# mem_port_arbiter

mem_port_arbiter, sequential cells grouped by signal name:
Bar = 20 um.
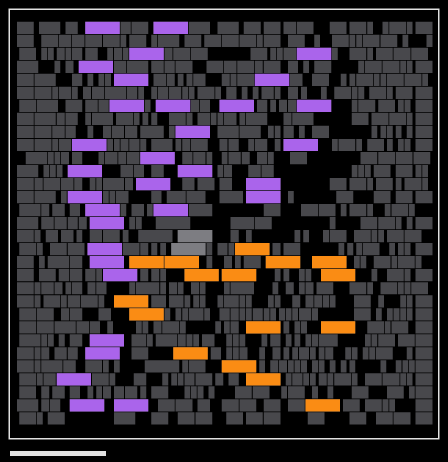
mem_port_arbiter, the clock network:
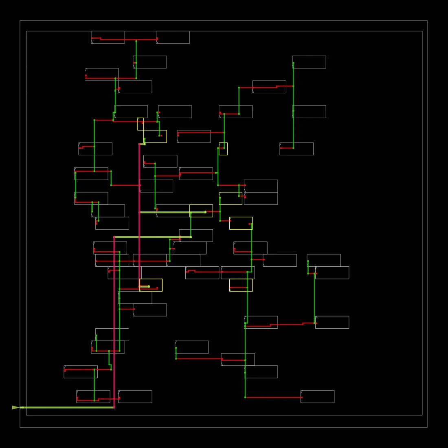
mem_port_arbiter, routed metal, one colour a layer:
Two of the layers only.
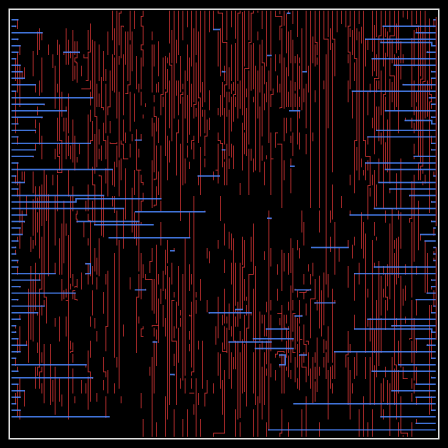
$ cat src/rtl/mem_port_arbiter.sv
// mem_port_arbiter: shares the single ROM read port between the fetch stage
// (requester 0) and a data-read requester (requester 1). Grants at most one read
// per cycle, tracks in-flight reads with a MEM_LAT-deep tag pipeline and routes
// each returning ROM word to the requester that issued it.
// Build option: define ARB_RR_EN for round-robin tie-breaking; without it the
// data requester (m1) always wins a tie.
module mem_port_arbiter #(
    parameter int unsigned ADDR_W  = 32,
    parameter int unsigned DATA_W  = 32,
    parameter int unsigned MEM_LAT = 1
) (
    input  logic              i_clk,
    input  logic              i_reset,
    input  logic              i_m0_req,
    input  logic [ADDR_W-1:0] i_m0_addr,
    output logic              o_m0_gnt,
    output logic              o_m0_rvalid,
    output logic [DATA_W-1:0] o_m0_rdata,
    input  logic              i_m1_req,
    input  logic [ADDR_W-1:0] i_m1_addr,
    output logic              o_m1_gnt,
    output logic              o_m1_rvalid,
    output logic [DATA_W-1:0] o_m1_rdata,
    output logic [ADDR_W-1:0] o_mem_addr,
    input  logic [DATA_W-1:0] i_mem_rdata,
    output logic [15:0]       o_stall_cnt
);

    logic               r_last_gnt;
    logic [ADDR_W-1:0]  r_addr;
    logic [15:0]        r_stall_cnt;
    logic [MEM_LAT-1:0] r_tag_vld;
    logic [MEM_LAT-1:0] r_tag_own;

    logic w_m1_wins;
    logic w_gnt0;
    logic w_gnt1;
    logic w_any_gnt;
    logic w_stall;
    logic w_out_vld;
    logic w_out_own;

`ifdef ARB_RR_EN
    // On a tie, grant the requester that was not granted most recently.
    assign w_m1_wins = ~r_last_gnt;
`else
    // Fixed priority: data reads win every tie; last_gnt is tracked but unused here.
    assign w_m1_wins = 1'b1;
    logic w_unused_last_gnt;
    assign w_unused_last_gnt = r_last_gnt;
`endif

    // Grant decode and ROM address mux; grants are held off while in reset.
    always_comb begin
        w_gnt1    = ~i_reset & i_m1_req & (~i_m0_req | w_m1_wins);
        w_gnt0    = ~i_reset & i_m0_req & ~(i_m1_req & w_m1_wins);
        w_any_gnt = w_gnt0 | w_gnt1;
        w_stall   = (i_m0_req & ~w_gnt0) | (i_m1_req & ~w_gnt1);
        if (w_gnt0) begin
            o_mem_addr = i_m0_addr;
        end else if (w_gnt1) begin
            o_mem_addr = i_m1_addr;
        end else begin
            o_mem_addr = r_addr;
        end
    end

    // Arbitration state and last-issued address, both updated only on grants.
    always_ff @(posedge i_clk) begin
        if (i_reset) begin
            r_last_gnt <= 1'b1;
            r_addr     <= '0;
        end else if (w_any_gnt) begin
            r_last_gnt <= w_gnt1;
            r_addr     <= o_mem_addr;
        end
    end

    // Tag pipeline: stage 0 captures {grant, owner}, later stages shift every cycle.
    always_ff @(posedge i_clk) begin
        if (i_reset) begin
            r_tag_vld <= '0;
            r_tag_own <= '0;
        end else begin
            r_tag_vld[0] <= w_any_gnt;
            r_tag_own[0] <= w_gnt1;
            for (int i = 1; i < MEM_LAT; i++) begin
                r_tag_vld[i] <= r_tag_vld[i-1];
                r_tag_own[i] <= r_tag_own[i-1];
            end
        end
    end

    // Saturating count of cycles in which any active request was refused.
    always_ff @(posedge i_clk) begin
        if (i_reset) begin
            r_stall_cnt <= '0;
        end else if (w_stall && (r_stall_cnt != 16'hFFFF)) begin
            r_stall_cnt <= r_stall_cnt + 16'd1;
        end
    end

    // Steer the returning ROM word to the owner of the output tag stage.
    always_comb begin
        w_out_vld   = r_tag_vld[MEM_LAT-1];
        w_out_own   = r_tag_own[MEM_LAT-1];
        o_m0_rvalid = w_out_vld & ~w_out_own;
        o_m1_rvalid = w_out_vld & w_out_own;
        o_m0_rdata  = o_m0_rvalid ? i_mem_rdata : '0;
        o_m1_rdata  = o_m1_rvalid ? i_mem_rdata : '0;
    end

    assign o_m0_gnt    = w_gnt0;
    assign o_m1_gnt    = w_gnt1;
    assign o_stall_cnt = r_stall_cnt;

endmodule

$ cat config.mk
export PLATFORM = sky130hd
export DESIGN_NAME = mem_port_arbiter
export DESIGN_NICKNAME = d
export VERILOG_FILES = /design/src/rtl/mem_port_arbiter.sv
export SDC_FILE = /design/constraint.sdc
export NUM_CORES = 1
export LEC_CHECK = 0
export ABC_AREA = 1
export CAP_MARGIN = 20
export CORE_UTILIZATION = 37
export DETAILED_ROUTE_END_ITERATION = 8
export PLACE_DENSITY_LB_ADDON = 0.25
export SLEW_MARGIN = 40
export SYNTH_ARGS = -nofsm -noshare
export SYNTH_HDL_FRONTEND = slang
export SYNTH_SLANG_ARGS = --single-unit
export TNS_END_PERCENT = 10
$ cat constraint.sdc
create_clock -name i_clk -period 4.4 [get_ports i_clk]
set_input_delay 1.32 -clock i_clk [delete_from_list [all_inputs] [get_ports i_clk]]
set_output_delay 1.32 -clock i_clk [all_outputs]
set_load 0.01 [all_outputs]
==> metrics.cfg <==
[placed_design]
dpl.hpwl_um = 8930
portBuffers = 215

[pwr]
clock_power_share_pct = 24.3
p_comb_share_pct = 33.5

[routing]
wl_met1_um = 4060
remaining_drc_errors = 0

[floorplan]
core_util_floorplan_pct = 38.6
rows = 31

[layout]
layout.cells.most_common_list = 187 x clkdlybuf4s50_1, 140 x nand2_1, 99 x nor2_1
nonClkBufAreaFrac_pct = 48.5
comb_cells = 347

[synth]
yosys-stat-cells = 463
yosys_warnings = 0
netlist_top_cells_area = dfxtp_1 35%, nand2_1 19%, nor2_1 13%, a31oi_1 7.1%, nand3_1 7.1%
yosysUniqueCellTypes = 24

[flow_run]
tool_warnings = 27

[global_routing]
grt_start_max_net_pins = 41
groute.layer.met1.usage_pct = 25.5
grt_overflow = 0

[critical_path]
crit_cells = 8
cp_cell_sequence = clkdlybuf4s50_1 > inv_2 > nand2_1 > nor2_2 > buf_6 > nand2_1 > nand3_1 > clkdlybuf4s50_1
arrival_ps = 3050
path_class = in2out

[cts]
cts_buffer_depth = 2

[sta]
finalSetupTns_ps = 0

[status]
status = completed

## Picture notes: 'sequential cells grouped by signal name' of mem_port_arbiter
Key: orange = `o_stall_cnt` [flops 16]; purple = `r_addr` [flops 32]

## Picture notes: 'the clock network' of mem_port_arbiter
clk_buf instances: 7
num sequential: 50
clk_skew: 4.48 ps
clock group total power: 277 uW
clk latency of the worst-skew pair: 300 ps

## Picture notes: 'routed metal, one colour a layer' of mem_port_arbiter
Key: blue = M3 [wire length 921 um]; red = M2 [wire length 5830 um]


# adxl345_sequencer

adxl345_sequencer, routed metal, one colour a layer:
Two of the layers only.
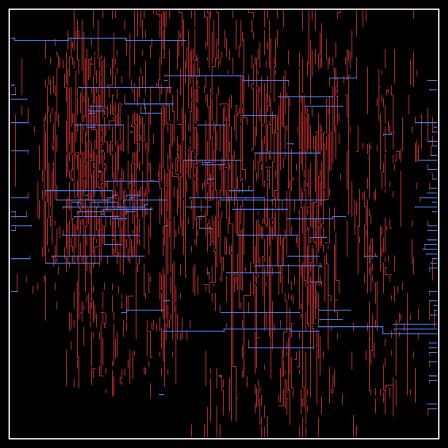
adxl345_sequencer, wiring heat map:
25 x 25 tiles, from dark purple (low) to yellow (high), scaled to the fullest tile. Values are wire area over tile area, all layers added.
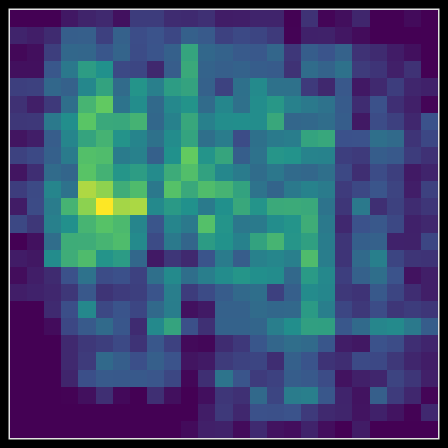
<file path="src/rtl/adxl345_sequencer.sv">
// -----------------------------------------------------------------------------
// adxl345_sequencer
//
// Autonomous ADXL345 controller. After start it reads DEVID (expects 0xE5),
// writes BW_RATE, DATA_FORMAT, INT_ENABLE and POWER_CTL, then waits for the
// device interrupt. On irq it reads INT_SOURCE and, when DATA_READY (bit 7) is
// set, burst-reads DATAX0..DATAZ1 and presents one signed X/Y/Z sample.
//
// Ports
//   clk, reset          clock; synchronous active-high reset
//   start               pulse; (re)starts initialisation from IDLE or FAULT
//   irq                 asynchronous level interrupt from the device
//   m_cmd_*             command to the byte-level I2C master (valid/ready)
//   m_rd_valid/m_rd_data  received bytes from the master
//   m_done/m_nack       transaction completion and NACK status
//   sample_*            assembled sample, sample_valid pulses once per update
//   busy, init_done     status
//   error, error_code   sticky fault: 1 bad DEVID, 2 NACK/short read, 3 timeout
// -----------------------------------------------------------------------------
module adxl345_sequencer #(
  parameter logic [6:0]  DEVICE_ADDR     = 7'h53,
  parameter logic [7:0]  BW_RATE_VAL     = 8'h0A,
  parameter logic [7:0]  DATA_FORMAT_VAL = 8'h08,
  parameter logic [7:0]  INT_ENABLE_VAL  = 8'h80,
  parameter logic [7:0]  POWER_CTL_VAL   = 8'h08,
  parameter int unsigned TIMEOUT_CYCLES  = 200000
) (
  input  logic               clk,
  input  logic               reset,
  input  logic               start,
  input  logic               irq,
  output logic               m_cmd_valid,
  input  logic               m_cmd_ready,
  output logic [6:0]         m_cmd_dev,
  output logic               m_cmd_rnw,
  output logic [7:0]         m_cmd_reg,
  output logic [2:0]         m_cmd_len,
  output logic [7:0]         m_cmd_wdata,
  input  logic               m_rd_valid,
  input  logic [7:0]         m_rd_data,
  input  logic               m_done,
  input  logic               m_nack,
  output logic               sample_valid,
  output logic signed [15:0] sample_x,
  output logic signed [15:0] sample_y,
  output logic signed [15:0] sample_z,
  output logic [7:0]         sample_int_source,
  output logic               busy,
  output logic               init_done,
  output logic               error,
  output logic [1:0]         error_code
);

  localparam logic [3:0] S_IDLE      = 4'd0;
  localparam logic [3:0] S_ID_REQ    = 4'd1;
  localparam logic [3:0] S_ID_WAIT   = 4'd2;
  localparam logic [3:0] S_CFG_REQ   = 4'd3;
  localparam logic [3:0] S_CFG_WAIT  = 4'd4;
  localparam logic [3:0] S_ARMED     = 4'd5;
  localparam logic [3:0] S_INT_REQ   = 4'd6;
  localparam logic [3:0] S_INT_WAIT  = 4'd7;
  localparam logic [3:0] S_DATA_REQ  = 4'd8;
  localparam logic [3:0] S_DATA_WAIT = 4'd9;
  localparam logic [3:0] S_EMIT      = 4'd10;
  localparam logic [3:0] S_FAULT     = 4'd11;

  localparam logic [7:0] REG_DEVID      = 8'h00;
  localparam logic [7:0] REG_INT_SOURCE = 8'h30;
  localparam logic [7:0] REG_DATAX0     = 8'h32;
  localparam logic [7:0] DEVID_VALUE    = 8'hE5;

  localparam logic [1:0] CODE_DEVID   = 2'd1;
  localparam logic [1:0] CODE_XFER    = 2'd2;
  localparam logic [1:0] CODE_TIMEOUT = 2'd3;

  localparam int TO_W = $clog2(TIMEOUT_CYCLES + 1);
  localparam logic [TO_W-1:0] TO_LAST = TO_W'(TIMEOUT_CYCLES - 1);

  // Configuration table: {register, value} in the order it is written.
  function automatic logic [15:0] cfg_entry(input logic [1:0] idx);
    case (idx)
      2'd0:    cfg_entry = {8'h2C, BW_RATE_VAL};
      2'd1:    cfg_entry = {8'h31, DATA_FORMAT_VAL};
      2'd2:    cfg_entry = {8'h2E, INT_ENABLE_VAL};
      default: cfg_entry = {8'h2D, POWER_CTL_VAL};
    endcase
  endfunction

  logic [3:0]      r_state;
  logic            r_irq_meta;
  logic            r_irq_sync;
  logic [1:0]      r_cfg_idx;
  logic [2:0]      r_byte_cnt;
  logic [TO_W-1:0] r_timeout_cnt;
  logic [7:0]      r_buf [0:5];
  logic [7:0]      r_int_source;

  logic [3:0]  w_state_next;
  logic [1:0]  w_cfg_idx_next;
  logic [1:0]  w_fault_code;
  logic        w_in_wait;
  logic        w_rd_accept;
  logic [2:0]  w_byte_total;
  logic        w_xfer_fail;
  logic        w_timeout;
  logic [7:0]  w_byte0;
  logic        w_enter_req;
  logic        w_enter_wait;
  logic        w_start_ok;
  logic        w_busy_next;
  logic [15:0] w_cfg_next;

  assign w_in_wait = (r_state == S_ID_WAIT) || (r_state == S_CFG_WAIT) ||
                     (r_state == S_INT_WAIT) || (r_state == S_DATA_WAIT);

  // Bytes past the requested length are dropped; a byte arriving together
  // with m_done still counts toward the total.
  assign w_rd_accept  = w_in_wait && m_rd_valid && (r_byte_cnt < m_cmd_len);
  assign w_byte_total = r_byte_cnt + 3'(w_rd_accept);
  assign w_xfer_fail  = m_nack || (m_cmd_rnw && (w_byte_total < m_cmd_len));
  assign w_timeout    = (r_timeout_cnt == TO_LAST);

  // Single-byte reads complete on m_done, possibly with the byte in that cycle.
  assign w_byte0 = (w_rd_accept && (r_byte_cnt == 3'd0)) ? m_rd_data : r_buf[0];

  assign w_start_ok = start && ((r_state == S_IDLE) || (r_state == S_FAULT));

  // NOTE: every signal assigned in this always_comb gets a default first so
  // no path leaves it unassigned and no latch is inferred.
  always_comb begin
    w_state_next   = r_state;
    w_cfg_idx_next = r_cfg_idx;
    w_fault_code   = 2'd0;
    case (r_state)
      S_IDLE, S_FAULT: if (start) w_state_next = S_ID_REQ;
      S_ID_REQ:        if (m_cmd_ready) w_state_next = S_ID_WAIT;
      S_ID_WAIT: begin
        if (m_done) begin
          if (w_byte0 == DEVID_VALUE) begin
            w_state_next   = S_CFG_REQ;
            w_cfg_idx_next = 2'd0;
          end else begin
            w_state_next = S_FAULT;
            w_fault_code = CODE_DEVID;
          end
        end
      end
      S_CFG_REQ:  if (m_cmd_ready) w_state_next = S_CFG_WAIT;
      S_CFG_WAIT: begin
        if (m_done) begin
          if (r_cfg_idx == 2'd3) begin
            w_state_next = S_ARMED;
          end else begin
            w_state_next   = S_CFG_REQ;
            w_cfg_idx_next = r_cfg_idx + 2'd1;
          end
        end
      end
      S_ARMED:    if (r_irq_sync) w_state_next = S_INT_REQ;
      S_INT_REQ:  if (m_cmd_ready) w_state_next = S_INT_WAIT;
      S_INT_WAIT: if (m_done) w_state_next = w_byte0[7] ? S_DATA_REQ : S_ARMED;
      S_DATA_REQ: if (m_cmd_ready) w_state_next = S_DATA_WAIT;
      S_DATA_WAIT: if (m_done) w_state_next = S_EMIT;
      S_EMIT:     w_state_next = S_ARMED;
      default:    w_state_next = S_IDLE;
    endcase

    // Transfer failures override whatever the per-state logic chose.
    if (w_in_wait) begin
      if (m_done && w_xfer_fail) begin
        w_state_next   = S_FAULT;
        w_fault_code   = CODE_XFER;
        w_cfg_idx_next = r_cfg_idx;
      end else if (!m_done && w_timeout) begin
        w_state_next = S_FAULT;
        w_fault_code = CODE_TIMEOUT;
      end
    end
  end

  assign w_enter_req = (w_state_next != r_state) &&
                       ((w_state_next == S_ID_REQ) || (w_state_next == S_CFG_REQ) ||
                        (w_state_next == S_INT_REQ) || (w_state_next == S_DATA_REQ));
  assign w_enter_wait = (w_state_next != r_state) &&
                        ((w_state_next == S_ID_WAIT) || (w_state_next == S_CFG_WAIT) ||
                         (w_state_next == S_INT_WAIT) || (w_state_next == S_DATA_WAIT));
  assign w_busy_next = !((w_state_next == S_IDLE) || (w_state_next == S_ARMED) ||
                         (w_state_next == S_FAULT));
  assign w_cfg_next  = cfg_entry(w_cfg_idx_next);

  // NOTE: all state below uses non-blocking assignments so every register
  // samples the pre-edge values, independent of statement order.
  always_ff @(posedge clk) begin
    if (reset) begin
      r_state           <= S_IDLE;
      r_irq_meta        <= 1'b0;
      r_irq_sync        <= 1'b0;
      r_cfg_idx         <= 2'd0;
      r_byte_cnt        <= 3'd0;
      r_timeout_cnt     <= '0;
      r_int_source      <= 8'd0;
      // NOTE: the six-byte burst buffer is plain flops, not a RAM, so it is
      // reset along with everything else and never exposes stale bytes.
      for (int i = 0; i < 6; i++) r_buf[i] <= 8'd0;
      m_cmd_valid       <= 1'b0;
      m_cmd_dev         <= 7'd0;
      m_cmd_rnw         <= 1'b0;
      m_cmd_reg         <= 8'd0;
      m_cmd_len         <= 3'd0;
      m_cmd_wdata       <= 8'd0;
      sample_valid      <= 1'b0;
      sample_x          <= '0;
      sample_y          <= '0;
      sample_z          <= '0;
      sample_int_source <= 8'd0;
      busy              <= 1'b0;
      init_done         <= 1'b0;
      error             <= 1'b0;
      error_code        <= 2'd0;
    end else begin
      r_state      <= w_state_next;
      r_irq_meta   <= irq;
      r_irq_sync   <= r_irq_meta;
      r_cfg_idx    <= w_cfg_idx_next;
      busy         <= w_busy_next;
      sample_valid <= 1'b0;

      // Command issue: fields are loaded once on REQ entry and then held,
      // so they stay stable for as long as the master stalls.
      if (m_cmd_valid && m_cmd_ready) m_cmd_valid <= 1'b0;
      if (w_enter_req) begin
        m_cmd_valid <= 1'b1;
        m_cmd_dev   <= DEVICE_ADDR;
        case (w_state_next)
          S_ID_REQ: begin
            m_cmd_rnw   <= 1'b1;
            m_cmd_reg   <= REG_DEVID;
            m_cmd_len   <= 3'd1;
            m_cmd_wdata <= 8'd0;
          end
          S_CFG_REQ: begin
            m_cmd_rnw   <= 1'b0;
            m_cmd_reg   <= w_cfg_next[15:8];
            m_cmd_len   <= 3'd1;
            m_cmd_wdata <= w_cfg_next[7:0];
          end
          S_INT_REQ: begin
            m_cmd_rnw   <= 1'b1;
            m_cmd_reg   <= REG_INT_SOURCE;
            m_cmd_len   <= 3'd1;
            m_cmd_wdata <= 8'd0;
          end
          default: begin
            m_cmd_rnw   <= 1'b1;
            m_cmd_reg   <= REG_DATAX0;
            m_cmd_len   <= 3'd6;
            m_cmd_wdata <= 8'd0;
          end
        endcase
      end

      if (w_in_wait) begin
        r_timeout_cnt <= r_timeout_cnt + 1'b1;
        if (w_rd_accept) r_byte_cnt <= r_byte_cnt + 3'd1;
        for (int i = 0; i < 6; i++) begin
          if (w_rd_accept && (r_byte_cnt == 3'(i))) r_buf[i] <= m_rd_data;
        end
      end
      if (w_enter_wait) begin
        r_timeout_cnt <= '0;
        r_byte_cnt    <= 3'd0;
      end

      if ((r_state == S_INT_WAIT) && m_done && !w_xfer_fail) r_int_source <= w_byte0;

      if (r_state == S_EMIT) begin
        sample_x          <= {r_buf[1], r_buf[0]};
        sample_y          <= {r_buf[3], r_buf[2]};
        sample_z          <= {r_buf[5], r_buf[4]};
        sample_int_source <= r_int_source;
        sample_valid      <= 1'b1;
      end

      if (w_start_ok) begin
        error      <= 1'b0;
        error_code <= 2'd0;
        init_done  <= 1'b0;
      end
      if ((r_state == S_CFG_WAIT) && (w_state_next == S_ARMED)) init_done <= 1'b1;
      if ((w_state_next == S_FAULT) && (r_state != S_FAULT)) begin
        error      <= 1'b1;
        error_code <= w_fault_code;
      end
    end
  end

endmodule

</file>
<file path="config.mk">
export PLATFORM = sky130hd
export DESIGN_NAME = adxl345_sequencer
export DESIGN_NICKNAME = d
export VERILOG_FILES = /design/src/rtl/adxl345_sequencer.sv
export SDC_FILE = /design/constraint.sdc
export NUM_CORES = 1
export LEC_CHECK = 0
export CAP_MARGIN = 25
export CORE_MARGIN = 1
export CORE_UTILIZATION = 49
export DETAILED_ROUTE_END_ITERATION = 10
export GPL_ROUTABILITY_DRIVEN = 0
export GPL_TIMING_DRIVEN = 0
export PLACE_DENSITY_LB_ADDON = 0.25
export SETUP_SLACK_MARGIN = 0.05
export SYNTH_ARGS = -nofsm -noshare
export SYNTH_HDL_FRONTEND = slang
export SYNTH_SLANG_ARGS = --single-unit
</file>
<file path="constraint.sdc">
create_clock -name clk -period 3.5 [get_ports clk]
set_input_delay 0.525 -clock clk [delete_from_list [all_inputs] [get_ports clk]]
set_output_delay 0.525 -clock clk [all_outputs]
set_load 0.01 [all_outputs]
</file>
==> metrics.cfg <==
[pwr]
p_comb_share_pct = 29.5
seq_cell_power_uw = 2070
p_int_uw = 3750

[layout]
n_fill_cell = 1192
clock_area_share_pct = 6.11

[routing]
drt-vias-per-instance = 5.41

[hold_path]
holdPathStages = 1

[global_routing]
grt_pass1_vias = 5474
grtUsageMet3_pct = 5.45

[status]
violations = negative setup slack
status = finished, violations left

[sta]
finalSetupTns_ps = -5530
worst_slack_ps = -204
setup_viol = 33

[critical_path]
path_class = reg2reg

[synth]
seq_area_frac_synth_pct = 50.4
logic_family = simple AND/OR/NAND/NOR gates

## Picture notes: 'routed metal, one colour a layer' of adxl345_sequencer
Key: blue = M3 [wire length 977 um]; red = M2 [wire length 8310 um]

## Picture notes: 'wiring heat map' of adxl345_sequencer
The emptiest ninth of the die: bottom left. The densest ninth of the die: middle. The fullest tile reaches 0.67. The mean over all tiles is 0.18. 11% of the tiles are nearly empty. 14% of the tiles are over half the peak.


# alu_seq_bcd

--- src/rtl/alu_seq_bcd.sv ---
// Multi-cycle unsigned ALU (ADD/SUB/MUL/DIV) with sequential double-dabble BCD output
// and valid/ready handshakes. Define ALU_REM_EN to add the DIV remainder port.
module alu_seq_bcd #(
    parameter int unsigned WIDTH  = 4,
    parameter int unsigned DIGITS = 3
) (
    input  logic                  clk,
    input  logic                  rst_n,
    input  logic                  in_valid,
    output logic                  in_ready,
    input  logic [WIDTH-1:0]      in1,
    input  logic [WIDTH-1:0]      in2,
    input  logic [1:0]            op,
    output logic                  out_valid,
    input  logic                  out_ready,
    output logic [2*WIDTH-1:0]    result,
    output logic [4*DIGITS-1:0]   bcd,
    output logic                  zero,
    output logic                  error
`ifdef ALU_REM_EN
    ,
    output logic [WIDTH-1:0]      remainder
`endif
);

    localparam int unsigned RW = 2 * WIDTH;
    localparam int unsigned BW = 4 * DIGITS;
    localparam int unsigned CW = $clog2(RW);

    function automatic longint unsigned pow10(input int unsigned n);
        longint unsigned p;
        p = 1;
        for (int unsigned i = 0; i < n; i++) p = p * 10;
        return p;
    endfunction

    // Enough BCD digits to represent the largest RW-bit result.
    if (pow10(DIGITS) <= ((64'(1) << RW) - 64'(1))) begin : g_digits_chk
        $error("alu_seq_bcd: DIGITS too small for result width");
    end

    typedef enum logic [1:0] {S_IDLE, S_EXEC, S_CONV, S_DONE} state_e;
    typedef enum logic [1:0] {OP_ADD, OP_SUB, OP_MUL, OP_DIV} op_e;

    state_e            state_q, state_d;
    op_e               op_q, op_d;
    logic [RW-1:0]     a_q, a_d;
    logic [WIDTH-1:0]  b_q, b_d;
    logic [RW-1:0]     acc_q, acc_d;
    logic [WIDTH-1:0]  rem_q, rem_d;
    logic [RW-1:0]     sh_q, sh_d;
    logic [BW-1:0]     dig_q, dig_d;
    logic [CW-1:0]     cnt_q, cnt_d;

    logic              in_ready_q, in_ready_d;
    logic              out_valid_q, out_valid_d;
    logic [RW-1:0]     result_q, result_d;
    logic [BW-1:0]     bcd_q, bcd_d;
    logic              zero_q, zero_d;
    logic              error_q, error_d;
`ifdef ALU_REM_EN
    logic [WIDTH-1:0]  remo_q, remo_d;
`endif

    logic              err_c;
    logic              qbit_c;
    logic [WIDTH:0]    rem_sh_c;
    logic [BW-1:0]     adj_c;

    // Next-state, datapath iteration and registered-output updates.
    always_comb begin
        state_d     = state_q;
        op_d        = op_q;
        a_d         = a_q;
        b_d         = b_q;
        acc_d       = acc_q;
        rem_d       = rem_q;
        sh_d        = sh_q;
        dig_d       = dig_q;
        cnt_d       = cnt_q;
        in_ready_d  = in_ready_q;
        out_valid_d = out_valid_q;
        result_d    = result_q;
        bcd_d       = bcd_q;
        zero_d      = zero_q;
        error_d     = error_q;
`ifdef ALU_REM_EN
        remo_d      = remo_q;
`endif
        err_c       = 1'b0;
        qbit_c      = 1'b0;
        rem_sh_c    = '0;
        adj_c       = '0;

        unique case (state_q)
            S_IDLE: begin
                if (in_valid) begin
                    op_d       = op_e'(op);
                    a_d        = RW'(in1);
                    b_d        = in2;
                    acc_d      = '0;
                    rem_d      = '0;
                    cnt_d      = '0;
                    in_ready_d = 1'b0;
                    state_d    = S_EXEC;
                end
            end
            S_EXEC: begin
                cnt_d = cnt_q + CW'(1);
                unique case (op_q)
                    OP_ADD: begin
                        acc_d   = a_q + RW'(b_q);
                        state_d = S_CONV;
                    end
                    OP_SUB: begin
                        if (a_q < RW'(b_q)) begin
                            err_c = 1'b1;
                        end else begin
                            acc_d   = a_q - RW'(b_q);
                            state_d = S_CONV;
                        end
                    end
                    OP_MUL: begin
                        if (b_q[0]) acc_d = acc_q + a_q;
                        a_d = a_q << 1;
                        b_d = b_q >> 1;
                        if (cnt_q == CW'(WIDTH - 1)) state_d = S_CONV;
                    end
                    OP_DIV: begin
                        if (b_q == '0) begin
                            err_c = 1'b1;
                        end else begin
                            // Restoring step: bring in next dividend bit, subtract if it fits.
                            rem_sh_c = {rem_q, a_q[WIDTH-1]};
                            if (rem_sh_c >= {1'b0, b_q}) begin
                                rem_d  = WIDTH'(rem_sh_c - {1'b0, b_q});
                                qbit_c = 1'b1;
                            end else begin
                                rem_d  = WIDTH'(rem_sh_c);
                            end
                            acc_d = {acc_q[RW-2:0], qbit_c};
                            a_d   = a_q << 1;
                            if (cnt_q == CW'(WIDTH - 1)) state_d = S_CONV;
                        end
                    end
                endcase
                if (err_c) begin
                    state_d     = S_DONE;
                    out_valid_d = 1'b1;
                    result_d    = '0;
                    bcd_d       = '1;
                    zero_d      = 1'b0;
                    error_d     = 1'b1;
`ifdef ALU_REM_EN
                    remo_d      = '0;
`endif
                end else if (state_d == S_CONV) begin
                    sh_d  = acc_d;
                    dig_d = '0;
                    cnt_d = '0;
                end
            end
            S_CONV: begin
                for (int i = 0; i < int'(DIGITS); i++) begin
                    adj_c[4*i +: 4] = (dig_q[4*i +: 4] >= 4'd5) ? dig_q[4*i +: 4] + 4'd3
                                                                : dig_q[4*i +: 4];
                end
                dig_d = {adj_c[BW-2:0], sh_q[RW-1]};
                sh_d  = sh_q << 1;
                cnt_d = cnt_q + CW'(1);
                if (cnt_q == CW'(RW - 1)) begin
                    state_d     = S_DONE;
                    out_valid_d = 1'b1;
                    result_d    = acc_q;
                    bcd_d       = {adj_c[BW-2:0], sh_q[RW-1]};
                    zero_d      = (acc_q == '0);
                    error_d     = 1'b0;
`ifdef ALU_REM_EN
                    remo_d      = (op_q == OP_DIV) ? rem_q : '0;
`endif
                end
            end
            S_DONE: begin
                if (out_ready) begin
                    state_d     = S_IDLE;
                    out_valid_d = 1'b0;
                    in_ready_d  = 1'b1;
                end
            end
        endcase
    end

    always_ff @(posedge clk or negedge rst_n) begin
        if (!rst_n) begin
            state_q     <= S_IDLE;
            op_q        <= OP_ADD;
            a_q         <= '0;
            b_q         <= '0;
            acc_q       <= '0;
            rem_q       <= '0;
            sh_q        <= '0;
            dig_q       <= '0;
            cnt_q       <= '0;
            in_ready_q  <= 1'b1;
            out_valid_q <= 1'b0;
            result_q    <= '0;
            bcd_q       <= '0;
            zero_q      <= 1'b0;
            error_q     <= 1'b0;
`ifdef ALU_REM_EN
            remo_q      <= '0;
`endif
        end else begin
            state_q     <= state_d;
            op_q        <= op_d;
            a_q         <= a_d;
            b_q         <= b_d;
            acc_q       <= acc_d;
            rem_q       <= rem_d;
            sh_q        <= sh_d;
            dig_q       <= dig_d;
            cnt_q       <= cnt_d;
            in_ready_q  <= in_ready_d;
            out_valid_q <= out_valid_d;
            result_q    <= result_d;
            bcd_q       <= bcd_d;
            zero_q      <= zero_d;
            error_q     <= error_d;
`ifdef ALU_REM_EN
            remo_q      <= remo_d;
`endif
        end
    end

    assign in_ready  = in_ready_q;
    assign out_valid = out_valid_q;
    assign result    = result_q;
    assign bcd       = bcd_q;
    assign zero      = zero_q;
    assign error     = error_q;
`ifdef ALU_REM_EN
    assign remainder = remo_q;
`endif

endmodule
--- config.mk ---
export PLATFORM = sky130hd
export DESIGN_NAME = alu_seq_bcd
export DESIGN_NICKNAME = d
export VERILOG_FILES = /design/src/rtl/alu_seq_bcd.sv
export SDC_FILE = /design/constraint.sdc
export NUM_CORES = 1
export LEC_CHECK = 0
export ABC_AREA = 1
export CAP_MARGIN = 25
export CORE_ASPECT_RATIO = 2
export CORE_UTILIZATION = 31
export DETAILED_ROUTE_END_ITERATION = 7
export SYNTH_ARGS = -nofsm -noshare
export SYNTH_HDL_FRONTEND = slang
export SYNTH_SLANG_ARGS = --single-unit
--- constraint.sdc ---
create_clock -name clk -period 2.8 [get_ports clk]
set_input_delay 0.84 -clock clk [delete_from_list [all_inputs] [get_ports clk]]
set_output_delay 0.84 -clock clk [all_outputs]
set_load 0.02 [all_outputs]
==> metrics.cfg <==
[sta]
rsz0062_at_grt = false
finalCritPeriodShare_pct = 88.5

[synth]
ys_area_mm2 = 0.00504
syn_inst = 657
yosysUniqueCellTypes = 45
syn_area_mm2 = 0.00504

[global_routing]
grt_pass1_wl_um = 24100
groute.layer.met1.usage_pct = 16.4

[pwr]
seq_cell_power_uw = 1870
p_leak_uw = 0.00281

[cts]
numCtsBuffers = 9

[critical_path]
crit_buf_inv = 3

[routing]
remaining_drc_errors = 0

[status]
status = completed

[floorplan]
core_util_floorplan_pct = 31.8

[layout]
drive_gt1_share_pct = 10.9

[hold_path]
hold_class = in2async

alu_seq_bcd, cell area per tile:
Bar = 20 um. 9 x 18 tiles, from dark purple (low) to yellow (high), 0 to 100% covered.
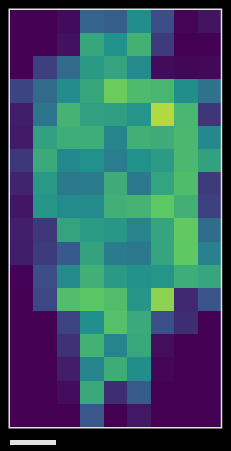
2.5% of the tiles are over 75% full. The mean over all tiles is 34%. The emptiest ninth of the die: bottom left.

alu_seq_bcd, wiring heat map:
18 x 36 tiles, from dark purple (low) to yellow (high), scaled to the fullest tile. Values are wire area over tile area, all layers added.
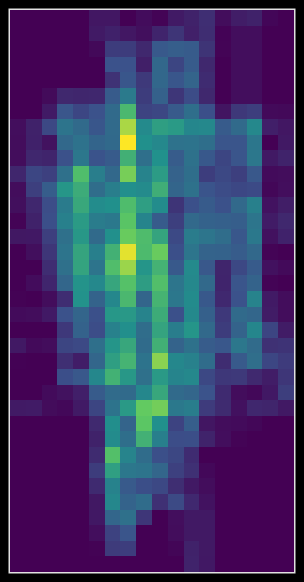
The densest ninth of the die: middle. 28% of the tiles are nearly empty. The fullest tile reaches 0.73. 9.4% of the tiles are over half the peak.

alu_seq_bcd, the clock network:
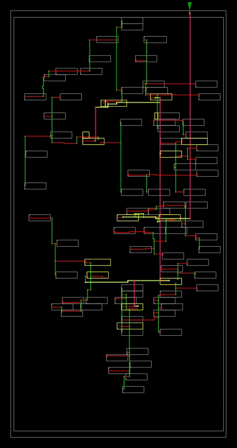
clk latency of the worst-skew pair: 340 ps
clk sinks: 75
num sequential: 75


# vc_output_state

<file path="src/rtl/vc_output_pkg.sv">
`default_nettype none
// ============================================================================
// Module   : vc_output_pkg
// Purpose  : Shared types and helpers for the output-port VC state tracker.
//            Holds the per-VC state enum, the index/counter width helpers,
//            the bit positions inside the sticky error vector and the flit
//            type encodings (kept identical to the params.svh values).
// Ports    : none (package)
// Revision : 1.0 - initial release
// ============================================================================
package vc_output_pkg;

  // Per-VC ownership state as seen by the output stage.
  typedef enum logic [1:0] {
    FREE  = 2'b00,
    BUSY  = 2'b01,
    DRAIN = 2'b10
  } vc_state_t;

  // Flit type encodings; these must track the values in params.svh.
  localparam logic [1:0] HEAD = 2'b00;
  localparam logic [1:0] BODY = 2'b01;
  localparam logic [1:0] TAIL = 2'b10;

  // Bit positions inside the sticky err vector {alloc_busy, overflow, underflow}.
  localparam int c_ERR_UNDERFLOW  = 0;
  localparam int c_ERR_OVERFLOW   = 1;
  localparam int c_ERR_ALLOC_BUSY = 2;

  // VC index width; a single-VC port still carries a 1-bit index.
  function automatic int vcw_of(input int num_vc);
    return (num_vc > 1) ? $clog2(num_vc) : 1;
  endfunction

  // Credit counter width; must hold the value CREDIT_DEPTH itself.
  function automatic int cw_of(input int depth);
    return $clog2(depth + 1);
  endfunction

endpackage : vc_output_pkg
`default_nettype wire

</file>
<file path="src/rtl/vc_credit_counter.sv">
`default_nettype none
// ============================================================================
// Module   : vc_credit_counter
// Purpose  : One saturating downstream-credit counter for a single VC.
//            Resets to CREDIT_DEPTH (downstream buffer empty). A departing
//            flit consumes a credit, a returned credit restores one; both in
//            the same cycle cancel out. Attempts to go below zero or above
//            CREDIT_DEPTH hold the count and raise a one-cycle pulse.
// Ports    : clk, rstn        - clock, async active-low reset
//            i_dec            - flit departed on this VC
//            i_inc            - credit returned for this VC
//            o_cnt            - registered credit count
//            o_cnt_next       - count that will be loaded at the next edge
//            o_underflow      - pulse: departure while count == 0
//            o_overflow       - pulse: credit while count == CREDIT_DEPTH
// Revision : 1.0 - initial release
// ============================================================================
module vc_credit_counter
  import vc_output_pkg::*;
#(
  parameter  int CREDIT_DEPTH = 4,
  localparam int CW           = cw_of(CREDIT_DEPTH)
) (
  input  logic          clk,
  input  logic          rstn,
  input  logic          i_dec,
  input  logic          i_inc,
  output logic [CW-1:0] o_cnt,
  output logic [CW-1:0] o_cnt_next,
  output logic          o_underflow,
  output logic          o_overflow
);

  localparam logic [CW-1:0] c_FULL = CW'(CREDIT_DEPTH);

  logic [CW-1:0] r_cnt;
  logic [CW-1:0] w_cnt_next;
  logic          w_underflow;
  logic          w_overflow;

  // Simultaneous dec and inc fall through to "hold" with no error, even at
  // either saturation point.
  always_comb begin
    w_cnt_next  = r_cnt;
    w_underflow = 1'b0;
    w_overflow  = 1'b0;
    if (i_inc && !i_dec) begin
      if (r_cnt == c_FULL) begin
        w_overflow = 1'b1;
      end else begin
        w_cnt_next = r_cnt + 1'b1;
      end
    end else if (i_dec && !i_inc) begin
      if (r_cnt == '0) begin
        w_underflow = 1'b1;
      end else begin
        w_cnt_next = r_cnt - 1'b1;
      end
    end
  end

  always_ff @(posedge clk or negedge rstn) begin
    if (!rstn) begin
      r_cnt <= c_FULL;
    end else begin
      r_cnt <= w_cnt_next;
    end
  end

  assign o_cnt       = r_cnt;
  assign o_cnt_next  = w_cnt_next;
  assign o_underflow = w_underflow;
  assign o_overflow  = w_overflow;

endmodule : vc_credit_counter
`default_nettype wire

</file>
<file path="src/rtl/vc_output_state.sv">
`default_nettype none
// ============================================================================
// Module   : vc_output_state
// Purpose  : Per-output-port virtual-channel state tracker. For every VC it
//            tracks ownership (FREE/BUSY/DRAIN) and the downstream credit
//            count, and presents vc_available / credit_avail to the VC and
//            switch allocators. All outputs come straight from flops.
// Ports    : clk, rstn        - clock, async active-low reset
//            flit_fire        - a flit leaves on the link this cycle
//            flit_vc          - VC of the departing flit
//            flit_type        - HEAD/BODY/TAIL of the departing flit
//            alloc_valid      - VC allocator claims alloc_vc this cycle
//            alloc_vc         - VC being claimed
//            credit_valid     - downstream returns a credit for credit_vc
//            credit_vc        - VC of the returned credit
//            vc_available     - per VC: state is FREE
//            credit_avail     - per VC: credit count nonzero
//            credit_cnt       - packed credit counts, VC0 in the LSBs
//            err              - sticky {alloc_busy, overflow, underflow}
// Config   : VC_ATOMIC_RELEASE_EN - when defined, a tail moves the VC to
//            DRAIN and it is only released once every credit is back, so a
//            downstream VC never holds flits of two packets. When undefined
//            a tail releases the VC directly and DRAIN is never entered.
// Revision : 1.0 - initial release
// ============================================================================
module vc_output_state
  import vc_output_pkg::*;
#(
  parameter  int NUM_VC       = 2,
  parameter  int CREDIT_DEPTH = 4,
  localparam int VCW          = vcw_of(NUM_VC),
  localparam int CW           = cw_of(CREDIT_DEPTH)
) (
  input  logic                 clk,
  input  logic                 rstn,
  input  logic                 flit_fire,
  input  logic [VCW-1:0]       flit_vc,
  input  logic [1:0]           flit_type,
  input  logic                 alloc_valid,
  input  logic [VCW-1:0]       alloc_vc,
  input  logic                 credit_valid,
  input  logic [VCW-1:0]       credit_vc,
  output logic [NUM_VC-1:0]    vc_available,
  output logic [NUM_VC-1:0]    credit_avail,
  output logic [NUM_VC*CW-1:0] credit_cnt,
  output logic [2:0]           err
);

`ifdef VC_ATOMIC_RELEASE_EN
  localparam logic [CW-1:0] c_FULL = CW'(CREDIT_DEPTH);
`endif

  logic [NUM_VC-1:0] w_under;
  logic [NUM_VC-1:0] w_over;
  logic [NUM_VC-1:0] w_alloc_err;
  logic [2:0]        w_err_set;
  logic [2:0]        r_err;

  for (genvar i = 0; i < NUM_VC; i++) begin : g_vc
    // Index values >= NUM_VC never match any lane, so out-of-range events
    // are dropped without extra logic.
    localparam logic [VCW-1:0] c_IDX = VCW'(i);

    logic          w_fire;
    logic          w_tail;
    logic          w_alloc;
    logic          w_credit;
    logic [CW-1:0] w_cnt;
    logic [CW-1:0] w_cnt_next;
    vc_state_t     r_state;
    vc_state_t     w_state_next;
    logic          r_avail;
    logic          r_credit_avail;

    assign w_fire   = flit_fire    && (flit_vc   == c_IDX);
    assign w_tail   = w_fire       && (flit_type == TAIL);
    assign w_alloc  = alloc_valid  && (alloc_vc  == c_IDX);
    assign w_credit = credit_valid && (credit_vc == c_IDX);

    vc_credit_counter #(
      .CREDIT_DEPTH (CREDIT_DEPTH)
    ) u_credit (
      .clk         (clk),
      .rstn        (rstn),
      .i_dec       (w_fire),
      .i_inc       (w_credit),
      .o_cnt       (w_cnt),
      .o_cnt_next  (w_cnt_next),
      .o_underflow (w_under[i]),
      .o_overflow  (w_over[i])
    );

    // A claim only succeeds on a FREE VC with no tail in the same cycle;
    // the tail wins a same-cycle collision and the claim is reported.
    assign w_alloc_err[i] = w_alloc && ((r_state != FREE) || w_tail);

`ifdef VC_ATOMIC_RELEASE_EN
    // Release condition looks at the count being loaded this edge, so a
    // tail or a final credit that leaves the buffer empty frees the VC in
    // the same cycle.
    logic w_full_next;
    assign w_full_next = (w_cnt_next == c_FULL);
`endif

    always_comb begin
      w_state_next = r_state;
      case (r_state)
        FREE: begin
          if (w_alloc && !w_tail) begin
            w_state_next = BUSY;
          end
        end
        BUSY: begin
          if (w_tail) begin
`ifdef VC_ATOMIC_RELEASE_EN
            w_state_next = w_full_next ? FREE : DRAIN;
`else
            w_state_next = FREE;
`endif
          end
        end
        DRAIN: begin
`ifdef VC_ATOMIC_RELEASE_EN
          if (w_full_next) begin
            w_state_next = FREE;
          end
`else
          // Not reachable in this build; recover to FREE if ever entered.
          w_state_next = FREE;
`endif
        end
        default: begin
          w_state_next = FREE;
        end
      endcase
    end

    always_ff @(posedge clk or negedge rstn) begin
      if (!rstn) begin
        r_state        <= FREE;
        r_avail        <= 1'b1;
        r_credit_avail <= 1'b1;
      end else begin
        r_state        <= w_state_next;
        r_avail        <= (w_state_next == FREE);
        r_credit_avail <= (w_cnt_next != '0);
      end
    end

    assign vc_available[i]          = r_avail;
    assign credit_avail[i]          = r_credit_avail;
    assign credit_cnt[i*CW +: CW]   = w_cnt;
  end : g_vc

  assign w_err_set[c_ERR_UNDERFLOW]  = |w_under;
  assign w_err_set[c_ERR_OVERFLOW]   = |w_over;
  assign w_err_set[c_ERR_ALLOC_BUSY] = |w_alloc_err;

  // Sticky: flags only accumulate until the next reset.
  always_ff @(posedge clk or negedge rstn) begin
    if (!rstn) begin
      r_err <= 3'b000;
    end else begin
      r_err <= r_err | w_err_set;
    end
  end

  assign err = r_err;

endmodule : vc_output_state
`default_nettype wire

</file>
<file path="config.mk">
export PLATFORM = sky130hd
export DESIGN_NAME = vc_output_state
export DESIGN_NICKNAME = d
export VERILOG_FILES = /design/src/rtl/vc_output_pkg.sv /design/src/rtl/vc_credit_counter.sv /design/src/rtl/vc_output_state.sv
export SDC_FILE = /design/constraint.sdc
export NUM_CORES = 1
export LEC_CHECK = 0
export ABC_AREA = 0
export CAP_MARGIN = 25
export CORE_MARGIN = 2
export CORE_UTILIZATION = 40
export CTS_CLUSTER_SIZE = 12
export DETAILED_ROUTE_END_ITERATION = 10
export GPL_TIMING_DRIVEN = 1
export PLACE_DENSITY = 0.65
export SLEW_MARGIN = 40
export SYNTH_ARGS = -nofsm -noshare
export SYNTH_HDL_FRONTEND = slang
export SYNTH_HIERARCHICAL = 1
export SYNTH_SLANG_ARGS = --single-unit
</file>
<file path="constraint.sdc">
create_clock -name clk -period 4.8 [get_ports clk]
set_clock_uncertainty 0.15 [all_clocks]
set_input_delay 0.48 -clock clk [delete_from_list [all_inputs] [get_ports clk]]
set_output_delay 0.48 -clock clk [all_outputs]
set_load 0.1 [all_outputs]
</file>
vc_output_state, wiring heat map:
11 x 11 tiles, from dark purple (low) to yellow (high), scaled to the fullest tile. Values are wire area over tile area, all layers added.
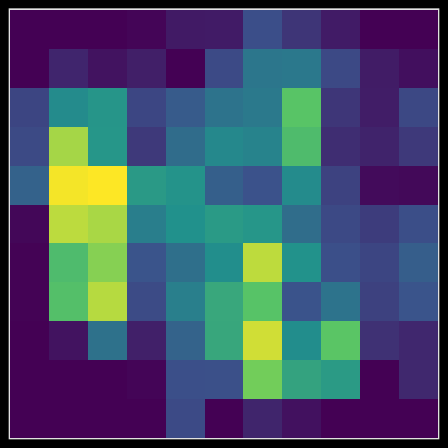
The fullest tile reaches 0.34. The mean over all tiles is 0.099. The emptiest ninth of the die: bottom left. The densest ninth of the die: left middle. 21% of the tiles are nearly empty.

==> metrics.cfg <==
[layout]
comb_area_share_pct = 45.0
regArea_um2 = 433
n_all_buffers = 23
nClkBuffers = 3
seq_share_pct = 34.6

[placed_design]
dpl.hpwl_um = 1490
gp_congestion = 0.731
pre_cts_ws_ps = 2010

[critical_path]
setup.worst_path.end_class = flip-flop

[synth]
yosys.area.top_type_share_pct = 25.8
yosys_warnings = 6
ys_sh_aoi_pct = 16.4
ys_ff = 17
seq_area_frac_synth_pct = 40.6

[routing]
dr.max_layer_used = met4
dr_wl_met2_um = 985
wirelength_um = 1980

[status]
status = completed

[global_routing]
antenna_found_initial = 0
top_usage_layer = met2

[sta]
worst_slack_ps = 2310
relSlewSlack_pct = 48.1
period_minus_slack_ps = 2490

[floorplan]
core_util_floorplan_pct = 42.7

[cts]
clock_latency_ps = 290


# pipelined_decode_stage_flat

pipelined_decode_stage_flat, wiring heat map:
11 x 21 tiles, from dark purple (low) to yellow (high), scaled to the fullest tile. Values are wire area over tile area, all layers added.
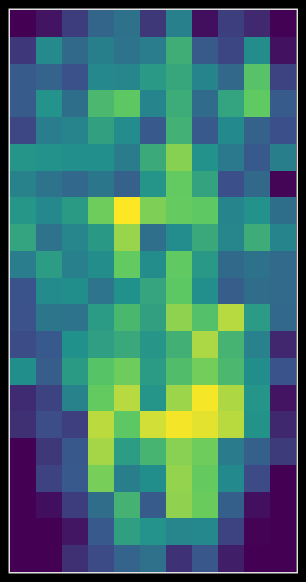
pipelined_decode_stage_flat, the clock network:
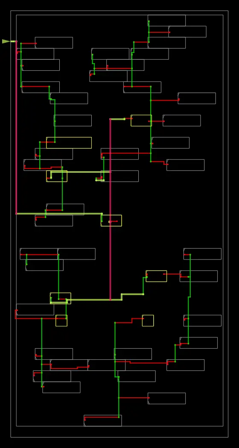
$ cat src/rtl/pipelined_decode_stage_if.sv
// Handshake and field bundle between the IF/ID register, the decode stage and execute.
// The slave modport is the decode stage; master is whoever drives it.
interface pipelined_decode_stage_if #(
    parameter int RA_W = 5
);
    logic            in_valid;
    logic            in_ready;
    logic [5:0]      op;
    logic [5:0]      fn;
    logic [RA_W-1:0] rs;
    logic [RA_W-1:0] rt;
    logic [RA_W-1:0] rd;
    logic            flush;
    logic            out_valid;
    logic            out_ready;
    logic [20:0]     ctrl;
    logic [RA_W-1:0] out_rs;
    logic [RA_W-1:0] out_rt;
    logic [RA_W-1:0] out_dest;
    logic            illegal;

    modport master (
        output in_valid, op, fn, rs, rt, rd, flush, out_ready,
        input  in_ready, out_valid, ctrl, out_rs, out_rt, out_dest, illegal
    );

    modport slave (
        input  in_valid, op, fn, rs, rt, rd, flush, out_ready,
        output in_ready, out_valid, ctrl, out_rs, out_rt, out_dest, illegal
    );
endinterface

$ cat src/rtl/pipelined_decode_stage.sv
// Registered ID stage: decodes {op,fn} into the control bundle held in the ID/EX register.
// Stalls upstream on load-use hazards and while a multi-cycle MUL occupies the stage.
module pipelined_decode_stage #(
    parameter int MUL_CYCLES = 3,
    parameter bit ENABLE_MUL = 1'b1,
    parameter int RA_W       = 5
) (
    input logic                     clock,
    input logic                     reset,
    pipelined_decode_stage_if.slave bus
);
    typedef struct packed {
        logic       selimregb;
        logic [1:0] selbrjumpz;
        logic       selregdest;
        logic       selwsource;
        logic       writereg;
        logic       writeov;
        logic       unsig;
        logic [1:0] shiftop;
        logic [2:0] aluop;
        logic       selalushift;
        logic [2:0] compop;
        logic [1:0] selpctype;
        logic       readmem;
        logic       writemem;
    } ctrl_t;

    localparam logic [1:0] BJ_BRANCH = 2'b00, BJ_JUMP = 2'b01, BJ_SEQ = 2'b10;
    localparam logic [1:0] PC_BRANCH = 2'b01, PC_JUMP = 2'b10, PC_REG = 2'b11;
    localparam logic [2:0] ALU_AND = 3'b000, ALU_OR = 3'b001, ALU_ADD = 3'b010,
                           ALU_NOR = 3'b100, ALU_XOR = 3'b101, ALU_SUB = 3'b110,
                           ALU_MUL = 3'b111;
    localparam logic [1:0] SH_SRLV = 2'b00, SH_SRAV = 2'b01, SH_SLLV = 2'b10;
    localparam logic [2:0] CMP_BEQ = 3'b000, CMP_BLEZ = 3'b010, CMP_BGTZ = 3'b011,
                           CMP_BNE = 3'b101;

    ctrl_t dec;
    logic  dec_illegal;
    logic  dec_is_mul;
    logic  reads_rs;
    logic  reads_rt;

    always_comb begin
        // NOTE: every signal written here gets a default first, so no path can infer a latch.
        dec         = '0;
        dec_illegal = 1'b0;
        dec_is_mul  = 1'b0;
        reads_rs    = 1'b0;
        reads_rt    = 1'b0;
        case (bus.op)
            6'h00: begin
                dec.selbrjumpz = BJ_SEQ;
                dec.selregdest = 1'b1;
                dec.writereg   = 1'b1;
                reads_rs       = 1'b1;
                reads_rt       = 1'b1;
                case (bus.fn)
                    6'h04: begin dec.selalushift = 1'b1; dec.shiftop = SH_SLLV; end
                    6'h06: begin dec.selalushift = 1'b1; dec.shiftop = SH_SRLV; end
                    6'h07: begin dec.selalushift = 1'b1; dec.shiftop = SH_SRAV; end
                    6'h08: begin
                        dec.selbrjumpz = BJ_JUMP;
                        dec.selpctype  = PC_REG;
                        dec.selregdest = 1'b0;
                        dec.writereg   = 1'b0;
                    end
                    6'h20: begin dec.aluop = ALU_ADD; dec.writeov = 1'b1; end
                    6'h21: begin dec.aluop = ALU_ADD; dec.unsig = 1'b1; end
                    6'h22: begin dec.aluop = ALU_SUB; dec.writeov = 1'b1; end
                    6'h23: begin dec.aluop = ALU_SUB; dec.unsig = 1'b1; end
                    6'h24: dec.aluop = ALU_AND;
                    6'h25: dec.aluop = ALU_OR;
                    6'h26: dec.aluop = ALU_XOR;
                    6'h27: dec.aluop = ALU_NOR;
                    6'h28: begin
                        dec.aluop   = ALU_MUL;
                        dec_is_mul  = 1'b1;
                        dec_illegal = !ENABLE_MUL;
                    end
                    default: dec_illegal = 1'b1;
                endcase
            end
            6'h02: begin dec.selbrjumpz = BJ_JUMP; dec.selpctype = PC_JUMP; end
            6'h04, 6'h05, 6'h06, 6'h07: begin
                dec.selbrjumpz = BJ_BRANCH;
                dec.selpctype  = PC_BRANCH;
                reads_rs       = 1'b1;
                reads_rt       = (bus.op == 6'h04) || (bus.op == 6'h05);
                case (bus.op[1:0])
                    2'b00:   dec.compop = CMP_BEQ;
                    2'b01:   dec.compop = CMP_BNE;
                    2'b10:   dec.compop = CMP_BLEZ;
                    default: dec.compop = CMP_BGTZ;
                endcase
            end
            6'h08, 6'h09, 6'h0A: begin
                dec.selbrjumpz = BJ_SEQ;
                dec.selimregb  = 1'b1;
                dec.writereg   = 1'b1;
                dec.aluop      = ALU_ADD;
                dec.writeov    = (bus.op == 6'h08);
                dec.unsig      = (bus.op != 6'h08);
                reads_rs       = 1'b1;
            end
            6'h0C, 6'h0D, 6'h0E: begin
                dec.selbrjumpz = BJ_SEQ;
                dec.selimregb  = 1'b1;
                dec.writereg   = 1'b1;
                dec.unsig      = 1'b1;
                dec.aluop      = (bus.op == 6'h0C) ? ALU_AND :
                                 (bus.op == 6'h0D) ? ALU_OR : ALU_XOR;
                reads_rs       = 1'b1;
            end
            6'h23: begin
                dec.selbrjumpz = BJ_SEQ;
                dec.selimregb  = 1'b1;
                dec.selwsource = 1'b1;
                dec.writereg   = 1'b1;
                dec.aluop      = ALU_ADD;
                dec.readmem    = 1'b1;
                reads_rs       = 1'b1;
            end
            6'h2B: begin
                dec.selbrjumpz = BJ_SEQ;
                dec.selimregb  = 1'b1;
                dec.aluop      = ALU_ADD;
                dec.writemem   = 1'b1;
                reads_rs       = 1'b1;
                reads_rt       = 1'b1;
            end
            default: dec_illegal = 1'b1;
        endcase
        if (dec_illegal) begin
            dec        = '0;
            dec_is_mul = 1'b0;
            reads_rs   = 1'b0;
            reads_rt   = 1'b0;
        end
    end

    ctrl_t           ctrl_q;
    logic [RA_W-1:0] rs_q;
    logic [RA_W-1:0] rt_q;
    logic [RA_W-1:0] dest_q;
    logic            valid_q;
    logic            illegal_q;
    logic            mul_busy;
    logic [3:0]      mul_count;
    logic            hazard;
    logic            accept;

    // A held LW blocks any incoming instruction that reads its destination register.
    assign hazard = valid_q && ctrl_q.readmem && (dest_q != '0) &&
                    ((reads_rs && (dest_q == bus.rs)) || (reads_rt && (dest_q == bus.rt)));

    assign bus.in_ready = !reset && !bus.flush && !hazard && !mul_busy &&
                          (!valid_q || bus.out_ready);
    assign accept       = bus.in_valid && bus.in_ready;

    always_ff @(posedge clock or posedge reset) begin
        if (reset) begin
            ctrl_q    <= '0;
            rs_q      <= '0;
            rt_q      <= '0;
            dest_q    <= '0;
            valid_q   <= 1'b0;
            illegal_q <= 1'b0;
            mul_busy  <= 1'b0;
            mul_count <= '0;
        end else if (bus.flush) begin
            valid_q   <= 1'b0;
            illegal_q <= 1'b0;
            mul_busy  <= 1'b0;
            mul_count <= '0;
        end else begin
            // The busy flag outlives the count by one cycle so nothing enters beside a fresh MUL result.
            if (mul_busy) begin
                if (mul_count == 4'd1) begin
                    mul_count <= '0;
                    valid_q   <= 1'b1;
                end else if (mul_count == 4'd0) begin
                    mul_busy <= 1'b0;
                end else begin
                    mul_count <= mul_count - 4'd1;
                end
            end
            if (valid_q && bus.out_ready) begin
                valid_q <= 1'b0;
            end
            if (accept) begin
                ctrl_q    <= dec;
                rs_q      <= bus.rs;
                rt_q      <= bus.rt;
                dest_q    <= dec.selregdest ? bus.rd : bus.rt;
                illegal_q <= dec_illegal;
                if (dec_is_mul && (MUL_CYCLES > 1)) begin
                    valid_q   <= 1'b0;
                    mul_busy  <= 1'b1;
                    mul_count <= 4'(MUL_CYCLES - 1);
                end else begin
                    valid_q <= 1'b1;
                end
            end
        end
    end

    assign bus.out_valid = valid_q;
    assign bus.ctrl      = ctrl_q;
    assign bus.out_rs    = rs_q;
    assign bus.out_rt    = rt_q;
    assign bus.out_dest  = dest_q;
    assign bus.illegal   = illegal_q;
endmodule

$ cat src/flat_wrapper.sv
// flat-port wrapper written by rule: the top's interface ports become plain ports
module pipelined_decode_stage_flat 
#(
    parameter int MUL_CYCLES = 3,
    parameter bit ENABLE_MUL = 1'b1,
    parameter int RA_W       = 5
)
  (clock, reset, bus_in_valid, bus_op, bus_fn, bus_rs, bus_rt, bus_rd, bus_flush, bus_out_ready, bus_in_ready, bus_out_valid, bus_ctrl, bus_out_rs, bus_out_rt, bus_out_dest, bus_illegal);
  pipelined_decode_stage_if #(.RA_W(RA_W)) bus_i ();
  input logic clock;
  input logic reset;
  input wire logic [$bits(bus_i.in_valid)-1:0] bus_in_valid;
  input wire logic [$bits(bus_i.op)-1:0] bus_op;
  input wire logic [$bits(bus_i.fn)-1:0] bus_fn;
  input wire logic [$bits(bus_i.rs)-1:0] bus_rs;
  input wire logic [$bits(bus_i.rt)-1:0] bus_rt;
  input wire logic [$bits(bus_i.rd)-1:0] bus_rd;
  input wire logic [$bits(bus_i.flush)-1:0] bus_flush;
  input wire logic [$bits(bus_i.out_ready)-1:0] bus_out_ready;
  output wire logic [$bits(bus_i.in_ready)-1:0] bus_in_ready;
  output wire logic [$bits(bus_i.out_valid)-1:0] bus_out_valid;
  output wire logic [$bits(bus_i.ctrl)-1:0] bus_ctrl;
  output wire logic [$bits(bus_i.out_rs)-1:0] bus_out_rs;
  output wire logic [$bits(bus_i.out_rt)-1:0] bus_out_rt;
  output wire logic [$bits(bus_i.out_dest)-1:0] bus_out_dest;
  output wire logic [$bits(bus_i.illegal)-1:0] bus_illegal;
  assign bus_i.in_valid = bus_in_valid;
  assign bus_i.op = bus_op;
  assign bus_i.fn = bus_fn;
  assign bus_i.rs = bus_rs;
  assign bus_i.rt = bus_rt;
  assign bus_i.rd = bus_rd;
  assign bus_i.flush = bus_flush;
  assign bus_i.out_ready = bus_out_ready;
  assign bus_in_ready = bus_i.in_ready;
  assign bus_out_valid = bus_i.out_valid;
  assign bus_ctrl = bus_i.ctrl;
  assign bus_out_rs = bus_i.out_rs;
  assign bus_out_rt = bus_i.out_rt;
  assign bus_out_dest = bus_i.out_dest;
  assign bus_illegal = bus_i.illegal;
  pipelined_decode_stage #(.MUL_CYCLES(MUL_CYCLES), .ENABLE_MUL(ENABLE_MUL), .RA_W(RA_W)) u_core (.clock(clock), .reset(reset), .bus(bus_i));
endmodule
$ cat config.mk
export PLATFORM = sky130hd
export DESIGN_NAME = pipelined_decode_stage_flat
export DESIGN_NICKNAME = d
export VERILOG_FILES = /design/src/rtl/pipelined_decode_stage_if.sv /design/src/rtl/pipelined_decode_stage.sv /design/src/flat_wrapper.sv
export SDC_FILE = /design/constraint.sdc
export NUM_CORES = 1
export LEC_CHECK = 0
export CORE_ASPECT_RATIO = 2
export CORE_UTILIZATION = 48
export CTS_BUF_LIST = sky130_fd_sc_hd__clkbuf_8 sky130_fd_sc_hd__clkbuf_16
export DETAILED_ROUTE_END_ITERATION = 10
export PLACE_DENSITY = 0.8
export SYNTH_ARGS = -nofsm -noshare
export SYNTH_HDL_FRONTEND = slang
export SYNTH_SLANG_ARGS = --single-unit
$ cat constraint.sdc
create_clock -name clock -period 2.6 [get_ports clock]
set_input_delay 0.52 -clock clock [delete_from_list [all_inputs] [get_ports clock]]
set_output_delay 0.52 -clock clock [all_outputs]
set_load 0.01 [all_outputs]
==> metrics.cfg <==
[layout]
syn_to_final_growth_pct = 53.6
nClkBuffers = 5
finish.utilization_pct = 75.9
comb_cells = 167

[floorplan]
core_util_floorplan_pct = 49.4
n_tap_cell = 58

[global_routing]
grt_pass1_vias = 2361
grtUsageTotal_pct = 26.4

[hold_path]
whs_endpoint = u_core.bus.ctrl[0]

[status]
status = completed

[routing]
remaining_drc_errors = 0
vias = 2395
wl_met1_um = 2530

[critical_path]
cp_slowest_stage_delay_ps = 550
cp_cell_sequence = or4_4 > o2111ai_4 > nor4_2 > buf_4 > a31oi_4 > o21a_1 > buf_2
startpoint = u_core.bus.out_dest[1]
path_class = reg2out
arrival_ps = 2060

[sta]
finalMaxSlewViolations = 0
finalClockSkew_ps = 8.00
fmax_mhz = 388

[synth]
avgSynthCellArea_um2 = 10.9
yosys_most_used_dff = dfrtp_1
syn_inst = 232

[placed_design]
dp.cells = 404
dpl.hpwl_um = 5040

[pwr]
pg_clk_uw = 525

Notes on 'wiring heat map' of pipelined_decode_stage_flat above:
37% of the tiles are over half the peak. The emptiest ninth of the die: bottom left. The fullest tile reaches 0.46. 6.9% of the tiles are nearly empty. The mean over all tiles is 0.20.

Notes on 'the clock network' of pipelined_decode_stage_flat above:
num sequential: 42
clk sinks: 42


# pipe_rb_arbiter

`src/rtl/pipe_rb_arbiter.sv`:
```
// rtl/pipe_rb_arbiter.sv - round-robin requester arbiter feeding a two-stage OR-AND reduction pipeline
module pipe_rb_arbiter #(
  parameter int N_REQ = 4,
  parameter int W     = 8,
  localparam int IDW  = (N_REQ <= 2) ? 1 : $clog2(N_REQ)
) (
  input  logic               i_clk,
  input  logic               i_rst,
  input  logic [N_REQ-1:0]   i_req_valid,
  input  logic [N_REQ*W-1:0] i_req_data,
  output logic [N_REQ-1:0]   o_req_ready,
  output logic               o_rsp_valid,
  output logic [IDW-1:0]     o_rsp_id,
  output logic               o_rsp_data,
  input  logic               i_rsp_ready,
  output logic               o_busy
);

  localparam int NP = W / 2;

  // Round-robin pointer: index that gets first look in the next arbitration.
  logic [IDW-1:0] rr_ptr;

  // Stage 1: pair-OR bits of the granted word.
  logic           s1_valid;
  logic [NP-1:0]  s1_pair;
  logic [IDW-1:0] s1_id;

  // Stage 2: final AND; this stage is the response port.
  logic           s2_valid;
  logic           s2_data;
  logic [IDW-1:0] s2_id;

  logic           en;
  logic           found;
  logic [IDW-1:0] win_id;
  logic [IDW-1:0] cand;
  logic [N_REQ-1:0] win;
  logic           xfer;
  logic [W-1:0]   sel_data;
  logic [NP-1:0]  pair_or;
  logic [IDW-1:0] next_ptr;

  // Advance (base + off) around the ring of N_REQ requesters.
  function automatic logic [IDW-1:0] ring_add(input logic [IDW-1:0] base, input int off);
    int s;
    s = int'(base) + off;
    if (s >= N_REQ) s = s - N_REQ;
    return IDW'(s);
  endfunction

  // The whole pipeline moves only when the response slot is empty or being drained.
  assign en = !s2_valid || i_rsp_ready;

  // Scan from rr_ptr upward and pick the first requester with valid set.
  always_comb begin
    found  = 1'b0;
    win_id = '0;
    cand   = '0;
    for (int i = 0; i < N_REQ; i++) begin
      cand = ring_add(rr_ptr, i);
      if (!found && i_req_valid[cand]) begin
        found  = 1'b1;
        win_id = cand;
      end
    end
  end

  // One-hot grant, suppressed during stall and reset.
  always_comb begin
    win = '0;
    if (found) win[win_id] = 1'b1;
    o_req_ready = (en && !i_rst) ? win : '0;
  end

  assign xfer = |o_req_ready;

  // Pair-OR of the granted word, the first half of the reduction.
  always_comb begin
    sel_data = i_req_data[int'(win_id)*W +: W];
    pair_or  = '0;
    for (int j = 0; j < NP; j++) begin
      pair_or[j] = sel_data[2*j] | sel_data[2*j+1];
    end
  end

  // The winner's successor becomes the next first-look index, wrapping to 0.
  assign next_ptr = (int'(win_id) == N_REQ - 1) ? '0 : win_id + 1'b1;

  // Pipeline stages and pointer, all frozen together while the response is stalled.
  always_ff @(posedge i_clk) begin
    if (i_rst) begin
      rr_ptr   <= '0;
      s1_valid <= 1'b0;
      s1_pair  <= '0;
      s1_id    <= '0;
      s2_valid <= 1'b0;
      s2_data  <= 1'b0;
      s2_id    <= '0;
    end else if (en) begin
      s1_valid <= xfer;
      if (xfer) begin
        s1_pair <= pair_or;
        s1_id   <= win_id;
        rr_ptr  <= next_ptr;
      end
      s2_valid <= s1_valid;
      s2_data  <= s1_valid & (&s1_pair);
      s2_id    <= s1_valid ? s1_id : '0;
    end
  end

  assign o_rsp_valid = s2_valid;
  assign o_rsp_id    = s2_id;
  assign o_rsp_data  = s2_data;
  assign o_busy      = s1_valid | s2_valid;

endmodule

```
`config.mk`:
```
export PLATFORM = sky130hd
export DESIGN_NAME = pipe_rb_arbiter
export DESIGN_NICKNAME = d
export VERILOG_FILES = /design/src/rtl/pipe_rb_arbiter.sv
export SDC_FILE = /design/constraint.sdc
export NUM_CORES = 1
export LEC_CHECK = 0
export ABC_AREA = 1
export CORE_ASPECT_RATIO = 0.75
export CORE_MARGIN = 1.5
export CORE_UTILIZATION = 38
export DETAILED_ROUTE_END_ITERATION = 10
export PLACE_DENSITY_LB_ADDON = 0.15
export SLEW_MARGIN = 20
export SYNTH_ARGS = -nofsm -noshare
export SYNTH_HDL_FRONTEND = slang
export SYNTH_SLANG_ARGS = --single-unit
```
`constraint.sdc`:
```
create_clock -name i_clk -period 2.1 [get_ports i_clk]
set_input_delay 0.21 -clock i_clk [delete_from_list [all_inputs] [get_ports i_clk]]
set_output_delay 0.21 -clock i_clk [all_outputs]
set_load 0.01 [all_outputs]
```
pipe_rb_arbiter, routed metal, one colour a layer:
Two of the layers only.
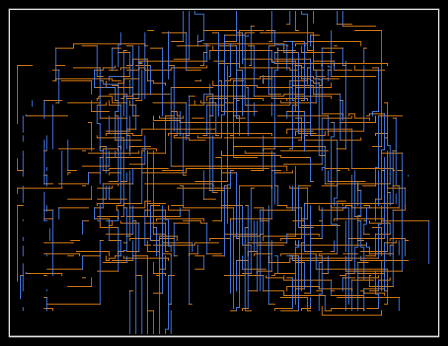
Key: blue = M2 [wire length 1830 um]; orange = M1 [wire length 1590 um]

==> metrics.cfg <==
[synth]
seq_area_frac_synth_pct = 22.6

[global_routing]
antenna_found_initial = 0
grtUsageMet3_pct = 4.93
met2_usage_pct = 38.3

[pwr]
p_seq_share_pct = 14.4
switching_share_pct = 49.3
p_comb_share_pct = 77.8
powerDensity_mw_per_mm2 = 1330
clock_power_share_pct = 7.8

[floorplan]
core_region_area_mm2 = 0.00291
dieWidth_um = 66.5

[status]
status = completed

[critical_path]
crit_buf_inv = 3
arrival_ps = 2230

[layout]
layout.cells.most_common_list = 39 x clkdlybuf4s50_1, 22 x nand3_1, 19 x nor2_1
seq_cells = 13
clock_area_share_pct = 2.12
comb_area_share_pct = 45.5
logic_area_um2 = 965

[routing]
firstDrtPassIters = 4

[sta]
worst_slack_ps = 3.67
finalClockSkew_ps = 5.18

[placed_design]
post_dp_cell_area_mm2 = 0.00182
gp_congestion = 0.827

[flow_run]
cap_violations = 0
tool_warnings = 27

[cts]
post_cts_buffers = 1


# avl_burst_master

[src/rtl/avl_burst_master.sv]
// avl_burst_master: Avalon-MM master bridge for the core's native memory port.
// Issues single-beat data reads/writes and fixed-length instruction burst reads.
// Optional feature macro: AVL_RESP_ERROR_EN (slave response errors, write responses).
module avl_burst_master #(
    parameter int unsigned ADDR_WIDTH = 32,
    parameter int unsigned DATA_WIDTH = 32,
    parameter int unsigned BURST_LEN  = 4
) (
    input  logic                                                    clock,
    input  logic                                                    reset,
    input  logic                                                    avl_valid,
    input  logic                                                    avl_instr,
    input  logic [ADDR_WIDTH-1:0]                                   avl_addr,
    input  logic [DATA_WIDTH-1:0]                                   avl_wdata,
    input  logic [DATA_WIDTH/8-1:0]                                 avl_wstrb,
    output logic [DATA_WIDTH-1:0]                                   avl_rdata,
    output logic                                                    avl_rvalid,
    output logic [((BURST_LEN > 1) ? $clog2(BURST_LEN) : 1)-1:0]    avl_beat,
    output logic                                                    avl_ready,
    output logic                                                    avl_error,
    output logic [ADDR_WIDTH-1:0]                                   m_avl_address,
    output logic [DATA_WIDTH/8-1:0]                                 m_avl_byteenable,
    output logic                                                    m_avl_lock,
    output logic                                                    m_avl_read,
    output logic [DATA_WIDTH-1:0]                                   m_avl_writedata,
    output logic                                                    m_avl_write,
    output logic [$clog2(BURST_LEN):0]                              m_avl_burstcount,
    input  logic [DATA_WIDTH-1:0]                                   m_avl_readdata,
    input  logic [1:0]                                              m_avl_response,
    input  logic                                                    m_avl_waitrequest,
    input  logic                                                    m_avl_readdatavalid,
    input  logic                                                    m_avl_writeresponsevalid
);

    localparam int unsigned BYTES    = DATA_WIDTH / 8;
    localparam int unsigned BEAT_W   = (BURST_LEN > 1) ? $clog2(BURST_LEN) : 1;
    localparam int unsigned BCW      = $clog2(BURST_LEN) + 1;
    localparam int unsigned WORD_OFS = $clog2(BYTES);
    localparam int unsigned LINE_OFS = $clog2(BURST_LEN * BYTES);

    localparam logic [ADDR_WIDTH-1:0] WORD_MASK = ~((ADDR_WIDTH'(1) << WORD_OFS) - ADDR_WIDTH'(1));
    localparam logic [ADDR_WIDTH-1:0] LINE_MASK = ~((ADDR_WIDTH'(1) << LINE_OFS) - ADDR_WIDTH'(1));

    localparam logic [1:0] S_IDLE = 2'd0;
    localparam logic [1:0] S_RD   = 2'd1;
    localparam logic [1:0] S_WR   = 2'd2;
    localparam logic [1:0] S_DONE = 2'd3;

    logic [1:0]            state_q,  state_d;
    logic [ADDR_WIDTH-1:0] addr_q,   addr_d;
    logic [BYTES-1:0]      be_q,     be_d;
    logic [DATA_WIDTH-1:0] wdata_q,  wdata_d;
    logic [BCW-1:0]        burst_q,  burst_d;
    logic                  read_q,   read_d;
    logic                  write_q,  write_d;
    logic [BCW-1:0]        cnt_q,    cnt_d;
    logic [DATA_WIDTH-1:0] rdata_q,  rdata_d;
    logic                  rvalid_q, rvalid_d;
    logic [BEAT_W-1:0]     beat_q,   beat_d;
    logic                  ready_q,  ready_d;
    logic                  error_q,  error_d;
    logic                  cmd_accept;
`ifdef AVL_RESP_ERROR_EN
    logic                  err_q,    err_d;
    logic                  wpend_q,  wpend_d;
`else
    logic                  unused_resp;
    assign unused_resp = ^{m_avl_response, m_avl_writeresponsevalid};
`endif

    // Command handshake completes when a strobe is up and the slave is not stalling
    assign cmd_accept = (read_q | write_q) & ~m_avl_waitrequest;

    // Next-state and output decode
    always_comb begin
        state_d  = state_q;
        addr_d   = addr_q;
        be_d     = be_q;
        wdata_d  = wdata_q;
        burst_d  = burst_q;
        read_d   = read_q;
        write_d  = write_q;
        cnt_d    = cnt_q;
        rdata_d  = rdata_q;
        rvalid_d = 1'b0;
        beat_d   = beat_q;
        ready_d  = 1'b0;
        error_d  = 1'b0;
`ifdef AVL_RESP_ERROR_EN
        err_d    = err_q;
        wpend_d  = wpend_q;
`endif
        case (state_q)
            S_IDLE: begin
                cnt_d = '0;
`ifdef AVL_RESP_ERROR_EN
                err_d   = 1'b0;
                wpend_d = 1'b0;
`endif
                if (avl_valid) begin
                    wdata_d = avl_wdata;
                    if (avl_wstrb != '0) begin
                        addr_d  = avl_addr & WORD_MASK;
                        be_d    = avl_wstrb;
                        burst_d = BCW'(1);
                        write_d = 1'b1;
                        state_d = S_WR;
                    end else if (avl_instr) begin
                        addr_d  = avl_addr & LINE_MASK;
                        be_d    = '1;
                        burst_d = BCW'(BURST_LEN);
                        read_d  = 1'b1;
                        state_d = S_RD;
                    end else begin
                        addr_d  = avl_addr & WORD_MASK;
                        be_d    = '1;
                        burst_d = BCW'(1);
                        read_d  = 1'b1;
                        state_d = S_RD;
                    end
                end
            end
            S_RD: begin
                if (cmd_accept) begin
                    read_d = 1'b0;
                end
                if (m_avl_readdatavalid) begin
                    rvalid_d = 1'b1;
                    rdata_d  = m_avl_readdata;
                    beat_d   = cnt_q[BEAT_W-1:0];
`ifdef AVL_RESP_ERROR_EN
                    if (m_avl_response != 2'b00) begin
                        err_d = 1'b1;
                    end
`endif
                    if (cnt_q == burst_q - BCW'(1)) begin
                        cnt_d   = '0;
                        state_d = S_DONE;
                    end else begin
                        cnt_d = cnt_q + BCW'(1);
                    end
                end
            end
            S_WR: begin
`ifdef AVL_RESP_ERROR_EN
                if (cmd_accept) begin
                    write_d = 1'b0;
                    wpend_d = 1'b1;
                end
                if (m_avl_writeresponsevalid && (wpend_q || cmd_accept)) begin
                    if (m_avl_response != 2'b00) begin
                        err_d = 1'b1;
                    end
                    wpend_d = 1'b0;
                    state_d = S_DONE;
                end
`else
                if (cmd_accept) begin
                    write_d = 1'b0;
                    state_d = S_DONE;
                end
`endif
            end
            S_DONE: begin
                ready_d = 1'b1;
`ifdef AVL_RESP_ERROR_EN
                error_d = err_q;
                err_d   = 1'b0;
`endif
                state_d = S_IDLE;
            end
            default: begin
                state_d = S_IDLE;
            end
        endcase
    end

    // State and output registers, synchronous active-low reset
    always_ff @(posedge clock) begin
        if (!reset) begin
            state_q  <= S_IDLE;
            addr_q   <= '0;
            be_q     <= '0;
            wdata_q  <= '0;
            burst_q  <= '0;
            read_q   <= 1'b0;
            write_q  <= 1'b0;
            cnt_q    <= '0;
            rdata_q  <= '0;
            rvalid_q <= 1'b0;
            beat_q   <= '0;
            ready_q  <= 1'b0;
            error_q  <= 1'b0;
`ifdef AVL_RESP_ERROR_EN
            err_q    <= 1'b0;
            wpend_q  <= 1'b0;
`endif
        end else begin
            state_q  <= state_d;
            addr_q   <= addr_d;
            be_q     <= be_d;
            wdata_q  <= wdata_d;
            burst_q  <= burst_d;
            read_q   <= read_d;
            write_q  <= write_d;
            cnt_q    <= cnt_d;
            rdata_q  <= rdata_d;
            rvalid_q <= rvalid_d;
            beat_q   <= beat_d;
            ready_q  <= ready_d;
            error_q  <= error_d;
`ifdef AVL_RESP_ERROR_EN
            err_q    <= err_d;
            wpend_q  <= wpend_d;
`endif
        end
    end

    assign avl_rdata        = rdata_q;
    assign avl_rvalid       = rvalid_q;
    assign avl_beat         = beat_q;
    assign avl_ready        = ready_q;
    assign avl_error        = error_q;
    assign m_avl_address    = addr_q;
    assign m_avl_byteenable = be_q;
    assign m_avl_lock       = 1'b0;
    assign m_avl_read       = read_q;
    assign m_avl_writedata  = wdata_q;
    assign m_avl_write      = write_q;
    assign m_avl_burstcount = burst_q;

endmodule

[config.mk]
export PLATFORM = sky130hd
export DESIGN_NAME = avl_burst_master
export DESIGN_NICKNAME = d
export VERILOG_FILES = /design/src/rtl/avl_burst_master.sv
export SDC_FILE = /design/constraint.sdc
export NUM_CORES = 1
export LEC_CHECK = 0
export CORE_ASPECT_RATIO = 2
export CORE_UTILIZATION = 43
export DETAILED_ROUTE_END_ITERATION = 16
export PLACE_DENSITY = 0.85
export REMOVE_ABC_BUFFERS = 1
export SLEW_MARGIN = 5
export SYNTH_ARGS = -nofsm -noshare
export SYNTH_HDL_FRONTEND = slang
export SYNTH_SLANG_ARGS = --single-unit
[constraint.sdc]
create_clock -name clock -period 3.7 [get_ports clock]
set_input_delay 0.37 -clock clock [delete_from_list [all_inputs] [get_ports clock]]
set_output_delay 0.37 -clock clock [all_outputs]
set_load 0.03 [all_outputs]
avl_burst_master, sequential cells grouped by signal name:
Bar = 20 um.
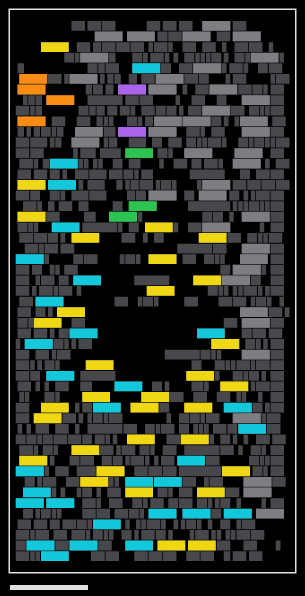
Key: purple = `m_avl_burstcount` [flops 2]; yellow = `m_avl_writedata` [flops 32]; green = `cnt_q` [flops 3]; orange = `m_avl_byteenable` [flops 4, where top left]; cyan = `m_avl_address` [flops 30]

avl_burst_master, wiring heat map:
15 x 29 tiles, from dark purple (low) to yellow (high), scaled to the fullest tile. Values are wire area over tile area, all layers added.
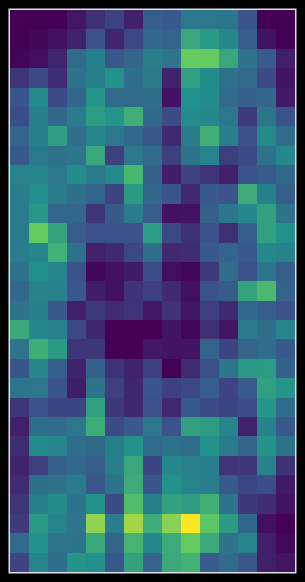
4.1% of the tiles are nearly empty. The densest ninth of the die: bottom middle. 16% of the tiles are over half the peak. The fullest tile reaches 0.57. The emptiest ninth of the die: middle.

==> metrics.cfg <==
[pwr]
power_leader = registers
clock_power_share_pct = 28.5

[layout]
drive_gt1_share_pct = 4.24
seq_cells = 111
dominant_cells = flip-flops and latches

[synth]
edf_count = 0
yosys_warnings = 0
ys_ff = 111
ys_area_mm2 = 0.00434
syn_area_mm2 = 0.00434

[status]
status = completed

[critical_path]
reg2reg_from = state_q[0]
path_class = reg2reg

[sta]
setup_viol = 0
finalCritPeriodShare_pct = 62.5

[flow_run]
tool_warnings = 33

[global_routing]
groute.layer.met1.usage_pct = 22.4

[cts]
cts_tree = yes

[floorplan]
dieWidth_um = 73.1
rows = 51

[routing]
wl_met1_um = 4300


# fetch_unit_flat

## config.mk

```make
export PLATFORM = sky130hd
export DESIGN_NAME = fetch_unit_flat
export DESIGN_NICKNAME = d
export VERILOG_FILES = /design/src/rtl/fetch_unit_if.sv /design/src/rtl/fetch_unit.sv /design/src/flat_wrapper.sv
export SDC_FILE = /design/constraint.sdc
export NUM_CORES = 1
export LEC_CHECK = 0
export CORE_MARGIN = 2
export CORE_UTILIZATION = 33
export CTS_CLUSTER_SIZE = 30
export DETAILED_ROUTE_END_ITERATION = 10
export HOLD_SLACK_MARGIN = 0.03
export SLEW_MARGIN = 0
export SYNTH_ARGS = -nofsm -noshare
export SYNTH_HDL_FRONTEND = slang
export SYNTH_SLANG_ARGS = --single-unit
```

## constraint.sdc

```tcl
create_clock -name clk -period 3.6 [get_ports clk]
set_clock_uncertainty 0.05 [all_clocks]
set_input_delay 1.08 -clock clk [delete_from_list [all_inputs] [get_ports clk]]
set_output_delay 1.08 -clock clk [all_outputs]
set_load 0.02 [all_outputs]
```

## src/rtl/fetch_unit_if.sv

```systemverilog
// ---------------------------------------------------------------------------
// fetch_unit_if
//   Bundles the fetch front-end signals. The fetch unit itself uses the
//   master modport. The surrounding pipeline, or a testbench, uses the
//   slave modport.
//
//   Groups:
//     imem_addr / imem_data        instruction memory read port
//     stall / flush                pipeline hazard control
//     br_valid / br_kind / br_pc /
//     br_off19 / br_off26 / br_reg redirect request from EX
//     if_id_valid / if_id_instr /
//     if_id_pc / if_id_pc_plus4    IF/ID pipeline register contents
//     fetch_count / squash_count   performance counters
// ---------------------------------------------------------------------------
interface fetch_unit_if #(
  parameter int ADDR_W = 64
);
  logic [ADDR_W-1:0] imem_addr;
  logic [31:0]       imem_data;
  logic              stall;
  logic              flush;
  logic              br_valid;
  logic [1:0]        br_kind;
  logic [ADDR_W-1:0] br_pc;
  logic [18:0]       br_off19;
  logic [25:0]       br_off26;
  logic [ADDR_W-1:0] br_reg;
  logic              if_id_valid;
  logic [31:0]       if_id_instr;
  logic [ADDR_W-1:0] if_id_pc;
  logic [ADDR_W-1:0] if_id_pc_plus4;
  logic [31:0]       fetch_count;
  logic [31:0]       squash_count;

  modport master (
    output imem_addr, if_id_valid, if_id_instr, if_id_pc, if_id_pc_plus4,
           fetch_count, squash_count,
    input  imem_data, stall, flush, br_valid, br_kind, br_pc, br_off19,
           br_off26, br_reg
  );

  modport slave (
    input  imem_addr, if_id_valid, if_id_instr, if_id_pc, if_id_pc_plus4,
           fetch_count, squash_count,
    output imem_data, stall, flush, br_valid, br_kind, br_pc, br_off19,
           br_off26, br_reg
  );
endinterface

```

## src/rtl/fetch_unit.sv

```systemverilog
// ---------------------------------------------------------------------------
// fetch_unit
//   Instruction-fetch front end. It holds a registered PC and selects the
//   next PC from three sources: a redirect from EX, a stall hold, or a
//   sequential PC+4 step. It also owns the IF/ID pipeline register. The
//   instruction memory is read combinationally at the PC register.
//
//   Optional feature: macro FETCH_UNIT_PERF_EN builds the saturating
//   fetch and squash performance counters. When the macro is undefined,
//   both counter outputs are tied to zero.
//
//   Ports:
//     clk    system clock, rising edge
//     rst_n  asynchronous active-low reset
//     bus    fetch_unit_if.master, which carries the imem port, the hazard
//            controls, the redirect request, the IF/ID outputs and the
//            counters
// ---------------------------------------------------------------------------
module fetch_unit #(
  parameter int                ADDR_W   = 64,
  parameter logic [ADDR_W-1:0] RESET_PC = {ADDR_W{1'b0}}
) (
  input logic          clk,
  input logic          rst_n,
  fetch_unit_if.master bus
);

  localparam logic [ADDR_W-1:0] PC_STEP    = ADDR_W'(3'd4);
  localparam logic [ADDR_W-1:0] ALIGN_MASK = ~ADDR_W'(2'b11);

  // Sign-extend an instruction-word offset and scale it to bytes.
  function automatic logic [ADDR_W-1:0] word_off19(input logic [18:0] off);
    return {{(ADDR_W-21){off[18]}}, off, 2'b00};
  endfunction

  function automatic logic [ADDR_W-1:0] word_off26(input logic [25:0] off);
    return {{(ADDR_W-28){off[25]}}, off, 2'b00};
  endfunction

  logic [ADDR_W-1:0] pc_r;
  logic [ADDR_W-1:0] pc_plus4_s;
  logic [ADDR_W-1:0] target_s;
  logic [ADDR_W-1:0] next_pc_s;
  logic              redirect_s;
  logic              clear_s;
  logic              load_s;
  logic              if_id_valid_r;
  logic [31:0]       if_id_instr_r;
  logic [ADDR_W-1:0] if_id_pc_r;
  logic [ADDR_W-1:0] if_id_pc_plus4_r;

  // Branch target and redirect decode. Kind 11 is reserved and never redirects.
  always_comb begin
    pc_plus4_s = pc_r + PC_STEP;
    redirect_s = 1'b0;
    target_s   = pc_plus4_s;
    case (bus.br_kind)
      2'b00: begin
        redirect_s = bus.br_valid;
        target_s   = bus.br_pc + word_off19(bus.br_off19);
      end
      2'b01: begin
        redirect_s = bus.br_valid;
        target_s   = bus.br_pc + word_off26(bus.br_off26);
      end
      2'b10: begin
        redirect_s = bus.br_valid;
        target_s   = bus.br_reg & ALIGN_MASK;
      end
      default: begin
        redirect_s = 1'b0;
        target_s   = pc_plus4_s;
      end
    endcase
  end

  // Next-PC priority: a redirect beats a stall, and a stall beats the sequential step.
  always_comb begin
    if (redirect_s) begin
      next_pc_s = target_s;
    end else if (bus.stall) begin
      next_pc_s = pc_r;
    end else begin
      next_pc_s = pc_plus4_s;
    end
  end

  // IF/ID control. A redirect or flush kills the entry even when stall is set.
  always_comb begin
    clear_s = redirect_s || bus.flush;
    if (clear_s) begin
      load_s = 1'b0;
    end else begin
      load_s = !bus.stall;
    end
  end

  // Program counter register.
  always_ff @(posedge clk or negedge rst_n) begin
    if (!rst_n) begin
      pc_r <= RESET_PC;
    end else begin
      pc_r <= next_pc_s;
    end
  end

  // IF/ID pipeline register. Payload fields hold when the entry is cleared.
  always_ff @(posedge clk or negedge rst_n) begin
    if (!rst_n) begin
      if_id_valid_r    <= 1'b0;
      if_id_instr_r    <= 32'h0000_0000;
      if_id_pc_r       <= {ADDR_W{1'b0}};
      if_id_pc_plus4_r <= {ADDR_W{1'b0}};
    end else if (clear_s) begin
      if_id_valid_r    <= 1'b0;
    end else if (load_s) begin
      if_id_valid_r    <= 1'b1;
      if_id_instr_r    <= bus.imem_data;
      if_id_pc_r       <= pc_r;
      if_id_pc_plus4_r <= pc_plus4_s;
    end else begin
      if_id_valid_r    <= if_id_valid_r;
    end
  end

  assign bus.imem_addr      = pc_r;
  assign bus.if_id_valid    = if_id_valid_r;
  assign bus.if_id_instr    = if_id_instr_r;
  assign bus.if_id_pc       = if_id_pc_r;
  assign bus.if_id_pc_plus4 = if_id_pc_plus4_r;

`ifdef FETCH_UNIT_PERF_EN
  logic [31:0] fetch_cnt_r;
  logic [31:0] squash_cnt_r;
  logic        squash_s;

  // A squash only counts when a live entry is thrown away.
  always_comb begin
    if (clear_s) begin
      squash_s = if_id_valid_r;
    end else begin
      squash_s = 1'b0;
    end
  end

  // Saturating performance counters, cleared only by reset.
  always_ff @(posedge clk or negedge rst_n) begin
    if (!rst_n) begin
      fetch_cnt_r  <= 32'h0000_0000;
      squash_cnt_r <= 32'h0000_0000;
    end else begin
      if (load_s && (fetch_cnt_r != 32'hFFFF_FFFF)) begin
        fetch_cnt_r <= fetch_cnt_r + 32'd1;
      end else begin
        fetch_cnt_r <= fetch_cnt_r;
      end
      if (squash_s && (squash_cnt_r != 32'hFFFF_FFFF)) begin
        squash_cnt_r <= squash_cnt_r + 32'd1;
      end else begin
        squash_cnt_r <= squash_cnt_r;
      end
    end
  end

  assign bus.fetch_count  = fetch_cnt_r;
  assign bus.squash_count = squash_cnt_r;
`else
  assign bus.fetch_count  = 32'h0000_0000;
  assign bus.squash_count = 32'h0000_0000;
`endif

endmodule

```

## src/flat_wrapper.sv

```systemverilog
// flat-port wrapper written by rule: the top's interface ports become plain ports
module fetch_unit_flat 
#(
  parameter int                ADDR_W   = 64,
  parameter logic [ADDR_W-1:0] RESET_PC = {ADDR_W{1'b0}}
)
  (clk, rst_n, bus_imem_addr, bus_if_id_valid, bus_if_id_instr, bus_if_id_pc, bus_if_id_pc_plus4, bus_fetch_count, bus_squash_count, bus_imem_data, bus_stall, bus_flush, bus_br_valid, bus_br_kind, bus_br_pc, bus_br_off19, bus_br_off26, bus_br_reg);
  fetch_unit_if #(.ADDR_W(ADDR_W)) bus_i ();
  input logic clk;
  input logic rst_n;
  output wire logic [$bits(bus_i.imem_addr)-1:0] bus_imem_addr;
  output wire logic [$bits(bus_i.if_id_valid)-1:0] bus_if_id_valid;
  output wire logic [$bits(bus_i.if_id_instr)-1:0] bus_if_id_instr;
  output wire logic [$bits(bus_i.if_id_pc)-1:0] bus_if_id_pc;
  output wire logic [$bits(bus_i.if_id_pc_plus4)-1:0] bus_if_id_pc_plus4;
  output wire logic [$bits(bus_i.fetch_count)-1:0] bus_fetch_count;
  output wire logic [$bits(bus_i.squash_count)-1:0] bus_squash_count;
  input wire logic [$bits(bus_i.imem_data)-1:0] bus_imem_data;
  input wire logic [$bits(bus_i.stall)-1:0] bus_stall;
  input wire logic [$bits(bus_i.flush)-1:0] bus_flush;
  input wire logic [$bits(bus_i.br_valid)-1:0] bus_br_valid;
  input wire logic [$bits(bus_i.br_kind)-1:0] bus_br_kind;
  input wire logic [$bits(bus_i.br_pc)-1:0] bus_br_pc;
  input wire logic [$bits(bus_i.br_off19)-1:0] bus_br_off19;
  input wire logic [$bits(bus_i.br_off26)-1:0] bus_br_off26;
  input wire logic [$bits(bus_i.br_reg)-1:0] bus_br_reg;
  assign bus_imem_addr = bus_i.imem_addr;
  assign bus_if_id_valid = bus_i.if_id_valid;
  assign bus_if_id_instr = bus_i.if_id_instr;
  assign bus_if_id_pc = bus_i.if_id_pc;
  assign bus_if_id_pc_plus4 = bus_i.if_id_pc_plus4;
  assign bus_fetch_count = bus_i.fetch_count;
  assign bus_squash_count = bus_i.squash_count;
  assign bus_i.imem_data = bus_imem_data;
  assign bus_i.stall = bus_stall;
  assign bus_i.flush = bus_flush;
  assign bus_i.br_valid = bus_br_valid;
  assign bus_i.br_kind = bus_br_kind;
  assign bus_i.br_pc = bus_br_pc;
  assign bus_i.br_off19 = bus_br_off19;
  assign bus_i.br_off26 = bus_br_off26;
  assign bus_i.br_reg = bus_br_reg;
  fetch_unit #(.ADDR_W(ADDR_W), .RESET_PC(RESET_PC)) u_core (.clk(clk), .rst_n(rst_n), .bus(bus_i));
endmodule
```

==> metrics.cfg <==
[status]
status = finished, violations left
violations = negative setup slack

[synth]
ys_ff = 223
seq_area_frac_synth_pct = 36.5
syn_inst = 1904

[layout]
nClkBuffers = 31
nNetsFinal = 2896
regArea_mm2 = 0.00558

[sta]
worst_slack_ps = -291
setup_viol = 27
rsz0062_at_grt = true
period_minus_slack_ps = 3890

[cts]
postCtsHoldBufs = 0
cts_tree = yes

[critical_path]
startpoint = bus_br_kind[1]
cp_cell_sequence = buf_12 > buf_12 > clkinv_8 > nand2_8 > and2_4 > a21o_4 > ha_4 > a21oi_2 > o21a_1 > inv_1 > or3_4 > a311oi_4 > o21ai_4 > a211oi_2 > buf_4 > o2bb2ai_4 > xnor2_2 > o32ai_2
critPathSlowestCell = a311oi_4

[routing]
wl_met1_um = 27900
remaining_drc_errors = 0

[placed_design]
dp.cells = 3139

[global_routing]
grtUsageTotal_pct = 26.0

[hold_path]
worstHoldStart = u_core.bus.if_id_pc_plus4[5]

fetch_unit_flat, the clock network:
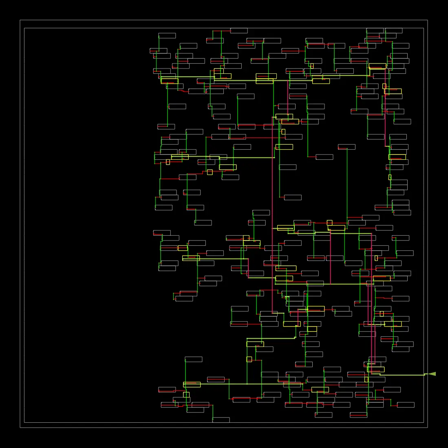
Num CTS Buffers: 24
num sequential: 223
clk latency of the worst-skew pair: 540 ps

fetch_unit_flat, routed metal, one colour a layer:
Two of the layers only.
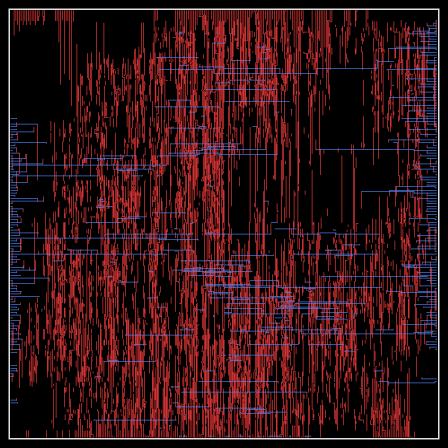
Key: blue = M3 [wire length 4140 um]; red = M2 [wire length 30.9 mm]


# multicycle_controller

`src/rtl/ctrl_pkg.sv`:
```
// Shared encodings for the multicycle ARM-subset control unit: FSM states,
// datapath select codes, data-processing commands and condition codes.
package ctrl_pkg;

    typedef enum logic [3:0] {
        FETCH, DECODE, MEMADR, MEMRD, MEMWB, MEMWR, EXECR, EXECI, ALUWB, BRANCH
    } state_t;

    localparam logic [1:0] ALU_ADD = 2'b00;
    localparam logic [1:0] ALU_SUB = 2'b01;
    localparam logic [1:0] ALU_AND = 2'b10;
    localparam logic [1:0] ALU_ORR = 2'b11;

    localparam logic [1:0] SRCB_REG  = 2'b00;
    localparam logic [1:0] SRCB_IMM  = 2'b01;
    localparam logic [1:0] SRCB_FOUR = 2'b10;

    localparam logic [1:0] RES_ALUOUT = 2'b00;
    localparam logic [1:0] RES_RDATA  = 2'b01;
    localparam logic [1:0] RES_ALU    = 2'b10;

    localparam logic [1:0] IMM_8  = 2'b00;
    localparam logic [1:0] IMM_12 = 2'b01;
    localparam logic [1:0] IMM_24 = 2'b10;

    localparam logic [3:0] CMD_AND = 4'b0000;
    localparam logic [3:0] CMD_SUB = 4'b0010;
    localparam logic [3:0] CMD_ADD = 4'b0100;
    localparam logic [3:0] CMD_CMP = 4'b1010;
    localparam logic [3:0] CMD_ORR = 4'b1100;

    localparam logic [3:0] COND_EQ = 4'b0000;
    localparam logic [3:0] COND_NE = 4'b0001;
    localparam logic [3:0] COND_CS = 4'b0010;
    localparam logic [3:0] COND_CC = 4'b0011;
    localparam logic [3:0] COND_MI = 4'b0100;
    localparam logic [3:0] COND_PL = 4'b0101;
    localparam logic [3:0] COND_VS = 4'b0110;
    localparam logic [3:0] COND_VC = 4'b0111;
    localparam logic [3:0] COND_HI = 4'b1000;
    localparam logic [3:0] COND_LS = 4'b1001;
    localparam logic [3:0] COND_GE = 4'b1010;
    localparam logic [3:0] COND_LT = 4'b1011;
    localparam logic [3:0] COND_GT = 4'b1100;
    localparam logic [3:0] COND_LE = 4'b1101;
    localparam logic [3:0] COND_AL = 4'b1110;
    localparam logic [3:0] COND_NV = 4'b1111;

    // Unlisted commands run as ADD.
    function automatic logic [1:0] cmd_to_alu(input logic [3:0] cmd);
        case (cmd)
            CMD_SUB, CMD_CMP: return ALU_SUB;
            CMD_AND:          return ALU_AND;
            CMD_ORR:          return ALU_ORR;
            default:          return ALU_ADD;
        endcase
    endfunction

endpackage

```
`src/rtl/multicycle_controller_cond_unit.sv`:
```
// NZCV flag register plus condition-field evaluation against the stored flags.
module cond_unit
    import ctrl_pkg::*;
(
    input  logic       clk,
    input  logic       rst_n,
    input  logic       flag_write_nz,
    input  logic       flag_write_cv,
    input  logic [3:0] alu_flags,
    input  logic [3:0] cond,
    output logic       cond_ex
);

    logic [3:0] flags;
    logic       n, z, c, v;

    always_ff @(posedge clk) begin
        if (!rst_n) begin
            flags <= 4'b0000;
        end else begin
            if (flag_write_nz) flags[3:2] <= alu_flags[3:2];
            if (flag_write_cv) flags[1:0] <= alu_flags[1:0];
        end
    end

    assign {n, z, c, v} = flags;

    always_comb begin
        cond_ex = 1'b0;
        case (cond)
            COND_EQ: cond_ex = z;
            COND_NE: cond_ex = !z;
            COND_CS: cond_ex = c;
            COND_CC: cond_ex = !c;
            COND_MI: cond_ex = n;
            COND_PL: cond_ex = !n;
            COND_VS: cond_ex = v;
            COND_VC: cond_ex = !v;
            COND_HI: cond_ex = c && !z;
            COND_LS: cond_ex = !c || z;
            COND_GE: cond_ex = (n == v);
            COND_LT: cond_ex = (n != v);
            COND_GT: cond_ex = !z && (n == v);
            COND_LE: cond_ex = z || (n != v);
            COND_AL: cond_ex = 1'b1;
            default: cond_ex = 1'b0;
        endcase
    end

endmodule

```
`src/rtl/multicycle_controller.sv`:
```
// Multicycle ARM-subset control FSM: one state per clock, Moore decode of all
// datapath selects and enables, with architectural writes gated by cond_ex.
module multicycle_controller
    import ctrl_pkg::*;
(
    input  logic       clk,
    input  logic       rst_n,
    input  logic [3:0] cond,
    input  logic [1:0] op,
    input  logic [5:0] funct,
    input  logic [3:0] rd,
    input  logic [3:0] alu_flags,
    output logic       pc_write,
    output logic       ir_write,
    output logic       reg_write,
    output logic       mem_write,
    output logic       adr_src,
    output logic       alu_src_a,
    output logic [1:0] alu_src_b,
    output logic [1:0] result_src,
    output logic [1:0] imm_src,
    output logic [1:0] alu_control
);

    state_t     state;
    logic       cond_ex;
    logic [3:0] cmd;
    logic       is_cmp;
    logic       in_exec;
    logic       flag_write_nz;
    logic       flag_write_cv;

    assign cmd     = funct[4:1];
    assign is_cmp  = (cmd == CMD_CMP);
    assign in_exec = (state == EXECR) || (state == EXECI);

    // Logical ops leave C and V untouched.
    assign flag_write_nz = in_exec && cond_ex && (funct[0] || is_cmp);
    assign flag_write_cv = flag_write_nz && (cmd != CMD_AND) && (cmd != CMD_ORR);

    cond_unit u_cond (
        .clk           (clk),
        .rst_n         (rst_n),
        .flag_write_nz (flag_write_nz),
        .flag_write_cv (flag_write_cv),
        .alu_flags     (alu_flags),
        .cond          (cond),
        .cond_ex       (cond_ex)
    );

    always_ff @(posedge clk) begin
        if (!rst_n) begin
            state <= FETCH;
        end else begin
            case (state)
                FETCH:  state <= DECODE;
                DECODE: begin
                    case (op)
                        2'b01:   state <= MEMADR;
                        2'b00:   state <= funct[5] ? EXECI : EXECR;
                        2'b10:   state <= BRANCH;
                        default: state <= FETCH;
                    endcase
                end
                MEMADR: state <= funct[0] ? MEMRD : MEMWR;
                MEMRD:  state <= MEMWB;
                EXECR:  state <= ALUWB;
                EXECI:  state <= ALUWB;
                default: state <= FETCH;
            endcase
        end
    end

    // Outputs depend on the stored flags, so ALUWB sees flags set in EXECR/EXECI.
    always_comb begin
        pc_write    = 1'b0;
        ir_write    = 1'b0;
        reg_write   = 1'b0;
        mem_write   = 1'b0;
        adr_src     = 1'b0;
        alu_src_a   = 1'b0;
        alu_src_b   = SRCB_REG;
        result_src  = RES_ALUOUT;
        alu_control = ALU_ADD;
        imm_src     = (op == 2'b11) ? IMM_8 : op;
        case (state)
            FETCH: begin
                ir_write   = 1'b1;
                pc_write   = 1'b1;
                alu_src_a  = 1'b1;
                alu_src_b  = SRCB_FOUR;
                result_src = RES_ALU;
            end
            DECODE: begin
                alu_src_a  = 1'b1;
                alu_src_b  = SRCB_FOUR;
                result_src = RES_ALU;
            end
            MEMADR: alu_src_b = SRCB_IMM;
            MEMRD:  adr_src = 1'b1;
            MEMWB: begin
                result_src = RES_RDATA;
                reg_write  = cond_ex;
            end
            MEMWR: begin
                adr_src   = 1'b1;
                mem_write = cond_ex;
            end
            EXECR: alu_control = cmd_to_alu(cmd);
            EXECI: begin
                alu_src_b   = SRCB_IMM;
                alu_control = cmd_to_alu(cmd);
            end
            ALUWB: begin
                reg_write = cond_ex && !is_cmp;
                pc_write  = cond_ex && !is_cmp && (rd == 4'd15);
            end
            BRANCH: begin
                alu_src_b  = SRCB_IMM;
                result_src = RES_ALU;
                pc_write   = cond_ex;
            end
            default: ;
        endcase
        if (!rst_n) begin
            pc_write  = 1'b0;
            ir_write  = 1'b0;
            reg_write = 1'b0;
            mem_write = 1'b0;
        end
    end

endmodule

```
`config.mk`:
```
export PLATFORM = sky130hd
export DESIGN_NAME = multicycle_controller
export DESIGN_NICKNAME = d
export VERILOG_FILES = /design/src/rtl/ctrl_pkg.sv /design/src/rtl/multicycle_controller_cond_unit.sv /design/src/rtl/multicycle_controller.sv
export SDC_FILE = /design/constraint.sdc
export NUM_CORES = 1
export LEC_CHECK = 0
export ABC_AREA = 0
export CAP_MARGIN = 25
export CORE_MARGIN = 8
export CORE_UTILIZATION = 35
export CTS_CLUSTER_DIAMETER = 30
export DETAILED_ROUTE_END_ITERATION = 10
export GPL_TIMING_DRIVEN = 0
export PLACE_DENSITY = 0.76
export SYNTH_ARGS = -nofsm -noshare
export SYNTH_HDL_FRONTEND = slang
export SYNTH_SLANG_ARGS = --single-unit
```
`constraint.sdc`:
```
create_clock -name clk -period 2.6 [get_ports clk]
set_clock_uncertainty 0.05 [all_clocks]
set_input_delay 0.52 -clock clk [delete_from_list [all_inputs] [get_ports clk]]
set_output_delay 0.52 -clock clk [all_outputs]
set_load 0.01 [all_outputs]
```
multicycle_controller, routed metal, one colour a layer:
Two of the layers only.
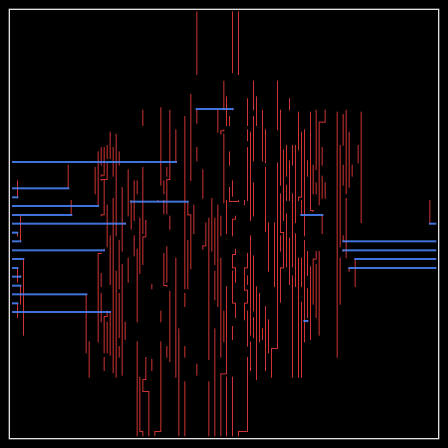
Key: blue = M3 [wire length 194 um]; red = M2 [wire length 1470 um]

multicycle_controller, placement by cell class:
Bar = 20 um.
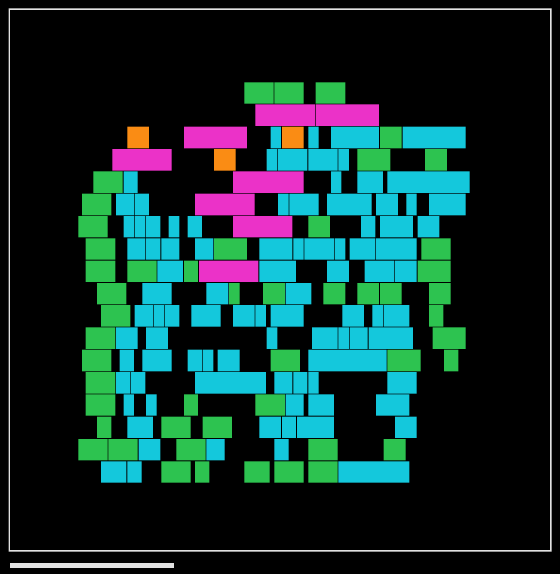
Key: orange = clock-net drivers [cells 3]; cyan = remaining logic cells [cells 92]; magenta = registers [cells 8]; green = remaining buffers and delay cells [cells 49]

==> metrics.cfg <==
[critical_path]
cp-endpoint = pc_write

[routing]
ant_nets = 0
firstDrtPassIters = 4
dr.max_layer_used = met4
wl_met1_um = 1060
drtIter0Drc = 35

[hold_path]
holdPathStages = 2

[global_routing]
grtUsageMet3_pct = 4.92
groute.layer.met1.usage_pct = 12.0
grtUsageTotal_pct = 11.9
grt_overflow = 0

[pwr]
vdd_drop_max_uv = 428
p_sw_uw = 125

[layout]
comb_cells = 89
nNetsFinal = 176
logic_area_um2 = 731

[status]
status = finished, violations left
violations = negative setup slack

[sta]
worst_slack_ps = -9.15
setup_viol = 1

[placed_design]
dpl.hpwl_um = 2000

[synth]
xor_area_share_pct = 4.02

[floorplan]
ios = 36

multicycle_controller, the clock network:
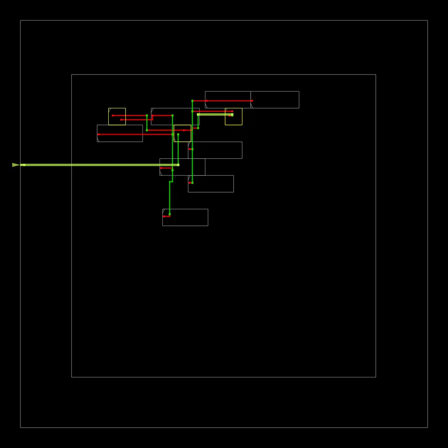
Num CTS Buffers: 3
clk sinks: 8
clock group total power: 92.8 uW
num sequential: 8
clk_buf instances: 3


# tmcu_apb_master

tmcu_apb_master, the clock network:
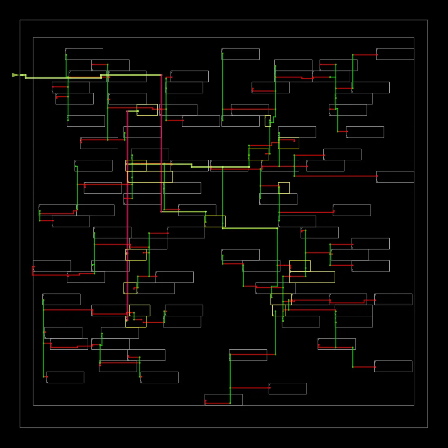
tmcu_apb_master, sequential cells grouped by signal name:
Bar = 20 um.
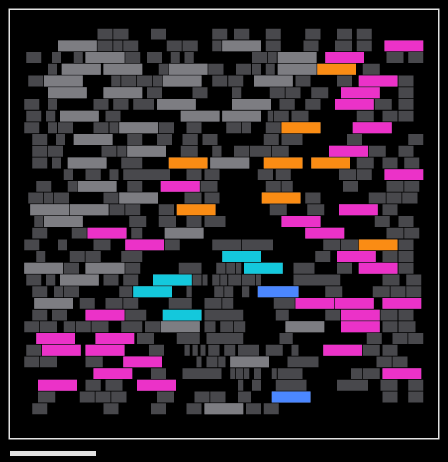
--- src/rtl/tmcu_pkg.sv ---
// tmcu_pkg: shared types and default widths for the APB requester slice.
//   apb_state_e   APB requester phase (IDLE / SETUP / ACCESS)
//   APB_ADDR_W    default APB address width
//   APB_DATA_W    default APB data width
//   APB_TIMEOUT   default ACCESS-phase wait limit (0 = wait forever)
package tmcu_pkg;

  typedef enum logic [1:0] {
    APB_IDLE   = 2'd0,
    APB_SETUP  = 2'd1,
    APB_ACCESS = 2'd2
  } apb_state_e;

  localparam int APB_ADDR_W  = 8;
  localparam int APB_DATA_W  = 32;
  localparam int APB_TIMEOUT = 16;

endpackage

--- src/rtl/tmcu_apb_master.sv ---
// tmcu_apb_master: APB requester bridging a valid/ready CPU request port onto
// the peripheral APB bus. One transfer in flight; a transfer that sees no
// pready within TIMEOUT ACCESS cycles is aborted and reported as an error.
//
// Ports
//   clk, rst_n                    clock, asynchronous active-low reset
//   req_valid/req_ready           CPU request handshake (ready only in IDLE)
//   req_write/req_addr/req_wdata  request fields, sampled on the accept cycle
//   resp_valid                    one-cycle completion pulse
//   resp_rdata                    read data (0 for writes and aborts)
//   resp_err                      1 = transfer aborted by timeout
//   psel/penable/pwrite/paddr/pwdata   APB requester outputs (registered)
//   prdata/pready                 APB completer inputs
import tmcu_pkg::*;

module tmcu_apb_master #(
  parameter int ADDR_W  = APB_ADDR_W,
  parameter int DATA_W  = APB_DATA_W,
  parameter int TIMEOUT = APB_TIMEOUT
) (
  input  logic              clk,
  input  logic              rst_n,
  input  logic              req_valid,
  output logic              req_ready,
  input  logic              req_write,
  input  logic [ADDR_W-1:0] req_addr,
  input  logic [DATA_W-1:0] req_wdata,
  output logic              resp_valid,
  output logic [DATA_W-1:0] resp_rdata,
  output logic              resp_err,
  output logic              psel,
  output logic              penable,
  output logic              pwrite,
  output logic [ADDR_W-1:0] paddr,
  output logic [DATA_W-1:0] pwdata,
  input  logic [DATA_W-1:0] prdata,
  input  logic              pready
);

  // A zero TIMEOUT still gets a 1-bit counter so the vector is never empty.
  localparam int CNT_W = (TIMEOUT > 0) ? $clog2(TIMEOUT + 1) : 1;
  localparam logic [CNT_W-1:0] CNT_LAST = CNT_W'((TIMEOUT > 0) ? TIMEOUT - 1 : 0);
  localparam logic [CNT_W-1:0] CNT_MAX  = '1;

  apb_state_e        state_q, state_d;
  logic              psel_q, psel_d;
  logic              penable_q, penable_d;
  logic              pwrite_q, pwrite_d;
  logic [ADDR_W-1:0] paddr_q, paddr_d;
  logic [DATA_W-1:0] pwdata_q, pwdata_d;
  logic              resp_valid_q, resp_valid_d;
  logic              resp_err_q, resp_err_d;
  logic [DATA_W-1:0] resp_rdata_q, resp_rdata_d;
  logic [CNT_W-1:0]  wait_cnt_q, wait_cnt_d;

  // Next-state logic. Response fields default to idle values so the
  // completion pulse lasts exactly one cycle; bus address/data/direction
  // default to holding so they do not toggle between transfers.
  always_comb begin
    state_d      = state_q;
    psel_d       = psel_q;
    penable_d    = penable_q;
    pwrite_d     = pwrite_q;
    paddr_d      = paddr_q;
    pwdata_d     = pwdata_q;
    wait_cnt_d   = wait_cnt_q;
    resp_valid_d = 1'b0;
    resp_err_d   = 1'b0;
    resp_rdata_d = '0;

    case (state_q)
      APB_IDLE: begin
        if (req_valid) begin
          pwrite_d   = req_write;
          paddr_d    = req_addr;
          pwdata_d   = req_wdata;
          psel_d     = 1'b1;
          penable_d  = 1'b0;
          wait_cnt_d = '0;
          state_d    = APB_SETUP;
        end
      end

      APB_SETUP: begin
        penable_d = 1'b1;
        state_d   = APB_ACCESS;
      end

      APB_ACCESS: begin
        // pready is checked first so a ready arriving on the last allowed
        // cycle completes normally instead of aborting.
        if (pready) begin
          psel_d       = 1'b0;
          penable_d    = 1'b0;
          resp_valid_d = 1'b1;
          resp_rdata_d = pwrite_q ? '0 : prdata;
          state_d      = APB_IDLE;
        end else if ((TIMEOUT != 0) && (wait_cnt_q == CNT_LAST)) begin
          psel_d       = 1'b0;
          penable_d    = 1'b0;
          resp_valid_d = 1'b1;
          resp_err_d   = 1'b1;
          state_d      = APB_IDLE;
        end else if (wait_cnt_q != CNT_MAX) begin
          wait_cnt_d = wait_cnt_q + 1'b1;
        end
      end

      default: begin
        psel_d    = 1'b0;
        penable_d = 1'b0;
        state_d   = APB_IDLE;
      end
    endcase
  end

  // All state and outputs are registered; reset drops psel/penable at once,
  // so an interrupted transfer never produces a response.
  always_ff @(posedge clk or negedge rst_n) begin
    if (!rst_n) begin
      state_q      <= APB_IDLE;
      psel_q       <= 1'b0;
      penable_q    <= 1'b0;
      pwrite_q     <= 1'b0;
      paddr_q      <= '0;
      pwdata_q     <= '0;
      resp_valid_q <= 1'b0;
      resp_err_q   <= 1'b0;
      resp_rdata_q <= '0;
      wait_cnt_q   <= '0;
    end else begin
      state_q      <= state_d;
      psel_q       <= psel_d;
      penable_q    <= penable_d;
      pwrite_q     <= pwrite_d;
      paddr_q      <= paddr_d;
      pwdata_q     <= pwdata_d;
      resp_valid_q <= resp_valid_d;
      resp_err_q   <= resp_err_d;
      resp_rdata_q <= resp_rdata_d;
      wait_cnt_q   <= wait_cnt_d;
    end
  end

  assign req_ready  = (state_q == APB_IDLE);
  assign psel       = psel_q;
  assign penable    = penable_q;
  assign pwrite     = pwrite_q;
  assign paddr      = paddr_q;
  assign pwdata     = pwdata_q;
  assign resp_valid = resp_valid_q;
  assign resp_err   = resp_err_q;
  assign resp_rdata = resp_rdata_q;

endmodule

--- config.mk ---
export PLATFORM = sky130hd
export DESIGN_NAME = tmcu_apb_master
export DESIGN_NICKNAME = d
export VERILOG_FILES = /design/src/rtl/tmcu_pkg.sv /design/src/rtl/tmcu_apb_master.sv
export SDC_FILE = /design/constraint.sdc
export NUM_CORES = 1
export LEC_CHECK = 0
export CAP_MARGIN = 40
export CORE_MARGIN = 3
export CORE_UTILIZATION = 36
export DETAILED_ROUTE_END_ITERATION = 12
export PLACE_DENSITY_LB_ADDON = 0.05
export SLEW_MARGIN = 40
export SYNTH_ARGS = -nofsm -noshare
export SYNTH_HDL_FRONTEND = slang
export SYNTH_SLANG_ARGS = --single-unit
--- constraint.sdc ---
create_clock -name clk -period 2.1 [get_ports clk]
set_clock_uncertainty 0.2 [all_clocks]
set_input_delay 0.315 -clock clk [delete_from_list [all_inputs] [get_ports clk]]
set_output_delay 0.315 -clock clk [all_outputs]
set_load 0.02 [all_outputs]
==> metrics.cfg <==
[synth]
ys_sh_adder_pct = 1.19
xor_area_share_pct = 0
yosys_warnings = 0
netlist_top_cells_count = 84 x dfrtp_1, 42 x mux2_2, 32 x and2_1
netlist_top_cells_area = dfrtp_1 67%, mux2_2 15%, and2_1 6.4%, buf_6 1.8%, ha_1 1.2%

[routing]
ant_nets = 0

[cts]
cts_buffer_depth = 2
cts.clk_slew.worst_paths_ps = 80

[layout]
regArea_mm2 = 0.00210

[placed_design]
portBuffers = 154

[global_routing]
grt_start_max_net_pins = 38
grtUsageTotal_pct = 15.4

[pwr]
pg_clk_uw = 1270
p_int_uw = 4350
power_uw = 6420
switching_share_pct = 32.3

[critical_path]
r2r_slack_ps = 30
arrival_ps = 2090
cp_slowest_stage_delay_ps = 410

[floorplan]
chipArea_mm2 = 0.00989

[sta]
finalCritPeriodShare_pct = 98.6
whs_ps = 251

[status]
status = completed

Notes on 'the clock network' of tmcu_apb_master above:
clk_buf instances: 11
num sequential: 84

Notes on 'sequential cells grouped by signal name' of tmcu_apb_master above:
Key: magenta = `pwdata` [flops 32, where all over the die]; orange = `paddr` [flops 8]; blue = `state_q` [flops 2]; cyan = `wait_cnt_q` [flops 5]
Another 37 sequential cells are not coloured.


# randseq_token_sequencer

[config.mk]
export PLATFORM = sky130hd
export DESIGN_NAME = randseq_token_sequencer
export DESIGN_NICKNAME = d
export VERILOG_FILES = /design/src/rtl/randseq_pkg.sv /design/src/rtl/randseq_lfsr.sv /design/src/rtl/randseq_token_sequencer.sv
export SDC_FILE = /design/constraint.sdc
export NUM_CORES = 1
export LEC_CHECK = 0
export CAP_MARGIN = 20
export CORE_MARGIN = 4
export CORE_UTILIZATION = 41
export DETAILED_ROUTE_END_ITERATION = 16
export SYNTH_ARGS = -nofsm -noshare
export SYNTH_HDL_FRONTEND = slang
export SYNTH_SLANG_ARGS = --single-unit
[constraint.sdc]
create_clock -name clk -period 2.6 [get_ports clk]
set_clock_uncertainty 0.1 [all_clocks]
set_input_delay 0.65 -clock clk [delete_from_list [all_inputs] [get_ports clk]]
set_output_delay 0.65 -clock clk [all_outputs]
set_load 0.01 [all_outputs]
[src/rtl/randseq_pkg.sv]
// rtl/randseq_pkg.sv - shared types, constants and LFSR step for the token sequencer
package randseq_pkg;

    localparam int LFSR_W = 16;
    localparam logic [LFSR_W-1:0] LFSR_POLY = 16'hB400;

    typedef enum logic [2:0] {
        TOK_NONE  = 3'd0,
        TOK_ADD   = 3'd1,
        TOK_SUB   = 3'd2,
        TOK_ONE   = 3'd3,
        TOK_TWO   = 3'd4,
        TOK_THREE = 3'd5,
        TOK_DONE  = 3'd6
    } tok_code_e;

    typedef enum logic [2:0] {
        ST_IDLE = 3'd0,
        ST_OP   = 3'd1,
        ST_OPND = 3'd2,
        ST_SKIP = 3'd3,
        ST_DN   = 3'd4
    } state_e;

    function automatic logic [LFSR_W-1:0] lfsr_next(input logic [LFSR_W-1:0] l);
        return (l >> 1) ^ (l[0] ? LFSR_POLY : '0);
    endfunction

endpackage

[src/rtl/randseq_lfsr.sv]
// rtl/randseq_lfsr.sv - 16-bit Galois LFSR with load/step/hold
module randseq_lfsr
    import randseq_pkg::*;
#(
    parameter logic [LFSR_W-1:0] SEED_VAL = 16'h0001
) (
    input  logic              clk,
    input  logic              rst,
    input  logic              load,
    input  logic              step,
    output logic [LFSR_W-1:0] q
);

    always_ff @(posedge clk or posedge rst) begin
        if (rst) begin
            q <= SEED_VAL;
        end else if (load) begin
            q <= SEED_VAL;
        end else if (step) begin
            q <= lfsr_next(q);
        end
    end

endmodule

[src/rtl/randseq_token_sequencer.sv]
// rtl/randseq_token_sequencer.sv - emits op/operand/done token sequences chosen by an LFSR
module randseq_token_sequencer
    import randseq_pkg::*;
#(
    parameter int N_SEQ = 4,
    parameter logic [LFSR_W-1:0] SEED = 16'h0001
) (
    input  logic        clk,
    input  logic        rst,
    input  logic        start_i,
    input  logic        abort_i,
    input  logic        tok_ready_i,
    output logic        tok_valid_o,
    output logic [2:0]  tok_code_o,
    output logic        busy_o,
    output logic        seq_done_o,
    output logic [15:0] seq_cnt_o
);

    localparam logic [LFSR_W-1:0] SEED_EFF = (SEED == '0) ? 16'h0001 : SEED;
    localparam logic [15:0] N_SEQ_W = 16'(N_SEQ);

    state_e            state, state_n;
    tok_code_e         tok_code, tok_code_n;
    logic              tok_valid, tok_valid_n;
    logic [LFSR_W-1:0] lfsr, lfsr_n;
    logic              lfsr_load, lfsr_step;
    logic [15:0]       remaining, remaining_n;
    logic [15:0]       seq_cnt;
    logic              hs, cnt_inc;

    randseq_lfsr #(.SEED_VAL(SEED_EFF)) u_lfsr (
        .clk  (clk),
        .rst  (rst),
        .load (lfsr_load),
        .step (lfsr_step),
        .q    (lfsr)
    );

    assign hs = tok_valid & tok_ready_i;

    always_comb begin
        state_n     = state;
        lfsr_load   = 1'b0;
        lfsr_step   = 1'b0;
        remaining_n = remaining;
        cnt_inc     = 1'b0;
        if (abort_i) begin
            state_n = ST_IDLE;
        end else begin
            case (state)
                ST_IDLE: begin
                    if (start_i) begin
                        lfsr_load   = 1'b1;
                        remaining_n = N_SEQ_W;
                        state_n     = ST_OP;
                    end
                end
                ST_OP: begin
                    if (hs) begin
                        lfsr_step = 1'b1;
                        state_n   = ST_OPND;
                    end
                end
                ST_OPND: begin
                    // low bits 3 is the rejected operand choice: draw again after one bubble
                    if (lfsr[1:0] == 2'b11) begin
                        lfsr_step = 1'b1;
                        state_n   = ST_SKIP;
                    end else if (hs) begin
                        lfsr_step = 1'b1;
                        state_n   = ST_DN;
                    end
                end
                ST_SKIP: state_n = ST_OPND;
                ST_DN: begin
                    if (hs) begin
                        cnt_inc     = 1'b1;
                        remaining_n = remaining - 16'd1;
                        state_n     = (remaining == 16'd1) ? ST_IDLE : ST_OP;
                    end
                end
                default: state_n = ST_IDLE;
            endcase
        end
    end

    // Look ahead at the next state and LFSR value so the token outputs can be registered
    always_comb begin
        lfsr_n      = lfsr_load ? SEED_EFF : (lfsr_step ? lfsr_next(lfsr) : lfsr);
        tok_valid_n = 1'b0;
        tok_code_n  = TOK_NONE;
        case (state_n)
            ST_OP: begin
                tok_valid_n = 1'b1;
                tok_code_n  = lfsr_n[0] ? TOK_SUB : TOK_ADD;
            end
            ST_OPND: begin
                case (lfsr_n[1:0])
                    2'd0:    begin tok_valid_n = 1'b1; tok_code_n = TOK_ONE;   end
                    2'd1:    begin tok_valid_n = 1'b1; tok_code_n = TOK_TWO;   end
                    2'd2:    begin tok_valid_n = 1'b1; tok_code_n = TOK_THREE; end
                    default: begin tok_valid_n = 1'b0; tok_code_n = TOK_NONE;  end
                endcase
            end
            ST_DN: begin
                tok_valid_n = 1'b1;
                tok_code_n  = TOK_DONE;
            end
            default: begin
                tok_valid_n = 1'b0;
                tok_code_n  = TOK_NONE;
            end
        endcase
    end

    always_ff @(posedge clk or posedge rst) begin
        if (rst) begin
            state     <= ST_IDLE;
            remaining <= 16'd0;
            seq_cnt   <= 16'd0;
            tok_valid <= 1'b0;
            tok_code  <= TOK_NONE;
        end else begin
            state     <= state_n;
            remaining <= remaining_n;
            tok_valid <= tok_valid_n;
            tok_code  <= tok_code_n;
            if (cnt_inc) begin
                seq_cnt <= seq_cnt + 16'd1;
            end
        end
    end

    assign tok_valid_o = tok_valid;
    assign tok_code_o  = tok_code;
    assign busy_o      = (state != ST_IDLE);
    assign seq_done_o  = cnt_inc;
    assign seq_cnt_o   = seq_cnt;

endmodule
randseq_token_sequencer, routed metal, one colour a layer:
Two of the layers only.
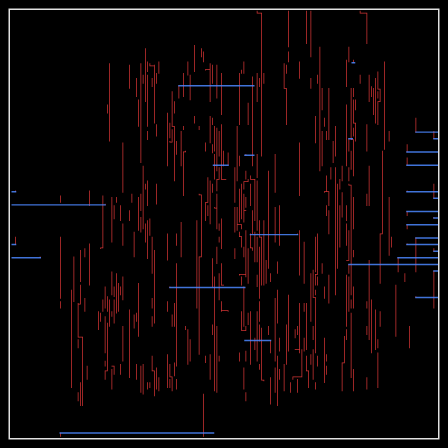
Key: red = M2 [wire length 2100 um]; blue = M3 [wire length 189 um]

randseq_token_sequencer, the clock network:
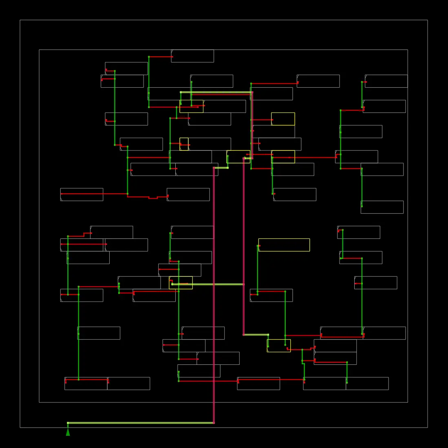
num sequential: 55
clk_buf instances: 6
clk sinks: 55

==> metrics.cfg <==
[cts]
postCtsHoldBufs = 0
htreeDepth = 2
cts_resized = 3
post_cts_buffers = 0

[synth]
yosys_most_used_dff = dfrtp_1
synth.most_common_cell = dfrtp_1
mux_share_pct = 0.810
logic_family = simple AND/OR/NAND/NOR gates
async_reset_ff_share_pct = 100

[floorplan]
rows = 28
chipArea_mm2 = 0.00775
ios = 27

[hold_path]
whs_endpoint = seq_cnt_o[7]

[critical_path]
path_class = in2reg
cp_slowest_stage_delay_ps = 450
r2r-end = tok_code_o[1]
setup.worst_path.end_class = flip-flop

[status]
status = completed

[global_routing]
antenna_found_initial = 0

[pwr]
pg_clk_uw = 590
p_int_uw = 1530

[layout]
finish.utilization_pct = 53.3
comb_cells = 170
regArea_mm2 = 0.00138

[routing]
drt-vias-per-instance = 5.04
drtIter0Drc = 91
wire_per_inst_um = 13.9

[sta]
tightest_slew_ps = 490
setup_viol = 0

[placed_design]
gp_congestion = 0.818


# wb_register_file

wb_register_file, routed metal, one colour a layer:
Two of the layers only.
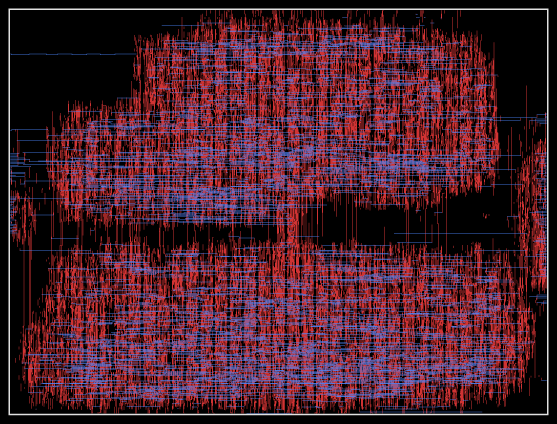
`config.mk`:
```
export PLATFORM = sky130hd
export DESIGN_NAME = wb_register_file
export DESIGN_NICKNAME = d
export VERILOG_FILES = /design/src/rtl/wb_register_file.sv
export SDC_FILE = /design/constraint.sdc
export NUM_CORES = 2
export LEC_CHECK = 0
export CAP_MARGIN = 30
export CORE_ASPECT_RATIO = 0.75
export CORE_MARGIN = 2
export CORE_UTILIZATION = 60
export CTS_BUF_LIST = sky130_fd_sc_hd__clkbuf_4
export CTS_CLUSTER_DIAMETER = 50
export DETAILED_ROUTE_END_ITERATION = 10
export GPL_TIMING_DRIVEN = 1
export PLACE_DENSITY = 0.89
export SYNTH_ARGS = -nofsm -noshare
export SYNTH_HDL_FRONTEND = slang
export SYNTH_SLANG_ARGS = --single-unit
```
`constraint.sdc`:
```
create_clock -name clk -period 5.2 [get_ports clk]
set_input_delay 0.52 -clock clk [delete_from_list [all_inputs] [get_ports clk]]
set_output_delay 0.52 -clock clk [all_outputs]
set_load 0.03 [all_outputs]
```
`src/rtl/wb_register_file.sv`:
```
// Write-back register file: 32 GPRs (GPR0 hard-wired to zero), 32 FPRs and
// the HI/LO pair. Writes commit on the rising clock edge; reads are
// combinational and can optionally see a same-cycle write-back.
module wb_register_file #(
    parameter int DATA_WIDTH = 32,
    parameter int ADDR_WIDTH = 5,
    parameter bit BYPASS     = 1'b1
) (
    input  logic                  clk,
    input  logic                  rst_n,
    input  logic                  wb_reg_write,
    input  logic                  wb_write_floating,
    input  logic                  wb_hilo_write,
    input  logic [ADDR_WIDTH-1:0] wb_write_addr,
    input  logic [DATA_WIDTH-1:0] wb_write_data,
    input  logic [DATA_WIDTH-1:0] wb_write_data2,
    input  logic [ADDR_WIDTH-1:0] rs_addr,
    input  logic [ADDR_WIDTH-1:0] rt_addr,
    input  logic [ADDR_WIDTH-1:0] fs_addr,
    input  logic [ADDR_WIDTH-1:0] ft_addr,
    output logic [DATA_WIDTH-1:0] rs_data,
    output logic [DATA_WIDTH-1:0] rt_data,
    output logic [DATA_WIDTH-1:0] fs_data,
    output logic [DATA_WIDTH-1:0] ft_data,
    output logic [DATA_WIDTH-1:0] hi_data,
    output logic [DATA_WIDTH-1:0] lo_data
);

    localparam int NUM_REGS = 2 ** ADDR_WIDTH;

    logic [DATA_WIDTH-1:0] gpr [NUM_REGS];
    logic [DATA_WIDTH-1:0] fpr [NUM_REGS];
    logic [DATA_WIDTH-1:0] hi_reg;
    logic [DATA_WIDTH-1:0] lo_reg;

    logic gpr_wr_en;
    logic fpr_wr_en;

    assign gpr_wr_en = wb_reg_write && !wb_write_floating;
    assign fpr_wr_en = wb_reg_write &&  wb_write_floating;

    // GPR file: index 0 is never written so it stays at its reset value of 0.
    always_ff @(posedge clk or negedge rst_n) begin
        if (!rst_n) begin
            for (int i = 0; i < NUM_REGS; i++) begin
                gpr[i] <= '0;
            end
        end else if (gpr_wr_en && (wb_write_addr != '0)) begin
            gpr[wb_write_addr] <= wb_write_data;
        end
    end

    // FPR file: every index, including 0, is an ordinary register.
    always_ff @(posedge clk or negedge rst_n) begin
        if (!rst_n) begin
            for (int i = 0; i < NUM_REGS; i++) begin
                fpr[i] <= '0;
            end
        end else if (fpr_wr_en) begin
            fpr[wb_write_addr] <= wb_write_data;
        end
    end

    // HI/LO pair, written independently of the GPR/FPR write enable.
    always_ff @(posedge clk or negedge rst_n) begin
        if (!rst_n) begin
            hi_reg <= '0;
            lo_reg <= '0;
        end else if (wb_hilo_write) begin
            hi_reg <= wb_write_data2;
            lo_reg <= wb_write_data;
        end
    end

    // GPR read with zero register and optional write-through.
    function automatic logic [DATA_WIDTH-1:0] read_gpr(input logic [ADDR_WIDTH-1:0] addr);
        logic [DATA_WIDTH-1:0] value;
        value = '0;
        if (addr != '0) begin
            value = gpr[addr];
            if (BYPASS && gpr_wr_en && (addr == wb_write_addr)) begin
                value = wb_write_data;
            end
        end
        return value;
    endfunction

    // FPR read with optional write-through.
    function automatic logic [DATA_WIDTH-1:0] read_fpr(input logic [ADDR_WIDTH-1:0] addr);
        logic [DATA_WIDTH-1:0] value;
        value = fpr[addr];
        if (BYPASS && fpr_wr_en && (addr == wb_write_addr)) begin
            value = wb_write_data;
        end
        return value;
    endfunction

    // Combinational read ports; everything reads as zero while reset is held.
    always_comb begin
        rs_data = '0;
        rt_data = '0;
        fs_data = '0;
        ft_data = '0;
        hi_data = '0;
        lo_data = '0;
        if (rst_n) begin
            rs_data = read_gpr(rs_addr);
            rt_data = read_gpr(rt_addr);
            fs_data = read_fpr(fs_addr);
            ft_data = read_fpr(ft_addr);
            hi_data = hi_reg;
            lo_data = lo_reg;
            if (BYPASS && wb_hilo_write) begin
                hi_data = wb_write_data2;
                lo_data = wb_write_data;
            end
        end
    end

endmodule

```
==> metrics.cfg <==
[status]
status = completed

[global_routing]
grt_pass1_vias = 86300
antenna_found_initial = 15
grt_overflow = 0
top_usage_layer = met2

[routing]
vias = 82100
dr.max_layer_used = met5
wire_per_inst_um = 33.1
ant_nets = 0

[pwr]
power_uw = 42300

[hold_path]
hold_class = in2reg

[critical_path]
reg2reg_from = fpr[233]
r2r_slack_ps = 4360
crit_top_cell = dlygate4sd3_1
startpoint = rst_n
cp-endpoint = rt_data[3]
r2r-end = fpr[233]

[floorplan]
dieWidth_um = 506
core_region_area_mm2 = 0.188
n_tap_cell = 2520

[layout]
n_fill_cell = 12200
regArea_mm2 = 0.0529

[synth]
logic_family = multiplexers
yosysUniqueCellTypes = 60
ys_area_mm2 = 0.113
netlist_top_cells_count = 2112 x dfrtp_1, 2101 x mux2_2, 778 x mux4_2

[cts]
cts.sinks = 2112
numCtsBuffers = 541

## Picture notes: 'routed metal, one colour a layer' of wb_register_file
Key: red = M2 [wire length 159 mm]; blue = M3 [wire length 54.4 mm]


# irq_arbiter_flat

irq_arbiter_flat, the clock network:
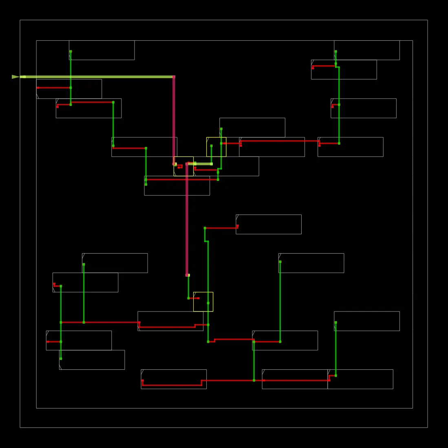
--- src/rtl/irq_pkg.sv ---
// Shared definitions for the interrupt arbiter: controller state encoding and
// default sizing for the source vector.
package irq_pkg;

  localparam int N_SRC_DEF = 8;
  localparam int ID_W_DEF  = 3;

  typedef enum logic [1:0] {
    IDLE = 2'd0,
    REQ  = 2'd1,
    SVC  = 2'd2
  } irq_state_e;

endpackage

--- src/rtl/irq_arbiter_if.sv ---
// Interrupt sources/controls towards the arbiter and the request/service view
// back to the core. The arbiter takes the slave side.
interface irq_arbiter_if
  import irq_pkg::*;
#(
  parameter int N_SRC = N_SRC_DEF,
  parameter int ID_W  = ID_W_DEF
);

  logic [N_SRC-1:0] i_src;
  logic [N_SRC-1:0] i_mask;
  logic [N_SRC-1:0] i_edge;
  logic             i_ack;
  logic             i_eoi;
  logic             o_irq;
  logic [ID_W-1:0]  o_irq_id;
  logic             o_in_service;
  logic [ID_W-1:0]  o_isr_id;
  logic [N_SRC-1:0] o_pending;

  modport slave (
    input  i_src, i_mask, i_edge, i_ack, i_eoi,
    output o_irq, o_irq_id, o_in_service, o_isr_id, o_pending
  );

  modport master (
    output i_src, i_mask, i_edge, i_ack, i_eoi,
    input  o_irq, o_irq_id, o_in_service, o_isr_id, o_pending
  );

endinterface

--- src/rtl/irq_prio_enc.sv ---
// Fixed-priority encoder: reports the lowest set index of req and whether any
// bit is set.
module irq_prio_enc #(
  parameter int N_SRC = 8,
  parameter int ID_W  = 3
) (
  input  logic [N_SRC-1:0] req,
  output logic [ID_W-1:0]  id,
  output logic             valid
);

  // Scan from the top so the lowest set index is the one left standing.
  always_comb begin
    id    = '0;
    valid = 1'b0;
    for (int i = N_SRC - 1; i >= 0; i--) begin
      if (req[i]) begin
        id    = ID_W'(i);
        valid = 1'b1;
      end
    end
  end

endmodule

--- src/rtl/irq_arbiter.sv ---
// Interrupt arbiter: per-source level/edge pending capture, fixed priority
// selection and a single-level IDLE/REQ/SVC handshake with the core.
module irq_arbiter
  import irq_pkg::*;
#(
  parameter int N_SRC = N_SRC_DEF,
  parameter int ID_W  = ID_W_DEF
) (
  input  logic           clk,
  input  logic           rst,
  input  logic           en,
  irq_arbiter_if.slave   bus
);

  irq_state_e       state_q, state_d;
  logic [N_SRC-1:0] pending_q, pending_d;
  logic [N_SRC-1:0] prev_q, prev_d;
  logic [ID_W-1:0]  irq_id_q, irq_id_d;
  logic [ID_W-1:0]  isr_id_q, isr_id_d;

  logic [N_SRC-1:0] eligible;
  logic [N_SRC-1:0] edge_set;
  logic [N_SRC-1:0] ack_clr;
  logic [ID_W-1:0]  enc_id;
  logic             enc_vld;
  logic             ack_take;

  assign eligible = pending_q & ~bus.i_mask;

  irq_prio_enc #(.N_SRC(N_SRC), .ID_W(ID_W)) u_enc (
    .req   (eligible),
    .id    (enc_id),
    .valid (enc_vld)
  );

  assign ack_take = (state_q == REQ) && bus.i_ack;
  assign edge_set = bus.i_src & ~prev_q;
  // The ack clears the ID presented this cycle; a fresh edge on it still wins.
  assign ack_clr  = ack_take ? (N_SRC'(1) << irq_id_q) : '0;

  always_comb begin
    state_d   = state_q;
    isr_id_d  = isr_id_q;
    irq_id_d  = enc_id;
    prev_d    = bus.i_src;
    pending_d = (bus.i_edge & (edge_set | (pending_q & ~ack_clr)))
              | (~bus.i_edge & bus.i_src);
    case (state_q)
      IDLE: if (enc_vld) state_d = REQ;
      REQ: begin
        if (bus.i_ack) begin
          state_d  = SVC;
          isr_id_d = irq_id_q;
        end else if (!enc_vld) begin
          state_d = IDLE;
        end
      end
      SVC:     if (bus.i_eoi) state_d = IDLE;
      default: state_d = IDLE;
    endcase
  end

  always_ff @(posedge clk or posedge rst) begin
    if (rst) begin
      state_q   <= IDLE;
      pending_q <= '0;
      prev_q    <= '0;
      irq_id_q  <= '0;
      isr_id_q  <= '0;
    end else if (en) begin
      state_q   <= state_d;
      pending_q <= pending_d;
      prev_q    <= prev_d;
      irq_id_q  <= irq_id_d;
      isr_id_q  <= isr_id_d;
    end
  end

  assign bus.o_irq        = (state_q == REQ);
  assign bus.o_in_service = (state_q == SVC);
  assign bus.o_irq_id     = irq_id_q;
  assign bus.o_isr_id     = isr_id_q;
  assign bus.o_pending    = pending_q;

endmodule

--- src/flat_wrapper.sv ---
// flat-port wrapper written by rule: the top's interface ports become plain ports
module irq_arbiter_flat import irq_pkg::*;
#(
  parameter int N_SRC = N_SRC_DEF,
  parameter int ID_W  = ID_W_DEF
)
  (clk, rst, en, bus_i_src, bus_i_mask, bus_i_edge, bus_i_ack, bus_i_eoi, bus_o_irq, bus_o_irq_id, bus_o_in_service, bus_o_isr_id, bus_o_pending);
  irq_arbiter_if #(.N_SRC(N_SRC), .ID_W(ID_W)) bus_i ();
  input  logic clk;
  input  logic rst;
  input  logic en;
  input wire logic [$bits(bus_i.i_src)-1:0] bus_i_src;
  input wire logic [$bits(bus_i.i_mask)-1:0] bus_i_mask;
  input wire logic [$bits(bus_i.i_edge)-1:0] bus_i_edge;
  input wire logic [$bits(bus_i.i_ack)-1:0] bus_i_ack;
  input wire logic [$bits(bus_i.i_eoi)-1:0] bus_i_eoi;
  output wire logic [$bits(bus_i.o_irq)-1:0] bus_o_irq;
  output wire logic [$bits(bus_i.o_irq_id)-1:0] bus_o_irq_id;
  output wire logic [$bits(bus_i.o_in_service)-1:0] bus_o_in_service;
  output wire logic [$bits(bus_i.o_isr_id)-1:0] bus_o_isr_id;
  output wire logic [$bits(bus_i.o_pending)-1:0] bus_o_pending;
  assign bus_i.i_src = bus_i_src;
  assign bus_i.i_mask = bus_i_mask;
  assign bus_i.i_edge = bus_i_edge;
  assign bus_i.i_ack = bus_i_ack;
  assign bus_i.i_eoi = bus_i_eoi;
  assign bus_o_irq = bus_i.o_irq;
  assign bus_o_irq_id = bus_i.o_irq_id;
  assign bus_o_in_service = bus_i.o_in_service;
  assign bus_o_isr_id = bus_i.o_isr_id;
  assign bus_o_pending = bus_i.o_pending;
  irq_arbiter #(.N_SRC(N_SRC), .ID_W(ID_W)) u_core (.clk(clk), .rst(rst), .en(en), .bus(bus_i));
endmodule
--- config.mk ---
export PLATFORM = sky130hd
export DESIGN_NAME = irq_arbiter_flat
export DESIGN_NICKNAME = d
export VERILOG_FILES = /design/src/rtl/irq_pkg.sv /design/src/rtl/irq_arbiter_if.sv /design/src/rtl/irq_prio_enc.sv /design/src/rtl/irq_arbiter.sv /design/src/flat_wrapper.sv
export SDC_FILE = /design/constraint.sdc
export NUM_CORES = 1
export LEC_CHECK = 0
export CORE_MARGIN = 2
export CORE_UTILIZATION = 43
export CTS_CLUSTER_DIAMETER = 50
export DETAILED_ROUTE_END_ITERATION = 16
export PLACE_DENSITY_LB_ADDON = 0.1
export SLEW_MARGIN = 5
export SYNTH_ARGS = -nofsm -noshare
export SYNTH_HDL_FRONTEND = slang
export SYNTH_SLANG_ARGS = --single-unit
--- constraint.sdc ---
create_clock -name clk -period 1.5 [get_ports clk]
set_clock_uncertainty 0.15 [all_clocks]
set_input_delay 0.3 -clock clk [delete_from_list [all_inputs] [get_ports clk]]
set_output_delay 0.3 -clock clk [all_outputs]
set_load 0.01 [all_outputs]
==> metrics.cfg <==
[status]
status = finished, violations left
violations = negative setup slack

[routing]
drtIter0Drc = 62
wl_met1_um = 1360

[sta]
setup_viol = 5
worst_slack_ps = -83.4
hold_viol = 0
finalSetupTns_ps = -359
relSlewSlack_pct = 73.5

[pwr]
pg_clk_uw = 280
p_leak_uw = 0.000910
powerDensity_mw_per_mm2 = 1010
clock_power_share_pct = 14.2

[global_routing]
grt_pass1_wl_um = 5140
antenna_found_initial = 0
top_usage_layer = met2

[layout]
clock_area_share_pct = 1.15
finish.utilization_pct = 71.7

[synth]
yosys_warnings = 0
edf_count = 0
logic_family = simple AND/OR/NAND/NOR gates
synthesis.nets = 148
avgSynthCellArea_um2 = 10.3

[critical_path]
reg2reg_depth = 5

[floorplan]
fp.dieH_um = 57.3
ios = 45

[flow_run]
cap_violations = 0

[placed_design]
post_dp_cell_area_mm2 = 0.00178

About 'the clock network' of irq_arbiter_flat:
clk_buf instances: 3
Num CTS Buffers: 3
clk latency of the worst-skew pair: 310 ps


# anton_neopixel_stream_tx_flat

anton_neopixel_stream_tx_flat, routed metal, one colour a layer:
Two of the layers only.
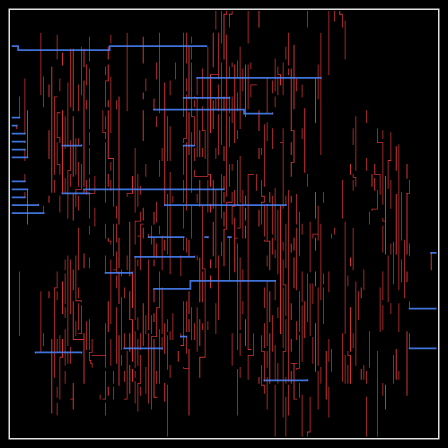
## config.mk

```make
export PLATFORM = sky130hd
export DESIGN_NAME = anton_neopixel_stream_tx_flat
export DESIGN_NICKNAME = d
export VERILOG_FILES = /design/src/rtl/anton_neopixel_stream_tx_pkg.sv /design/src/rtl/anton_neopixel_stream_tx_if.sv /design/src/rtl/anton_neopixel_bit_encoder.sv /design/src/rtl/anton_neopixel_stream_tx.sv /design/src/flat_wrapper.sv
export SDC_FILE = /design/constraint.sdc
export NUM_CORES = 1
export LEC_CHECK = 0
export ABC_AREA = 0
export CORE_UTILIZATION = 55
export CTS_CLUSTER_SIZE = 10
export DETAILED_ROUTE_END_ITERATION = 8
export MAX_ROUTING_LAYER = met4
export PLACE_DENSITY_LB_ADDON = 0.3
export SYNTH_ARGS = -nofsm -noshare
export SYNTH_HDL_FRONTEND = slang
export SYNTH_SLANG_ARGS = --single-unit
```

## constraint.sdc

```tcl
create_clock -name clk -period 2.7 [get_ports clk]
set_clock_uncertainty 0.05 [all_clocks]
set_input_delay 0.81 -clock clk [delete_from_list [all_inputs] [get_ports clk]]
set_output_delay 0.81 -clock clk [all_outputs]
set_load 0.02 [all_outputs]
```

## src/rtl/anton_neopixel_stream_tx_pkg.sv

```systemverilog
//------------------------------------------------------------------------------
// Module  : anton_neopixel_stream_tx_pkg
// Brief   : Shared constants, state encoding and helpers for the NeoPixel
//           stream transmitter (optional loop build: ANTON_NEOPIXEL_LOOP_EN).
// Revision: 1.0 - initial release
//------------------------------------------------------------------------------
`default_nettype none

package anton_neopixel_stream_tx_pkg;

   localparam int BUFFER_END_DEFAULT   = 256;
   localparam int BIT_CYCLES_DEFAULT   = 25;
   localparam int T0H_CYCLES_DEFAULT   = 8;
   localparam int T1H_CYCLES_DEFAULT   = 16;
   localparam int LATCH_CYCLES_DEFAULT = 1000;

   typedef enum logic [2:0] {
      IDLE  = 3'd0,
      FETCH = 3'd1,
      BIT   = 3'd2,
      LATCH = 3'd3,
      DONE  = 3'd4
   } state_t;

   // Address/length width: must be able to hold BUFFER_END itself.
   function automatic int buffer_bits(input int buffer_end);
      return $clog2(buffer_end + 1);
   endfunction

endpackage

`default_nettype wire

```

## src/rtl/anton_neopixel_stream_tx_if.sv

```systemverilog
//------------------------------------------------------------------------------
// Module  : anton_neopixel_stream_tx_if
// Brief   : Control handshake and buffer-RAM read port of the NeoPixel
//           stream transmitter; master = controller/RAM side, slave = block.
// Revision: 1.0 - initial release
//------------------------------------------------------------------------------
`default_nettype none

interface anton_neopixel_stream_tx_if
   import anton_neopixel_stream_tx_pkg::*;
#(
   parameter int BUFFER_END = BUFFER_END_DEFAULT
);
   localparam int BUFFER_BITS = buffer_bits(BUFFER_END);

   logic                   start;
   logic [BUFFER_BITS-1:0] len;
   logic [BUFFER_BITS-1:0] raddr;
   logic [7:0]             rdata;
   logic                   busy;
   logic                   done;

   modport master (
      output start,
      output len,
      output rdata,
      input  raddr,
      input  busy,
      input  done
   );

   modport slave (
      input  start,
      input  len,
      input  rdata,
      output raddr,
      output busy,
      output done
   );

endinterface

`default_nettype wire

```

## src/rtl/anton_neopixel_bit_encoder.sv

```systemverilog
//------------------------------------------------------------------------------
// Module  : anton_neopixel_bit_encoder
// Brief   : Times one WS2812 bit period and produces its high/low waveform.
// Revision: 1.0 - initial release
//------------------------------------------------------------------------------
`default_nettype none

module anton_neopixel_bit_encoder #(
   parameter int BIT_CYCLES = 25,
   parameter int T0H_CYCLES = 8,
   parameter int T1H_CYCLES = 16
) (
   input  logic clk,
   input  logic reset,
   input  logic bit_val,
   input  logic bit_start,
   output logic neo_out,
   output logic bit_last
);
   localparam int                 c_cnt_w    = $clog2(BIT_CYCLES);
   localparam logic [c_cnt_w-1:0] c_cnt_last = c_cnt_w'(BIT_CYCLES - 1);
   localparam logic [c_cnt_w-1:0] c_t0h      = c_cnt_w'(T0H_CYCLES);
   localparam logic [c_cnt_w-1:0] c_t1h      = c_cnt_w'(T1H_CYCLES);

   generate
      if (!((T0H_CYCLES < T1H_CYCLES) && (T1H_CYCLES < BIT_CYCLES))) begin : g_timing_check
         $error("anton_neopixel_bit_encoder: need T0H_CYCLES < T1H_CYCLES < BIT_CYCLES");
      end
   endgenerate

   logic               r_active;
   logic [c_cnt_w-1:0] r_cnt;

   assign bit_last = r_active && (r_cnt == c_cnt_last);
   assign neo_out  = r_active && (r_cnt < (bit_val ? c_t1h : c_t0h));

   // A bit_start on the last cycle of a period chains the next bit with no gap.
   always_ff @(posedge clk) begin
      if (reset) begin
         r_active <= 1'b0;
         r_cnt    <= '0;
      end else if (bit_start) begin
         r_active <= 1'b1;
         r_cnt    <= '0;
      end else if (bit_last) begin
         r_active <= 1'b0;
         r_cnt    <= '0;
      end else if (r_active) begin
         r_cnt    <= r_cnt + 1'b1;
      end
   end

endmodule

`default_nettype wire

```

## src/rtl/anton_neopixel_stream_tx.sv

```systemverilog
//------------------------------------------------------------------------------
// Module  : anton_neopixel_stream_tx
// Brief   : Reads bytes 0..len-1 from the pixel buffer and serializes them as a
//           NeoPixel frame followed by a latch gap. Macro ANTON_NEOPIXEL_LOOP_EN
//           adds a 'loop' input for continuous refresh.
// Revision: 1.0 - initial release
//------------------------------------------------------------------------------
`default_nettype none

module anton_neopixel_stream_tx
   import anton_neopixel_stream_tx_pkg::*;
#(
   parameter int BUFFER_END   = BUFFER_END_DEFAULT,
   parameter int BIT_CYCLES   = BIT_CYCLES_DEFAULT,
   parameter int T0H_CYCLES   = T0H_CYCLES_DEFAULT,
   parameter int T1H_CYCLES   = T1H_CYCLES_DEFAULT,
   parameter int LATCH_CYCLES = LATCH_CYCLES_DEFAULT
) (
   input  logic                     clk,
   input  logic                     reset,
   anton_neopixel_stream_tx_if.slave bus,
`ifdef ANTON_NEOPIXEL_LOOP_EN
   input  logic                     loop,
`endif
   output logic                     neo_out
);
   localparam int BUFFER_BITS = buffer_bits(BUFFER_END);
   localparam int c_latch_w   = (LATCH_CYCLES > 1) ? $clog2(LATCH_CYCLES) : 1;

   localparam logic [BUFFER_BITS-1:0] c_len_max    = BUFFER_BITS'(BUFFER_END);
   localparam logic [c_latch_w-1:0]   c_latch_last = c_latch_w'(LATCH_CYCLES - 1);

   state_t                 r_state;
   logic                   r_fetch_second;
   logic [BUFFER_BITS-1:0] r_len_q;
   logic [BUFFER_BITS-1:0] r_raddr;
   logic [7:0]             r_shift;
   logic [2:0]             r_bit_idx;
   logic [c_latch_w-1:0]   r_latch_cnt;
   logic                   r_busy;
   logic                   r_done;
   logic                   r_loop_q;

   logic                   w_loop;
   logic                   w_bit_start;
   logic                   w_bit_last;
   logic                   w_byte_end;
   logic                   w_frame_end;
   logic [BUFFER_BITS-1:0] w_len_clamped;

`ifdef ANTON_NEOPIXEL_LOOP_EN
   assign w_loop = loop;
`else
   assign w_loop = 1'b0;
`endif

   assign w_len_clamped = (bus.len > c_len_max) ? c_len_max : bus.len;

   // raddr always points at the byte after the one being shifted out, so the
   // current byte is the last one exactly when raddr has reached len_q.
   assign w_byte_end  = (r_state == BIT) && w_bit_last && (r_bit_idx == 3'd7);
   assign w_frame_end = w_byte_end && (r_raddr == r_len_q);
   assign w_bit_start = ((r_state == FETCH) && r_fetch_second) ||
                        ((r_state == BIT) && w_bit_last && !w_frame_end);

   assign bus.raddr = r_raddr;
   assign bus.busy  = r_busy;
   assign bus.done  = r_done;

   anton_neopixel_bit_encoder #(
      .BIT_CYCLES (BIT_CYCLES),
      .T0H_CYCLES (T0H_CYCLES),
      .T1H_CYCLES (T1H_CYCLES)
   ) u_bit_encoder (
      .clk       (clk),
      .reset     (reset),
      .bit_val   (r_shift[7]),
      .bit_start (w_bit_start),
      .neo_out   (neo_out),
      .bit_last  (w_bit_last)
   );

   always_ff @(posedge clk) begin
      if (reset) begin
         r_state        <= IDLE;
         r_fetch_second <= 1'b0;
         r_len_q        <= '0;
         r_raddr        <= '0;
         r_shift        <= '0;
         r_bit_idx      <= '0;
         r_latch_cnt    <= '0;
         r_busy         <= 1'b0;
         r_done         <= 1'b0;
         r_loop_q       <= 1'b0;
      end else begin
         r_done <= 1'b0;
         case (r_state)
            IDLE: begin
               if (bus.start) begin
                  r_len_q        <= w_len_clamped;
                  r_busy         <= 1'b1;
                  r_loop_q       <= 1'b0;
                  r_fetch_second <= 1'b0;
                  r_state        <= (w_len_clamped == '0) ? DONE : FETCH;
               end
            end
            FETCH: begin
               if (!r_fetch_second) begin
                  r_fetch_second <= 1'b1;
               end else begin
                  r_shift   <= bus.rdata;
                  r_raddr   <= r_raddr + 1'b1;
                  r_bit_idx <= '0;
                  r_state   <= BIT;
               end
            end
            BIT: begin
               if (w_bit_last) begin
                  if (w_frame_end) begin
                     r_latch_cnt <= '0;
                     r_state     <= LATCH;
                  end else if (r_bit_idx == 3'd7) begin
                     r_shift   <= bus.rdata;
                     r_raddr   <= r_raddr + 1'b1;
                     r_bit_idx <= '0;
                  end else begin
                     r_shift   <= {r_shift[6:0], 1'b0};
                     r_bit_idx <= r_bit_idx + 1'b1;
                  end
               end
            end
            LATCH: begin
               if (r_latch_cnt == c_latch_last) begin
                  r_loop_q <= w_loop;
                  r_state  <= DONE;
               end else begin
                  r_latch_cnt <= r_latch_cnt + 1'b1;
               end
            end
            DONE: begin
               r_done      <= 1'b1;
               r_raddr     <= '0;
               r_latch_cnt <= '0;
               if (r_loop_q) begin
                  r_fetch_second <= 1'b0;
                  r_state        <= FETCH;
               end else begin
                  r_busy  <= 1'b0;
                  r_state <= IDLE;
               end
            end
            default: r_state <= IDLE;
         endcase
      end
   end

endmodule

`default_nettype wire

```

## src/flat_wrapper.sv

```systemverilog
// flat-port wrapper written by rule: the top's interface ports become plain ports
module anton_neopixel_stream_tx_flat import anton_neopixel_stream_tx_pkg::*;
#(
   parameter int BUFFER_END   = BUFFER_END_DEFAULT,
   parameter int BIT_CYCLES   = BIT_CYCLES_DEFAULT,
   parameter int T0H_CYCLES   = T0H_CYCLES_DEFAULT,
   parameter int T1H_CYCLES   = T1H_CYCLES_DEFAULT,
   parameter int LATCH_CYCLES = LATCH_CYCLES_DEFAULT
)
  (clk, reset, neo_out, bus_start, bus_len, bus_rdata, bus_raddr, bus_busy, bus_done);
  anton_neopixel_stream_tx_if #(.BUFFER_END(BUFFER_END)) bus_i ();
  input  logic clk;
  input  logic reset;
  output logic neo_out;
  input wire logic [$bits(bus_i.start)-1:0] bus_start;
  input wire logic [$bits(bus_i.len)-1:0] bus_len;
  input wire logic [$bits(bus_i.rdata)-1:0] bus_rdata;
  output wire logic [$bits(bus_i.raddr)-1:0] bus_raddr;
  output wire logic [$bits(bus_i.busy)-1:0] bus_busy;
  output wire logic [$bits(bus_i.done)-1:0] bus_done;
  assign bus_i.start = bus_start;
  assign bus_i.len = bus_len;
  assign bus_i.rdata = bus_rdata;
  assign bus_raddr = bus_i.raddr;
  assign bus_busy = bus_i.busy;
  assign bus_done = bus_i.done;
  anton_neopixel_stream_tx #(.BUFFER_END(BUFFER_END), .BIT_CYCLES(BIT_CYCLES), .T0H_CYCLES(T0H_CYCLES), .T1H_CYCLES(T1H_CYCLES), .LATCH_CYCLES(LATCH_CYCLES)) u_core (.clk(clk), .reset(reset), .bus(bus_i), .neo_out(neo_out));
endmodule
```

==> metrics.cfg <==
[routing]
remaining_drc_errors = 0
drt-vias-per-instance = 5.98
ant_nets = 0

[status]
status = completed

[critical_path]
r2r-end = u_core.r_bit_idx[1]
r2r_slack_ps = 470
crit_family = buffers and inverters

[synth]
edf_count = 0
ys_sh_aoi_pct = 20.4

[pwr]
pg_clk_uw = 429
switching_share_pct = 31.0
comb_power_uw = 381

[placed_design]
gp_congestion = 0.806
dpl.hpwl_um = 4260

[sta]
period_minus_slack_ps = 2330

[layout]
finish.utilization_pct = 67.0
nNetsFinal = 367

[hold_path]
worstHoldStart = u_core.r_latch_cnt[9]

[floorplan]
n_tap_cell = 67

[cts]
postCtsHoldBufs = 0

## Picture notes: 'routed metal, one colour a layer' of anton_neopixel_stream_tx_flat
Key: blue = M3 [wire length 241 um]; red = M2 [wire length 2870 um]


# y86_fetch_unit_flat

File: src/rtl/y86_pkg.sv
// y86_pkg: shared Y86 icodes, status codes, fetch FSM states and the length helper
package y86_pkg;
   localparam int MEM_BYTES_DEF = 75;
   localparam logic [3:0] I_HALT   = 4'h0;
   localparam logic [3:0] I_NOP    = 4'h1;
   localparam logic [3:0] I_RRMOVQ = 4'h2;
   localparam logic [3:0] I_IRMOVQ = 4'h3;
   localparam logic [3:0] I_RMMOVQ = 4'h4;
   localparam logic [3:0] I_MRMOVQ = 4'h5;
   localparam logic [3:0] I_OPQ    = 4'h6;
   localparam logic [3:0] I_JXX    = 4'h7;
   localparam logic [3:0] I_CALL   = 4'h8;
   localparam logic [3:0] I_RET    = 4'h9;
   localparam logic [3:0] I_PUSHQ  = 4'hA;
   localparam logic [3:0] I_POPQ   = 4'hB;
   localparam logic [2:0] STAT_AOK = 3'd1;
   localparam logic [2:0] STAT_HLT = 3'd2;
   localparam logic [2:0] STAT_ADR = 3'd3;
   localparam logic [2:0] STAT_INS = 3'd4;
   typedef enum logic [1:0] {IDLE, FETCH, RESP} fetch_state_t;
   function automatic logic [3:0] ilen(input logic [3:0] icode);
      return (icode == I_HALT || icode == I_NOP || icode == I_RET) ? 4'd1 :
             (icode == I_RRMOVQ || icode == I_OPQ || icode == I_PUSHQ || icode == I_POPQ) ? 4'd2 :
             (icode == I_JXX || icode == I_CALL) ? 4'd9 :
             (icode >= I_IRMOVQ && icode <= I_MRMOVQ) ? 4'd10 : 4'd1;
   endfunction
endpackage

File: src/rtl/y86_fetch_unit_if.sv
// y86_fetch_unit_if: request, memory and response signals of the fetch unit
interface y86_fetch_unit_if;
   logic        req_valid;
   logic        req_ready;
   logic [63:0] req_pc;
   logic        mem_rd;
   logic [63:0] mem_addr;
   logic [7:0]  mem_rdata;
   logic        resp_valid;
   logic        resp_ready;
   logic [79:0] instr;
   logic [63:0] new_pc;
   logic [3:0]  instr_len;
   logic        imem_err;
   logic        instr_invalid;
   modport master (output req_valid, req_pc, mem_rdata, resp_ready,
                   input req_ready, mem_rd, mem_addr, resp_valid, instr, new_pc, instr_len, imem_err, instr_invalid);
   modport slave (input req_valid, req_pc, mem_rdata, resp_ready,
                  output req_ready, mem_rd, mem_addr, resp_valid, instr, new_pc, instr_len, imem_err, instr_invalid);
endinterface

File: src/rtl/y86_ilen_decode.sv
// y86_ilen_decode: instruction length and invalid flag from the icode nibble
module y86_ilen_decode
   import y86_pkg::*;
(
   input  logic [3:0] icode,
   output logic [3:0] len,
   output logic       invalid
);
   assign len = ilen(icode);
   assign invalid = icode > I_POPQ;
endmodule

File: src/rtl/y86_fetch_unit.sv
// y86_fetch_unit: pipelined byte-wide instruction fetch with length decode and handshake
module y86_fetch_unit
   import y86_pkg::*;
#(
   parameter int MEM_BYTES = MEM_BYTES_DEF
) (
   input logic clk,
   input logic rst_n,
   y86_fetch_unit_if.slave bus
);
   fetch_state_t state;
   logic [63:0] pc, iaddr;
   logic [3:0]  iss, rcv, len, dec_len, cur_len, iss_n, rcv_n, fin_len;
   logic        stop, ret_v, inv_q, dec_inv, cur_inv, first, want, oob, issue, stop_n, take, done, req_oob;
   y86_ilen_decode u_dec (.icode(bus.mem_rdata[7:4]), .len(dec_len), .invalid(dec_inv));
   // length is taken live from the decoder on byte 0's return, from the latch afterwards; 0 means unknown
   always_comb begin
      first = ret_v && rcv == 4'd0;
      cur_len = first ? dec_len : len;
      cur_inv = first ? dec_inv : inv_q;
      iaddr = pc + 64'(iss);
      oob = iaddr >= 64'(MEM_BYTES);
      want = !stop && (cur_len == 4'd0 || iss < cur_len);
      issue = want && !oob;
      stop_n = stop || (want && oob);
      iss_n = iss + 4'(issue);
      rcv_n = rcv + 4'(ret_v);
      take = ret_v && rcv < cur_len;
      done = (cur_len != 4'd0 && rcv_n >= cur_len) || (stop_n && rcv_n == iss_n);
      fin_len = cur_len == 4'd0 ? 4'd1 : cur_len;
      req_oob = bus.req_pc >= 64'(MEM_BYTES);
   end
   // fetch FSM: byte 0 is issued on accept, later bytes one per cycle until the length or the memory bound
   always_ff @(posedge clk or negedge rst_n) begin
      if (!rst_n) begin
         state <= IDLE;
         bus.req_ready <= 1'b1;
         bus.mem_rd <= 1'b0;
         bus.mem_addr <= '0;
         bus.resp_valid <= 1'b0;
         bus.instr <= '0;
         bus.new_pc <= '0;
         bus.instr_len <= '0;
         bus.imem_err <= 1'b0;
         bus.instr_invalid <= 1'b0;
         pc <= '0;
         iss <= '0;
         rcv <= '0;
         len <= '0;
         stop <= 1'b0;
         ret_v <= 1'b0;
         inv_q <= 1'b0;
      end else begin
         ret_v <= bus.mem_rd;
         case (state)
            IDLE: if (bus.req_valid) begin
               state <= FETCH;
               bus.req_ready <= 1'b0;
               pc <= bus.req_pc;
               iss <= {3'b0, !req_oob};
               rcv <= '0;
               len <= '0;
               inv_q <= 1'b0;
               stop <= req_oob;
               bus.mem_rd <= !req_oob;
               bus.mem_addr <= bus.req_pc;
               bus.instr <= '0;
               bus.new_pc <= '0;
               bus.instr_len <= '0;
               bus.imem_err <= 1'b0;
               bus.instr_invalid <= 1'b0;
            end
            FETCH: begin
               iss <= iss_n;
               rcv <= rcv_n;
               len <= cur_len;
               inv_q <= cur_inv;
               stop <= stop_n;
               bus.mem_rd <= issue;
               if (issue) bus.mem_addr <= iaddr;
               if (take) bus.instr <= bus.instr | ({bus.mem_rdata, 72'd0} >> {rcv, 3'b0});
               if (done) begin
                  state <= RESP;
                  bus.resp_valid <= 1'b1;
                  bus.new_pc <= pc + 64'(fin_len);
                  bus.instr_len <= fin_len;
                  bus.imem_err <= stop_n && (cur_len == 4'd0 || iss_n < cur_len);
                  bus.instr_invalid <= cur_inv;
               end
            end
            default: if (bus.resp_ready) begin
               state <= IDLE;
               bus.resp_valid <= 1'b0;
               bus.req_ready <= 1'b1;
            end
         endcase
      end
   end
endmodule
File: src/flat_wrapper.sv
// flat-port wrapper written by rule: the top's interface ports become plain ports
module y86_fetch_unit_flat import y86_pkg::*;
#(
   parameter int MEM_BYTES = MEM_BYTES_DEF
)
  (clk, rst_n, bus_req_valid, bus_req_pc, bus_mem_rdata, bus_resp_ready, bus_req_ready, bus_mem_rd, bus_mem_addr, bus_resp_valid, bus_instr, bus_new_pc, bus_instr_len, bus_imem_err, bus_instr_invalid);
  y86_fetch_unit_if bus_i ();
  input logic clk;
  input logic rst_n;
  input wire logic [$bits(bus_i.req_valid)-1:0] bus_req_valid;
  input wire logic [$bits(bus_i.req_pc)-1:0] bus_req_pc;
  input wire logic [$bits(bus_i.mem_rdata)-1:0] bus_mem_rdata;
  input wire logic [$bits(bus_i.resp_ready)-1:0] bus_resp_ready;
  output wire logic [$bits(bus_i.req_ready)-1:0] bus_req_ready;
  output wire logic [$bits(bus_i.mem_rd)-1:0] bus_mem_rd;
  output wire logic [$bits(bus_i.mem_addr)-1:0] bus_mem_addr;
  output wire logic [$bits(bus_i.resp_valid)-1:0] bus_resp_valid;
  output wire logic [$bits(bus_i.instr)-1:0] bus_instr;
  output wire logic [$bits(bus_i.new_pc)-1:0] bus_new_pc;
  output wire logic [$bits(bus_i.instr_len)-1:0] bus_instr_len;
  output wire logic [$bits(bus_i.imem_err)-1:0] bus_imem_err;
  output wire logic [$bits(bus_i.instr_invalid)-1:0] bus_instr_invalid;
  assign bus_i.req_valid = bus_req_valid;
  assign bus_i.req_pc = bus_req_pc;
  assign bus_i.mem_rdata = bus_mem_rdata;
  assign bus_i.resp_ready = bus_resp_ready;
  assign bus_req_ready = bus_i.req_ready;
  assign bus_mem_rd = bus_i.mem_rd;
  assign bus_mem_addr = bus_i.mem_addr;
  assign bus_resp_valid = bus_i.resp_valid;
  assign bus_instr = bus_i.instr;
  assign bus_new_pc = bus_i.new_pc;
  assign bus_instr_len = bus_i.instr_len;
  assign bus_imem_err = bus_i.imem_err;
  assign bus_instr_invalid = bus_i.instr_invalid;
  y86_fetch_unit #(.MEM_BYTES(MEM_BYTES)) u_core (.clk(clk), .rst_n(rst_n), .bus(bus_i));
endmodule
File: config.mk
export PLATFORM = sky130hd
export DESIGN_NAME = y86_fetch_unit_flat
export DESIGN_NICKNAME = d
export VERILOG_FILES = /design/src/rtl/y86_pkg.sv /design/src/rtl/y86_fetch_unit_if.sv /design/src/rtl/y86_ilen_decode.sv /design/src/rtl/y86_fetch_unit.sv /design/src/flat_wrapper.sv
export SDC_FILE = /design/constraint.sdc
export NUM_CORES = 1
export LEC_CHECK = 0
export ABC_AREA = 1
export CAP_MARGIN = 20
export CELL_PAD_IN_SITES_DETAIL_PLACEMENT = 1
export CELL_PAD_IN_SITES_GLOBAL_PLACEMENT = 1
export CORE_MARGIN = 1.5
export CORE_UTILIZATION = 42
export DETAILED_ROUTE_END_ITERATION = 8
export PLACE_DENSITY_LB_ADDON = 0.2
export RECOVER_POWER = 100
export REMOVE_ABC_BUFFERS = 1
export SLEW_MARGIN = 10
export SYNTH_ARGS = -nofsm -noshare
export SYNTH_HDL_FRONTEND = slang
export SYNTH_HIERARCHICAL = 1
export SYNTH_SLANG_ARGS = --single-unit
export TNS_END_PERCENT = 10
File: constraint.sdc
create_clock -name clk -period 11.2 [get_ports clk]
set_clock_uncertainty 0.1 [all_clocks]
set_input_delay 2.24 -clock clk [delete_from_list [all_inputs] [get_ports clk]]
set_output_delay 2.24 -clock clk [all_outputs]
set_load 0.01 [all_outputs]
==> metrics.cfg <==
[status]
status = finished, violations left
violations = max-capacitance violations, max-slew violations

[sta]
setup_viol = 0
finalMaxSlewViolations = 454

[hold_path]
hold_class = reg2reg

[critical_path]
r2r-end = u_core/pc[27]
crit_buf_inv = 4
cp-endpoint = u_core/pc[27]
crit_top_cell = nand2_1
reg2reg_from = u_core/state[1]

[layout]
layout.cells.most_common_list = 624 x nand2_1, 334 x nor2_1, 297 x dfrtp_1
regMostFlops = u_core/bus.instr
dominant_cells = logic gates
comb_cells = 1666

[pwr]
seq_cell_power_uw = 1710

[routing]
dr.max_layer_used = met5
remaining_drc_errors = 0
drtIter0Drc = 1041

[synth]
yosys.area.top_type_share_pct = 45.1
syn_area_mm2 = 0.0165
edf_count = 0

[placed_design]
dp.cells = 2996

[floorplan]
rows = 72

[cts]
htreeDepth = 2

[flow_run]
cap_violations = 6

y86_fetch_unit_flat, cell area per tile:
Bar = 50 um. 20 x 20 tiles, from dark purple (low) to yellow (high), 0 to 100% covered.
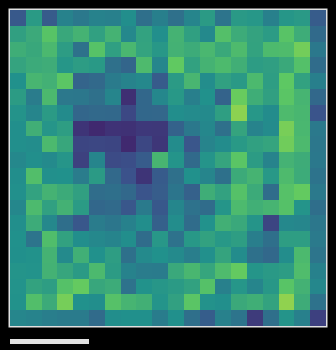
The fullest tile reaches 83%. The emptiest ninth of the die: middle. The mean over all tiles is 50%. 2.8% of the tiles are over 75% full.


# coin_acceptor

<file path="config.mk">
export PLATFORM = sky130hd
export DESIGN_NAME = coin_acceptor
export DESIGN_NICKNAME = d
export VERILOG_FILES = /design/src/rtl/coin_pkg.sv /design/src/rtl/coin_debounce.sv /design/src/rtl/coin_acceptor.sv
export SDC_FILE = /design/constraint.sdc
export NUM_CORES = 1
export LEC_CHECK = 0
export CAP_MARGIN = 10
export CORE_MARGIN = 2
export CORE_UTILIZATION = 50
export DETAILED_ROUTE_END_ITERATION = 8
export PLACE_DENSITY = 0.73
export SETUP_SLACK_MARGIN = 0.15
export SKIP_CTS_REPAIR_TIMING = 1
export SLEW_MARGIN = 20
export SYNTH_ARGS = -nofsm -noshare
export SYNTH_HDL_FRONTEND = slang
export SYNTH_SLANG_ARGS = --single-unit
</file>
<file path="constraint.sdc">
create_clock -name clk -period 3.9 [get_ports clk]
set_clock_uncertainty 0.15 [all_clocks]
set_input_delay 0.39 -clock clk [delete_from_list [all_inputs] [get_ports clk]]
set_output_delay 0.39 -clock clk [all_outputs]
set_load 0.01 [all_outputs]
</file>
<file path="src/rtl/coin_pkg.sv">
// Shared constants for the coin acceptor and the vend FSM: channel indices,
// coin values and a small helper that counts simultaneous coin events.
package coin_pkg;

    localparam int CH_10P = 0;
    localparam int CH_20P = 1;
    localparam int CH_50P = 2;
    localparam int CH_REF = 3;
    localparam int NUM_CH = 4;

    localparam int COIN_VAL_10P = 10;
    localparam int COIN_VAL_20P = 20;
    localparam int COIN_VAL_50P = 50;

    // Number of coin channels (refund excluded) showing an event this cycle.
    function automatic logic [1:0] count_coins(input logic [NUM_CH-1:0] ev);
        return {1'b0, ev[CH_10P]} + {1'b0, ev[CH_20P]} + {1'b0, ev[CH_50P]};
    endfunction

endpackage

</file>
<file path="src/rtl/coin_debounce.sv">
// One input channel: 2-FF synchroniser, symmetric debounce counter and a
// rising-edge detector on the debounced level.
module coin_debounce #(
    parameter int DEBOUNCE_CYCLES = 4,
    parameter int CNT_W           = 3
) (
    input  logic clk,
    input  logic rst,
    input  logic raw,
    output logic level,
    output logic rise
);

    logic             sync1_q;
    logic             sync2_q;
    logic             level_q, level_d;
    logic             level_prev_q;
    logic [CNT_W-1:0] cnt_q, cnt_d;

    // Count consecutive cycles the synchronised input disagrees with the level;
    // flip the level on the cycle the count would hit DEBOUNCE_CYCLES.
    always_comb begin
        level_d = level_q;
        cnt_d   = '0;
        if (sync2_q != level_q) begin
            if (cnt_q == CNT_W'(DEBOUNCE_CYCLES - 1)) begin
                level_d = sync2_q;
            end else begin
                cnt_d = cnt_q + CNT_W'(1);
            end
        end
    end

    // Synchroniser, debounce state and previous level for edge detection.
    always_ff @(posedge clk) begin
        if (rst) begin
            sync1_q      <= 1'b0;
            sync2_q      <= 1'b0;
            level_q      <= 1'b0;
            level_prev_q <= 1'b0;
            cnt_q        <= '0;
        end else begin
            sync1_q      <= raw;
            sync2_q      <= sync1_q;
            level_q      <= level_d;
            level_prev_q <= level_q;
            cnt_q        <= cnt_d;
        end
    end

    assign level = level_q;
    assign rise  = level_q & ~level_prev_q;

endmodule

</file>
<file path="src/rtl/coin_acceptor.sv">
// Coin acceptor front end: debounces the three coin sensors and the refund
// button, arbitrates simultaneous coins, applies inhibit and defers a refund
// that collides with a coin credit by one cycle.
module coin_acceptor
    import coin_pkg::*;
#(
    parameter int DEBOUNCE_CYCLES = 4,
    parameter int CNT_W           = 3
) (
    input  logic clk,
    input  logic rst,
    input  logic sens10p_raw,
    input  logic sens20p_raw,
    input  logic sens50p_raw,
    input  logic refund_raw,
    input  logic inhibit,
    output logic coin10p,
    output logic coin20p,
    output logic coin50p,
    output logic refund,
    output logic coin_reject
);

    logic [NUM_CH-1:0] raw;
    logic [NUM_CH-1:0] level;
    logic [NUM_CH-1:0] rise;
    logic              unused_level;

    logic [1:0] n_coin;
    logic       coin_ok;
    logic       refund_req;

    logic coin10p_q,     coin10p_d;
    logic coin20p_q,     coin20p_d;
    logic coin50p_q,     coin50p_d;
    logic refund_q,      refund_d;
    logic coin_reject_q, coin_reject_d;
    logic refund_pend_q, refund_pend_d;

    assign raw[CH_10P] = sens10p_raw;
    assign raw[CH_20P] = sens20p_raw;
    assign raw[CH_50P] = sens50p_raw;
    assign raw[CH_REF] = refund_raw;

    for (genvar g = 0; g < NUM_CH; g++) begin : g_ch
        coin_debounce #(
            .DEBOUNCE_CYCLES (DEBOUNCE_CYCLES),
            .CNT_W           (CNT_W)
        ) u_debounce (
            .clk   (clk),
            .rst   (rst),
            .raw   (raw[g]),
            .level (level[g]),
            .rise  (rise[g])
        );
    end

    // Debounced levels are only consumed through their rise events here.
    assign unused_level = ^level;

    // Arbitration: a lone coin is credited unless inhibited; anything else
    // with a coin event is rejected. A refund yields to a coin credit.
    always_comb begin
        n_coin        = count_coins(rise);
        coin_ok       = (n_coin == 2'd1) && !inhibit;
        coin10p_d     = coin_ok & rise[CH_10P];
        coin20p_d     = coin_ok & rise[CH_20P];
        coin50p_d     = coin_ok & rise[CH_50P];
        coin_reject_d = (n_coin != 2'd0) && !coin_ok;
        refund_req    = rise[CH_REF] | refund_pend_q;
        refund_d      = refund_req & ~coin_ok;
        refund_pend_d = refund_req & coin_ok;
    end

    // Output registers and the deferred-refund flag.
    always_ff @(posedge clk) begin
        if (rst) begin
            coin10p_q     <= 1'b0;
            coin20p_q     <= 1'b0;
            coin50p_q     <= 1'b0;
            refund_q      <= 1'b0;
            coin_reject_q <= 1'b0;
            refund_pend_q <= 1'b0;
        end else begin
            coin10p_q     <= coin10p_d;
            coin20p_q     <= coin20p_d;
            coin50p_q     <= coin50p_d;
            refund_q      <= refund_d;
            coin_reject_q <= coin_reject_d;
            refund_pend_q <= refund_pend_d;
        end
    end

    assign coin10p     = coin10p_q;
    assign coin20p     = coin20p_q;
    assign coin50p     = coin50p_q;
    assign refund      = refund_q;
    assign coin_reject = coin_reject_q;

endmodule

</file>
==> metrics.cfg <==
[synth]
xor_area_share_pct = 2.98
synth.most_common_cell = dfxtp_1
yosys_most_used_dff = dfxtp_1
synthesis.nets = 116
avgSynthCellArea_um2 = 11.8
logic_family = simple AND/OR/NAND/NOR gates
netlist_top_cells_area = dfxtp_1 58%, ha_1 8.5%, nor2b_1 8.5%, nor4_1 4.3%, mux2i_1 3.4%

[layout]
layout.cells.most_common_list = 34 x dfxtp_1, 16 x nor2b_1, 11 x clkdlybuf4s50_1
stdcell_area_mm2 = 0.00138

[critical_path]
cp_slowest_stage_delay_ps = 600
r2r_slack_ps = 1890

[pwr]
comb_power_uw = 18.0
p_comb_share_pct = 3.2
vdd_drop_max_uv = 259

[routing]
drt-vias-per-instance = 4.86
vias = 705

[placed_design]
pre_cts_ws_ps = 1920
post_dp_cell_area_mm2 = 0.00132

[status]
status = completed

[floorplan]
fp.dieH_um = 52.5

[sta]
hold_viol = 0

coin_acceptor, wiring heat map:
11 x 11 tiles, from dark purple (low) to yellow (high), scaled to the fullest tile. Values are wire area over tile area, all layers added.
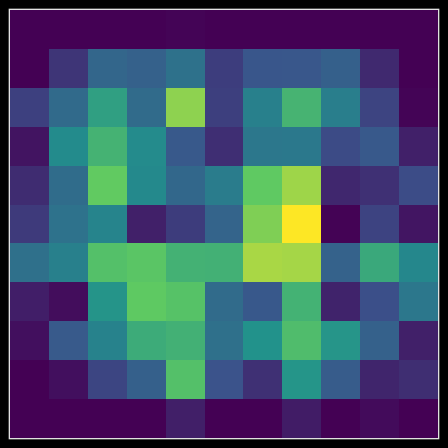
The fullest tile reaches 0.31. 22% of the tiles are over half the peak. 20% of the tiles are nearly empty. The densest ninth of the die: middle.

coin_acceptor, routed metal, one colour a layer:
Two of the layers only.
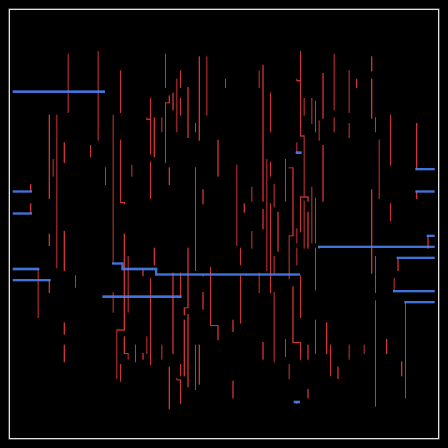
Key: blue = M3 [wire length 88.1 um]; red = M2 [wire length 651 um]


# uart_rx_fifo

uart_rx_fifo, wiring heat map:
18 x 18 tiles, from dark purple (low) to yellow (high), scaled to the fullest tile. Values are wire area over tile area, all layers added.
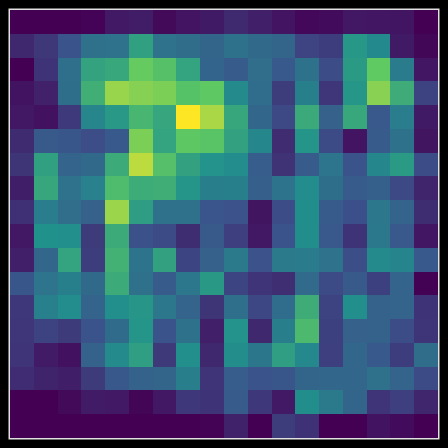
uart_rx_fifo, routed metal, one colour a layer:
Two of the layers only.
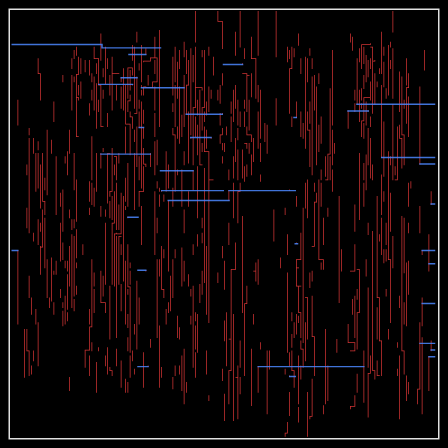
**src/rtl/uart_rx_fifo.sv**
```systemverilog
// UART receiver (configurable data/parity/stop) feeding a show-ahead FIFO with sticky error flags.
// Latency: byte at head 1 cycle after final stop sample; backpressure: none, a push into a full FIFO is dropped and flagged.
module uart_rx_fifo #(
  parameter int CLKS_PER_BIT = 1250,
  parameter int DATA_BITS    = 8,
  parameter int PARITY       = 0,
  parameter int STOP_BITS    = 1,
  parameter int FIFO_DEPTH   = 4
) (
  input  logic                          iCE_CLK,
  input  logic                          RST_N,
  input  logic                          RX,
  output logic [DATA_BITS-1:0]          REC_BYTE,
  output logic                          RECEIVED,
  input  logic                          RD_EN,
  output logic [$clog2(FIFO_DEPTH):0]   FIFO_COUNT,
  output logic                          FRAME_ERR,
  output logic                          PARITY_ERR,
  output logic                          OVERRUN,
  input  logic                          CLR_ERR
);

  localparam int CW = $clog2(CLKS_PER_BIT);
  localparam int IW = 4;
  localparam int AW = $clog2(FIFO_DEPTH);
  localparam logic [CW-1:0] FULL_BIT  = CW'(CLKS_PER_BIT - 1);
  localparam logic [CW-1:0] HALF_BIT  = CW'(CLKS_PER_BIT / 2 - 1);
  localparam logic [IW-1:0] LAST_DATA = IW'(DATA_BITS - 1);
  localparam logic [IW-1:0] LAST_STOP = IW'(STOP_BITS - 1);
  localparam logic [AW:0]   DEPTH_C   = (AW + 1)'(FIFO_DEPTH);

  typedef enum logic [2:0] {S_IDLE, S_START, S_DATA, S_PARITY, S_STOP, S_BREAK} state_t;

  state_t               state, state_nxt;
  logic [CW-1:0]        cnt, cnt_nxt;
  logic [IW-1:0]        idx, idx_nxt;
  logic [DATA_BITS-1:0] shreg, shreg_nxt;
  logic                 par_bad, par_bad_nxt;
  logic                 sync1, rx_s;
  logic                 push_nxt, push_q;
  logic [DATA_BITS-1:0] push_dat;
  logic                 ferr_set, perr_set;
  logic                 tick;

  logic [DATA_BITS-1:0] mem [FIFO_DEPTH];
  logic [AW-1:0]        wr_ptr, rd_ptr;
  logic [AW:0]          count;
  logic [DATA_BITS-1:0] last_q;
  logic                 full, do_push, do_pop, ovr_set;

  assign tick = (cnt == '0);

  always_comb begin
    state_nxt   = state;
    cnt_nxt     = cnt;
    idx_nxt     = idx;
    shreg_nxt   = shreg;
    par_bad_nxt = par_bad;
    push_nxt    = 1'b0;
    ferr_set    = 1'b0;
    perr_set    = 1'b0;
    case (state)
      S_IDLE: begin
        if (!rx_s) begin
          state_nxt = S_START;
          cnt_nxt   = HALF_BIT;
        end
      end
      S_START: begin
        if (!tick) begin
          cnt_nxt = cnt - 1'b1;
        end else if (rx_s) begin
          state_nxt = S_IDLE;
        end else begin
          state_nxt   = S_DATA;
          cnt_nxt     = FULL_BIT;
          idx_nxt     = '0;
          par_bad_nxt = 1'b0;
        end
      end
      S_DATA: begin
        if (!tick) begin
          cnt_nxt = cnt - 1'b1;
        end else begin
          shreg_nxt = {rx_s, shreg[DATA_BITS-1:1]};
          cnt_nxt   = FULL_BIT;
          if (idx == LAST_DATA) begin
            idx_nxt   = '0;
            state_nxt = (PARITY != 0) ? S_PARITY : S_STOP;
          end else begin
            idx_nxt = idx + 1'b1;
          end
        end
      end
      S_PARITY: begin
        if (!tick) begin
          cnt_nxt = cnt - 1'b1;
        end else begin
          cnt_nxt   = FULL_BIT;
          state_nxt = S_STOP;
          // odd parity needs a total XOR of 1, even parity needs 0
          if ((^{shreg, rx_s}) != (PARITY == 1)) begin
            par_bad_nxt = 1'b1;
            perr_set    = 1'b1;
          end
        end
      end
      S_STOP: begin
        if (!tick) begin
          cnt_nxt = cnt - 1'b1;
        end else if (!rx_s) begin
          ferr_set  = 1'b1;
          state_nxt = S_BREAK;
        end else if (idx == LAST_STOP) begin
          state_nxt = S_IDLE;
          push_nxt  = !par_bad;
        end else begin
          idx_nxt = idx + 1'b1;
          cnt_nxt = FULL_BIT;
        end
      end
      S_BREAK: begin
        if (rx_s) state_nxt = S_IDLE;
      end
      default: state_nxt = S_IDLE;
    endcase
  end

  always_ff @(posedge iCE_CLK) begin
    if (!RST_N) begin
      state    <= S_IDLE;
      cnt      <= '0;
      idx      <= '0;
      shreg    <= '0;
      par_bad  <= 1'b0;
      sync1    <= 1'b1;
      rx_s     <= 1'b1;
      push_q   <= 1'b0;
      push_dat <= '0;
    end else begin
      state   <= state_nxt;
      cnt     <= cnt_nxt;
      idx     <= idx_nxt;
      shreg   <= shreg_nxt;
      par_bad <= par_bad_nxt;
      sync1   <= RX;
      rx_s    <= sync1;
      push_q  <= push_nxt;
      if (push_nxt) push_dat <= shreg;
    end
  end

  // A full FIFO still accepts a push when the head is popped in the same cycle
  assign full    = (count == DEPTH_C);
  assign do_pop  = RD_EN && (count != '0);
  assign do_push = push_q && (!full || do_pop);
  assign ovr_set = push_q && full && !do_pop;

  always_ff @(posedge iCE_CLK) begin
    if (do_push && RST_N) mem[wr_ptr] <= push_dat;
  end

  always_ff @(posedge iCE_CLK) begin
    if (!RST_N) begin
      wr_ptr     <= '0;
      rd_ptr     <= '0;
      count      <= '0;
      last_q     <= '0;
      FRAME_ERR  <= 1'b0;
      PARITY_ERR <= 1'b0;
      OVERRUN    <= 1'b0;
    end else begin
      if (do_push) wr_ptr <= wr_ptr + 1'b1;
      if (do_pop)  rd_ptr <= rd_ptr + 1'b1;
      case ({do_push, do_pop})
        2'b10:   count <= count + 1'b1;
        2'b01:   count <= count - 1'b1;
        default: count <= count;
      endcase
      if (count != '0) last_q <= mem[rd_ptr];
      FRAME_ERR  <= ferr_set | (FRAME_ERR  & ~CLR_ERR);
      PARITY_ERR <= perr_set | (PARITY_ERR & ~CLR_ERR);
      OVERRUN    <= ovr_set  | (OVERRUN    & ~CLR_ERR);
    end
  end

  assign RECEIVED   = (count != '0);
  assign FIFO_COUNT = count;
  assign REC_BYTE   = RECEIVED ? mem[rd_ptr] : last_q;

endmodule

```
**config.mk**
```make
export PLATFORM = sky130hd
export DESIGN_NAME = uart_rx_fifo
export DESIGN_NICKNAME = d
export VERILOG_FILES = /design/src/rtl/uart_rx_fifo.sv
export SDC_FILE = /design/constraint.sdc
export NUM_CORES = 1
export LEC_CHECK = 0
export CAP_MARGIN = 25
export CORE_UTILIZATION = 55
export DETAILED_ROUTE_END_ITERATION = 12
export DONT_BUFFER_PORTS = 1
export GPL_ROUTABILITY_DRIVEN = 0
export PLACE_DENSITY_LB_ADDON = 0.08
export SETUP_SLACK_MARGIN = 0.3
export SYNTH_ARGS = -nofsm -noshare
export SYNTH_HDL_FRONTEND = slang
export SYNTH_SLANG_ARGS = --single-unit
```
**constraint.sdc**
```tcl
create_clock -name iCE_CLK -period 2.68 [get_ports iCE_CLK]
set_input_delay 0.536 -clock iCE_CLK [delete_from_list [all_inputs] [get_ports iCE_CLK]]
set_output_delay 0.536 -clock iCE_CLK [all_outputs]
set_load 0.05 [all_outputs]
```
==> metrics.cfg <==
[global_routing]
top_usage_layer = met2
grt_start_max_net_pins = 44
grt_overflow = 0

[critical_path]
critPathSlowestCell = or3_4
arrival_ps = 1810

[synth]
xor_area_share_pct = 2.95

[sta]
period_minus_slack_ps = 2350

[layout]
inverters_excl_clock = 16
regMostFlops = mem
comb_cells = 249
clock_area_share_pct = 4.37

[pwr]
seq_cell_power_uw = 1600
p_leak_uw = 0.00156
comb_power_uw = 1140
power_uw = 3640

[status]
status = completed

[placed_design]
pre_cts_ws_ps = 238

[routing]
drtIter0Drc = 118

[hold_path]
whs_endpoint = rx_s
worstHoldStart = RST_N

## Picture notes: 'wiring heat map' of uart_rx_fifo
The fullest tile reaches 0.48. The mean over all tiles is 0.15. The emptiest ninth of the die: bottom left.

## Picture notes: 'routed metal, one colour a layer' of uart_rx_fifo
Key: red = M2 [wire length 3400 um]; blue = M3 [wire length 201 um]


# fwd_scoreboard

$ cat config.mk
export PLATFORM = sky130hd
export DESIGN_NAME = fwd_scoreboard
export DESIGN_NICKNAME = d
export VERILOG_FILES = /design/src/rtl/fwd_scoreboard.sv
export SDC_FILE = /design/constraint.sdc
export NUM_CORES = 1
export LEC_CHECK = 0
export CAP_MARGIN = 10
export CORE_AREA = 2 2 117 119
export CTS_BUF_LIST = sky130_fd_sc_hd__clkbuf_2
export DETAILED_ROUTE_END_ITERATION = 12
export DIE_AREA = 0 0 119 121
export PLACE_DENSITY = 0.85
export SLEW_MARGIN = 30
export SYNTH_ARGS = -nofsm -noshare
export SYNTH_HDL_FRONTEND = slang
export SYNTH_SLANG_ARGS = --single-unit
$ cat constraint.sdc
create_clock -name clk -period 8.6 [get_ports clk]
set_clock_uncertainty 0.1 [all_clocks]
set_input_delay 1.72 -clock clk [delete_from_list [all_inputs] [get_ports clk]]
set_output_delay 1.72 -clock clk [all_outputs]
set_load 0.005 [all_outputs]
$ cat src/rtl/fwd_scoreboard.sv
// fwd_scoreboard: operand forwarding and load-use interlock for an in-order
// pipeline. It keeps one destination tag per in-flight stage after ID
// (stage 0 = EX ... stage DEPTH-1 = WB). Each ID source register is matched
// against these tags, youngest stage first. The result is either a value
// forwarded from a stage, the register-file value, or a stall request when
// the matching producer has not yet computed its result.
//
// Ports
//   clk          rising-edge clock
//   reset        synchronous active-high reset
//   pipe_adv     every stage advances this cycle
//   flush        kill the FLUSH_STAGES youngest stages
//   issue_valid  ID presents an instruction
//   issue_rd     destination register of the issuing instruction
//   issue_rdy    first stage index in which that result exists
//   src_addr     flattened source register numbers, 5 bits per source
//   gr_data      flattened register-file read data, XLEN per source
//   stage_data   flattened result value held in each stage, XLEN per stage
//   src_data     resolved operand values (combinational)
//   fwd_sel      per source: 0 = register file, i+1 = stage i (combinational)
//   stall        ID must hold because an operand is not produced yet (combinational)
//   stall_cnt    saturating count of counted stall cycles (registered)
module fwd_scoreboard #(
  parameter int unsigned XLEN         = 32,
  parameter int unsigned NSRC         = 2,
  parameter int unsigned DEPTH        = 4,
  parameter int unsigned FLUSH_STAGES = 1
) (
  input  logic                                           clk,
  input  logic                                           reset,
  input  logic                                           pipe_adv,
  input  logic                                           flush,
  input  logic                                           issue_valid,
  input  logic [4:0]                                     issue_rd,
  input  logic [((DEPTH > 1) ? $clog2(DEPTH) : 1)-1:0]   issue_rdy,
  input  logic [5*NSRC-1:0]                              src_addr,
  input  logic [XLEN*NSRC-1:0]                           gr_data,
  input  logic [XLEN*DEPTH-1:0]                          stage_data,
  output logic [XLEN*NSRC-1:0]                           src_data,
  output logic [$clog2(DEPTH+1)*NSRC-1:0]                fwd_sel,
  output logic                                           stall,
  output logic [15:0]                                    stall_cnt
);

  localparam int unsigned RW = (DEPTH > 1) ? $clog2(DEPTH) : 1;
  localparam int unsigned SW = $clog2(DEPTH + 1);
  localparam int unsigned CW = 16;

  // Tag entry per in-flight stage
  logic          r_vld [DEPTH];
  logic [4:0]    r_rd  [DEPTH];
  logic [RW-1:0] r_rdy [DEPTH];
  logic [CW-1:0] r_stall_cnt;

  // Per-source resolution results
  logic [XLEN-1:0] w_data [NSRC];
  logic [SW-1:0]   w_sel  [NSRC];
  logic            w_hold [NSRC];
  logic            w_hit  [NSRC];
  logic            w_stall;
  logic            w_load_vld;

  // Youngest-first tag match; the first hit decides, so a not-yet-ready
  // young producer blocks any older ready copy of the same register.
  always_comb begin
    for (int s = 0; s < int'(NSRC); s++) begin
      w_data[s] = gr_data[s*XLEN +: XLEN];
      w_sel[s]  = '0;
      w_hold[s] = 1'b0;
      w_hit[s]  = 1'b0;
      for (int i = 0; i < int'(DEPTH); i++) begin
        if (!w_hit[s] && r_vld[i] && (src_addr[s*5 +: 5] != 5'd0) &&
            (r_rd[i] == src_addr[s*5 +: 5])) begin
          w_hit[s] = 1'b1;
          if (r_rdy[i] <= RW'(i)) begin
            w_data[s] = stage_data[i*XLEN +: XLEN];
            w_sel[s]  = SW'(i + 1);
          end else begin
            w_hold[s] = 1'b1;
          end
        end
      end
    end
  end

  // Any blocked source holds ID
  always_comb begin
    w_stall = 1'b0;
    for (int s = 0; s < int'(NSRC); s++) begin
      w_stall = w_stall | w_hold[s];
    end
  end

  // A stalled or rd=0 issue enters stage 0 as a bubble
  assign w_load_vld = issue_valid & ~w_stall & (issue_rd != 5'd0);

  // Tag pipeline: shift on pipe_adv, then flush overrides the youngest stages
  always_ff @(posedge clk) begin
    if (reset) begin
      for (int i = 0; i < int'(DEPTH); i++) begin
        r_vld[i] <= 1'b0;
        r_rd[i]  <= 5'd0;
        r_rdy[i] <= '0;
      end
    end else begin
      if (pipe_adv) begin
        for (int i = int'(DEPTH) - 1; i >= 1; i--) begin
          r_vld[i] <= r_vld[i-1];
          r_rd[i]  <= r_rd[i-1];
          r_rdy[i] <= r_rdy[i-1];
        end
        r_vld[0] <= w_load_vld;
        r_rd[0]  <= issue_rd;
        r_rdy[0] <= issue_rdy;
      end
      if (flush) begin
        for (int i = 0; i < int'(DEPTH); i++) begin
          if (i < int'(FLUSH_STAGES)) begin
            r_vld[i] <= 1'b0;
          end
        end
      end
    end
  end

  // Stall cycle counter; flushed cycles are not counted, saturates at all-ones
  always_ff @(posedge clk) begin
    if (reset) begin
      r_stall_cnt <= '0;
    end else if (w_stall && !flush && (r_stall_cnt != {CW{1'b1}})) begin
      r_stall_cnt <= r_stall_cnt + CW'(1);
    end
  end

  // Flatten per-source results onto the output buses
  for (genvar s = 0; s < int'(NSRC); s++) begin : g_out
    assign src_data[s*XLEN +: XLEN] = w_data[s];
    assign fwd_sel[s*SW +: SW]      = w_sel[s];
  end

  assign stall     = w_stall;
  assign stall_cnt = r_stall_cnt;

endmodule

fwd_scoreboard, cell area per tile:
Bar = 20 um. 12 x 12 tiles, from dark purple (low) to yellow (high), 0 to 100% covered.
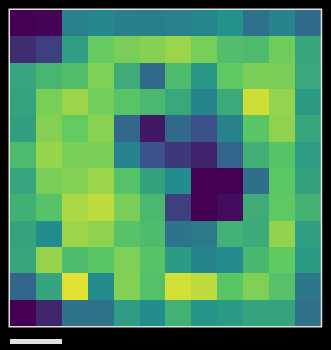
The emptiest ninth of the die: middle. The densest ninth of the die: left middle. The fullest tile reaches 95%. The mean over all tiles is 58%.

==> metrics.cfg <==
[sta]
relSlewSlack_pct = 33.3
finalMaxSlewViolations = 0

[routing]
dr.max_layer_used = met4
dr_wl_met3_um = 1700

[pwr]
p_comb_share_pct = 42.8
comb_power_uw = 267
power_leader = combinational logic

[global_routing]
grt_pass1_wl_um = 32500
grt_overflow = 0

[layout]
nonClkBufAreaFrac_pct = 36.4
dominant_cells = logic gates

[synth]
netlist_top_cells_count = 110 x nand2_1, 64 x mux2i_1, 64 x o211ai_1
syn_area_mm2 = 0.00539
xor_area_share_pct = 6.50

[critical_path]
cp_cell_sequence = clkdlybuf4s50_1 > xnor2_1 > and4_1 > a2111oi_0 > nor2b_4 > buf_4 > mux2i_1 > o211ai_1 > o21a_1 > clkdlybuf4s50_1

[placed_design]
pre_cts_ws_ps = 1370

[floorplan]
n_tap_cell = 176

[status]
status = completed

[cts]
numCtsBuffers = 5

fwd_scoreboard, wiring heat map:
24 x 24 tiles, from dark purple (low) to yellow (high), scaled to the fullest tile. Values are wire area over tile area, all layers added.
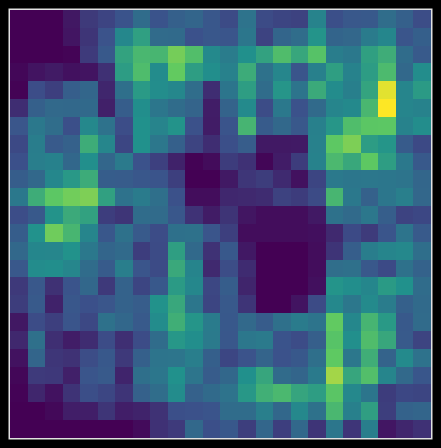
6.6% of the tiles are nearly empty. The mean over all tiles is 0.25. The densest ninth of the die: top right. 16% of the tiles are over half the peak. The fullest tile reaches 0.77.


# multiplier_8b

multiplier_8b, cell area per tile:
Bar = 20 um. 11 x 11 tiles, from dark purple (low) to yellow (high), 0 to 100% covered.
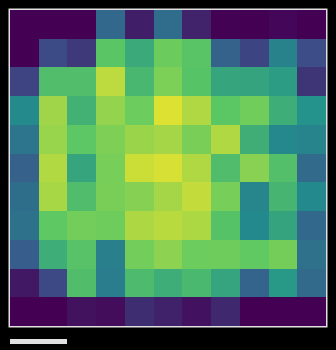
multiplier_8b, wiring heat map:
22 x 22 tiles, from dark purple (low) to yellow (high), scaled to the fullest tile. Values are wire area over tile area, all layers added.
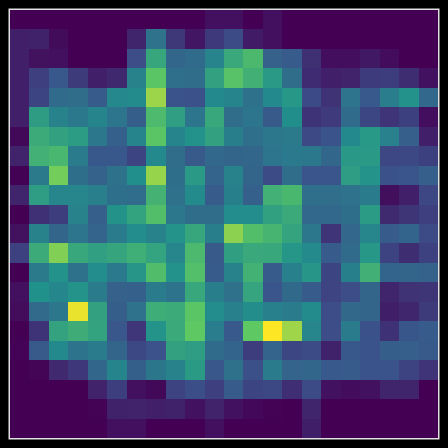
multiplier_8b, sequential cells grouped by signal name:
Bar = 20 um.
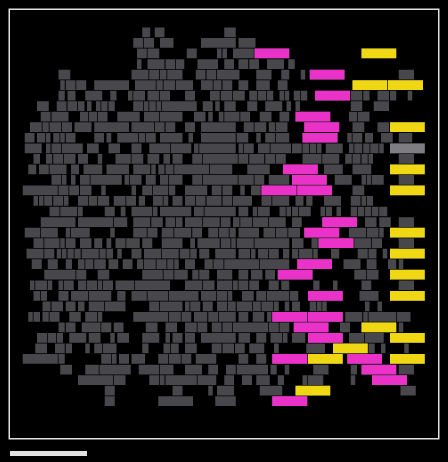
$ cat config.mk
export PLATFORM = sky130hd
export DESIGN_NAME = multiplier_8b
export DESIGN_NICKNAME = d
export VERILOG_FILES = /design/src/rtl/multiplier_8b_pkg.sv /design/src/rtl/multiplier_8b_mult_8x4.sv /design/src/rtl/multiplier_8b.sv
export SDC_FILE = /design/constraint.sdc
export NUM_CORES = 1
export LEC_CHECK = 0
export CORE_MARGIN = 3
export CORE_UTILIZATION = 42
export CTS_CLUSTER_DIAMETER = 150
export DETAILED_ROUTE_END_ITERATION = 8
export DONT_BUFFER_PORTS = 1
export PLACE_DENSITY = 0.64
export SLEW_MARGIN = 20
export SYNTH_ARGS = -nofsm -noshare
export SYNTH_HDL_FRONTEND = slang
export SYNTH_SLANG_ARGS = --single-unit
$ cat constraint.sdc
create_clock -name clk -period 2.6 [get_ports clk]
set_input_delay 0.78 -clock clk [delete_from_list [all_inputs] [get_ports clk]]
set_output_delay 0.78 -clock clk [all_outputs]
set_load 0.01 [all_outputs]
$ cat src/rtl/multiplier_8b_pkg.sv
// Shared widths, stage-1 payload and arithmetic helpers for the pipelined 8x8 multiplier.
// Signed support is compiled in with MULTIPLIER_8B_SIGNED_EN.
package multiplier_8b_pkg;

   localparam int unsigned OPERAND_W = 8;
   localparam int unsigned PRODUCT_W = 16;
   localparam int unsigned PP_W      = 12;
   localparam int unsigned NIBBLE_W  = 4;
   localparam int unsigned LATENCY   = 2;

   // Registered state between the partial-product stage and the summing stage
   typedef struct packed {
      logic            valid;
      logic            neg;
      logic [PP_W-1:0] pp_hi;
      logic [PP_W-1:0] pp_lo;
   } stage1_t;

   // Two's-complement operand to magnitude; -128 maps to 128, which still fits unsigned
   function automatic logic [OPERAND_W-1:0] to_magnitude(input logic [OPERAND_W-1:0] op,
                                                          input logic              signed_mode);
      logic [OPERAND_W-1:0] mag;
      mag = op;
      if (signed_mode && op[OPERAND_W-1]) begin
         mag = OPERAND_W'(~op + 1'b1);
      end
      return mag;
   endfunction

   function automatic logic [PRODUCT_W-1:0] combine(input stage1_t s);
      logic [PRODUCT_W-1:0] sum;
      sum = PRODUCT_W'(s.pp_lo) + (PRODUCT_W'(s.pp_hi) << NIBBLE_W);
      if (s.neg) begin
         sum = PRODUCT_W'(~sum + 1'b1);
      end
      return sum;
   endfunction

endpackage

$ cat src/rtl/multiplier_8b_mult_8x4.sv
// Combinational 8-bit x 4-bit unsigned partial-product generator, 12-bit result.
module mult_8x4
   import multiplier_8b_pkg::*;
(
   input  logic [OPERAND_W-1:0] a,
   input  logic [NIBBLE_W-1:0]  b,
   output logic [PP_W-1:0]      p
);

   logic [PP_W-1:0] acc;

   // Shift-and-add over the four multiplier bits
   always_comb begin
      acc = '0;
      for (int i = 0; i < int'(NIBBLE_W); i++) begin
         if (b[i]) begin
            acc = acc + (PP_W'(a) << i);
         end
      end
   end

   assign p = acc;

endmodule

$ cat src/rtl/multiplier_8b.sv
// Two-stage pipelined 8x8 -> 16 multiplier with valid tagging, no backpressure.
// Define MULTIPLIER_8B_SIGNED_EN to add the is_signed port (two's-complement mode).
module multiplier_8b
   import multiplier_8b_pkg::*;
(
   input  logic                 clk,
   input  logic                 rst,
`ifdef MULTIPLIER_8B_SIGNED_EN
   input  logic                 is_signed,
`endif
   input  logic                 in_valid,
   input  logic [OPERAND_W-1:0] a,
   input  logic [OPERAND_W-1:0] b,
   output logic                 out_valid,
   output logic [PRODUCT_W-1:0] product
);

   logic                 signed_mode_c;
   logic [OPERAND_W-1:0] mag_a_c;
   logic [OPERAND_W-1:0] mag_b_c;
   logic                 neg_c;
   logic [PP_W-1:0]      pp_lo_c;
   logic [PP_W-1:0]      pp_hi_c;
   stage1_t              s1;

`ifdef MULTIPLIER_8B_SIGNED_EN
   assign signed_mode_c = is_signed;
`else
   assign signed_mode_c = 1'b0;
`endif

   // Multiply magnitudes; the result sign rides along with the partial products
   assign mag_a_c = to_magnitude(a, signed_mode_c);
   assign mag_b_c = to_magnitude(b, signed_mode_c);
   assign neg_c   = signed_mode_c & (a[OPERAND_W-1] ^ b[OPERAND_W-1]);

   mult_8x4 u_pp_lo (
      .a (mag_a_c),
      .b (mag_b_c[NIBBLE_W-1:0]),
      .p (pp_lo_c)
   );

   mult_8x4 u_pp_hi (
      .a (mag_a_c),
      .b (mag_b_c[OPERAND_W-1:NIBBLE_W]),
      .p (pp_hi_c)
   );

   // Stage 1: data loads only with in_valid so idle-cycle operands never enter the pipe
   always_ff @(posedge clk or posedge rst) begin
      if (rst) begin
         s1 <= '0;
      end else begin
         s1.valid <= in_valid;
         if (in_valid) begin
            s1.neg   <= neg_c;
            s1.pp_lo <= pp_lo_c;
            s1.pp_hi <= pp_hi_c;
         end
      end
   end

   // Stage 2: sum partials, apply sign; product holds between valid results
   always_ff @(posedge clk or posedge rst) begin
      if (rst) begin
         out_valid <= 1'b0;
         product   <= '0;
      end else begin
         out_valid <= s1.valid;
         if (s1.valid) begin
            product <= combine(s1);
         end
      end
   end

endmodule

==> metrics.cfg <==
[sta]
setup_viol = 18
worst_slack_ps = -1570

[placed_design]
dp.cells = 743

[pwr]
switching_share_pct = 37.9
seq_cell_power_uw = 1020

[critical_path]
arrival_ps = 4340
crit_buf_inv = 0

[global_routing]
grtUsageMet3_pct = 2.79
met2_usage_pct = 36.0
groute.layer.met1.usage_pct = 27.3
grt_pass1_vias = 4420

[layout]
inverters_excl_clock = 35
mostFrequentLayoutCell = buf_4

[cts]
numCtsBuffers = 5

[status]
violations = negative setup slack
status = finished, violations left

[synth]
ys_sh_aoi_pct = 21.0
synthesis.nets = 623

[routing]
drt-vias-per-instance = 5.55

[flow_run]
tool_warnings = 37

[floorplan]
core_region_area_mm2 = 0.0105

About 'cell area per tile' of multiplier_8b:
32% of the tiles are over 75% full. The densest ninth of the die: middle. 11% of the tiles are nearly empty. The fullest tile reaches 95%. The mean over all tiles is 52%.

About 'wiring heat map' of multiplier_8b:
The mean over all tiles is 0.17. 16% of the tiles are nearly empty. The densest ninth of the die: middle. The fullest tile reaches 0.58. 18% of the tiles are over half the peak.

About 'sequential cells grouped by signal name' of multiplier_8b:
Key: magenta = `s1` [flops 25]; yellow = `product` [flops 16]


# bd_frame_rx

bd_frame_rx, sequential cells grouped by signal name:
Bar = 50 um.
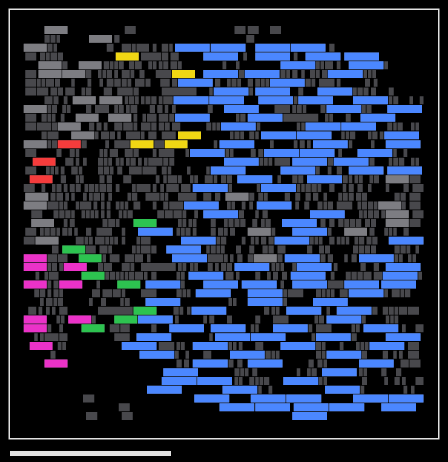
bd_frame_rx, wiring heat map:
27 x 27 tiles, from dark purple (low) to yellow (high), scaled to the fullest tile. Values are wire area over tile area, all layers added.
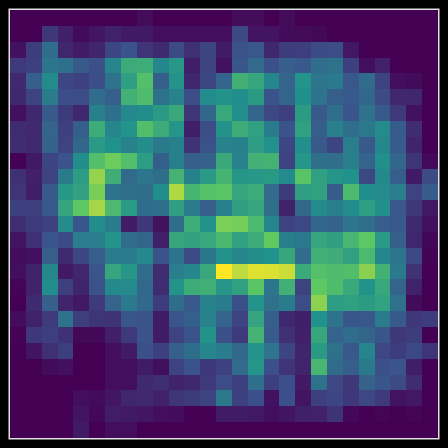
`src/rtl/bd_pkg.sv`:
```
// Shared types and defaults for the bit-decoder frame receiver.
// Holds the FSM state set, error codes and the default sync marker.
package bd_pkg;

  typedef enum logic [2:0] {
    HUNT,
    LEN,
    PAYLOAD,
    CHK,
    DRAIN
  } state_t;

  typedef enum logic [1:0] {
    ERR_NONE,
    ERR_LEN,
    ERR_CHK,
    ERR_TIMEOUT
  } err_code_t;

  localparam logic [7:0] SYNC_BYTE_DEFAULT = 8'hA5;

  // Address width for a buffer of the given depth; never narrower than one bit.
  function automatic int addr_w(input int depth);
    return (depth > 1) ? $clog2(depth) : 1;
  endfunction

endpackage

```
`src/rtl/bd_frame_buf.sv`:
```
// Payload buffer: single write port, registered read port updated only on re.
// rdata holds its value between reads so a stalled consumer sees a stable byte.
module bd_frame_buf
  import bd_pkg::*;
#(
  parameter int DEPTH = 16,
  parameter int AW    = addr_w(DEPTH)
) (
  input  logic          clk,
  input  logic          rst,
  input  logic          we,
  input  logic [AW-1:0] waddr,
  input  logic [7:0]    wdata,
  input  logic          re,
  input  logic [AW-1:0] raddr,
  output logic [7:0]    rdata
);

  logic [7:0] mem_q [DEPTH];
  logic [7:0] mem_d [DEPTH];
  logic [7:0] rdata_q, rdata_d;

  always_comb begin
    mem_d = mem_q;
    if (we) begin
      mem_d[waddr] = wdata;
    end
  end

  always_comb begin
    rdata_d = rdata_q;
    if (re) begin
      rdata_d = mem_q[raddr];
    end
  end

  // Storage needs no reset; only the visible read register is cleared.
  always_ff @(posedge clk) begin
    mem_q <= mem_d;
  end

  always_ff @(posedge clk) begin
    if (!rst) begin
      rdata_q <= 8'h00;
    end else begin
      rdata_q <= rdata_d;
    end
  end

  assign rdata = rdata_q;

endmodule

```
`src/rtl/bd_frame_rx.sv`:
```
// Frame receiver: hunts sync, buffers length/payload/XOR checksum, replays good payloads.
// First out byte one cycle after the checksum strobe; bytes arriving while draining are dropped.
module bd_frame_rx
  import bd_pkg::*;
#(
  parameter logic [7:0] SYNC_BYTE = SYNC_BYTE_DEFAULT,
  parameter int         MAX_LEN   = 16,
  parameter int         TIMEOUT   = 1024
) (
  input  logic       clk,
  input  logic       rst,
  input  logic [7:0] in_data,
  input  logic       in_valid,
  output logic [7:0] out_data,
  output logic       out_valid,
  input  logic       out_ready,
  output logic       out_last,
  output logic       frame_ok,
  output logic       frame_err,
  output logic [1:0] err_code,
  output logic [7:0] drop_cnt
);

  localparam int LW = $clog2(MAX_LEN + 1);
  localparam int AW = addr_w(MAX_LEN);
  localparam int IW = $clog2(TIMEOUT);
  localparam logic [7:0]    MAX_LEN_B = 8'(MAX_LEN);
  localparam logic [IW-1:0] IDLE_LIM  = IW'(TIMEOUT - 1);

  state_t      state_q, state_d;
  logic [LW-1:0] len_q, len_d;
  logic [LW-1:0] idx_q, idx_d;
  logic [7:0]  chk_q, chk_d;
  logic [IW-1:0] idle_q, idle_d;
  logic        out_valid_q, out_valid_d;
  logic        out_last_q, out_last_d;
  logic        frame_ok_q, frame_ok_d;
  logic        frame_err_q, frame_err_d;
  err_code_t   err_code_q, err_code_d;
  logic [7:0]  drop_cnt_q, drop_cnt_d;

  logic          buf_we, buf_re;
  logic [AW-1:0] buf_waddr, buf_raddr;
  logic [7:0]    buf_rdata;

  logic          len_bad, chk_match, idle_hit, is_last, handshake;
  logic [LW-1:0] idx_inc;

  assign len_bad   = (in_data == 8'h00) || (in_data > MAX_LEN_B);
  assign chk_match = (in_data == chk_q);
  assign idle_hit  = (idle_q == IDLE_LIM);
  assign is_last   = (idx_q == len_q - LW'(1));
  assign idx_inc   = idx_q + LW'(1);
  assign handshake = out_valid_q && out_ready;

  bd_frame_buf #(.DEPTH(MAX_LEN), .AW(AW)) u_buf (
    .clk   (clk),
    .rst   (rst),
    .we    (buf_we),
    .waddr (buf_waddr),
    .wdata (in_data),
    .re    (buf_re),
    .raddr (buf_raddr),
    .rdata (buf_rdata)
  );

  always_ff @(posedge clk) begin
    if (!rst) begin
      state_q     <= HUNT;
      len_q       <= '0;
      idx_q       <= '0;
      chk_q       <= 8'h00;
      idle_q      <= '0;
      out_valid_q <= 1'b0;
      out_last_q  <= 1'b0;
      frame_ok_q  <= 1'b0;
      frame_err_q <= 1'b0;
      err_code_q  <= ERR_NONE;
      drop_cnt_q  <= 8'h00;
    end else begin
      state_q     <= state_d;
      len_q       <= len_d;
      idx_q       <= idx_d;
      chk_q       <= chk_d;
      idle_q      <= idle_d;
      out_valid_q <= out_valid_d;
      out_last_q  <= out_last_d;
      frame_ok_q  <= frame_ok_d;
      frame_err_q <= frame_err_d;
      err_code_q  <= err_code_d;
      drop_cnt_q  <= drop_cnt_d;
    end
  end

  always_comb begin
    state_d = state_q;
    unique case (state_q)
      HUNT: begin
        if (in_valid && (in_data == SYNC_BYTE)) state_d = LEN;
      end
      LEN: begin
        if (in_valid)      state_d = len_bad ? HUNT : PAYLOAD;
        else if (idle_hit) state_d = HUNT;
      end
      PAYLOAD: begin
        if (in_valid) begin
          if (is_last) state_d = CHK;
        end else if (idle_hit) begin
          state_d = HUNT;
        end
      end
      CHK: begin
        if (in_valid)      state_d = chk_match ? DRAIN : HUNT;
        else if (idle_hit) state_d = HUNT;
      end
      DRAIN: begin
        // A byte arriving alongside the final handshake is a drop, never a sync candidate.
        if (handshake && is_last) state_d = HUNT;
      end
      default: state_d = HUNT;
    endcase
  end

  always_comb begin
    len_d       = len_q;
    idx_d       = idx_q;
    chk_d       = chk_q;
    idle_d      = '0;
    out_valid_d = out_valid_q;
    out_last_d  = out_last_q;
    frame_ok_d  = 1'b0;
    frame_err_d = 1'b0;
    err_code_d  = err_code_q;
    drop_cnt_d  = drop_cnt_q;
    buf_we      = 1'b0;
    buf_waddr   = idx_q[AW-1:0];
    buf_re      = 1'b0;
    buf_raddr   = idx_q[AW-1:0];

    unique case (state_q)
      LEN, PAYLOAD, CHK: begin
        if (!in_valid) begin
          if (idle_hit) begin
            frame_err_d = 1'b1;
            err_code_d  = ERR_TIMEOUT;
          end else begin
            idle_d = idle_q + IW'(1);
          end
        end else if (state_q == LEN) begin
          if (len_bad) begin
            frame_err_d = 1'b1;
            err_code_d  = ERR_LEN;
          end else begin
            len_d = in_data[LW-1:0];
            chk_d = in_data;
            idx_d = '0;
          end
        end else if (state_q == PAYLOAD) begin
          buf_we = 1'b1;
          chk_d  = chk_q ^ in_data;
          idx_d  = idx_inc;
        end else begin
          if (chk_match) begin
            frame_ok_d  = 1'b1;
            err_code_d  = ERR_NONE;
            idx_d       = '0;
            buf_re      = 1'b1;
            buf_raddr   = '0;
            out_valid_d = 1'b1;
            out_last_d  = (len_q == LW'(1));
          end else begin
            frame_err_d = 1'b1;
            err_code_d  = ERR_CHK;
          end
        end
      end
      DRAIN: begin
        if (in_valid && (drop_cnt_q != 8'hFF)) drop_cnt_d = drop_cnt_q + 8'd1;
        if (handshake) begin
          if (is_last) begin
            out_valid_d = 1'b0;
            out_last_d  = 1'b0;
          end else begin
            idx_d      = idx_inc;
            buf_re     = 1'b1;
            buf_raddr  = idx_inc[AW-1:0];
            out_last_d = (idx_inc == len_q - LW'(1));
          end
        end
      end
      default: ;
    endcase
  end

  assign out_data  = buf_rdata;
  assign out_valid = out_valid_q;
  assign out_last  = out_last_q;
  assign frame_ok  = frame_ok_q;
  assign frame_err = frame_err_q;
  assign err_code  = err_code_q;
  assign drop_cnt  = drop_cnt_q;

endmodule

```
`config.mk`:
```
export PLATFORM = sky130hd
export DESIGN_NAME = bd_frame_rx
export DESIGN_NICKNAME = d
export VERILOG_FILES = /design/src/rtl/bd_pkg.sv /design/src/rtl/bd_frame_buf.sv /design/src/rtl/bd_frame_rx.sv
export SDC_FILE = /design/constraint.sdc
export NUM_CORES = 1
export LEC_CHECK = 0
export ABC_AREA = 1
export CAP_MARGIN = 20
export CORE_MARGIN = 4
export CORE_UTILIZATION = 55
export CTS_BUF_LIST = sky130_fd_sc_hd__clkbuf_8
export DETAILED_ROUTE_END_ITERATION = 10
export MAX_ROUTING_LAYER = met4
export PLACE_DENSITY = 0.75
export SYNTH_ARGS = -nofsm -noshare
export SYNTH_HDL_FRONTEND = slang
export SYNTH_SLANG_ARGS = --single-unit
```
`constraint.sdc`:
```
create_clock -name clk -period 6.3 [get_ports clk]
set_clock_uncertainty 0.15 [all_clocks]
set_input_delay 0.63 -clock clk [delete_from_list [all_inputs] [get_ports clk]]
set_output_delay 0.63 -clock clk [all_outputs]
set_load 0.02 [all_outputs]
```
==> metrics.cfg <==
[layout]
n_all_buffers = 43
largest_reg_flops = 128
logic_area_mm2 = 0.00290
syn_to_final_growth_pct = 9.86
nonClkBufAreaFrac_pct = 4.31
top_regs = u_buf.mem_q (128), idle_q (10)

[sta]
finalCritPeriodShare_pct = 57.0
finalMaxSlewViolations = 0

[hold_path]
worstHoldStart = idle_q[0]

[critical_path]
reg2reg_depth = 17
cp-start-kind = input pin

[synth]
ys_sh_simple_pct = 24.6
ys_area_mm2 = 0.00855

[cts]
cts.clk_slew.worst_paths_ps = 90
cts.sinks = 181

[floorplan]
core_region_area_mm2 = 0.0152
dieWidth_um = 133

[routing]
wire_per_inst_um = 17.4
firstDrtPassIters = 6
dr.max_layer_used = met4

[global_routing]
antenna_found_initial = 0
grt_start_max_net_pins = 66
top_usage_layer = met2
grtUsageTotal_pct = 24.8

[status]
status = completed

[pwr]
p_int_uw = 1990
switching_share_pct = 36.0
pg_clk_uw = 836

[flow_run]
tool_warnings = 30

Notes on 'sequential cells grouped by signal name' of bd_frame_rx above:
Key: magenta = `idle_q` [flops 10]; blue = `u_buf.mem_q` [flops 128]; green = `chk_q` [flops 8]; yellow = `idx_q` [flops 5]; red = `state_q` [flops 3]
Another 27 sequential cells are not coloured.

Notes on 'wiring heat map' of bd_frame_rx above:
The densest ninth of the die: middle. 15% of the tiles are nearly empty. The fullest tile reaches 0.69. 19% of the tiles are over half the peak.


# apu_triangle_frontend

**config.mk**
```make
export PLATFORM = sky130hd
export DESIGN_NAME = apu_triangle_frontend
export DESIGN_NICKNAME = d
export VERILOG_FILES = /design/src/rtl/apu_pkg.sv /design/src/rtl/apu_frame_sequencer.sv /design/src/rtl/apu_triangle_frontend.sv
export SDC_FILE = /design/constraint.sdc
export NUM_CORES = 1
export LEC_CHECK = 0
export ABC_AREA = 1
export CELL_PAD_IN_SITES_DETAIL_PLACEMENT = 1
export CELL_PAD_IN_SITES_GLOBAL_PLACEMENT = 1
export CORE_UTILIZATION = 33
export CTS_BUF_LIST = sky130_fd_sc_hd__clkbuf_8
export CTS_CLUSTER_SIZE = 14
export DETAILED_ROUTE_END_ITERATION = 10
export GPL_ROUTABILITY_DRIVEN = 1
export MAX_ROUTING_LAYER = met4
export PLACE_DENSITY = 0.81
export SETUP_SLACK_MARGIN = 0.02
export SYNTH_ARGS = -nofsm -noshare
export SYNTH_HDL_FRONTEND = slang
export SYNTH_SLANG_ARGS = --single-unit
```
**constraint.sdc**
```tcl
create_clock -name clk -period 1.6 [get_ports clk]
set_input_delay 0.32 -clock clk [delete_from_list [all_inputs] [get_ports clk]]
set_output_delay 0.32 -clock clk [all_outputs]
set_load 0.01 [all_outputs]
```
**src/rtl/apu_pkg.sv**
```systemverilog
// apu_pkg: shared constants and types for the APU triangle front end.
//   - CPU register offsets (relative to $4000) decoded by the front end
//   - frame-sequencer step counts for the 4-step and 5-step modes
//   - sequencer mode enum and the CPU write payload struct
package apu_pkg;

  localparam int unsigned ADDR_W = 5;
  localparam int unsigned DATA_W = 8;

  localparam logic [ADDR_W-1:0] ADDR_4008 = 5'h08;
  localparam logic [ADDR_W-1:0] ADDR_400A = 5'h0A;
  localparam logic [ADDR_W-1:0] ADDR_400B = 5'h0B;
  localparam logic [ADDR_W-1:0] ADDR_4017 = 5'h17;

  localparam int unsigned STEP1   = 3729;
  localparam int unsigned STEP2   = 7457;
  localparam int unsigned STEP3   = 11186;
  localparam int unsigned STEP4_4 = 14915;
  localparam int unsigned STEP4_5 = 18641;

  typedef enum logic {
    SEQ_4STEP = 1'b0,
    SEQ_5STEP = 1'b1
  } seq_mode_e;

  // One CPU bus write as seen by the decoder
  typedef struct packed {
    logic [ADDR_W-1:0] addr;
    logic [DATA_W-1:0] data;
  } cpu_wr_t;

  // True when a write strobe targets the given register offset
  function automatic logic addr_hit(input logic en, input logic [ADDR_W-1:0] addr,
                                    input logic [ADDR_W-1:0] target);
    return en && (addr == target);
  endfunction

endpackage

```
**src/rtl/apu_frame_sequencer.sv**
```systemverilog
// apu_frame_sequencer: clock divider, frame-sequencer counter, quarter/half
// frame event decode and the frame interrupt flag.
// Optional feature: APU_FRAME_IRQ_EN (defined -> frame IRQ flop, inhibit and
// acknowledge are built; undefined -> o_frame_irq is tied low).
// Ports:
//   clk, reset        system clock, synchronous active-high reset
//   i_wr_4017         one-cycle $4017 write strobe
//   i_mode            wr_data[7] of the $4017 write (1 = 5-step)
//   i_inhibit         wr_data[6] of the $4017 write (IRQ inhibit)
//   i_irq_ack         one-cycle IRQ acknowledge
//   o_quarter_frame   one-cycle quarter-frame clock
//   o_half_frame      one-cycle half-frame clock
//   o_frame_irq       level frame interrupt request
module apu_frame_sequencer
  import apu_pkg::*;
#(
  parameter int unsigned CLK_DIV = 1,
  parameter int unsigned SEQ_W   = 15
) (
  input  logic clk,
  input  logic reset,
  input  logic i_wr_4017,
  input  logic i_mode,
  input  logic i_inhibit,
  input  logic i_irq_ack,
  output logic o_quarter_frame,
  output logic o_half_frame,
  output logic o_frame_irq
);

  localparam int unsigned DIV_W = (CLK_DIV > 1) ? $clog2(CLK_DIV) : 1;
  localparam logic [DIV_W-1:0] DIV_LAST = DIV_W'(CLK_DIV - 1);

  localparam logic [SEQ_W-1:0] CNT_S1   = SEQ_W'(STEP1);
  localparam logic [SEQ_W-1:0] CNT_S2   = SEQ_W'(STEP2);
  localparam logic [SEQ_W-1:0] CNT_S3   = SEQ_W'(STEP3);
  localparam logic [SEQ_W-1:0] CNT_S4_4 = SEQ_W'(STEP4_4);
  localparam logic [SEQ_W-1:0] CNT_S4_5 = SEQ_W'(STEP4_5);

  logic [DIV_W-1:0] r_div;
  logic [SEQ_W-1:0] r_cnt;
  seq_mode_e        r_mode;
  logic             r_quarter;
  logic             r_half;

  logic             w_tick;
  logic [SEQ_W-1:0] w_cnt_nxt;
  logic [SEQ_W-1:0] w_cnt_last;
  logic             w_wrap;
  logic             w_half_evt;
  logic             w_qtr_evt;

  // Event decode on the count the current tick is about to reach
  always_comb begin
    w_tick     = (r_div == DIV_LAST);
    w_cnt_nxt  = r_cnt + SEQ_W'(1);
    w_cnt_last = (r_mode == SEQ_5STEP) ? CNT_S4_5 : CNT_S4_4;
    w_wrap     = w_tick && (w_cnt_nxt == w_cnt_last);
    w_half_evt = w_tick && ((w_cnt_nxt == CNT_S2) || (w_cnt_nxt == w_cnt_last));
    w_qtr_evt  = w_half_evt ||
                 (w_tick && ((w_cnt_nxt == CNT_S1) || (w_cnt_nxt == CNT_S3)));
  end

  // Divider, counter and event pulses; a $4017 write overrides any event
  // except the immediate clock requested by selecting 5-step mode
  always_ff @(posedge clk) begin
    if (reset) begin
      r_div     <= '0;
      r_cnt     <= '0;
      r_mode    <= SEQ_4STEP;
      r_quarter <= 1'b0;
      r_half    <= 1'b0;
    end else if (i_wr_4017) begin
      r_div     <= '0;
      r_cnt     <= '0;
      r_mode    <= seq_mode_e'(i_mode);
      r_quarter <= i_mode;
      r_half    <= i_mode;
    end else begin
      r_div     <= w_tick ? '0 : r_div + DIV_W'(1);
      if (w_tick) begin
        r_cnt <= w_wrap ? '0 : w_cnt_nxt;
      end
      r_quarter <= w_qtr_evt;
      r_half    <= w_half_evt;
    end
  end

  assign o_quarter_frame = r_quarter;
  assign o_half_frame    = r_half;

`ifdef APU_FRAME_IRQ_EN
  logic r_irq_inhibit;
  logic r_frame_irq;
  logic w_irq_set;

  assign w_irq_set = w_wrap && (r_mode == SEQ_4STEP) && !r_irq_inhibit;

  // IRQ flag: set beats acknowledge; an inhibit write clears it
  always_ff @(posedge clk) begin
    if (reset) begin
      r_irq_inhibit <= 1'b0;
      r_frame_irq   <= 1'b0;
    end else if (i_wr_4017) begin
      r_irq_inhibit <= i_inhibit;
      if (i_inhibit || i_irq_ack) begin
        r_frame_irq <= 1'b0;
      end
    end else if (w_irq_set) begin
      r_frame_irq <= 1'b1;
    end else if (i_irq_ack) begin
      r_frame_irq <= 1'b0;
    end
  end

  assign o_frame_irq = r_frame_irq;
`else
  // IRQ inputs have no function in this build
  logic [1:0] w_unused_irq;
  assign w_unused_irq = {i_inhibit, i_irq_ack};
  assign o_frame_irq  = 1'b0;
`endif

endmodule

```
**src/rtl/apu_triangle_frontend.sv**
```systemverilog
// apu_triangle_frontend: CPU-side front end of the triangle channel.
// Decodes $4008/$400A/$400B/$4017 writes, holds the triangle register bytes,
// strobes reload after every $400B write and hosts the frame sequencer.
// Optional feature: APU_FRAME_IRQ_EN (frame IRQ; tied low when undefined).
// Ports:
//   clk, reset      system clock, synchronous active-high reset
//   wr_en           one-cycle CPU write strobe
//   wr_addr         register offset from $4000
//   wr_data         write data
//   irq_ack         one-cycle acknowledge, clears frame_irq
//   reg4008         {control flag, linear counter reload}
//   reg400A         timer low
//   reg400B         {length index, timer[10:8]}
//   reload          one-cycle pulse after a $400B write
//   quarter_frame   one-cycle quarter-frame clock
//   half_frame      one-cycle half-frame clock
//   frame_irq       level frame interrupt request
module apu_triangle_frontend
  import apu_pkg::*;
#(
  parameter int unsigned CLK_DIV = 1,
  parameter int unsigned SEQ_W   = 15
) (
  input  logic              clk,
  input  logic              reset,
  input  logic              wr_en,
  input  logic [ADDR_W-1:0] wr_addr,
  input  logic [DATA_W-1:0] wr_data,
  input  logic              irq_ack,
  output logic [DATA_W-1:0] reg4008,
  output logic [DATA_W-1:0] reg400A,
  output logic [DATA_W-1:0] reg400B,
  output logic              reload,
  output logic              quarter_frame,
  output logic              half_frame,
  output logic              frame_irq
);

  cpu_wr_t           w_wr;
  logic              w_wr_4008;
  logic              w_wr_400a;
  logic              w_wr_400b;
  logic              w_wr_4017;

  logic [DATA_W-1:0] r_reg4008;
  logic [DATA_W-1:0] r_reg400a;
  logic [DATA_W-1:0] r_reg400b;
  logic              r_reload;

  // Address decode
  assign w_wr      = '{addr: wr_addr, data: wr_data};
  assign w_wr_4008 = addr_hit(wr_en, w_wr.addr, ADDR_4008);
  assign w_wr_400a = addr_hit(wr_en, w_wr.addr, ADDR_400A);
  assign w_wr_400b = addr_hit(wr_en, w_wr.addr, ADDR_400B);
  assign w_wr_4017 = addr_hit(wr_en, w_wr.addr, ADDR_4017);

  // Triangle register bytes and the reload strobe
  always_ff @(posedge clk) begin
    if (reset) begin
      r_reg4008 <= '0;
      r_reg400a <= '0;
      r_reg400b <= '0;
      r_reload  <= 1'b0;
    end else begin
      if (w_wr_4008) begin
        r_reg4008 <= w_wr.data;
      end
      if (w_wr_400a) begin
        r_reg400a <= w_wr.data;
      end
      if (w_wr_400b) begin
        r_reg400b <= w_wr.data;
      end
      r_reload <= w_wr_400b;
    end
  end

  apu_frame_sequencer #(
    .CLK_DIV (CLK_DIV),
    .SEQ_W   (SEQ_W)
  ) u_frame_seq (
    .clk             (clk),
    .reset           (reset),
    .i_wr_4017       (w_wr_4017),
    .i_mode          (w_wr.data[7]),
    .i_inhibit       (w_wr.data[6]),
    .i_irq_ack       (irq_ack),
    .o_quarter_frame (quarter_frame),
    .o_half_frame    (half_frame),
    .o_frame_irq     (frame_irq)
  );

  assign reg4008 = r_reg4008;
  assign reg400A = r_reg400a;
  assign reg400B = r_reg400b;
  assign reload  = r_reload;

endmodule

```
apu_triangle_frontend, cell area per tile:
Bar = 20 um. 8 x 8 tiles, from dark purple (low) to yellow (high), 0 to 100% covered.
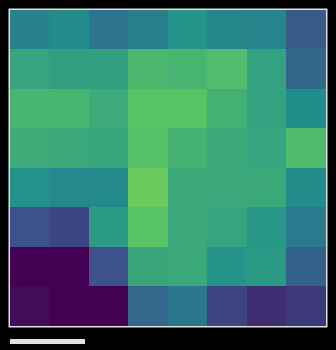
The mean over all tiles is 48%. The densest ninth of the die: middle. The emptiest ninth of the die: bottom left.

==> metrics.cfg <==
[global_routing]
grt_start_max_net_pins = 18
met2_usage_pct = 47.6

[status]
violations = negative setup slack
status = finished, violations left

[sta]
period_minus_slack_ps = 1950
rsz0062_at_grt = true
setup_viol = 13
worst_slack_ps = -348

[routing]
dr_wl_met3_um = 322
ant_nets = 0
drt-vias-per-instance = 5.21

[layout]
antennaDiodeCount = 0
comb_cells = 246
mostFrequentLayoutCell = nand2_1
nNetsFinal = 456
comb_area_share_pct = 40.4
n_fill_cell = 794
logic_area_mm2 = 0.00143

[critical_path]
cp_slowest_stage_delay_ps = 360
startpoint = u_frame_seq.r_cnt[0]
crit_buf_inv = 2
path_class = reg2reg

[floorplan]
core_util_floorplan_pct = 34.9
ios = 45
core_region_area_mm2 = 0.00646
fp.dieH_um = 84.6

[cts]
cts_tree = yes
clock_latency_ps = 300

[synth]
netlist_top_cells_count = 92 x nand2_1, 44 x dfxtp_1, 42 x inv_1

[pwr]
comb_power_uw = 292

apu_triangle_frontend, routed metal, one colour a layer:
Two of the layers only.
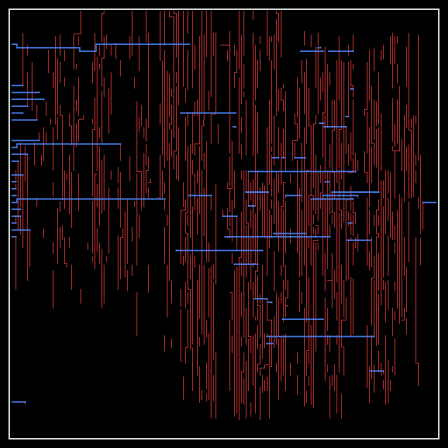
Key: red = M2 [wire length 4660 um]; blue = M3 [wire length 322 um]


# mem_bus_ctrl

mem_bus_ctrl, the clock network:
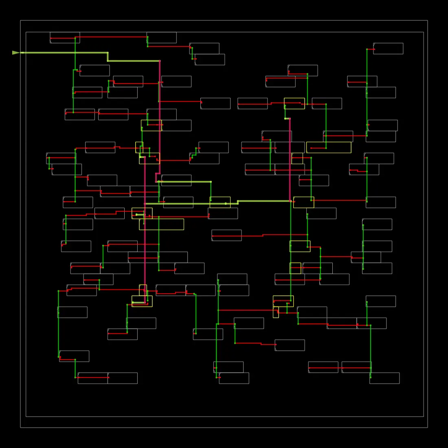
mem_bus_ctrl, placement by cell class:
Bar = 20 um.
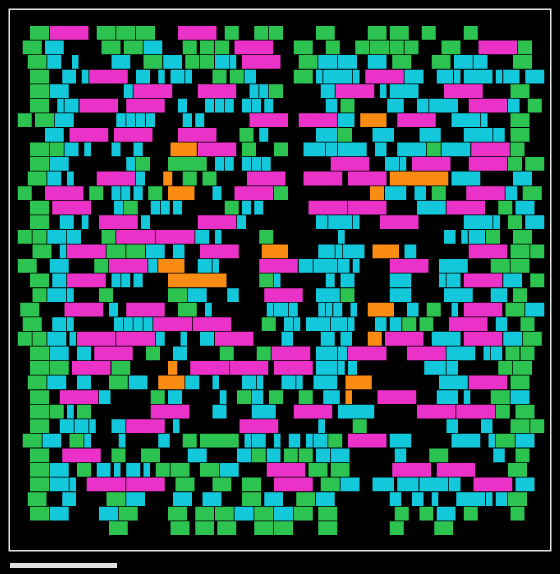
==> src/rtl/mem_bus_ctrl.sv <==
// rtl/mem_bus_ctrl.sv - LC-3 memory port sequencer: CPU/loader arbitration, SRAM timing, one MMIO address
module mem_bus_ctrl #(
  parameter int          MEM_LATENCY = 2,
  parameter logic [15:0] IO_ADDR     = 16'hFFFF
) (
  input  logic        clk,
  input  logic        reset,
  input  logic        cpu_req_i,
  input  logic        cpu_we_i,
  input  logic [15:0] cpu_addr_i,
  input  logic [15:0] cpu_wdata_i,
  output logic [15:0] cpu_rdata_o,
  output logic        cpu_ack_o,
  input  logic        ldr_req_i,
  input  logic        ldr_we_i,
  input  logic [15:0] ldr_addr_i,
  input  logic [15:0] ldr_wdata_i,
  output logic [15:0] ldr_rdata_o,
  output logic        ldr_ack_o,
  output logic        mem_en_o,
  output logic        mem_we_o,
  output logic [15:0] mem_addr_o,
  output logic [15:0] mem_wdata_o,
  input  logic [15:0] mem_rdata_i,
  input  logic [15:0] sw_i,
  output logic [15:0] hex_data_o,
  output logic        busy_o
);

  localparam logic [1:0] S_IDLE  = 2'd0;
  localparam logic [1:0] S_ISSUE = 2'd1;
  localparam logic [1:0] S_WAIT  = 2'd2;
  localparam logic [1:0] S_ACK   = 2'd3;
  localparam logic [1:0] LAT_M1  = 2'(MEM_LATENCY - 1);

  logic [1:0]  state_q, state_d;
  logic        grant_q, grant_d;   // 0 = CPU, 1 = loader; doubles as last_grant
  logic        we_q, we_d;
  logic [15:0] addr_q, addr_d;
  logic [15:0] wdata_q, wdata_d;
  logic [1:0]  cnt_q, cnt_d;
  logic [15:0] cpu_rdata_q, cpu_rdata_d;
  logic [15:0] ldr_rdata_q, ldr_rdata_d;
  logic [15:0] hex_q, hex_d;
  logic        busy_q, busy_d;
  logic        is_io;

  assign is_io = (addr_q == IO_ADDR);

  always_comb begin
    state_d     = state_q;
    grant_d     = grant_q;
    we_d        = we_q;
    addr_d      = addr_q;
    wdata_d     = wdata_q;
    cnt_d       = cnt_q;
    cpu_rdata_d = cpu_rdata_q;
    ldr_rdata_d = ldr_rdata_q;
    hex_d       = hex_q;
    case (state_q)
      S_IDLE: begin
        if (cpu_req_i || ldr_req_i) begin
          grant_d = (cpu_req_i && ldr_req_i) ? ~grant_q : ldr_req_i;
          we_d    = grant_d ? ldr_we_i    : cpu_we_i;
          addr_d  = grant_d ? ldr_addr_i  : cpu_addr_i;
          wdata_d = grant_d ? ldr_wdata_i : cpu_wdata_i;
          state_d = S_ISSUE;
        end
      end
      S_ISSUE: begin
        if (is_io) begin
          if (we_q)         hex_d       = wdata_q;
          else if (grant_q) ldr_rdata_d = sw_i;
          else              cpu_rdata_d = sw_i;
          state_d = S_ACK;
        end else if (we_q) begin
          state_d = S_ACK;
        end else begin
          cnt_d   = LAT_M1;
          state_d = S_WAIT;
        end
      end
      S_WAIT: begin
        if (cnt_q == 2'd0) begin
          if (grant_q) ldr_rdata_d = mem_rdata_i;
          else         cpu_rdata_d = mem_rdata_i;
          state_d = S_ACK;
        end else begin
          cnt_d = cnt_q - 2'd1;
        end
      end
      default: state_d = S_IDLE;
    endcase
    busy_d = (state_d != S_IDLE);
  end

  always_ff @(posedge clk) begin
    if (reset) begin
      state_q     <= S_IDLE;
      grant_q     <= 1'b1;
      we_q        <= 1'b0;
      addr_q      <= 16'h0;
      wdata_q     <= 16'h0;
      cnt_q       <= 2'd0;
      cpu_rdata_q <= 16'h0;
      ldr_rdata_q <= 16'h0;
      hex_q       <= 16'h0;
      busy_q      <= 1'b0;
    end else begin
      state_q     <= state_d;
      grant_q     <= grant_d;
      we_q        <= we_d;
      addr_q      <= addr_d;
      wdata_q     <= wdata_d;
      cnt_q       <= cnt_d;
      cpu_rdata_q <= cpu_rdata_d;
      ldr_rdata_q <= ldr_rdata_d;
      hex_q       <= hex_d;
      busy_q      <= busy_d;
    end
  end

  assign mem_en_o    = (state_q == S_ISSUE) && !is_io;
  assign mem_we_o    = (state_q == S_ISSUE) && !is_io && we_q;
  assign mem_addr_o  = addr_q;
  assign mem_wdata_o = wdata_q;
  assign cpu_ack_o   = (state_q == S_ACK) && !grant_q;
  assign ldr_ack_o   = (state_q == S_ACK) && grant_q;
  assign cpu_rdata_o = cpu_rdata_q;
  assign ldr_rdata_o = ldr_rdata_q;
  assign hex_data_o  = hex_q;
  assign busy_o      = busy_q;

endmodule

==> config.mk <==
export PLATFORM = sky130hd
export DESIGN_NAME = mem_bus_ctrl
export DESIGN_NICKNAME = d
export VERILOG_FILES = /design/src/rtl/mem_bus_ctrl.sv
export SDC_FILE = /design/constraint.sdc
export NUM_CORES = 1
export LEC_CHECK = 0
export CORE_UTILIZATION = 42
export DETAILED_ROUTE_END_ITERATION = 6
export GPL_TIMING_DRIVEN = 1
export PLACE_DENSITY_LB_ADDON = 0.08
export SLEW_MARGIN = 10
export SYNTH_ARGS = -nofsm -noshare
export SYNTH_HDL_FRONTEND = slang
export SYNTH_SLANG_ARGS = --single-unit
export TNS_END_PERCENT = 1
==> constraint.sdc <==
create_clock -name clk -period 3.2 [get_ports clk]
set_input_delay 0.64 -clock clk [delete_from_list [all_inputs] [get_ports clk]]
set_output_delay 0.64 -clock clk [all_outputs]
set_load 0.1 [all_outputs]
==> metrics.cfg <==
[routing]
dr.max_layer_used = met4
drtIter0Drc = 71

[global_routing]
grt_pass1_vias = 3505

[pwr]
power_uw = 5660

[sta]
fmax_mhz = 363
finalMaxSlewViolations = 0
relSlewSlack_pct = 42.1

[synth]
largest_area_cell = dfxtp_1
ys_sh_simple_pct = 14.9
async_reset_ff_share_pct = 0

[placed_design]
dp.cells = 701

[status]
status = completed

[floorplan]
rows = 35
core_util_floorplan_pct = 43.8

[layout]
nonClkBufAreaFrac_pct = 28.7
final_cells = 717
nClkBuffers = 10
seq_cells = 87
seq_share_pct = 29.0

[critical_path]
reg2reg_from = mem_addr_o[7]
path_class = reg2out
cp_slowest_stage_delay_ps = 610
critPathMaxFanout = 17
crit_top_cell = buf_4

[cts]
clockRootBuffer = clkbuf_8

About 'the clock network' of mem_bus_ctrl:
clk latency of the worst-skew pair: 340 ps
clock group total power: 823 uW

About 'placement by cell class' of mem_bus_ctrl:
Key: magenta = registers [cells 87]; cyan = remaining logic cells [cells 292]; green = remaining buffers and delay cells [cells 193]; orange = clock drivers and dummy loads [cells 16]


# gyro_servo_filter_flat

gyro_servo_filter_flat, cell area per tile:
Bar = 50 um. 16 x 16 tiles, from dark purple (low) to yellow (high), 0 to 100% covered.
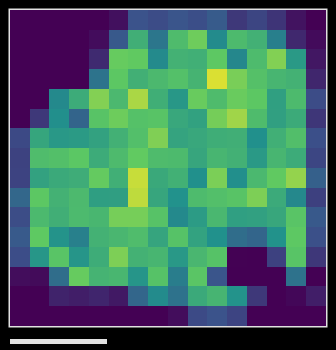
gyro_servo_filter_flat, sequential cells grouped by signal name:
Bar = 50 um.
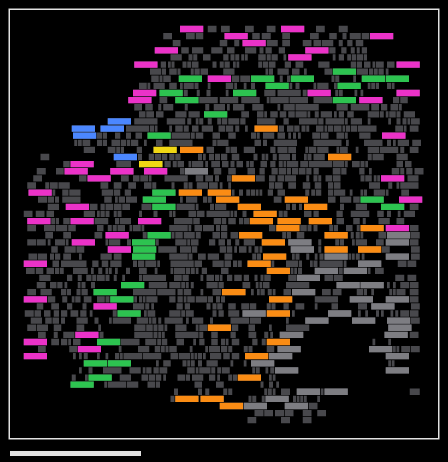
gyro_servo_filter_flat, the clock network:
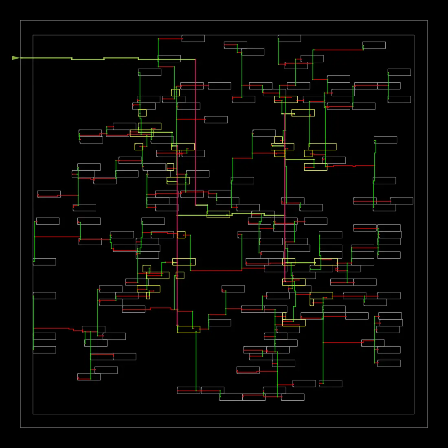
==> config.mk <==
export PLATFORM = sky130hd
export DESIGN_NAME = gyro_servo_filter_flat
export DESIGN_NICKNAME = d
export VERILOG_FILES = /design/src/rtl/gyro_pkg.sv /design/src/rtl/gyro_servo_filter_if.sv /design/src/rtl/gyro_chan_filter.sv /design/src/rtl/gyro_servo_filter.sv /design/src/flat_wrapper.sv
export SDC_FILE = /design/constraint.sdc
export NUM_CORES = 1
export LEC_CHECK = 0
export CORE_MARGIN = 5
export CORE_UTILIZATION = 45
export DETAILED_ROUTE_END_ITERATION = 8
export PLACE_DENSITY = 0.68
export SYNTH_ARGS = -nofsm -noshare
export SYNTH_HDL_FRONTEND = slang
export SYNTH_SLANG_ARGS = --single-unit
export TNS_END_PERCENT = 50
==> constraint.sdc <==
create_clock -name clk -period 9.45 [get_ports clk]
set_input_delay 2.835 -clock clk [delete_from_list [all_inputs] [get_ports clk]]
set_output_delay 2.835 -clock clk [all_outputs]
set_load 0.02 [all_outputs]
==> src/rtl/gyro_pkg.sv <==
// gyro_pkg
//   Shared definitions for the gyro servo filter: the controller state type
//   and the default values of every block parameter, including the servo
//   clamp limits.
package gyro_pkg;

  typedef enum logic [1:0] {
    ST_IDLE = 2'd0,
    ST_CAL  = 2'd1,
    ST_RUN  = 2'd2
  } state_t;

  localparam int DEF_DATA_W   = 16;
  localparam int DEF_CH       = 2;
  localparam int DEF_ALPHA_SH = 2;
  localparam int DEF_CAL_LOG2 = 4;
  localparam int DEF_OUT_MIN  = -1000;
  localparam int DEF_OUT_MAX  = 1000;

endpackage

==> src/rtl/gyro_servo_filter_if.sv <==
// gyro_servo_filter_if
//   Bundles the control, gyro sample and servo command signals of
//   gyro_servo_filter.
//   master : the controlling side (drives enable, cal_start, gyro_valid,
//            gyro_data; observes the servo/status outputs)
//   slave  : the filter itself
//   Signals:
//     enable, cal_start, gyro_valid  control / sample strobe
//     gyro_data  [CH*DATA_W]          packed signed samples, ch i at [i*DATA_W +: DATA_W]
//     servo_out  [CH*DATA_W]          packed signed clamped servo commands
//     servo_valid                     one-cycle strobe, servo_out updated
//     sat        [CH]                 per-channel clamp flag
//     cal_busy, cal_done              calibration status
interface gyro_servo_filter_if
  import gyro_pkg::*;
#(
  parameter int DATA_W = DEF_DATA_W,
  parameter int CH     = DEF_CH
);
  logic                 enable;
  logic                 cal_start;
  logic                 gyro_valid;
  logic [CH*DATA_W-1:0] gyro_data;
  logic [CH*DATA_W-1:0] servo_out;
  logic                 servo_valid;
  logic [CH-1:0]        sat;
  logic                 cal_busy;
  logic                 cal_done;

  modport master (
    output enable, cal_start, gyro_valid, gyro_data,
    input  servo_out, servo_valid, sat, cal_busy, cal_done
  );

  modport slave (
    input  enable, cal_start, gyro_valid, gyro_data,
    output servo_out, servo_valid, sat, cal_busy, cal_done
  );
endinterface

==> src/rtl/gyro_chan_filter.sv <==
// gyro_chan_filter
//   One channel of the servo datapath: calibration accumulator and offset,
//   offset subtraction, first-order IIR low-pass and output clamp.
//   Ports:
//     clk, reset      clock, asynchronous active-low reset
//     sample_i        signed gyro sample for this channel
//     acc_clr_i       restart calibration (clear accumulator)
//     acc_en_i        accumulate sample_i into the calibration sum
//     cal_fin_i       with acc_en_i: last calibration sample, latch offset
//                     and clear the filter state
//     run_en_i        filter sample_i (stage p1 update)
//     out_en_i        load the clamped filter value into the output (p2)
//     out_clr_i       force the output and sat flag to zero
//     servo_o, sat_o  clamped servo command and clamp flag
module gyro_chan_filter
  import gyro_pkg::*;
#(
  parameter int DATA_W   = DEF_DATA_W,
  parameter int ALPHA_SH = DEF_ALPHA_SH,
  parameter int CAL_LOG2 = DEF_CAL_LOG2,
  parameter int OUT_MIN  = DEF_OUT_MIN,
  parameter int OUT_MAX  = DEF_OUT_MAX
) (
  input  logic                     clk,
  input  logic                     reset,
  input  logic signed [DATA_W-1:0] sample_i,
  input  logic                     acc_clr_i,
  input  logic                     acc_en_i,
  input  logic                     cal_fin_i,
  input  logic                     run_en_i,
  input  logic                     out_en_i,
  input  logic                     out_clr_i,
  output logic signed [DATA_W-1:0] servo_o,
  output logic                     sat_o
);

  localparam int AW  = DATA_W + CAL_LOG2;
  localparam int XW  = DATA_W + 1;
  localparam int DW2 = DATA_W + 2;

  localparam logic signed [XW-1:0] LIM_LO = XW'(OUT_MIN);
  localparam logic signed [XW-1:0] LIM_HI = XW'(OUT_MAX);

  function automatic logic signed [DATA_W-1:0] clamp_fn(input logic signed [XW-1:0] v);
    logic signed [XW-1:0] r;
    if (v < LIM_LO)      r = LIM_LO;
    else if (v > LIM_HI) r = LIM_HI;
    else                 r = v;
    return r[DATA_W-1:0];
  endfunction

  function automatic logic sat_fn(input logic signed [XW-1:0] v);
    return (v < LIM_LO) || (v > LIM_HI);
  endfunction

  logic signed [AW-1:0]     acc_q, acc_d, acc_sum;
  logic signed [DATA_W-1:0] off_q, off_d;
  logic signed [XW-1:0]     x_p0;
  logic signed [DW2-1:0]    diff_p0, step_p0, ynew_p0;
  logic signed [XW-1:0]     y_p1_q, y_p1_d;
  logic signed [DATA_W-1:0] servo_p2_q, servo_p2_d;
  logic                     sat_p2_q, sat_p2_d;

  // ---- stage p0: offset removal and IIR step, all at full width ----
  always_comb begin
    acc_sum = acc_q + AW'(sample_i);
    x_p0    = XW'(sample_i) - XW'(off_q);
    diff_p0 = DW2'(x_p0) - DW2'(y_p1_q);
    step_p0 = diff_p0 >>> ALPHA_SH;
    // y moves toward x, so the sum never leaves the XW-bit range of x.
    ynew_p0 = DW2'(y_p1_q) + step_p0;
  end

  always_comb begin
    acc_d  = acc_q;
    off_d  = off_q;
    y_p1_d = y_p1_q;
    if (acc_clr_i) begin
      acc_d = '0;
    end else if (acc_en_i) begin
      if (cal_fin_i) begin
        acc_d  = '0;
        off_d  = DATA_W'(acc_sum >>> CAL_LOG2);
        y_p1_d = '0;
      end else begin
        acc_d = acc_sum;
      end
    end
    if (run_en_i) y_p1_d = ynew_p0[XW-1:0];
  end

  // ---- stage p2: clamp of the filter state ----
  always_comb begin
    servo_p2_d = servo_p2_q;
    sat_p2_d   = sat_p2_q;
    if (out_clr_i) begin
      servo_p2_d = '0;
      sat_p2_d   = 1'b0;
    end else if (out_en_i) begin
      servo_p2_d = clamp_fn(y_p1_q);
      sat_p2_d   = sat_fn(y_p1_q);
    end
  end

  always_ff @(posedge clk or negedge reset) begin
    if (!reset) begin
      acc_q      <= '0;
      off_q      <= '0;
      y_p1_q     <= '0;
      servo_p2_q <= '0;
      sat_p2_q   <= 1'b0;
    end else begin
      acc_q      <= acc_d;
      off_q      <= off_d;
      y_p1_q     <= y_p1_d;
      servo_p2_q <= servo_p2_d;
      sat_p2_q   <= sat_p2_d;
    end
  end

  assign servo_o = servo_p2_q;
  assign sat_o   = sat_p2_q;

endmodule

==> src/rtl/gyro_servo_filter.sv <==
// gyro_servo_filter
//   Multi-channel gyro-to-servo path: offset calibration, IIR low-pass and
//   clamped servo output. Controller (IDLE / CAL / RUN) and calibration
//   sample counter live here; the per-channel arithmetic is gyro_chan_filter.
//   Ports:
//     clk    sole clock, rising edge
//     reset  asynchronous active-low reset
//     bus    gyro_servo_filter_if.slave (control, samples, servo outputs)
//   A sample accepted in cycle n appears on servo_out with servo_valid in
//   cycle n+2.
module gyro_servo_filter
  import gyro_pkg::*;
#(
  parameter int DATA_W   = DEF_DATA_W,
  parameter int CH       = DEF_CH,
  parameter int ALPHA_SH = DEF_ALPHA_SH,
  parameter int CAL_LOG2 = DEF_CAL_LOG2,
  parameter int OUT_MIN  = DEF_OUT_MIN,
  parameter int OUT_MAX  = DEF_OUT_MAX
) (
  input  logic              clk,
  input  logic              reset,
  gyro_servo_filter_if.slave bus
);

  localparam int CW = CAL_LOG2 + 1;
  localparam logic [CW-1:0] CNT_LAST = CW'((1 << CAL_LOG2) - 1);

  state_t        state_q, state_d;
  logic [CW-1:0] cnt_q, cnt_d;
  logic          vld_p1_q;
  logic          servo_valid_p2_q;
  logic          cal_done_q;

  logic active, acc_clr, acc_en, cal_fin, run_stay, run_en, out_en, out_clr;
  logic cal_busy;

  logic [CH*DATA_W-1:0] servo_w;
  logic [CH-1:0]        sat_w;

  always_ff @(posedge clk or negedge reset) begin
    if (!reset) state_q <= ST_IDLE;
    else        state_q <= state_d;
  end

  // enable low wins over everything; cal_start always restarts calibration.
  always_comb begin
    state_d = state_q;
    if (!bus.enable) begin
      state_d = ST_IDLE;
    end else if (bus.cal_start) begin
      state_d = ST_CAL;
    end else begin
      case (state_q)
        ST_IDLE: state_d = ST_RUN;
        ST_CAL:  if (cal_fin) state_d = ST_RUN;
        ST_RUN:  state_d = ST_RUN;
        default: state_d = ST_IDLE;
      endcase
    end
  end

  // A sample arriving together with a transition is dropped: 'active' is
  // false whenever the state is being redirected.
  always_comb begin
    active   = bus.enable && !bus.cal_start;
    acc_clr  = bus.enable && bus.cal_start;
    acc_en   = active && (state_q == ST_CAL) && bus.gyro_valid;
    cal_fin  = acc_en && (cnt_q == CNT_LAST);
    run_stay = active && (state_q == ST_RUN);
    run_en   = run_stay && bus.gyro_valid;
    // In-flight samples only reach the output while RUN is kept.
    out_en   = run_stay && vld_p1_q;
    out_clr  = !bus.enable;
    cal_busy = (state_q == ST_CAL);
  end

  always_comb begin
    cnt_d = cnt_q;
    if (acc_clr)      cnt_d = '0;
    else if (cal_fin) cnt_d = '0;
    else if (acc_en)  cnt_d = cnt_q + 1'b1;
  end

  // ---- stage p1 / p2 control: valid follows the data pipeline ----
  always_ff @(posedge clk or negedge reset) begin
    if (!reset) begin
      cnt_q            <= '0;
      vld_p1_q         <= 1'b0;
      servo_valid_p2_q <= 1'b0;
      cal_done_q       <= 1'b0;
    end else begin
      cnt_q            <= cnt_d;
      vld_p1_q         <= run_en;
      servo_valid_p2_q <= out_en;
      cal_done_q       <= cal_fin;
    end
  end

  for (genvar i = 0; i < CH; i++) begin : g_chan
    gyro_chan_filter #(
      .DATA_W  (DATA_W),
      .ALPHA_SH(ALPHA_SH),
      .CAL_LOG2(CAL_LOG2),
      .OUT_MIN (OUT_MIN),
      .OUT_MAX (OUT_MAX)
    ) u_chan (
      .clk      (clk),
      .reset    (reset),
      .sample_i (bus.gyro_data[i*DATA_W +: DATA_W]),
      .acc_clr_i(acc_clr),
      .acc_en_i (acc_en),
      .cal_fin_i(cal_fin),
      .run_en_i (run_en),
      .out_en_i (out_en),
      .out_clr_i(out_clr),
      .servo_o  (servo_w[i*DATA_W +: DATA_W]),
      .sat_o    (sat_w[i])
    );
  end

  assign bus.servo_out   = servo_w;
  assign bus.sat         = sat_w;
  assign bus.servo_valid = servo_valid_p2_q;
  assign bus.cal_busy    = cal_busy;
  assign bus.cal_done    = cal_done_q;

endmodule

==> src/flat_wrapper.sv <==
// flat-port wrapper written by rule: the top's interface ports become plain ports
module gyro_servo_filter_flat import gyro_pkg::*;
#(
  parameter int DATA_W   = DEF_DATA_W,
  parameter int CH       = DEF_CH,
  parameter int ALPHA_SH = DEF_ALPHA_SH,
  parameter int CAL_LOG2 = DEF_CAL_LOG2,
  parameter int OUT_MIN  = DEF_OUT_MIN,
  parameter int OUT_MAX  = DEF_OUT_MAX
)
  (clk, reset, bus_enable, bus_cal_start, bus_gyro_valid, bus_gyro_data, bus_servo_out, bus_servo_valid, bus_sat, bus_cal_busy, bus_cal_done);
  gyro_servo_filter_if #(.DATA_W(DATA_W), .CH(CH)) bus_i ();
  input  logic clk;
  input  logic reset;
  input wire logic [$bits(bus_i.enable)-1:0] bus_enable;
  input wire logic [$bits(bus_i.cal_start)-1:0] bus_cal_start;
  input wire logic [$bits(bus_i.gyro_valid)-1:0] bus_gyro_valid;
  input wire logic [$bits(bus_i.gyro_data)-1:0] bus_gyro_data;
  output wire logic [$bits(bus_i.servo_out)-1:0] bus_servo_out;
  output wire logic [$bits(bus_i.servo_valid)-1:0] bus_servo_valid;
  output wire logic [$bits(bus_i.sat)-1:0] bus_sat;
  output wire logic [$bits(bus_i.cal_busy)-1:0] bus_cal_busy;
  output wire logic [$bits(bus_i.cal_done)-1:0] bus_cal_done;
  assign bus_i.enable = bus_enable;
  assign bus_i.cal_start = bus_cal_start;
  assign bus_i.gyro_valid = bus_gyro_valid;
  assign bus_i.gyro_data = bus_gyro_data;
  assign bus_servo_out = bus_i.servo_out;
  assign bus_servo_valid = bus_i.servo_valid;
  assign bus_sat = bus_i.sat;
  assign bus_cal_busy = bus_i.cal_busy;
  assign bus_cal_done = bus_i.cal_done;
  gyro_servo_filter #(.DATA_W(DATA_W), .CH(CH), .ALPHA_SH(ALPHA_SH), .CAL_LOG2(CAL_LOG2), .OUT_MIN(OUT_MIN), .OUT_MAX(OUT_MAX)) u_core (.clk(clk), .reset(reset), .bus(bus_i));
endmodule
==> metrics.cfg <==
[status]
status = completed

[cts]
cts_resized = 0
cts_tree = yes

[synth]
largest_area_cell = dfrtp_1
ys_ff = 150
ys_sh_simple_pct = 12.9

[pwr]
p_comb_share_pct = 60.7
p_sw_uw = 1660
powerDensity_mw_per_mm2 = 310

[flow_run]
tool_warnings = 26
cap_violations = 0

[global_routing]
top_usage_layer = met2
grt_pass1_vias = 8241
grt_start_max_net_pins = 88

[routing]
wirelength_um = 25000
dr_wl_met3_um = 924

[critical_path]
critPathRequiredTime_ps = 9750
setup.worst_path.end_class = flip-flop
crit_cells = 20
reg2reg_depth = 20
path_class = in2reg

[layout]
largest_reg_flops = 40
antennaDiodeCount = 0
n_all_buffers = 78
nNetsFinal = 1368
seq_share_pct = 30.6

[floorplan]
n_tap_cell = 319

[placed_design]
gp_congestion = 0.859

About 'cell area per tile' of gyro_servo_filter_flat:
The mean over all tiles is 44%. The emptiest ninth of the die: top left. 17% of the tiles are nearly empty. 11% of the tiles are over 75% full. The fullest tile reaches 95%. The densest ninth of the die: middle.

About 'sequential cells grouped by signal name' of gyro_servo_filter_flat:
Key: magenta = `u_core.g_chan.u_chan.acc_q` [flops 40, where all over the die]; orange = `u_core.g_chan.u_chan.y_p1_q` [flops 34]; blue = `u_core.cnt_q` [flops 5, where top left]; green = `u_core.g_chan.u_chan.off_q` [flops 32, where all over the die]; yellow = `u_core.state_q` [flops 2]

About 'the clock network' of gyro_servo_filter_flat:
clk sinks: 150
clk latency of the worst-skew pair: 420 ps
clk_buf instances: 21


# pc_ctrl

**src/rtl/pc_ctrl.sv**
```systemverilog
// -----------------------------------------------------------------------------
// pc_ctrl
//
// Program-counter controller for a small sequential core. Holds a three-state
// execution FSM (IDLE -> RUN -> DONE), a branch/jump target look-up table and
// an executed-instruction counter. Every RUN cycle performs exactly one pc
// update. The priority order is halt, then taken branch, then jump, then the
// sequential pc+1.
//
// Parameters
//   PC_W        program counter width in bits
//   LUT_N       number of branch-target LUT entries (power of two)
//
// Ports
//   CLK         single clock, all state updates on the rising edge
//   Reset       synchronous, active-high; clears FSM, pc, counters and LUT
//   start       begin execution from pc=0 (IDLE or DONE only)
//   halt        decoded halt at the current pc (RUN only)
//   branch_en   decoded conditional branch at the current pc (RUN only)
//   z           branch condition; a branch is taken when 1
//   jump_en     decoded unconditional jump at the current pc (RUN only)
//   target_idx  LUT index supplying the branch/jump target
//   lut_we      LUT write enable (any state)
//   lut_waddr   LUT write address
//   lut_wdata   LUT write data (absolute target address)
//   pc          current instruction address (registered)
//   fetch_valid pc holds a live instruction this cycle (registered)
//   done        program finished (registered)
//   cycle_cnt   executed-instruction count, saturating (registered)
// -----------------------------------------------------------------------------
module pc_ctrl #(
  parameter  int PC_W  = 10,
  parameter  int LUT_N = 16,
  localparam int IDX_W = $clog2(LUT_N)
) (
  input  logic              CLK,
  input  logic              Reset,
  input  logic              start,
  input  logic              halt,
  input  logic              branch_en,
  input  logic              z,
  input  logic              jump_en,
  input  logic [IDX_W-1:0]  target_idx,
  input  logic              lut_we,
  input  logic [IDX_W-1:0]  lut_waddr,
  input  logic [PC_W-1:0]   lut_wdata,
  output logic [PC_W-1:0]   pc,
  output logic              fetch_valid,
  output logic              done,
  output logic [15:0]       cycle_cnt
);

  typedef enum logic [1:0] {
    ST_IDLE = 2'b00,
    ST_RUN  = 2'b01,
    ST_DONE = 2'b10
  } state_t;

  state_t            state_r;
  logic [PC_W-1:0]   pc_r;
  logic              fetch_valid_r;
  logic              done_r;
  logic [15:0]       cycle_cnt_r;

  logic [PC_W-1:0]   lut_r [LUT_N];

  logic [PC_W-1:0]   target_s;
  logic              redirect_s;
  logic [PC_W-1:0]   pc_inc_s;
  logic [15:0]       cnt_next_s;

  // Next-value helpers: combinational LUT read, redirect decode, pc+1 and
  // saturating counter increment.
  always_comb begin
    // Reading the registered array here gives read-before-write behaviour:
    // a same-cycle write only becomes visible after the edge.
    target_s   = lut_r[target_idx];
    redirect_s = (branch_en & z) | jump_en;
    // Natural truncation to PC_W bits provides the all-ones -> 0 wrap.
    pc_inc_s   = pc_r + {{(PC_W-1){1'b0}}, 1'b1};
    if (cycle_cnt_r == 16'hFFFF) begin
      cnt_next_s = cycle_cnt_r;
    end else begin
      cnt_next_s = cycle_cnt_r + 16'd1;
    end
  end

  // Execution FSM with all outputs registered alongside the state.
  always_ff @(posedge CLK) begin
    if (Reset) begin
      state_r       <= ST_IDLE;
      pc_r          <= {PC_W{1'b0}};
      fetch_valid_r <= 1'b0;
      done_r        <= 1'b0;
      cycle_cnt_r   <= 16'd0;
    end else begin
      case (state_r)
        ST_IDLE: begin
          if (start) begin
            state_r       <= ST_RUN;
            pc_r          <= {PC_W{1'b0}};
            fetch_valid_r <= 1'b1;
            done_r        <= 1'b0;
            cycle_cnt_r   <= 16'd0;
          end
        end
        ST_RUN: begin
          // The halt cycle still counts as an executed instruction.
          cycle_cnt_r <= cnt_next_s;
          if (halt) begin
            state_r       <= ST_DONE;
            fetch_valid_r <= 1'b0;
            done_r        <= 1'b1;
          end else if (redirect_s) begin
            pc_r <= target_s;
          end else begin
            pc_r <= pc_inc_s;
          end
        end
        ST_DONE: begin
          if (start) begin
            state_r       <= ST_RUN;
            pc_r          <= {PC_W{1'b0}};
            fetch_valid_r <= 1'b1;
            done_r        <= 1'b0;
            cycle_cnt_r   <= 16'd0;
          end
        end
        default: begin
          // Unreachable encoding: recover to a quiet IDLE.
          state_r       <= ST_IDLE;
          pc_r          <= {PC_W{1'b0}};
          fetch_valid_r <= 1'b0;
          done_r        <= 1'b0;
          cycle_cnt_r   <= 16'd0;
        end
      endcase
    end
  end

  // Branch-target LUT: cleared by reset, writable in every state.
  always_ff @(posedge CLK) begin
    if (Reset) begin
      for (int i = 0; i < LUT_N; i++) begin
        lut_r[i] <= {PC_W{1'b0}};
      end
    end else if (lut_we) begin
      lut_r[lut_waddr] <= lut_wdata;
    end
  end

  assign pc          = pc_r;
  assign fetch_valid = fetch_valid_r;
  assign done        = done_r;
  assign cycle_cnt   = cycle_cnt_r;

endmodule

```
**config.mk**
```make
export PLATFORM = sky130hd
export DESIGN_NAME = pc_ctrl
export DESIGN_NICKNAME = d
export VERILOG_FILES = /design/src/rtl/pc_ctrl.sv
export SDC_FILE = /design/constraint.sdc
export NUM_CORES = 1
export LEC_CHECK = 0
export ABC_AREA = 1
export CAP_MARGIN = 20
export CORE_UTILIZATION = 56
export CTS_BUF_LIST = sky130_fd_sc_hd__clkbuf_4 sky130_fd_sc_hd__clkbuf_8
export DETAILED_ROUTE_END_ITERATION = 12
export GPL_TIMING_DRIVEN = 0
export PLACE_DENSITY = 0.79
export SLEW_MARGIN = 10
export SYNTH_ARGS = -nofsm -noshare
export SYNTH_HDL_FRONTEND = slang
export SYNTH_SLANG_ARGS = --single-unit
```
**constraint.sdc**
```tcl
create_clock -name CLK -period 1.7 [get_ports CLK]
set_clock_uncertainty 0.2 [all_clocks]
set_input_delay 0.34 -clock CLK [delete_from_list [all_inputs] [get_ports CLK]]
set_output_delay 0.34 -clock CLK [all_outputs]
set_load 0.1 [all_outputs]
```
pc_ctrl, routed metal, one colour a layer:
Two of the layers only.
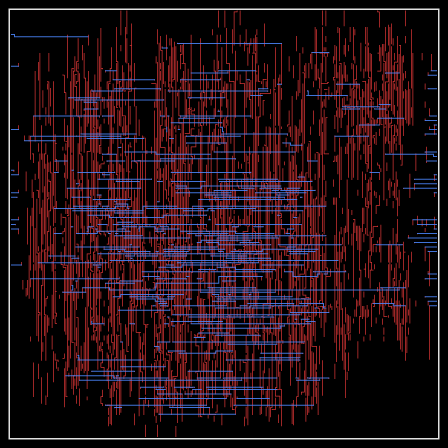
Key: red = M2 [wire length 12400 um]; blue = M3 [wire length 3210 um]

==> metrics.cfg <==
[sta]
setup_viol = 11
finalCritPeriodShare_pct = 102
worst_slack_ps = -26.2

[status]
violations = negative setup slack
status = finished, violations left

[hold_path]
hold_class = in2reg

[critical_path]
cp-start-kind = flip-flop

[global_routing]
grt_pass1_wl_um = 39300
grt_start_max_net_pins = 20

[placed_design]
pre_cts_ws_ps = -1070
post_dp_cell_area_mm2 = 0.0100

[floorplan]
rows = 45
ios = 54
fp.dieH_um = 129

[layout]
logic_area_mm2 = 0.00353
mostFrequentLayoutCell = nor2_1


# mem_arbiter

<file path="src/rtl/mem_arb_pkg.sv">
// Shared encodings for the CPU/DMA memory arbiter: FSM state codes and requester indices.
package mem_arb_pkg;

  localparam logic [1:0] ARB_IDLE   = 2'b00;
  localparam logic [1:0] ARB_ACCESS = 2'b01;
  localparam logic [1:0] ARB_DONE   = 2'b10;

  localparam int PORT_CPU = 0;
  localparam int PORT_DMA = 1;

endpackage

</file>
<file path="src/rtl/mem_arbiter_rr_pick2.sv">
// Combinational 2-way round-robin selector: a tie goes to the port not granted last.
module rr_pick2 (
  input  logic [1:0] req,
  input  logic       last_grant,
  output logic       valid,
  output logic       grant
);

  assign valid = |req;
  assign grant = (req == 2'b11) ? ~last_grant : req[1];

endmodule

</file>
<file path="src/rtl/mem_arbiter.sv">
// Round-robin arbiter/sequencer sharing one variable-latency memory port between CPU (p0) and DMA (p1).
// Optional ACCESS watchdog: define MEM_ARB_TIMEOUT_EN to abort stuck accesses with err=1.
module mem_arbiter
  import mem_arb_pkg::*;
#(
  parameter int AW      = 32,
  parameter int DW      = 32,
  parameter int TIMEOUT = 16
) (
  input  logic          clk,
  input  logic          reset,
  input  logic          p0_req,
  input  logic          p0_we,
  input  logic [AW-1:0] p0_addr,
  input  logic [DW-1:0] p0_wdata,
  output logic          p0_ack,
  output logic [DW-1:0] p0_rdata,
  output logic          p0_err,
  input  logic          p1_req,
  input  logic          p1_we,
  input  logic [AW-1:0] p1_addr,
  input  logic [DW-1:0] p1_wdata,
  output logic          p1_ack,
  output logic [DW-1:0] p1_rdata,
  output logic          p1_err,
  output logic          mem_req,
  output logic          mem_we,
  output logic [AW-1:0] mem_addr,
  output logic [DW-1:0] mem_wdata,
  input  logic [DW-1:0] mem_rdata,
  input  logic          mem_ready
);

  logic [1:0]         state_q, state_d;
  logic               last_q, last_d;
  logic               win_q, win_d;
  logic               req_q, req_d;
  logic               we_q, we_d;
  logic [AW-1:0]      addr_q, addr_d;
  logic [DW-1:0]      wdata_q, wdata_d;
  logic [1:0]         ack_q, ack_d;
  logic [1:0][DW-1:0] rdata_q, rdata_d;
  logic               pick_valid, pick_grant;
  logic               pick_dma;

`ifdef MEM_ARB_TIMEOUT_EN
  localparam int CW = $clog2(TIMEOUT + 1);
  localparam logic [CW-1:0] CNT_LAST = CW'(TIMEOUT - 1);
  logic [1:0]    err_q, err_d;
  logic [CW-1:0] cnt_q, cnt_d;
`endif

  rr_pick2 u_pick (
    .req        ({p1_req, p0_req}),
    .last_grant (last_q),
    .valid      (pick_valid),
    .grant      (pick_grant)
  );

  assign pick_dma = (pick_grant == 1'(PORT_DMA));

  always_comb begin
    state_d = state_q;
    last_d  = last_q;
    win_d   = win_q;
    req_d   = req_q;
    we_d    = we_q;
    addr_d  = addr_q;
    wdata_d = wdata_q;
    ack_d   = '0;
    rdata_d = rdata_q;
`ifdef MEM_ARB_TIMEOUT_EN
    err_d   = '0;
    cnt_d   = cnt_q;
`endif
    case (state_q)
      ARB_IDLE: begin
        if (pick_valid) begin
          we_d    = pick_dma ? p1_we    : p0_we;
          addr_d  = pick_dma ? p1_addr  : p0_addr;
          wdata_d = pick_dma ? p1_wdata : p0_wdata;
          req_d   = 1'b1;
          last_d  = pick_grant;
          win_d   = pick_grant;
          state_d = ARB_ACCESS;
`ifdef MEM_ARB_TIMEOUT_EN
          cnt_d   = '0;
`endif
        end
      end
      ARB_ACCESS: begin
        if (mem_ready) begin
          // Writes complete without disturbing the port's last read value.
          if (!we_q) rdata_d[win_q] = mem_rdata;
          ack_d[win_q] = 1'b1;
          req_d        = 1'b0;
          state_d      = ARB_DONE;
        end
`ifdef MEM_ARB_TIMEOUT_EN
        else if (cnt_q == CNT_LAST) begin
          ack_d[win_q] = 1'b1;
          err_d[win_q] = 1'b1;
          req_d        = 1'b0;
          state_d      = ARB_DONE;
        end else begin
          cnt_d = cnt_q + 1'b1;
        end
`endif
      end
      ARB_DONE: state_d = ARB_IDLE;
      default:  state_d = ARB_IDLE;
    endcase
  end

  always_ff @(posedge clk or posedge reset) begin
    if (reset) begin
      state_q <= ARB_IDLE;
      last_q  <= 1'(PORT_DMA);
      win_q   <= 1'(PORT_CPU);
      req_q   <= 1'b0;
      we_q    <= 1'b0;
      addr_q  <= '0;
      wdata_q <= '0;
      ack_q   <= '0;
      rdata_q <= '0;
`ifdef MEM_ARB_TIMEOUT_EN
      err_q   <= '0;
      cnt_q   <= '0;
`endif
    end else begin
      state_q <= state_d;
      last_q  <= last_d;
      win_q   <= win_d;
      req_q   <= req_d;
      we_q    <= we_d;
      addr_q  <= addr_d;
      wdata_q <= wdata_d;
      ack_q   <= ack_d;
      rdata_q <= rdata_d;
`ifdef MEM_ARB_TIMEOUT_EN
      err_q   <= err_d;
      cnt_q   <= cnt_d;
`endif
    end
  end

  assign mem_req   = req_q;
  assign mem_we    = we_q;
  assign mem_addr  = addr_q;
  assign mem_wdata = wdata_q;
  assign p0_ack    = ack_q[PORT_CPU];
  assign p1_ack    = ack_q[PORT_DMA];
  assign p0_rdata  = rdata_q[PORT_CPU];
  assign p1_rdata  = rdata_q[PORT_DMA];
`ifdef MEM_ARB_TIMEOUT_EN
  assign p0_err    = err_q[PORT_CPU];
  assign p1_err    = err_q[PORT_DMA];
`else
  assign p0_err    = 1'b0;
  assign p1_err    = 1'b0;
`endif

endmodule

</file>
<file path="config.mk">
export PLATFORM = sky130hd
export DESIGN_NAME = mem_arbiter
export DESIGN_NICKNAME = d
export VERILOG_FILES = /design/src/rtl/mem_arb_pkg.sv /design/src/rtl/mem_arbiter_rr_pick2.sv /design/src/rtl/mem_arbiter.sv
export SDC_FILE = /design/constraint.sdc
export NUM_CORES = 1
export LEC_CHECK = 0
export ABC_AREA = 1
export CAP_MARGIN = 20
export CORE_MARGIN = 10
export CORE_UTILIZATION = 45
export CTS_CLUSTER_DIAMETER = 150
export CTS_CLUSTER_SIZE = 16
export DETAILED_ROUTE_END_ITERATION = 7
export GPL_ROUTABILITY_DRIVEN = 0
export PLACE_DENSITY = 0.94
export SETUP_SLACK_MARGIN = 0.5
export SLEW_MARGIN = 20
export SYNTH_ARGS = -nofsm -noshare
export SYNTH_HDL_FRONTEND = slang
export SYNTH_SLANG_ARGS = --single-unit
</file>
<file path="constraint.sdc">
create_clock -name clk -period 8.2 [get_ports clk]
set_input_delay 1.64 -clock clk [delete_from_list [all_inputs] [get_ports clk]]
set_output_delay 1.64 -clock clk [all_outputs]
set_load 0.03 [all_outputs]
</file>
mem_arbiter, the clock network:
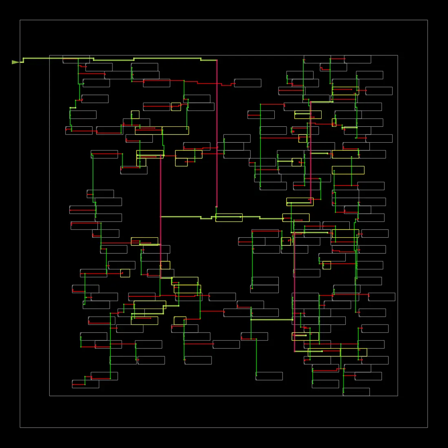
Num CTS Buffers: 17
clk latency of the worst-skew pair: 420 ps
num sequential: 136
clk sinks: 136
clock group total power: 801 uW

==> metrics.cfg <==
[status]
status = completed

[critical_path]
crit_top_cell = nand2_1
cp-endpoint = p1_rdata[27]

[pwr]
powerDensity_mw_per_mm2 = 411
p_leak_uw = 0.00531
vdd_drop_max_uv = 186

[layout]
stdcell_area_mm2 = 0.0101
regArea_mm2 = 0.00340

[sta]
rsz0062_at_grt = false
whs_ps = 469
hold_viol = 0
tightest_slew_ps = 1100

[global_routing]
met2_usage_pct = 39.1

[hold_path]
whs_endpoint = p0_rdata[29]
worstHoldStart = p0_rdata[29]

[synth]
yosys_warnings = 0
seq_area_frac_synth_pct = 52.6
largest_area_cell = dfrtp_1
avgSynthCellArea_um2 = 7.44

[routing]
dr_wl_met3_um = 2560
remaining_drc_errors = 0

[cts]
post_cts_buffers = 0
postCtsHoldBufs = 0

[flow_run]
tool_warnings = 26



==> screenshots <==
Wiring heat map.
image #1
17 x 17 tiles, from dark purple (low) to yellow (high), scaled to the fullest tile. Values are wire area over tile area, all layers added.
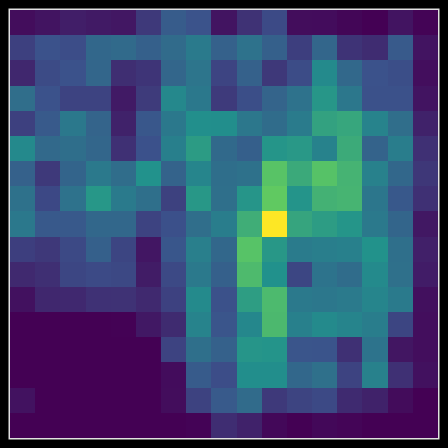
image #2
22 x 22 tiles, from dark purple (low) to yellow (high), scaled to the fullest tile. Values are wire area over tile area, all layers added.
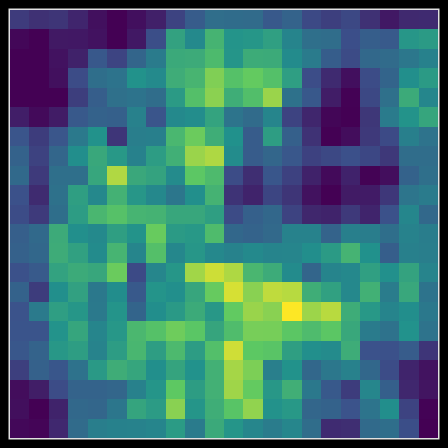
image #3
13 x 10 tiles, from dark purple (low) to yellow (high), scaled to the fullest tile. Values are wire area over tile area, all layers added.
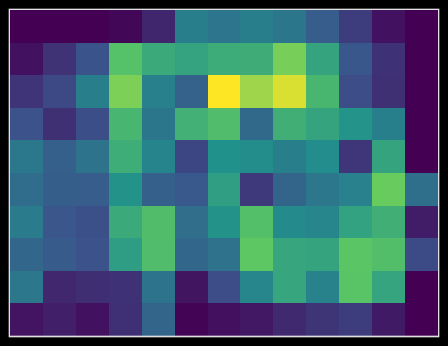
image #4
28 x 28 tiles, from dark purple (low) to yellow (high), scaled to the fullest tile. Values are wire area over tile area, all layers added.
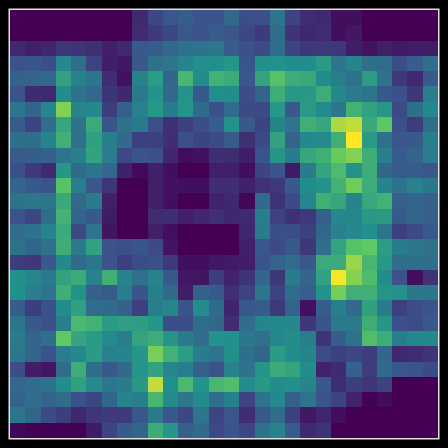
image #5
13 x 13 tiles, from dark purple (low) to yellow (high), scaled to the fullest tile. Values are wire area over tile area, all layers added.
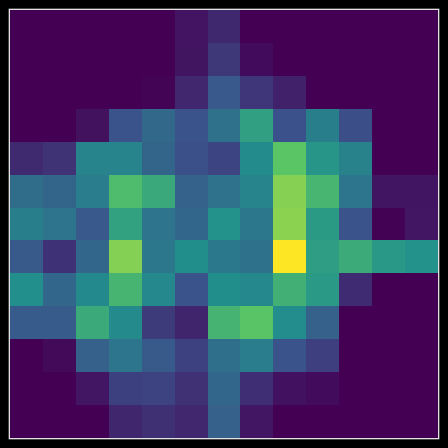
image #6
20 x 20 tiles, from dark purple (low) to yellow (high), scaled to the fullest tile. Values are wire area over tile area, all layers added.
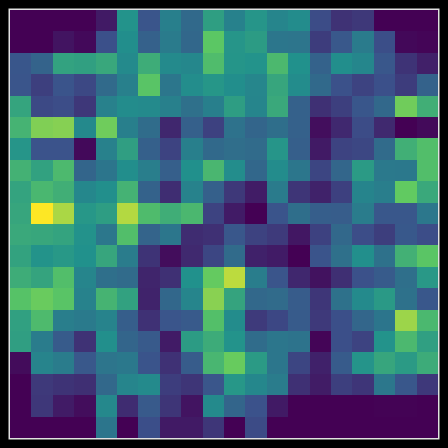
mem_arbiter: image #4
fetch_unit_flat: image #2
apu_triangle_frontend: image #1
pipe_rb_arbiter: image #3
tmcu_apb_master: image #6
multicycle_controller: image #5


==> screenshots <==
Sequential cells grouped by signal name.
(a)
Bar = 20 um.
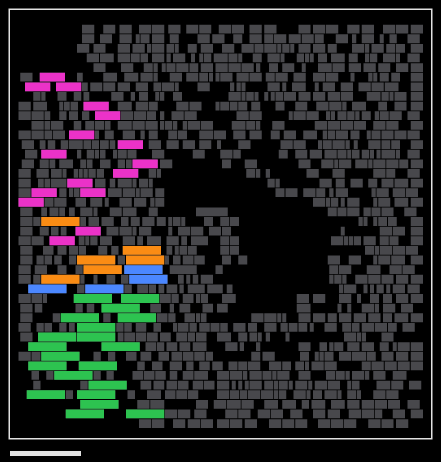
(b)
Bar = 20 um.
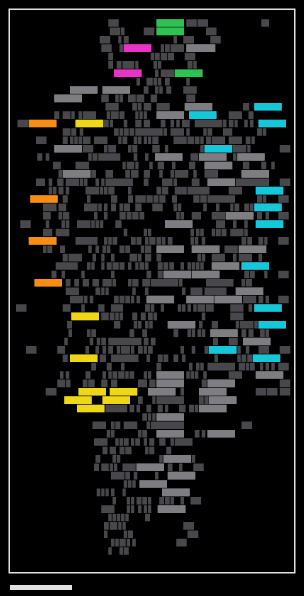
(c)
Bar = 200 um.
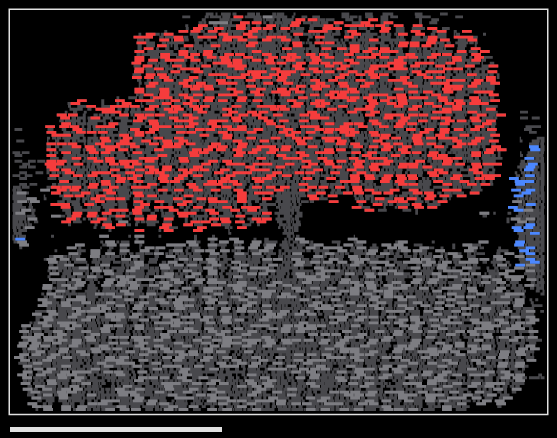
(d)
Bar = 50 um.
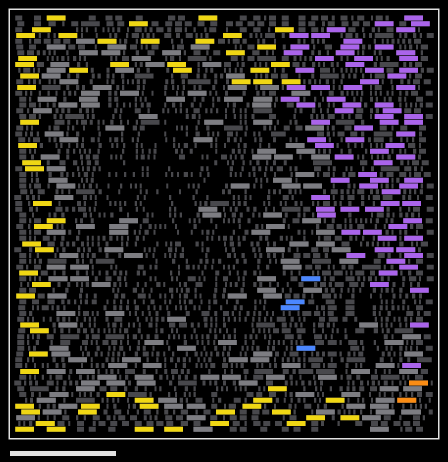
(e)
Bar = 50 um.
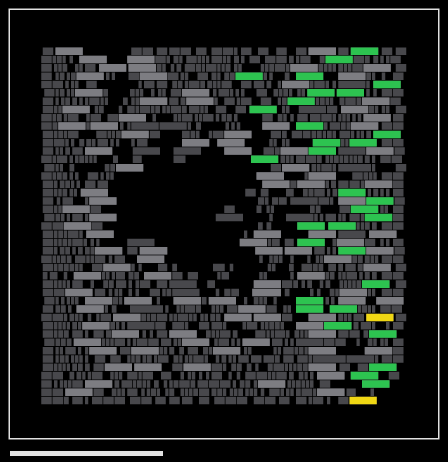
(f)
Bar = 20 um.
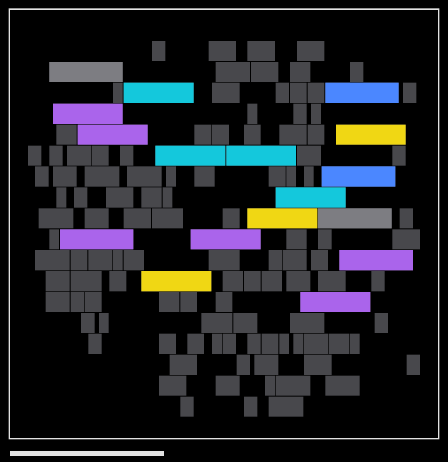
Of these, smallest die: (f)
fwd_scoreboard is (a).
mem_arbiter is (e).
wb_register_file is (c).
vc_output_state is (f).
y86_fetch_unit_flat is (d).
alu_seq_bcd is (b).

Key to (e):
Key: yellow = `ack_q` [flops 2]; green = `p0_rdata` [flops 32]
Another 102 sequential cells are not coloured.

No activity file was given, so power comes from the tool's default toggle rates.
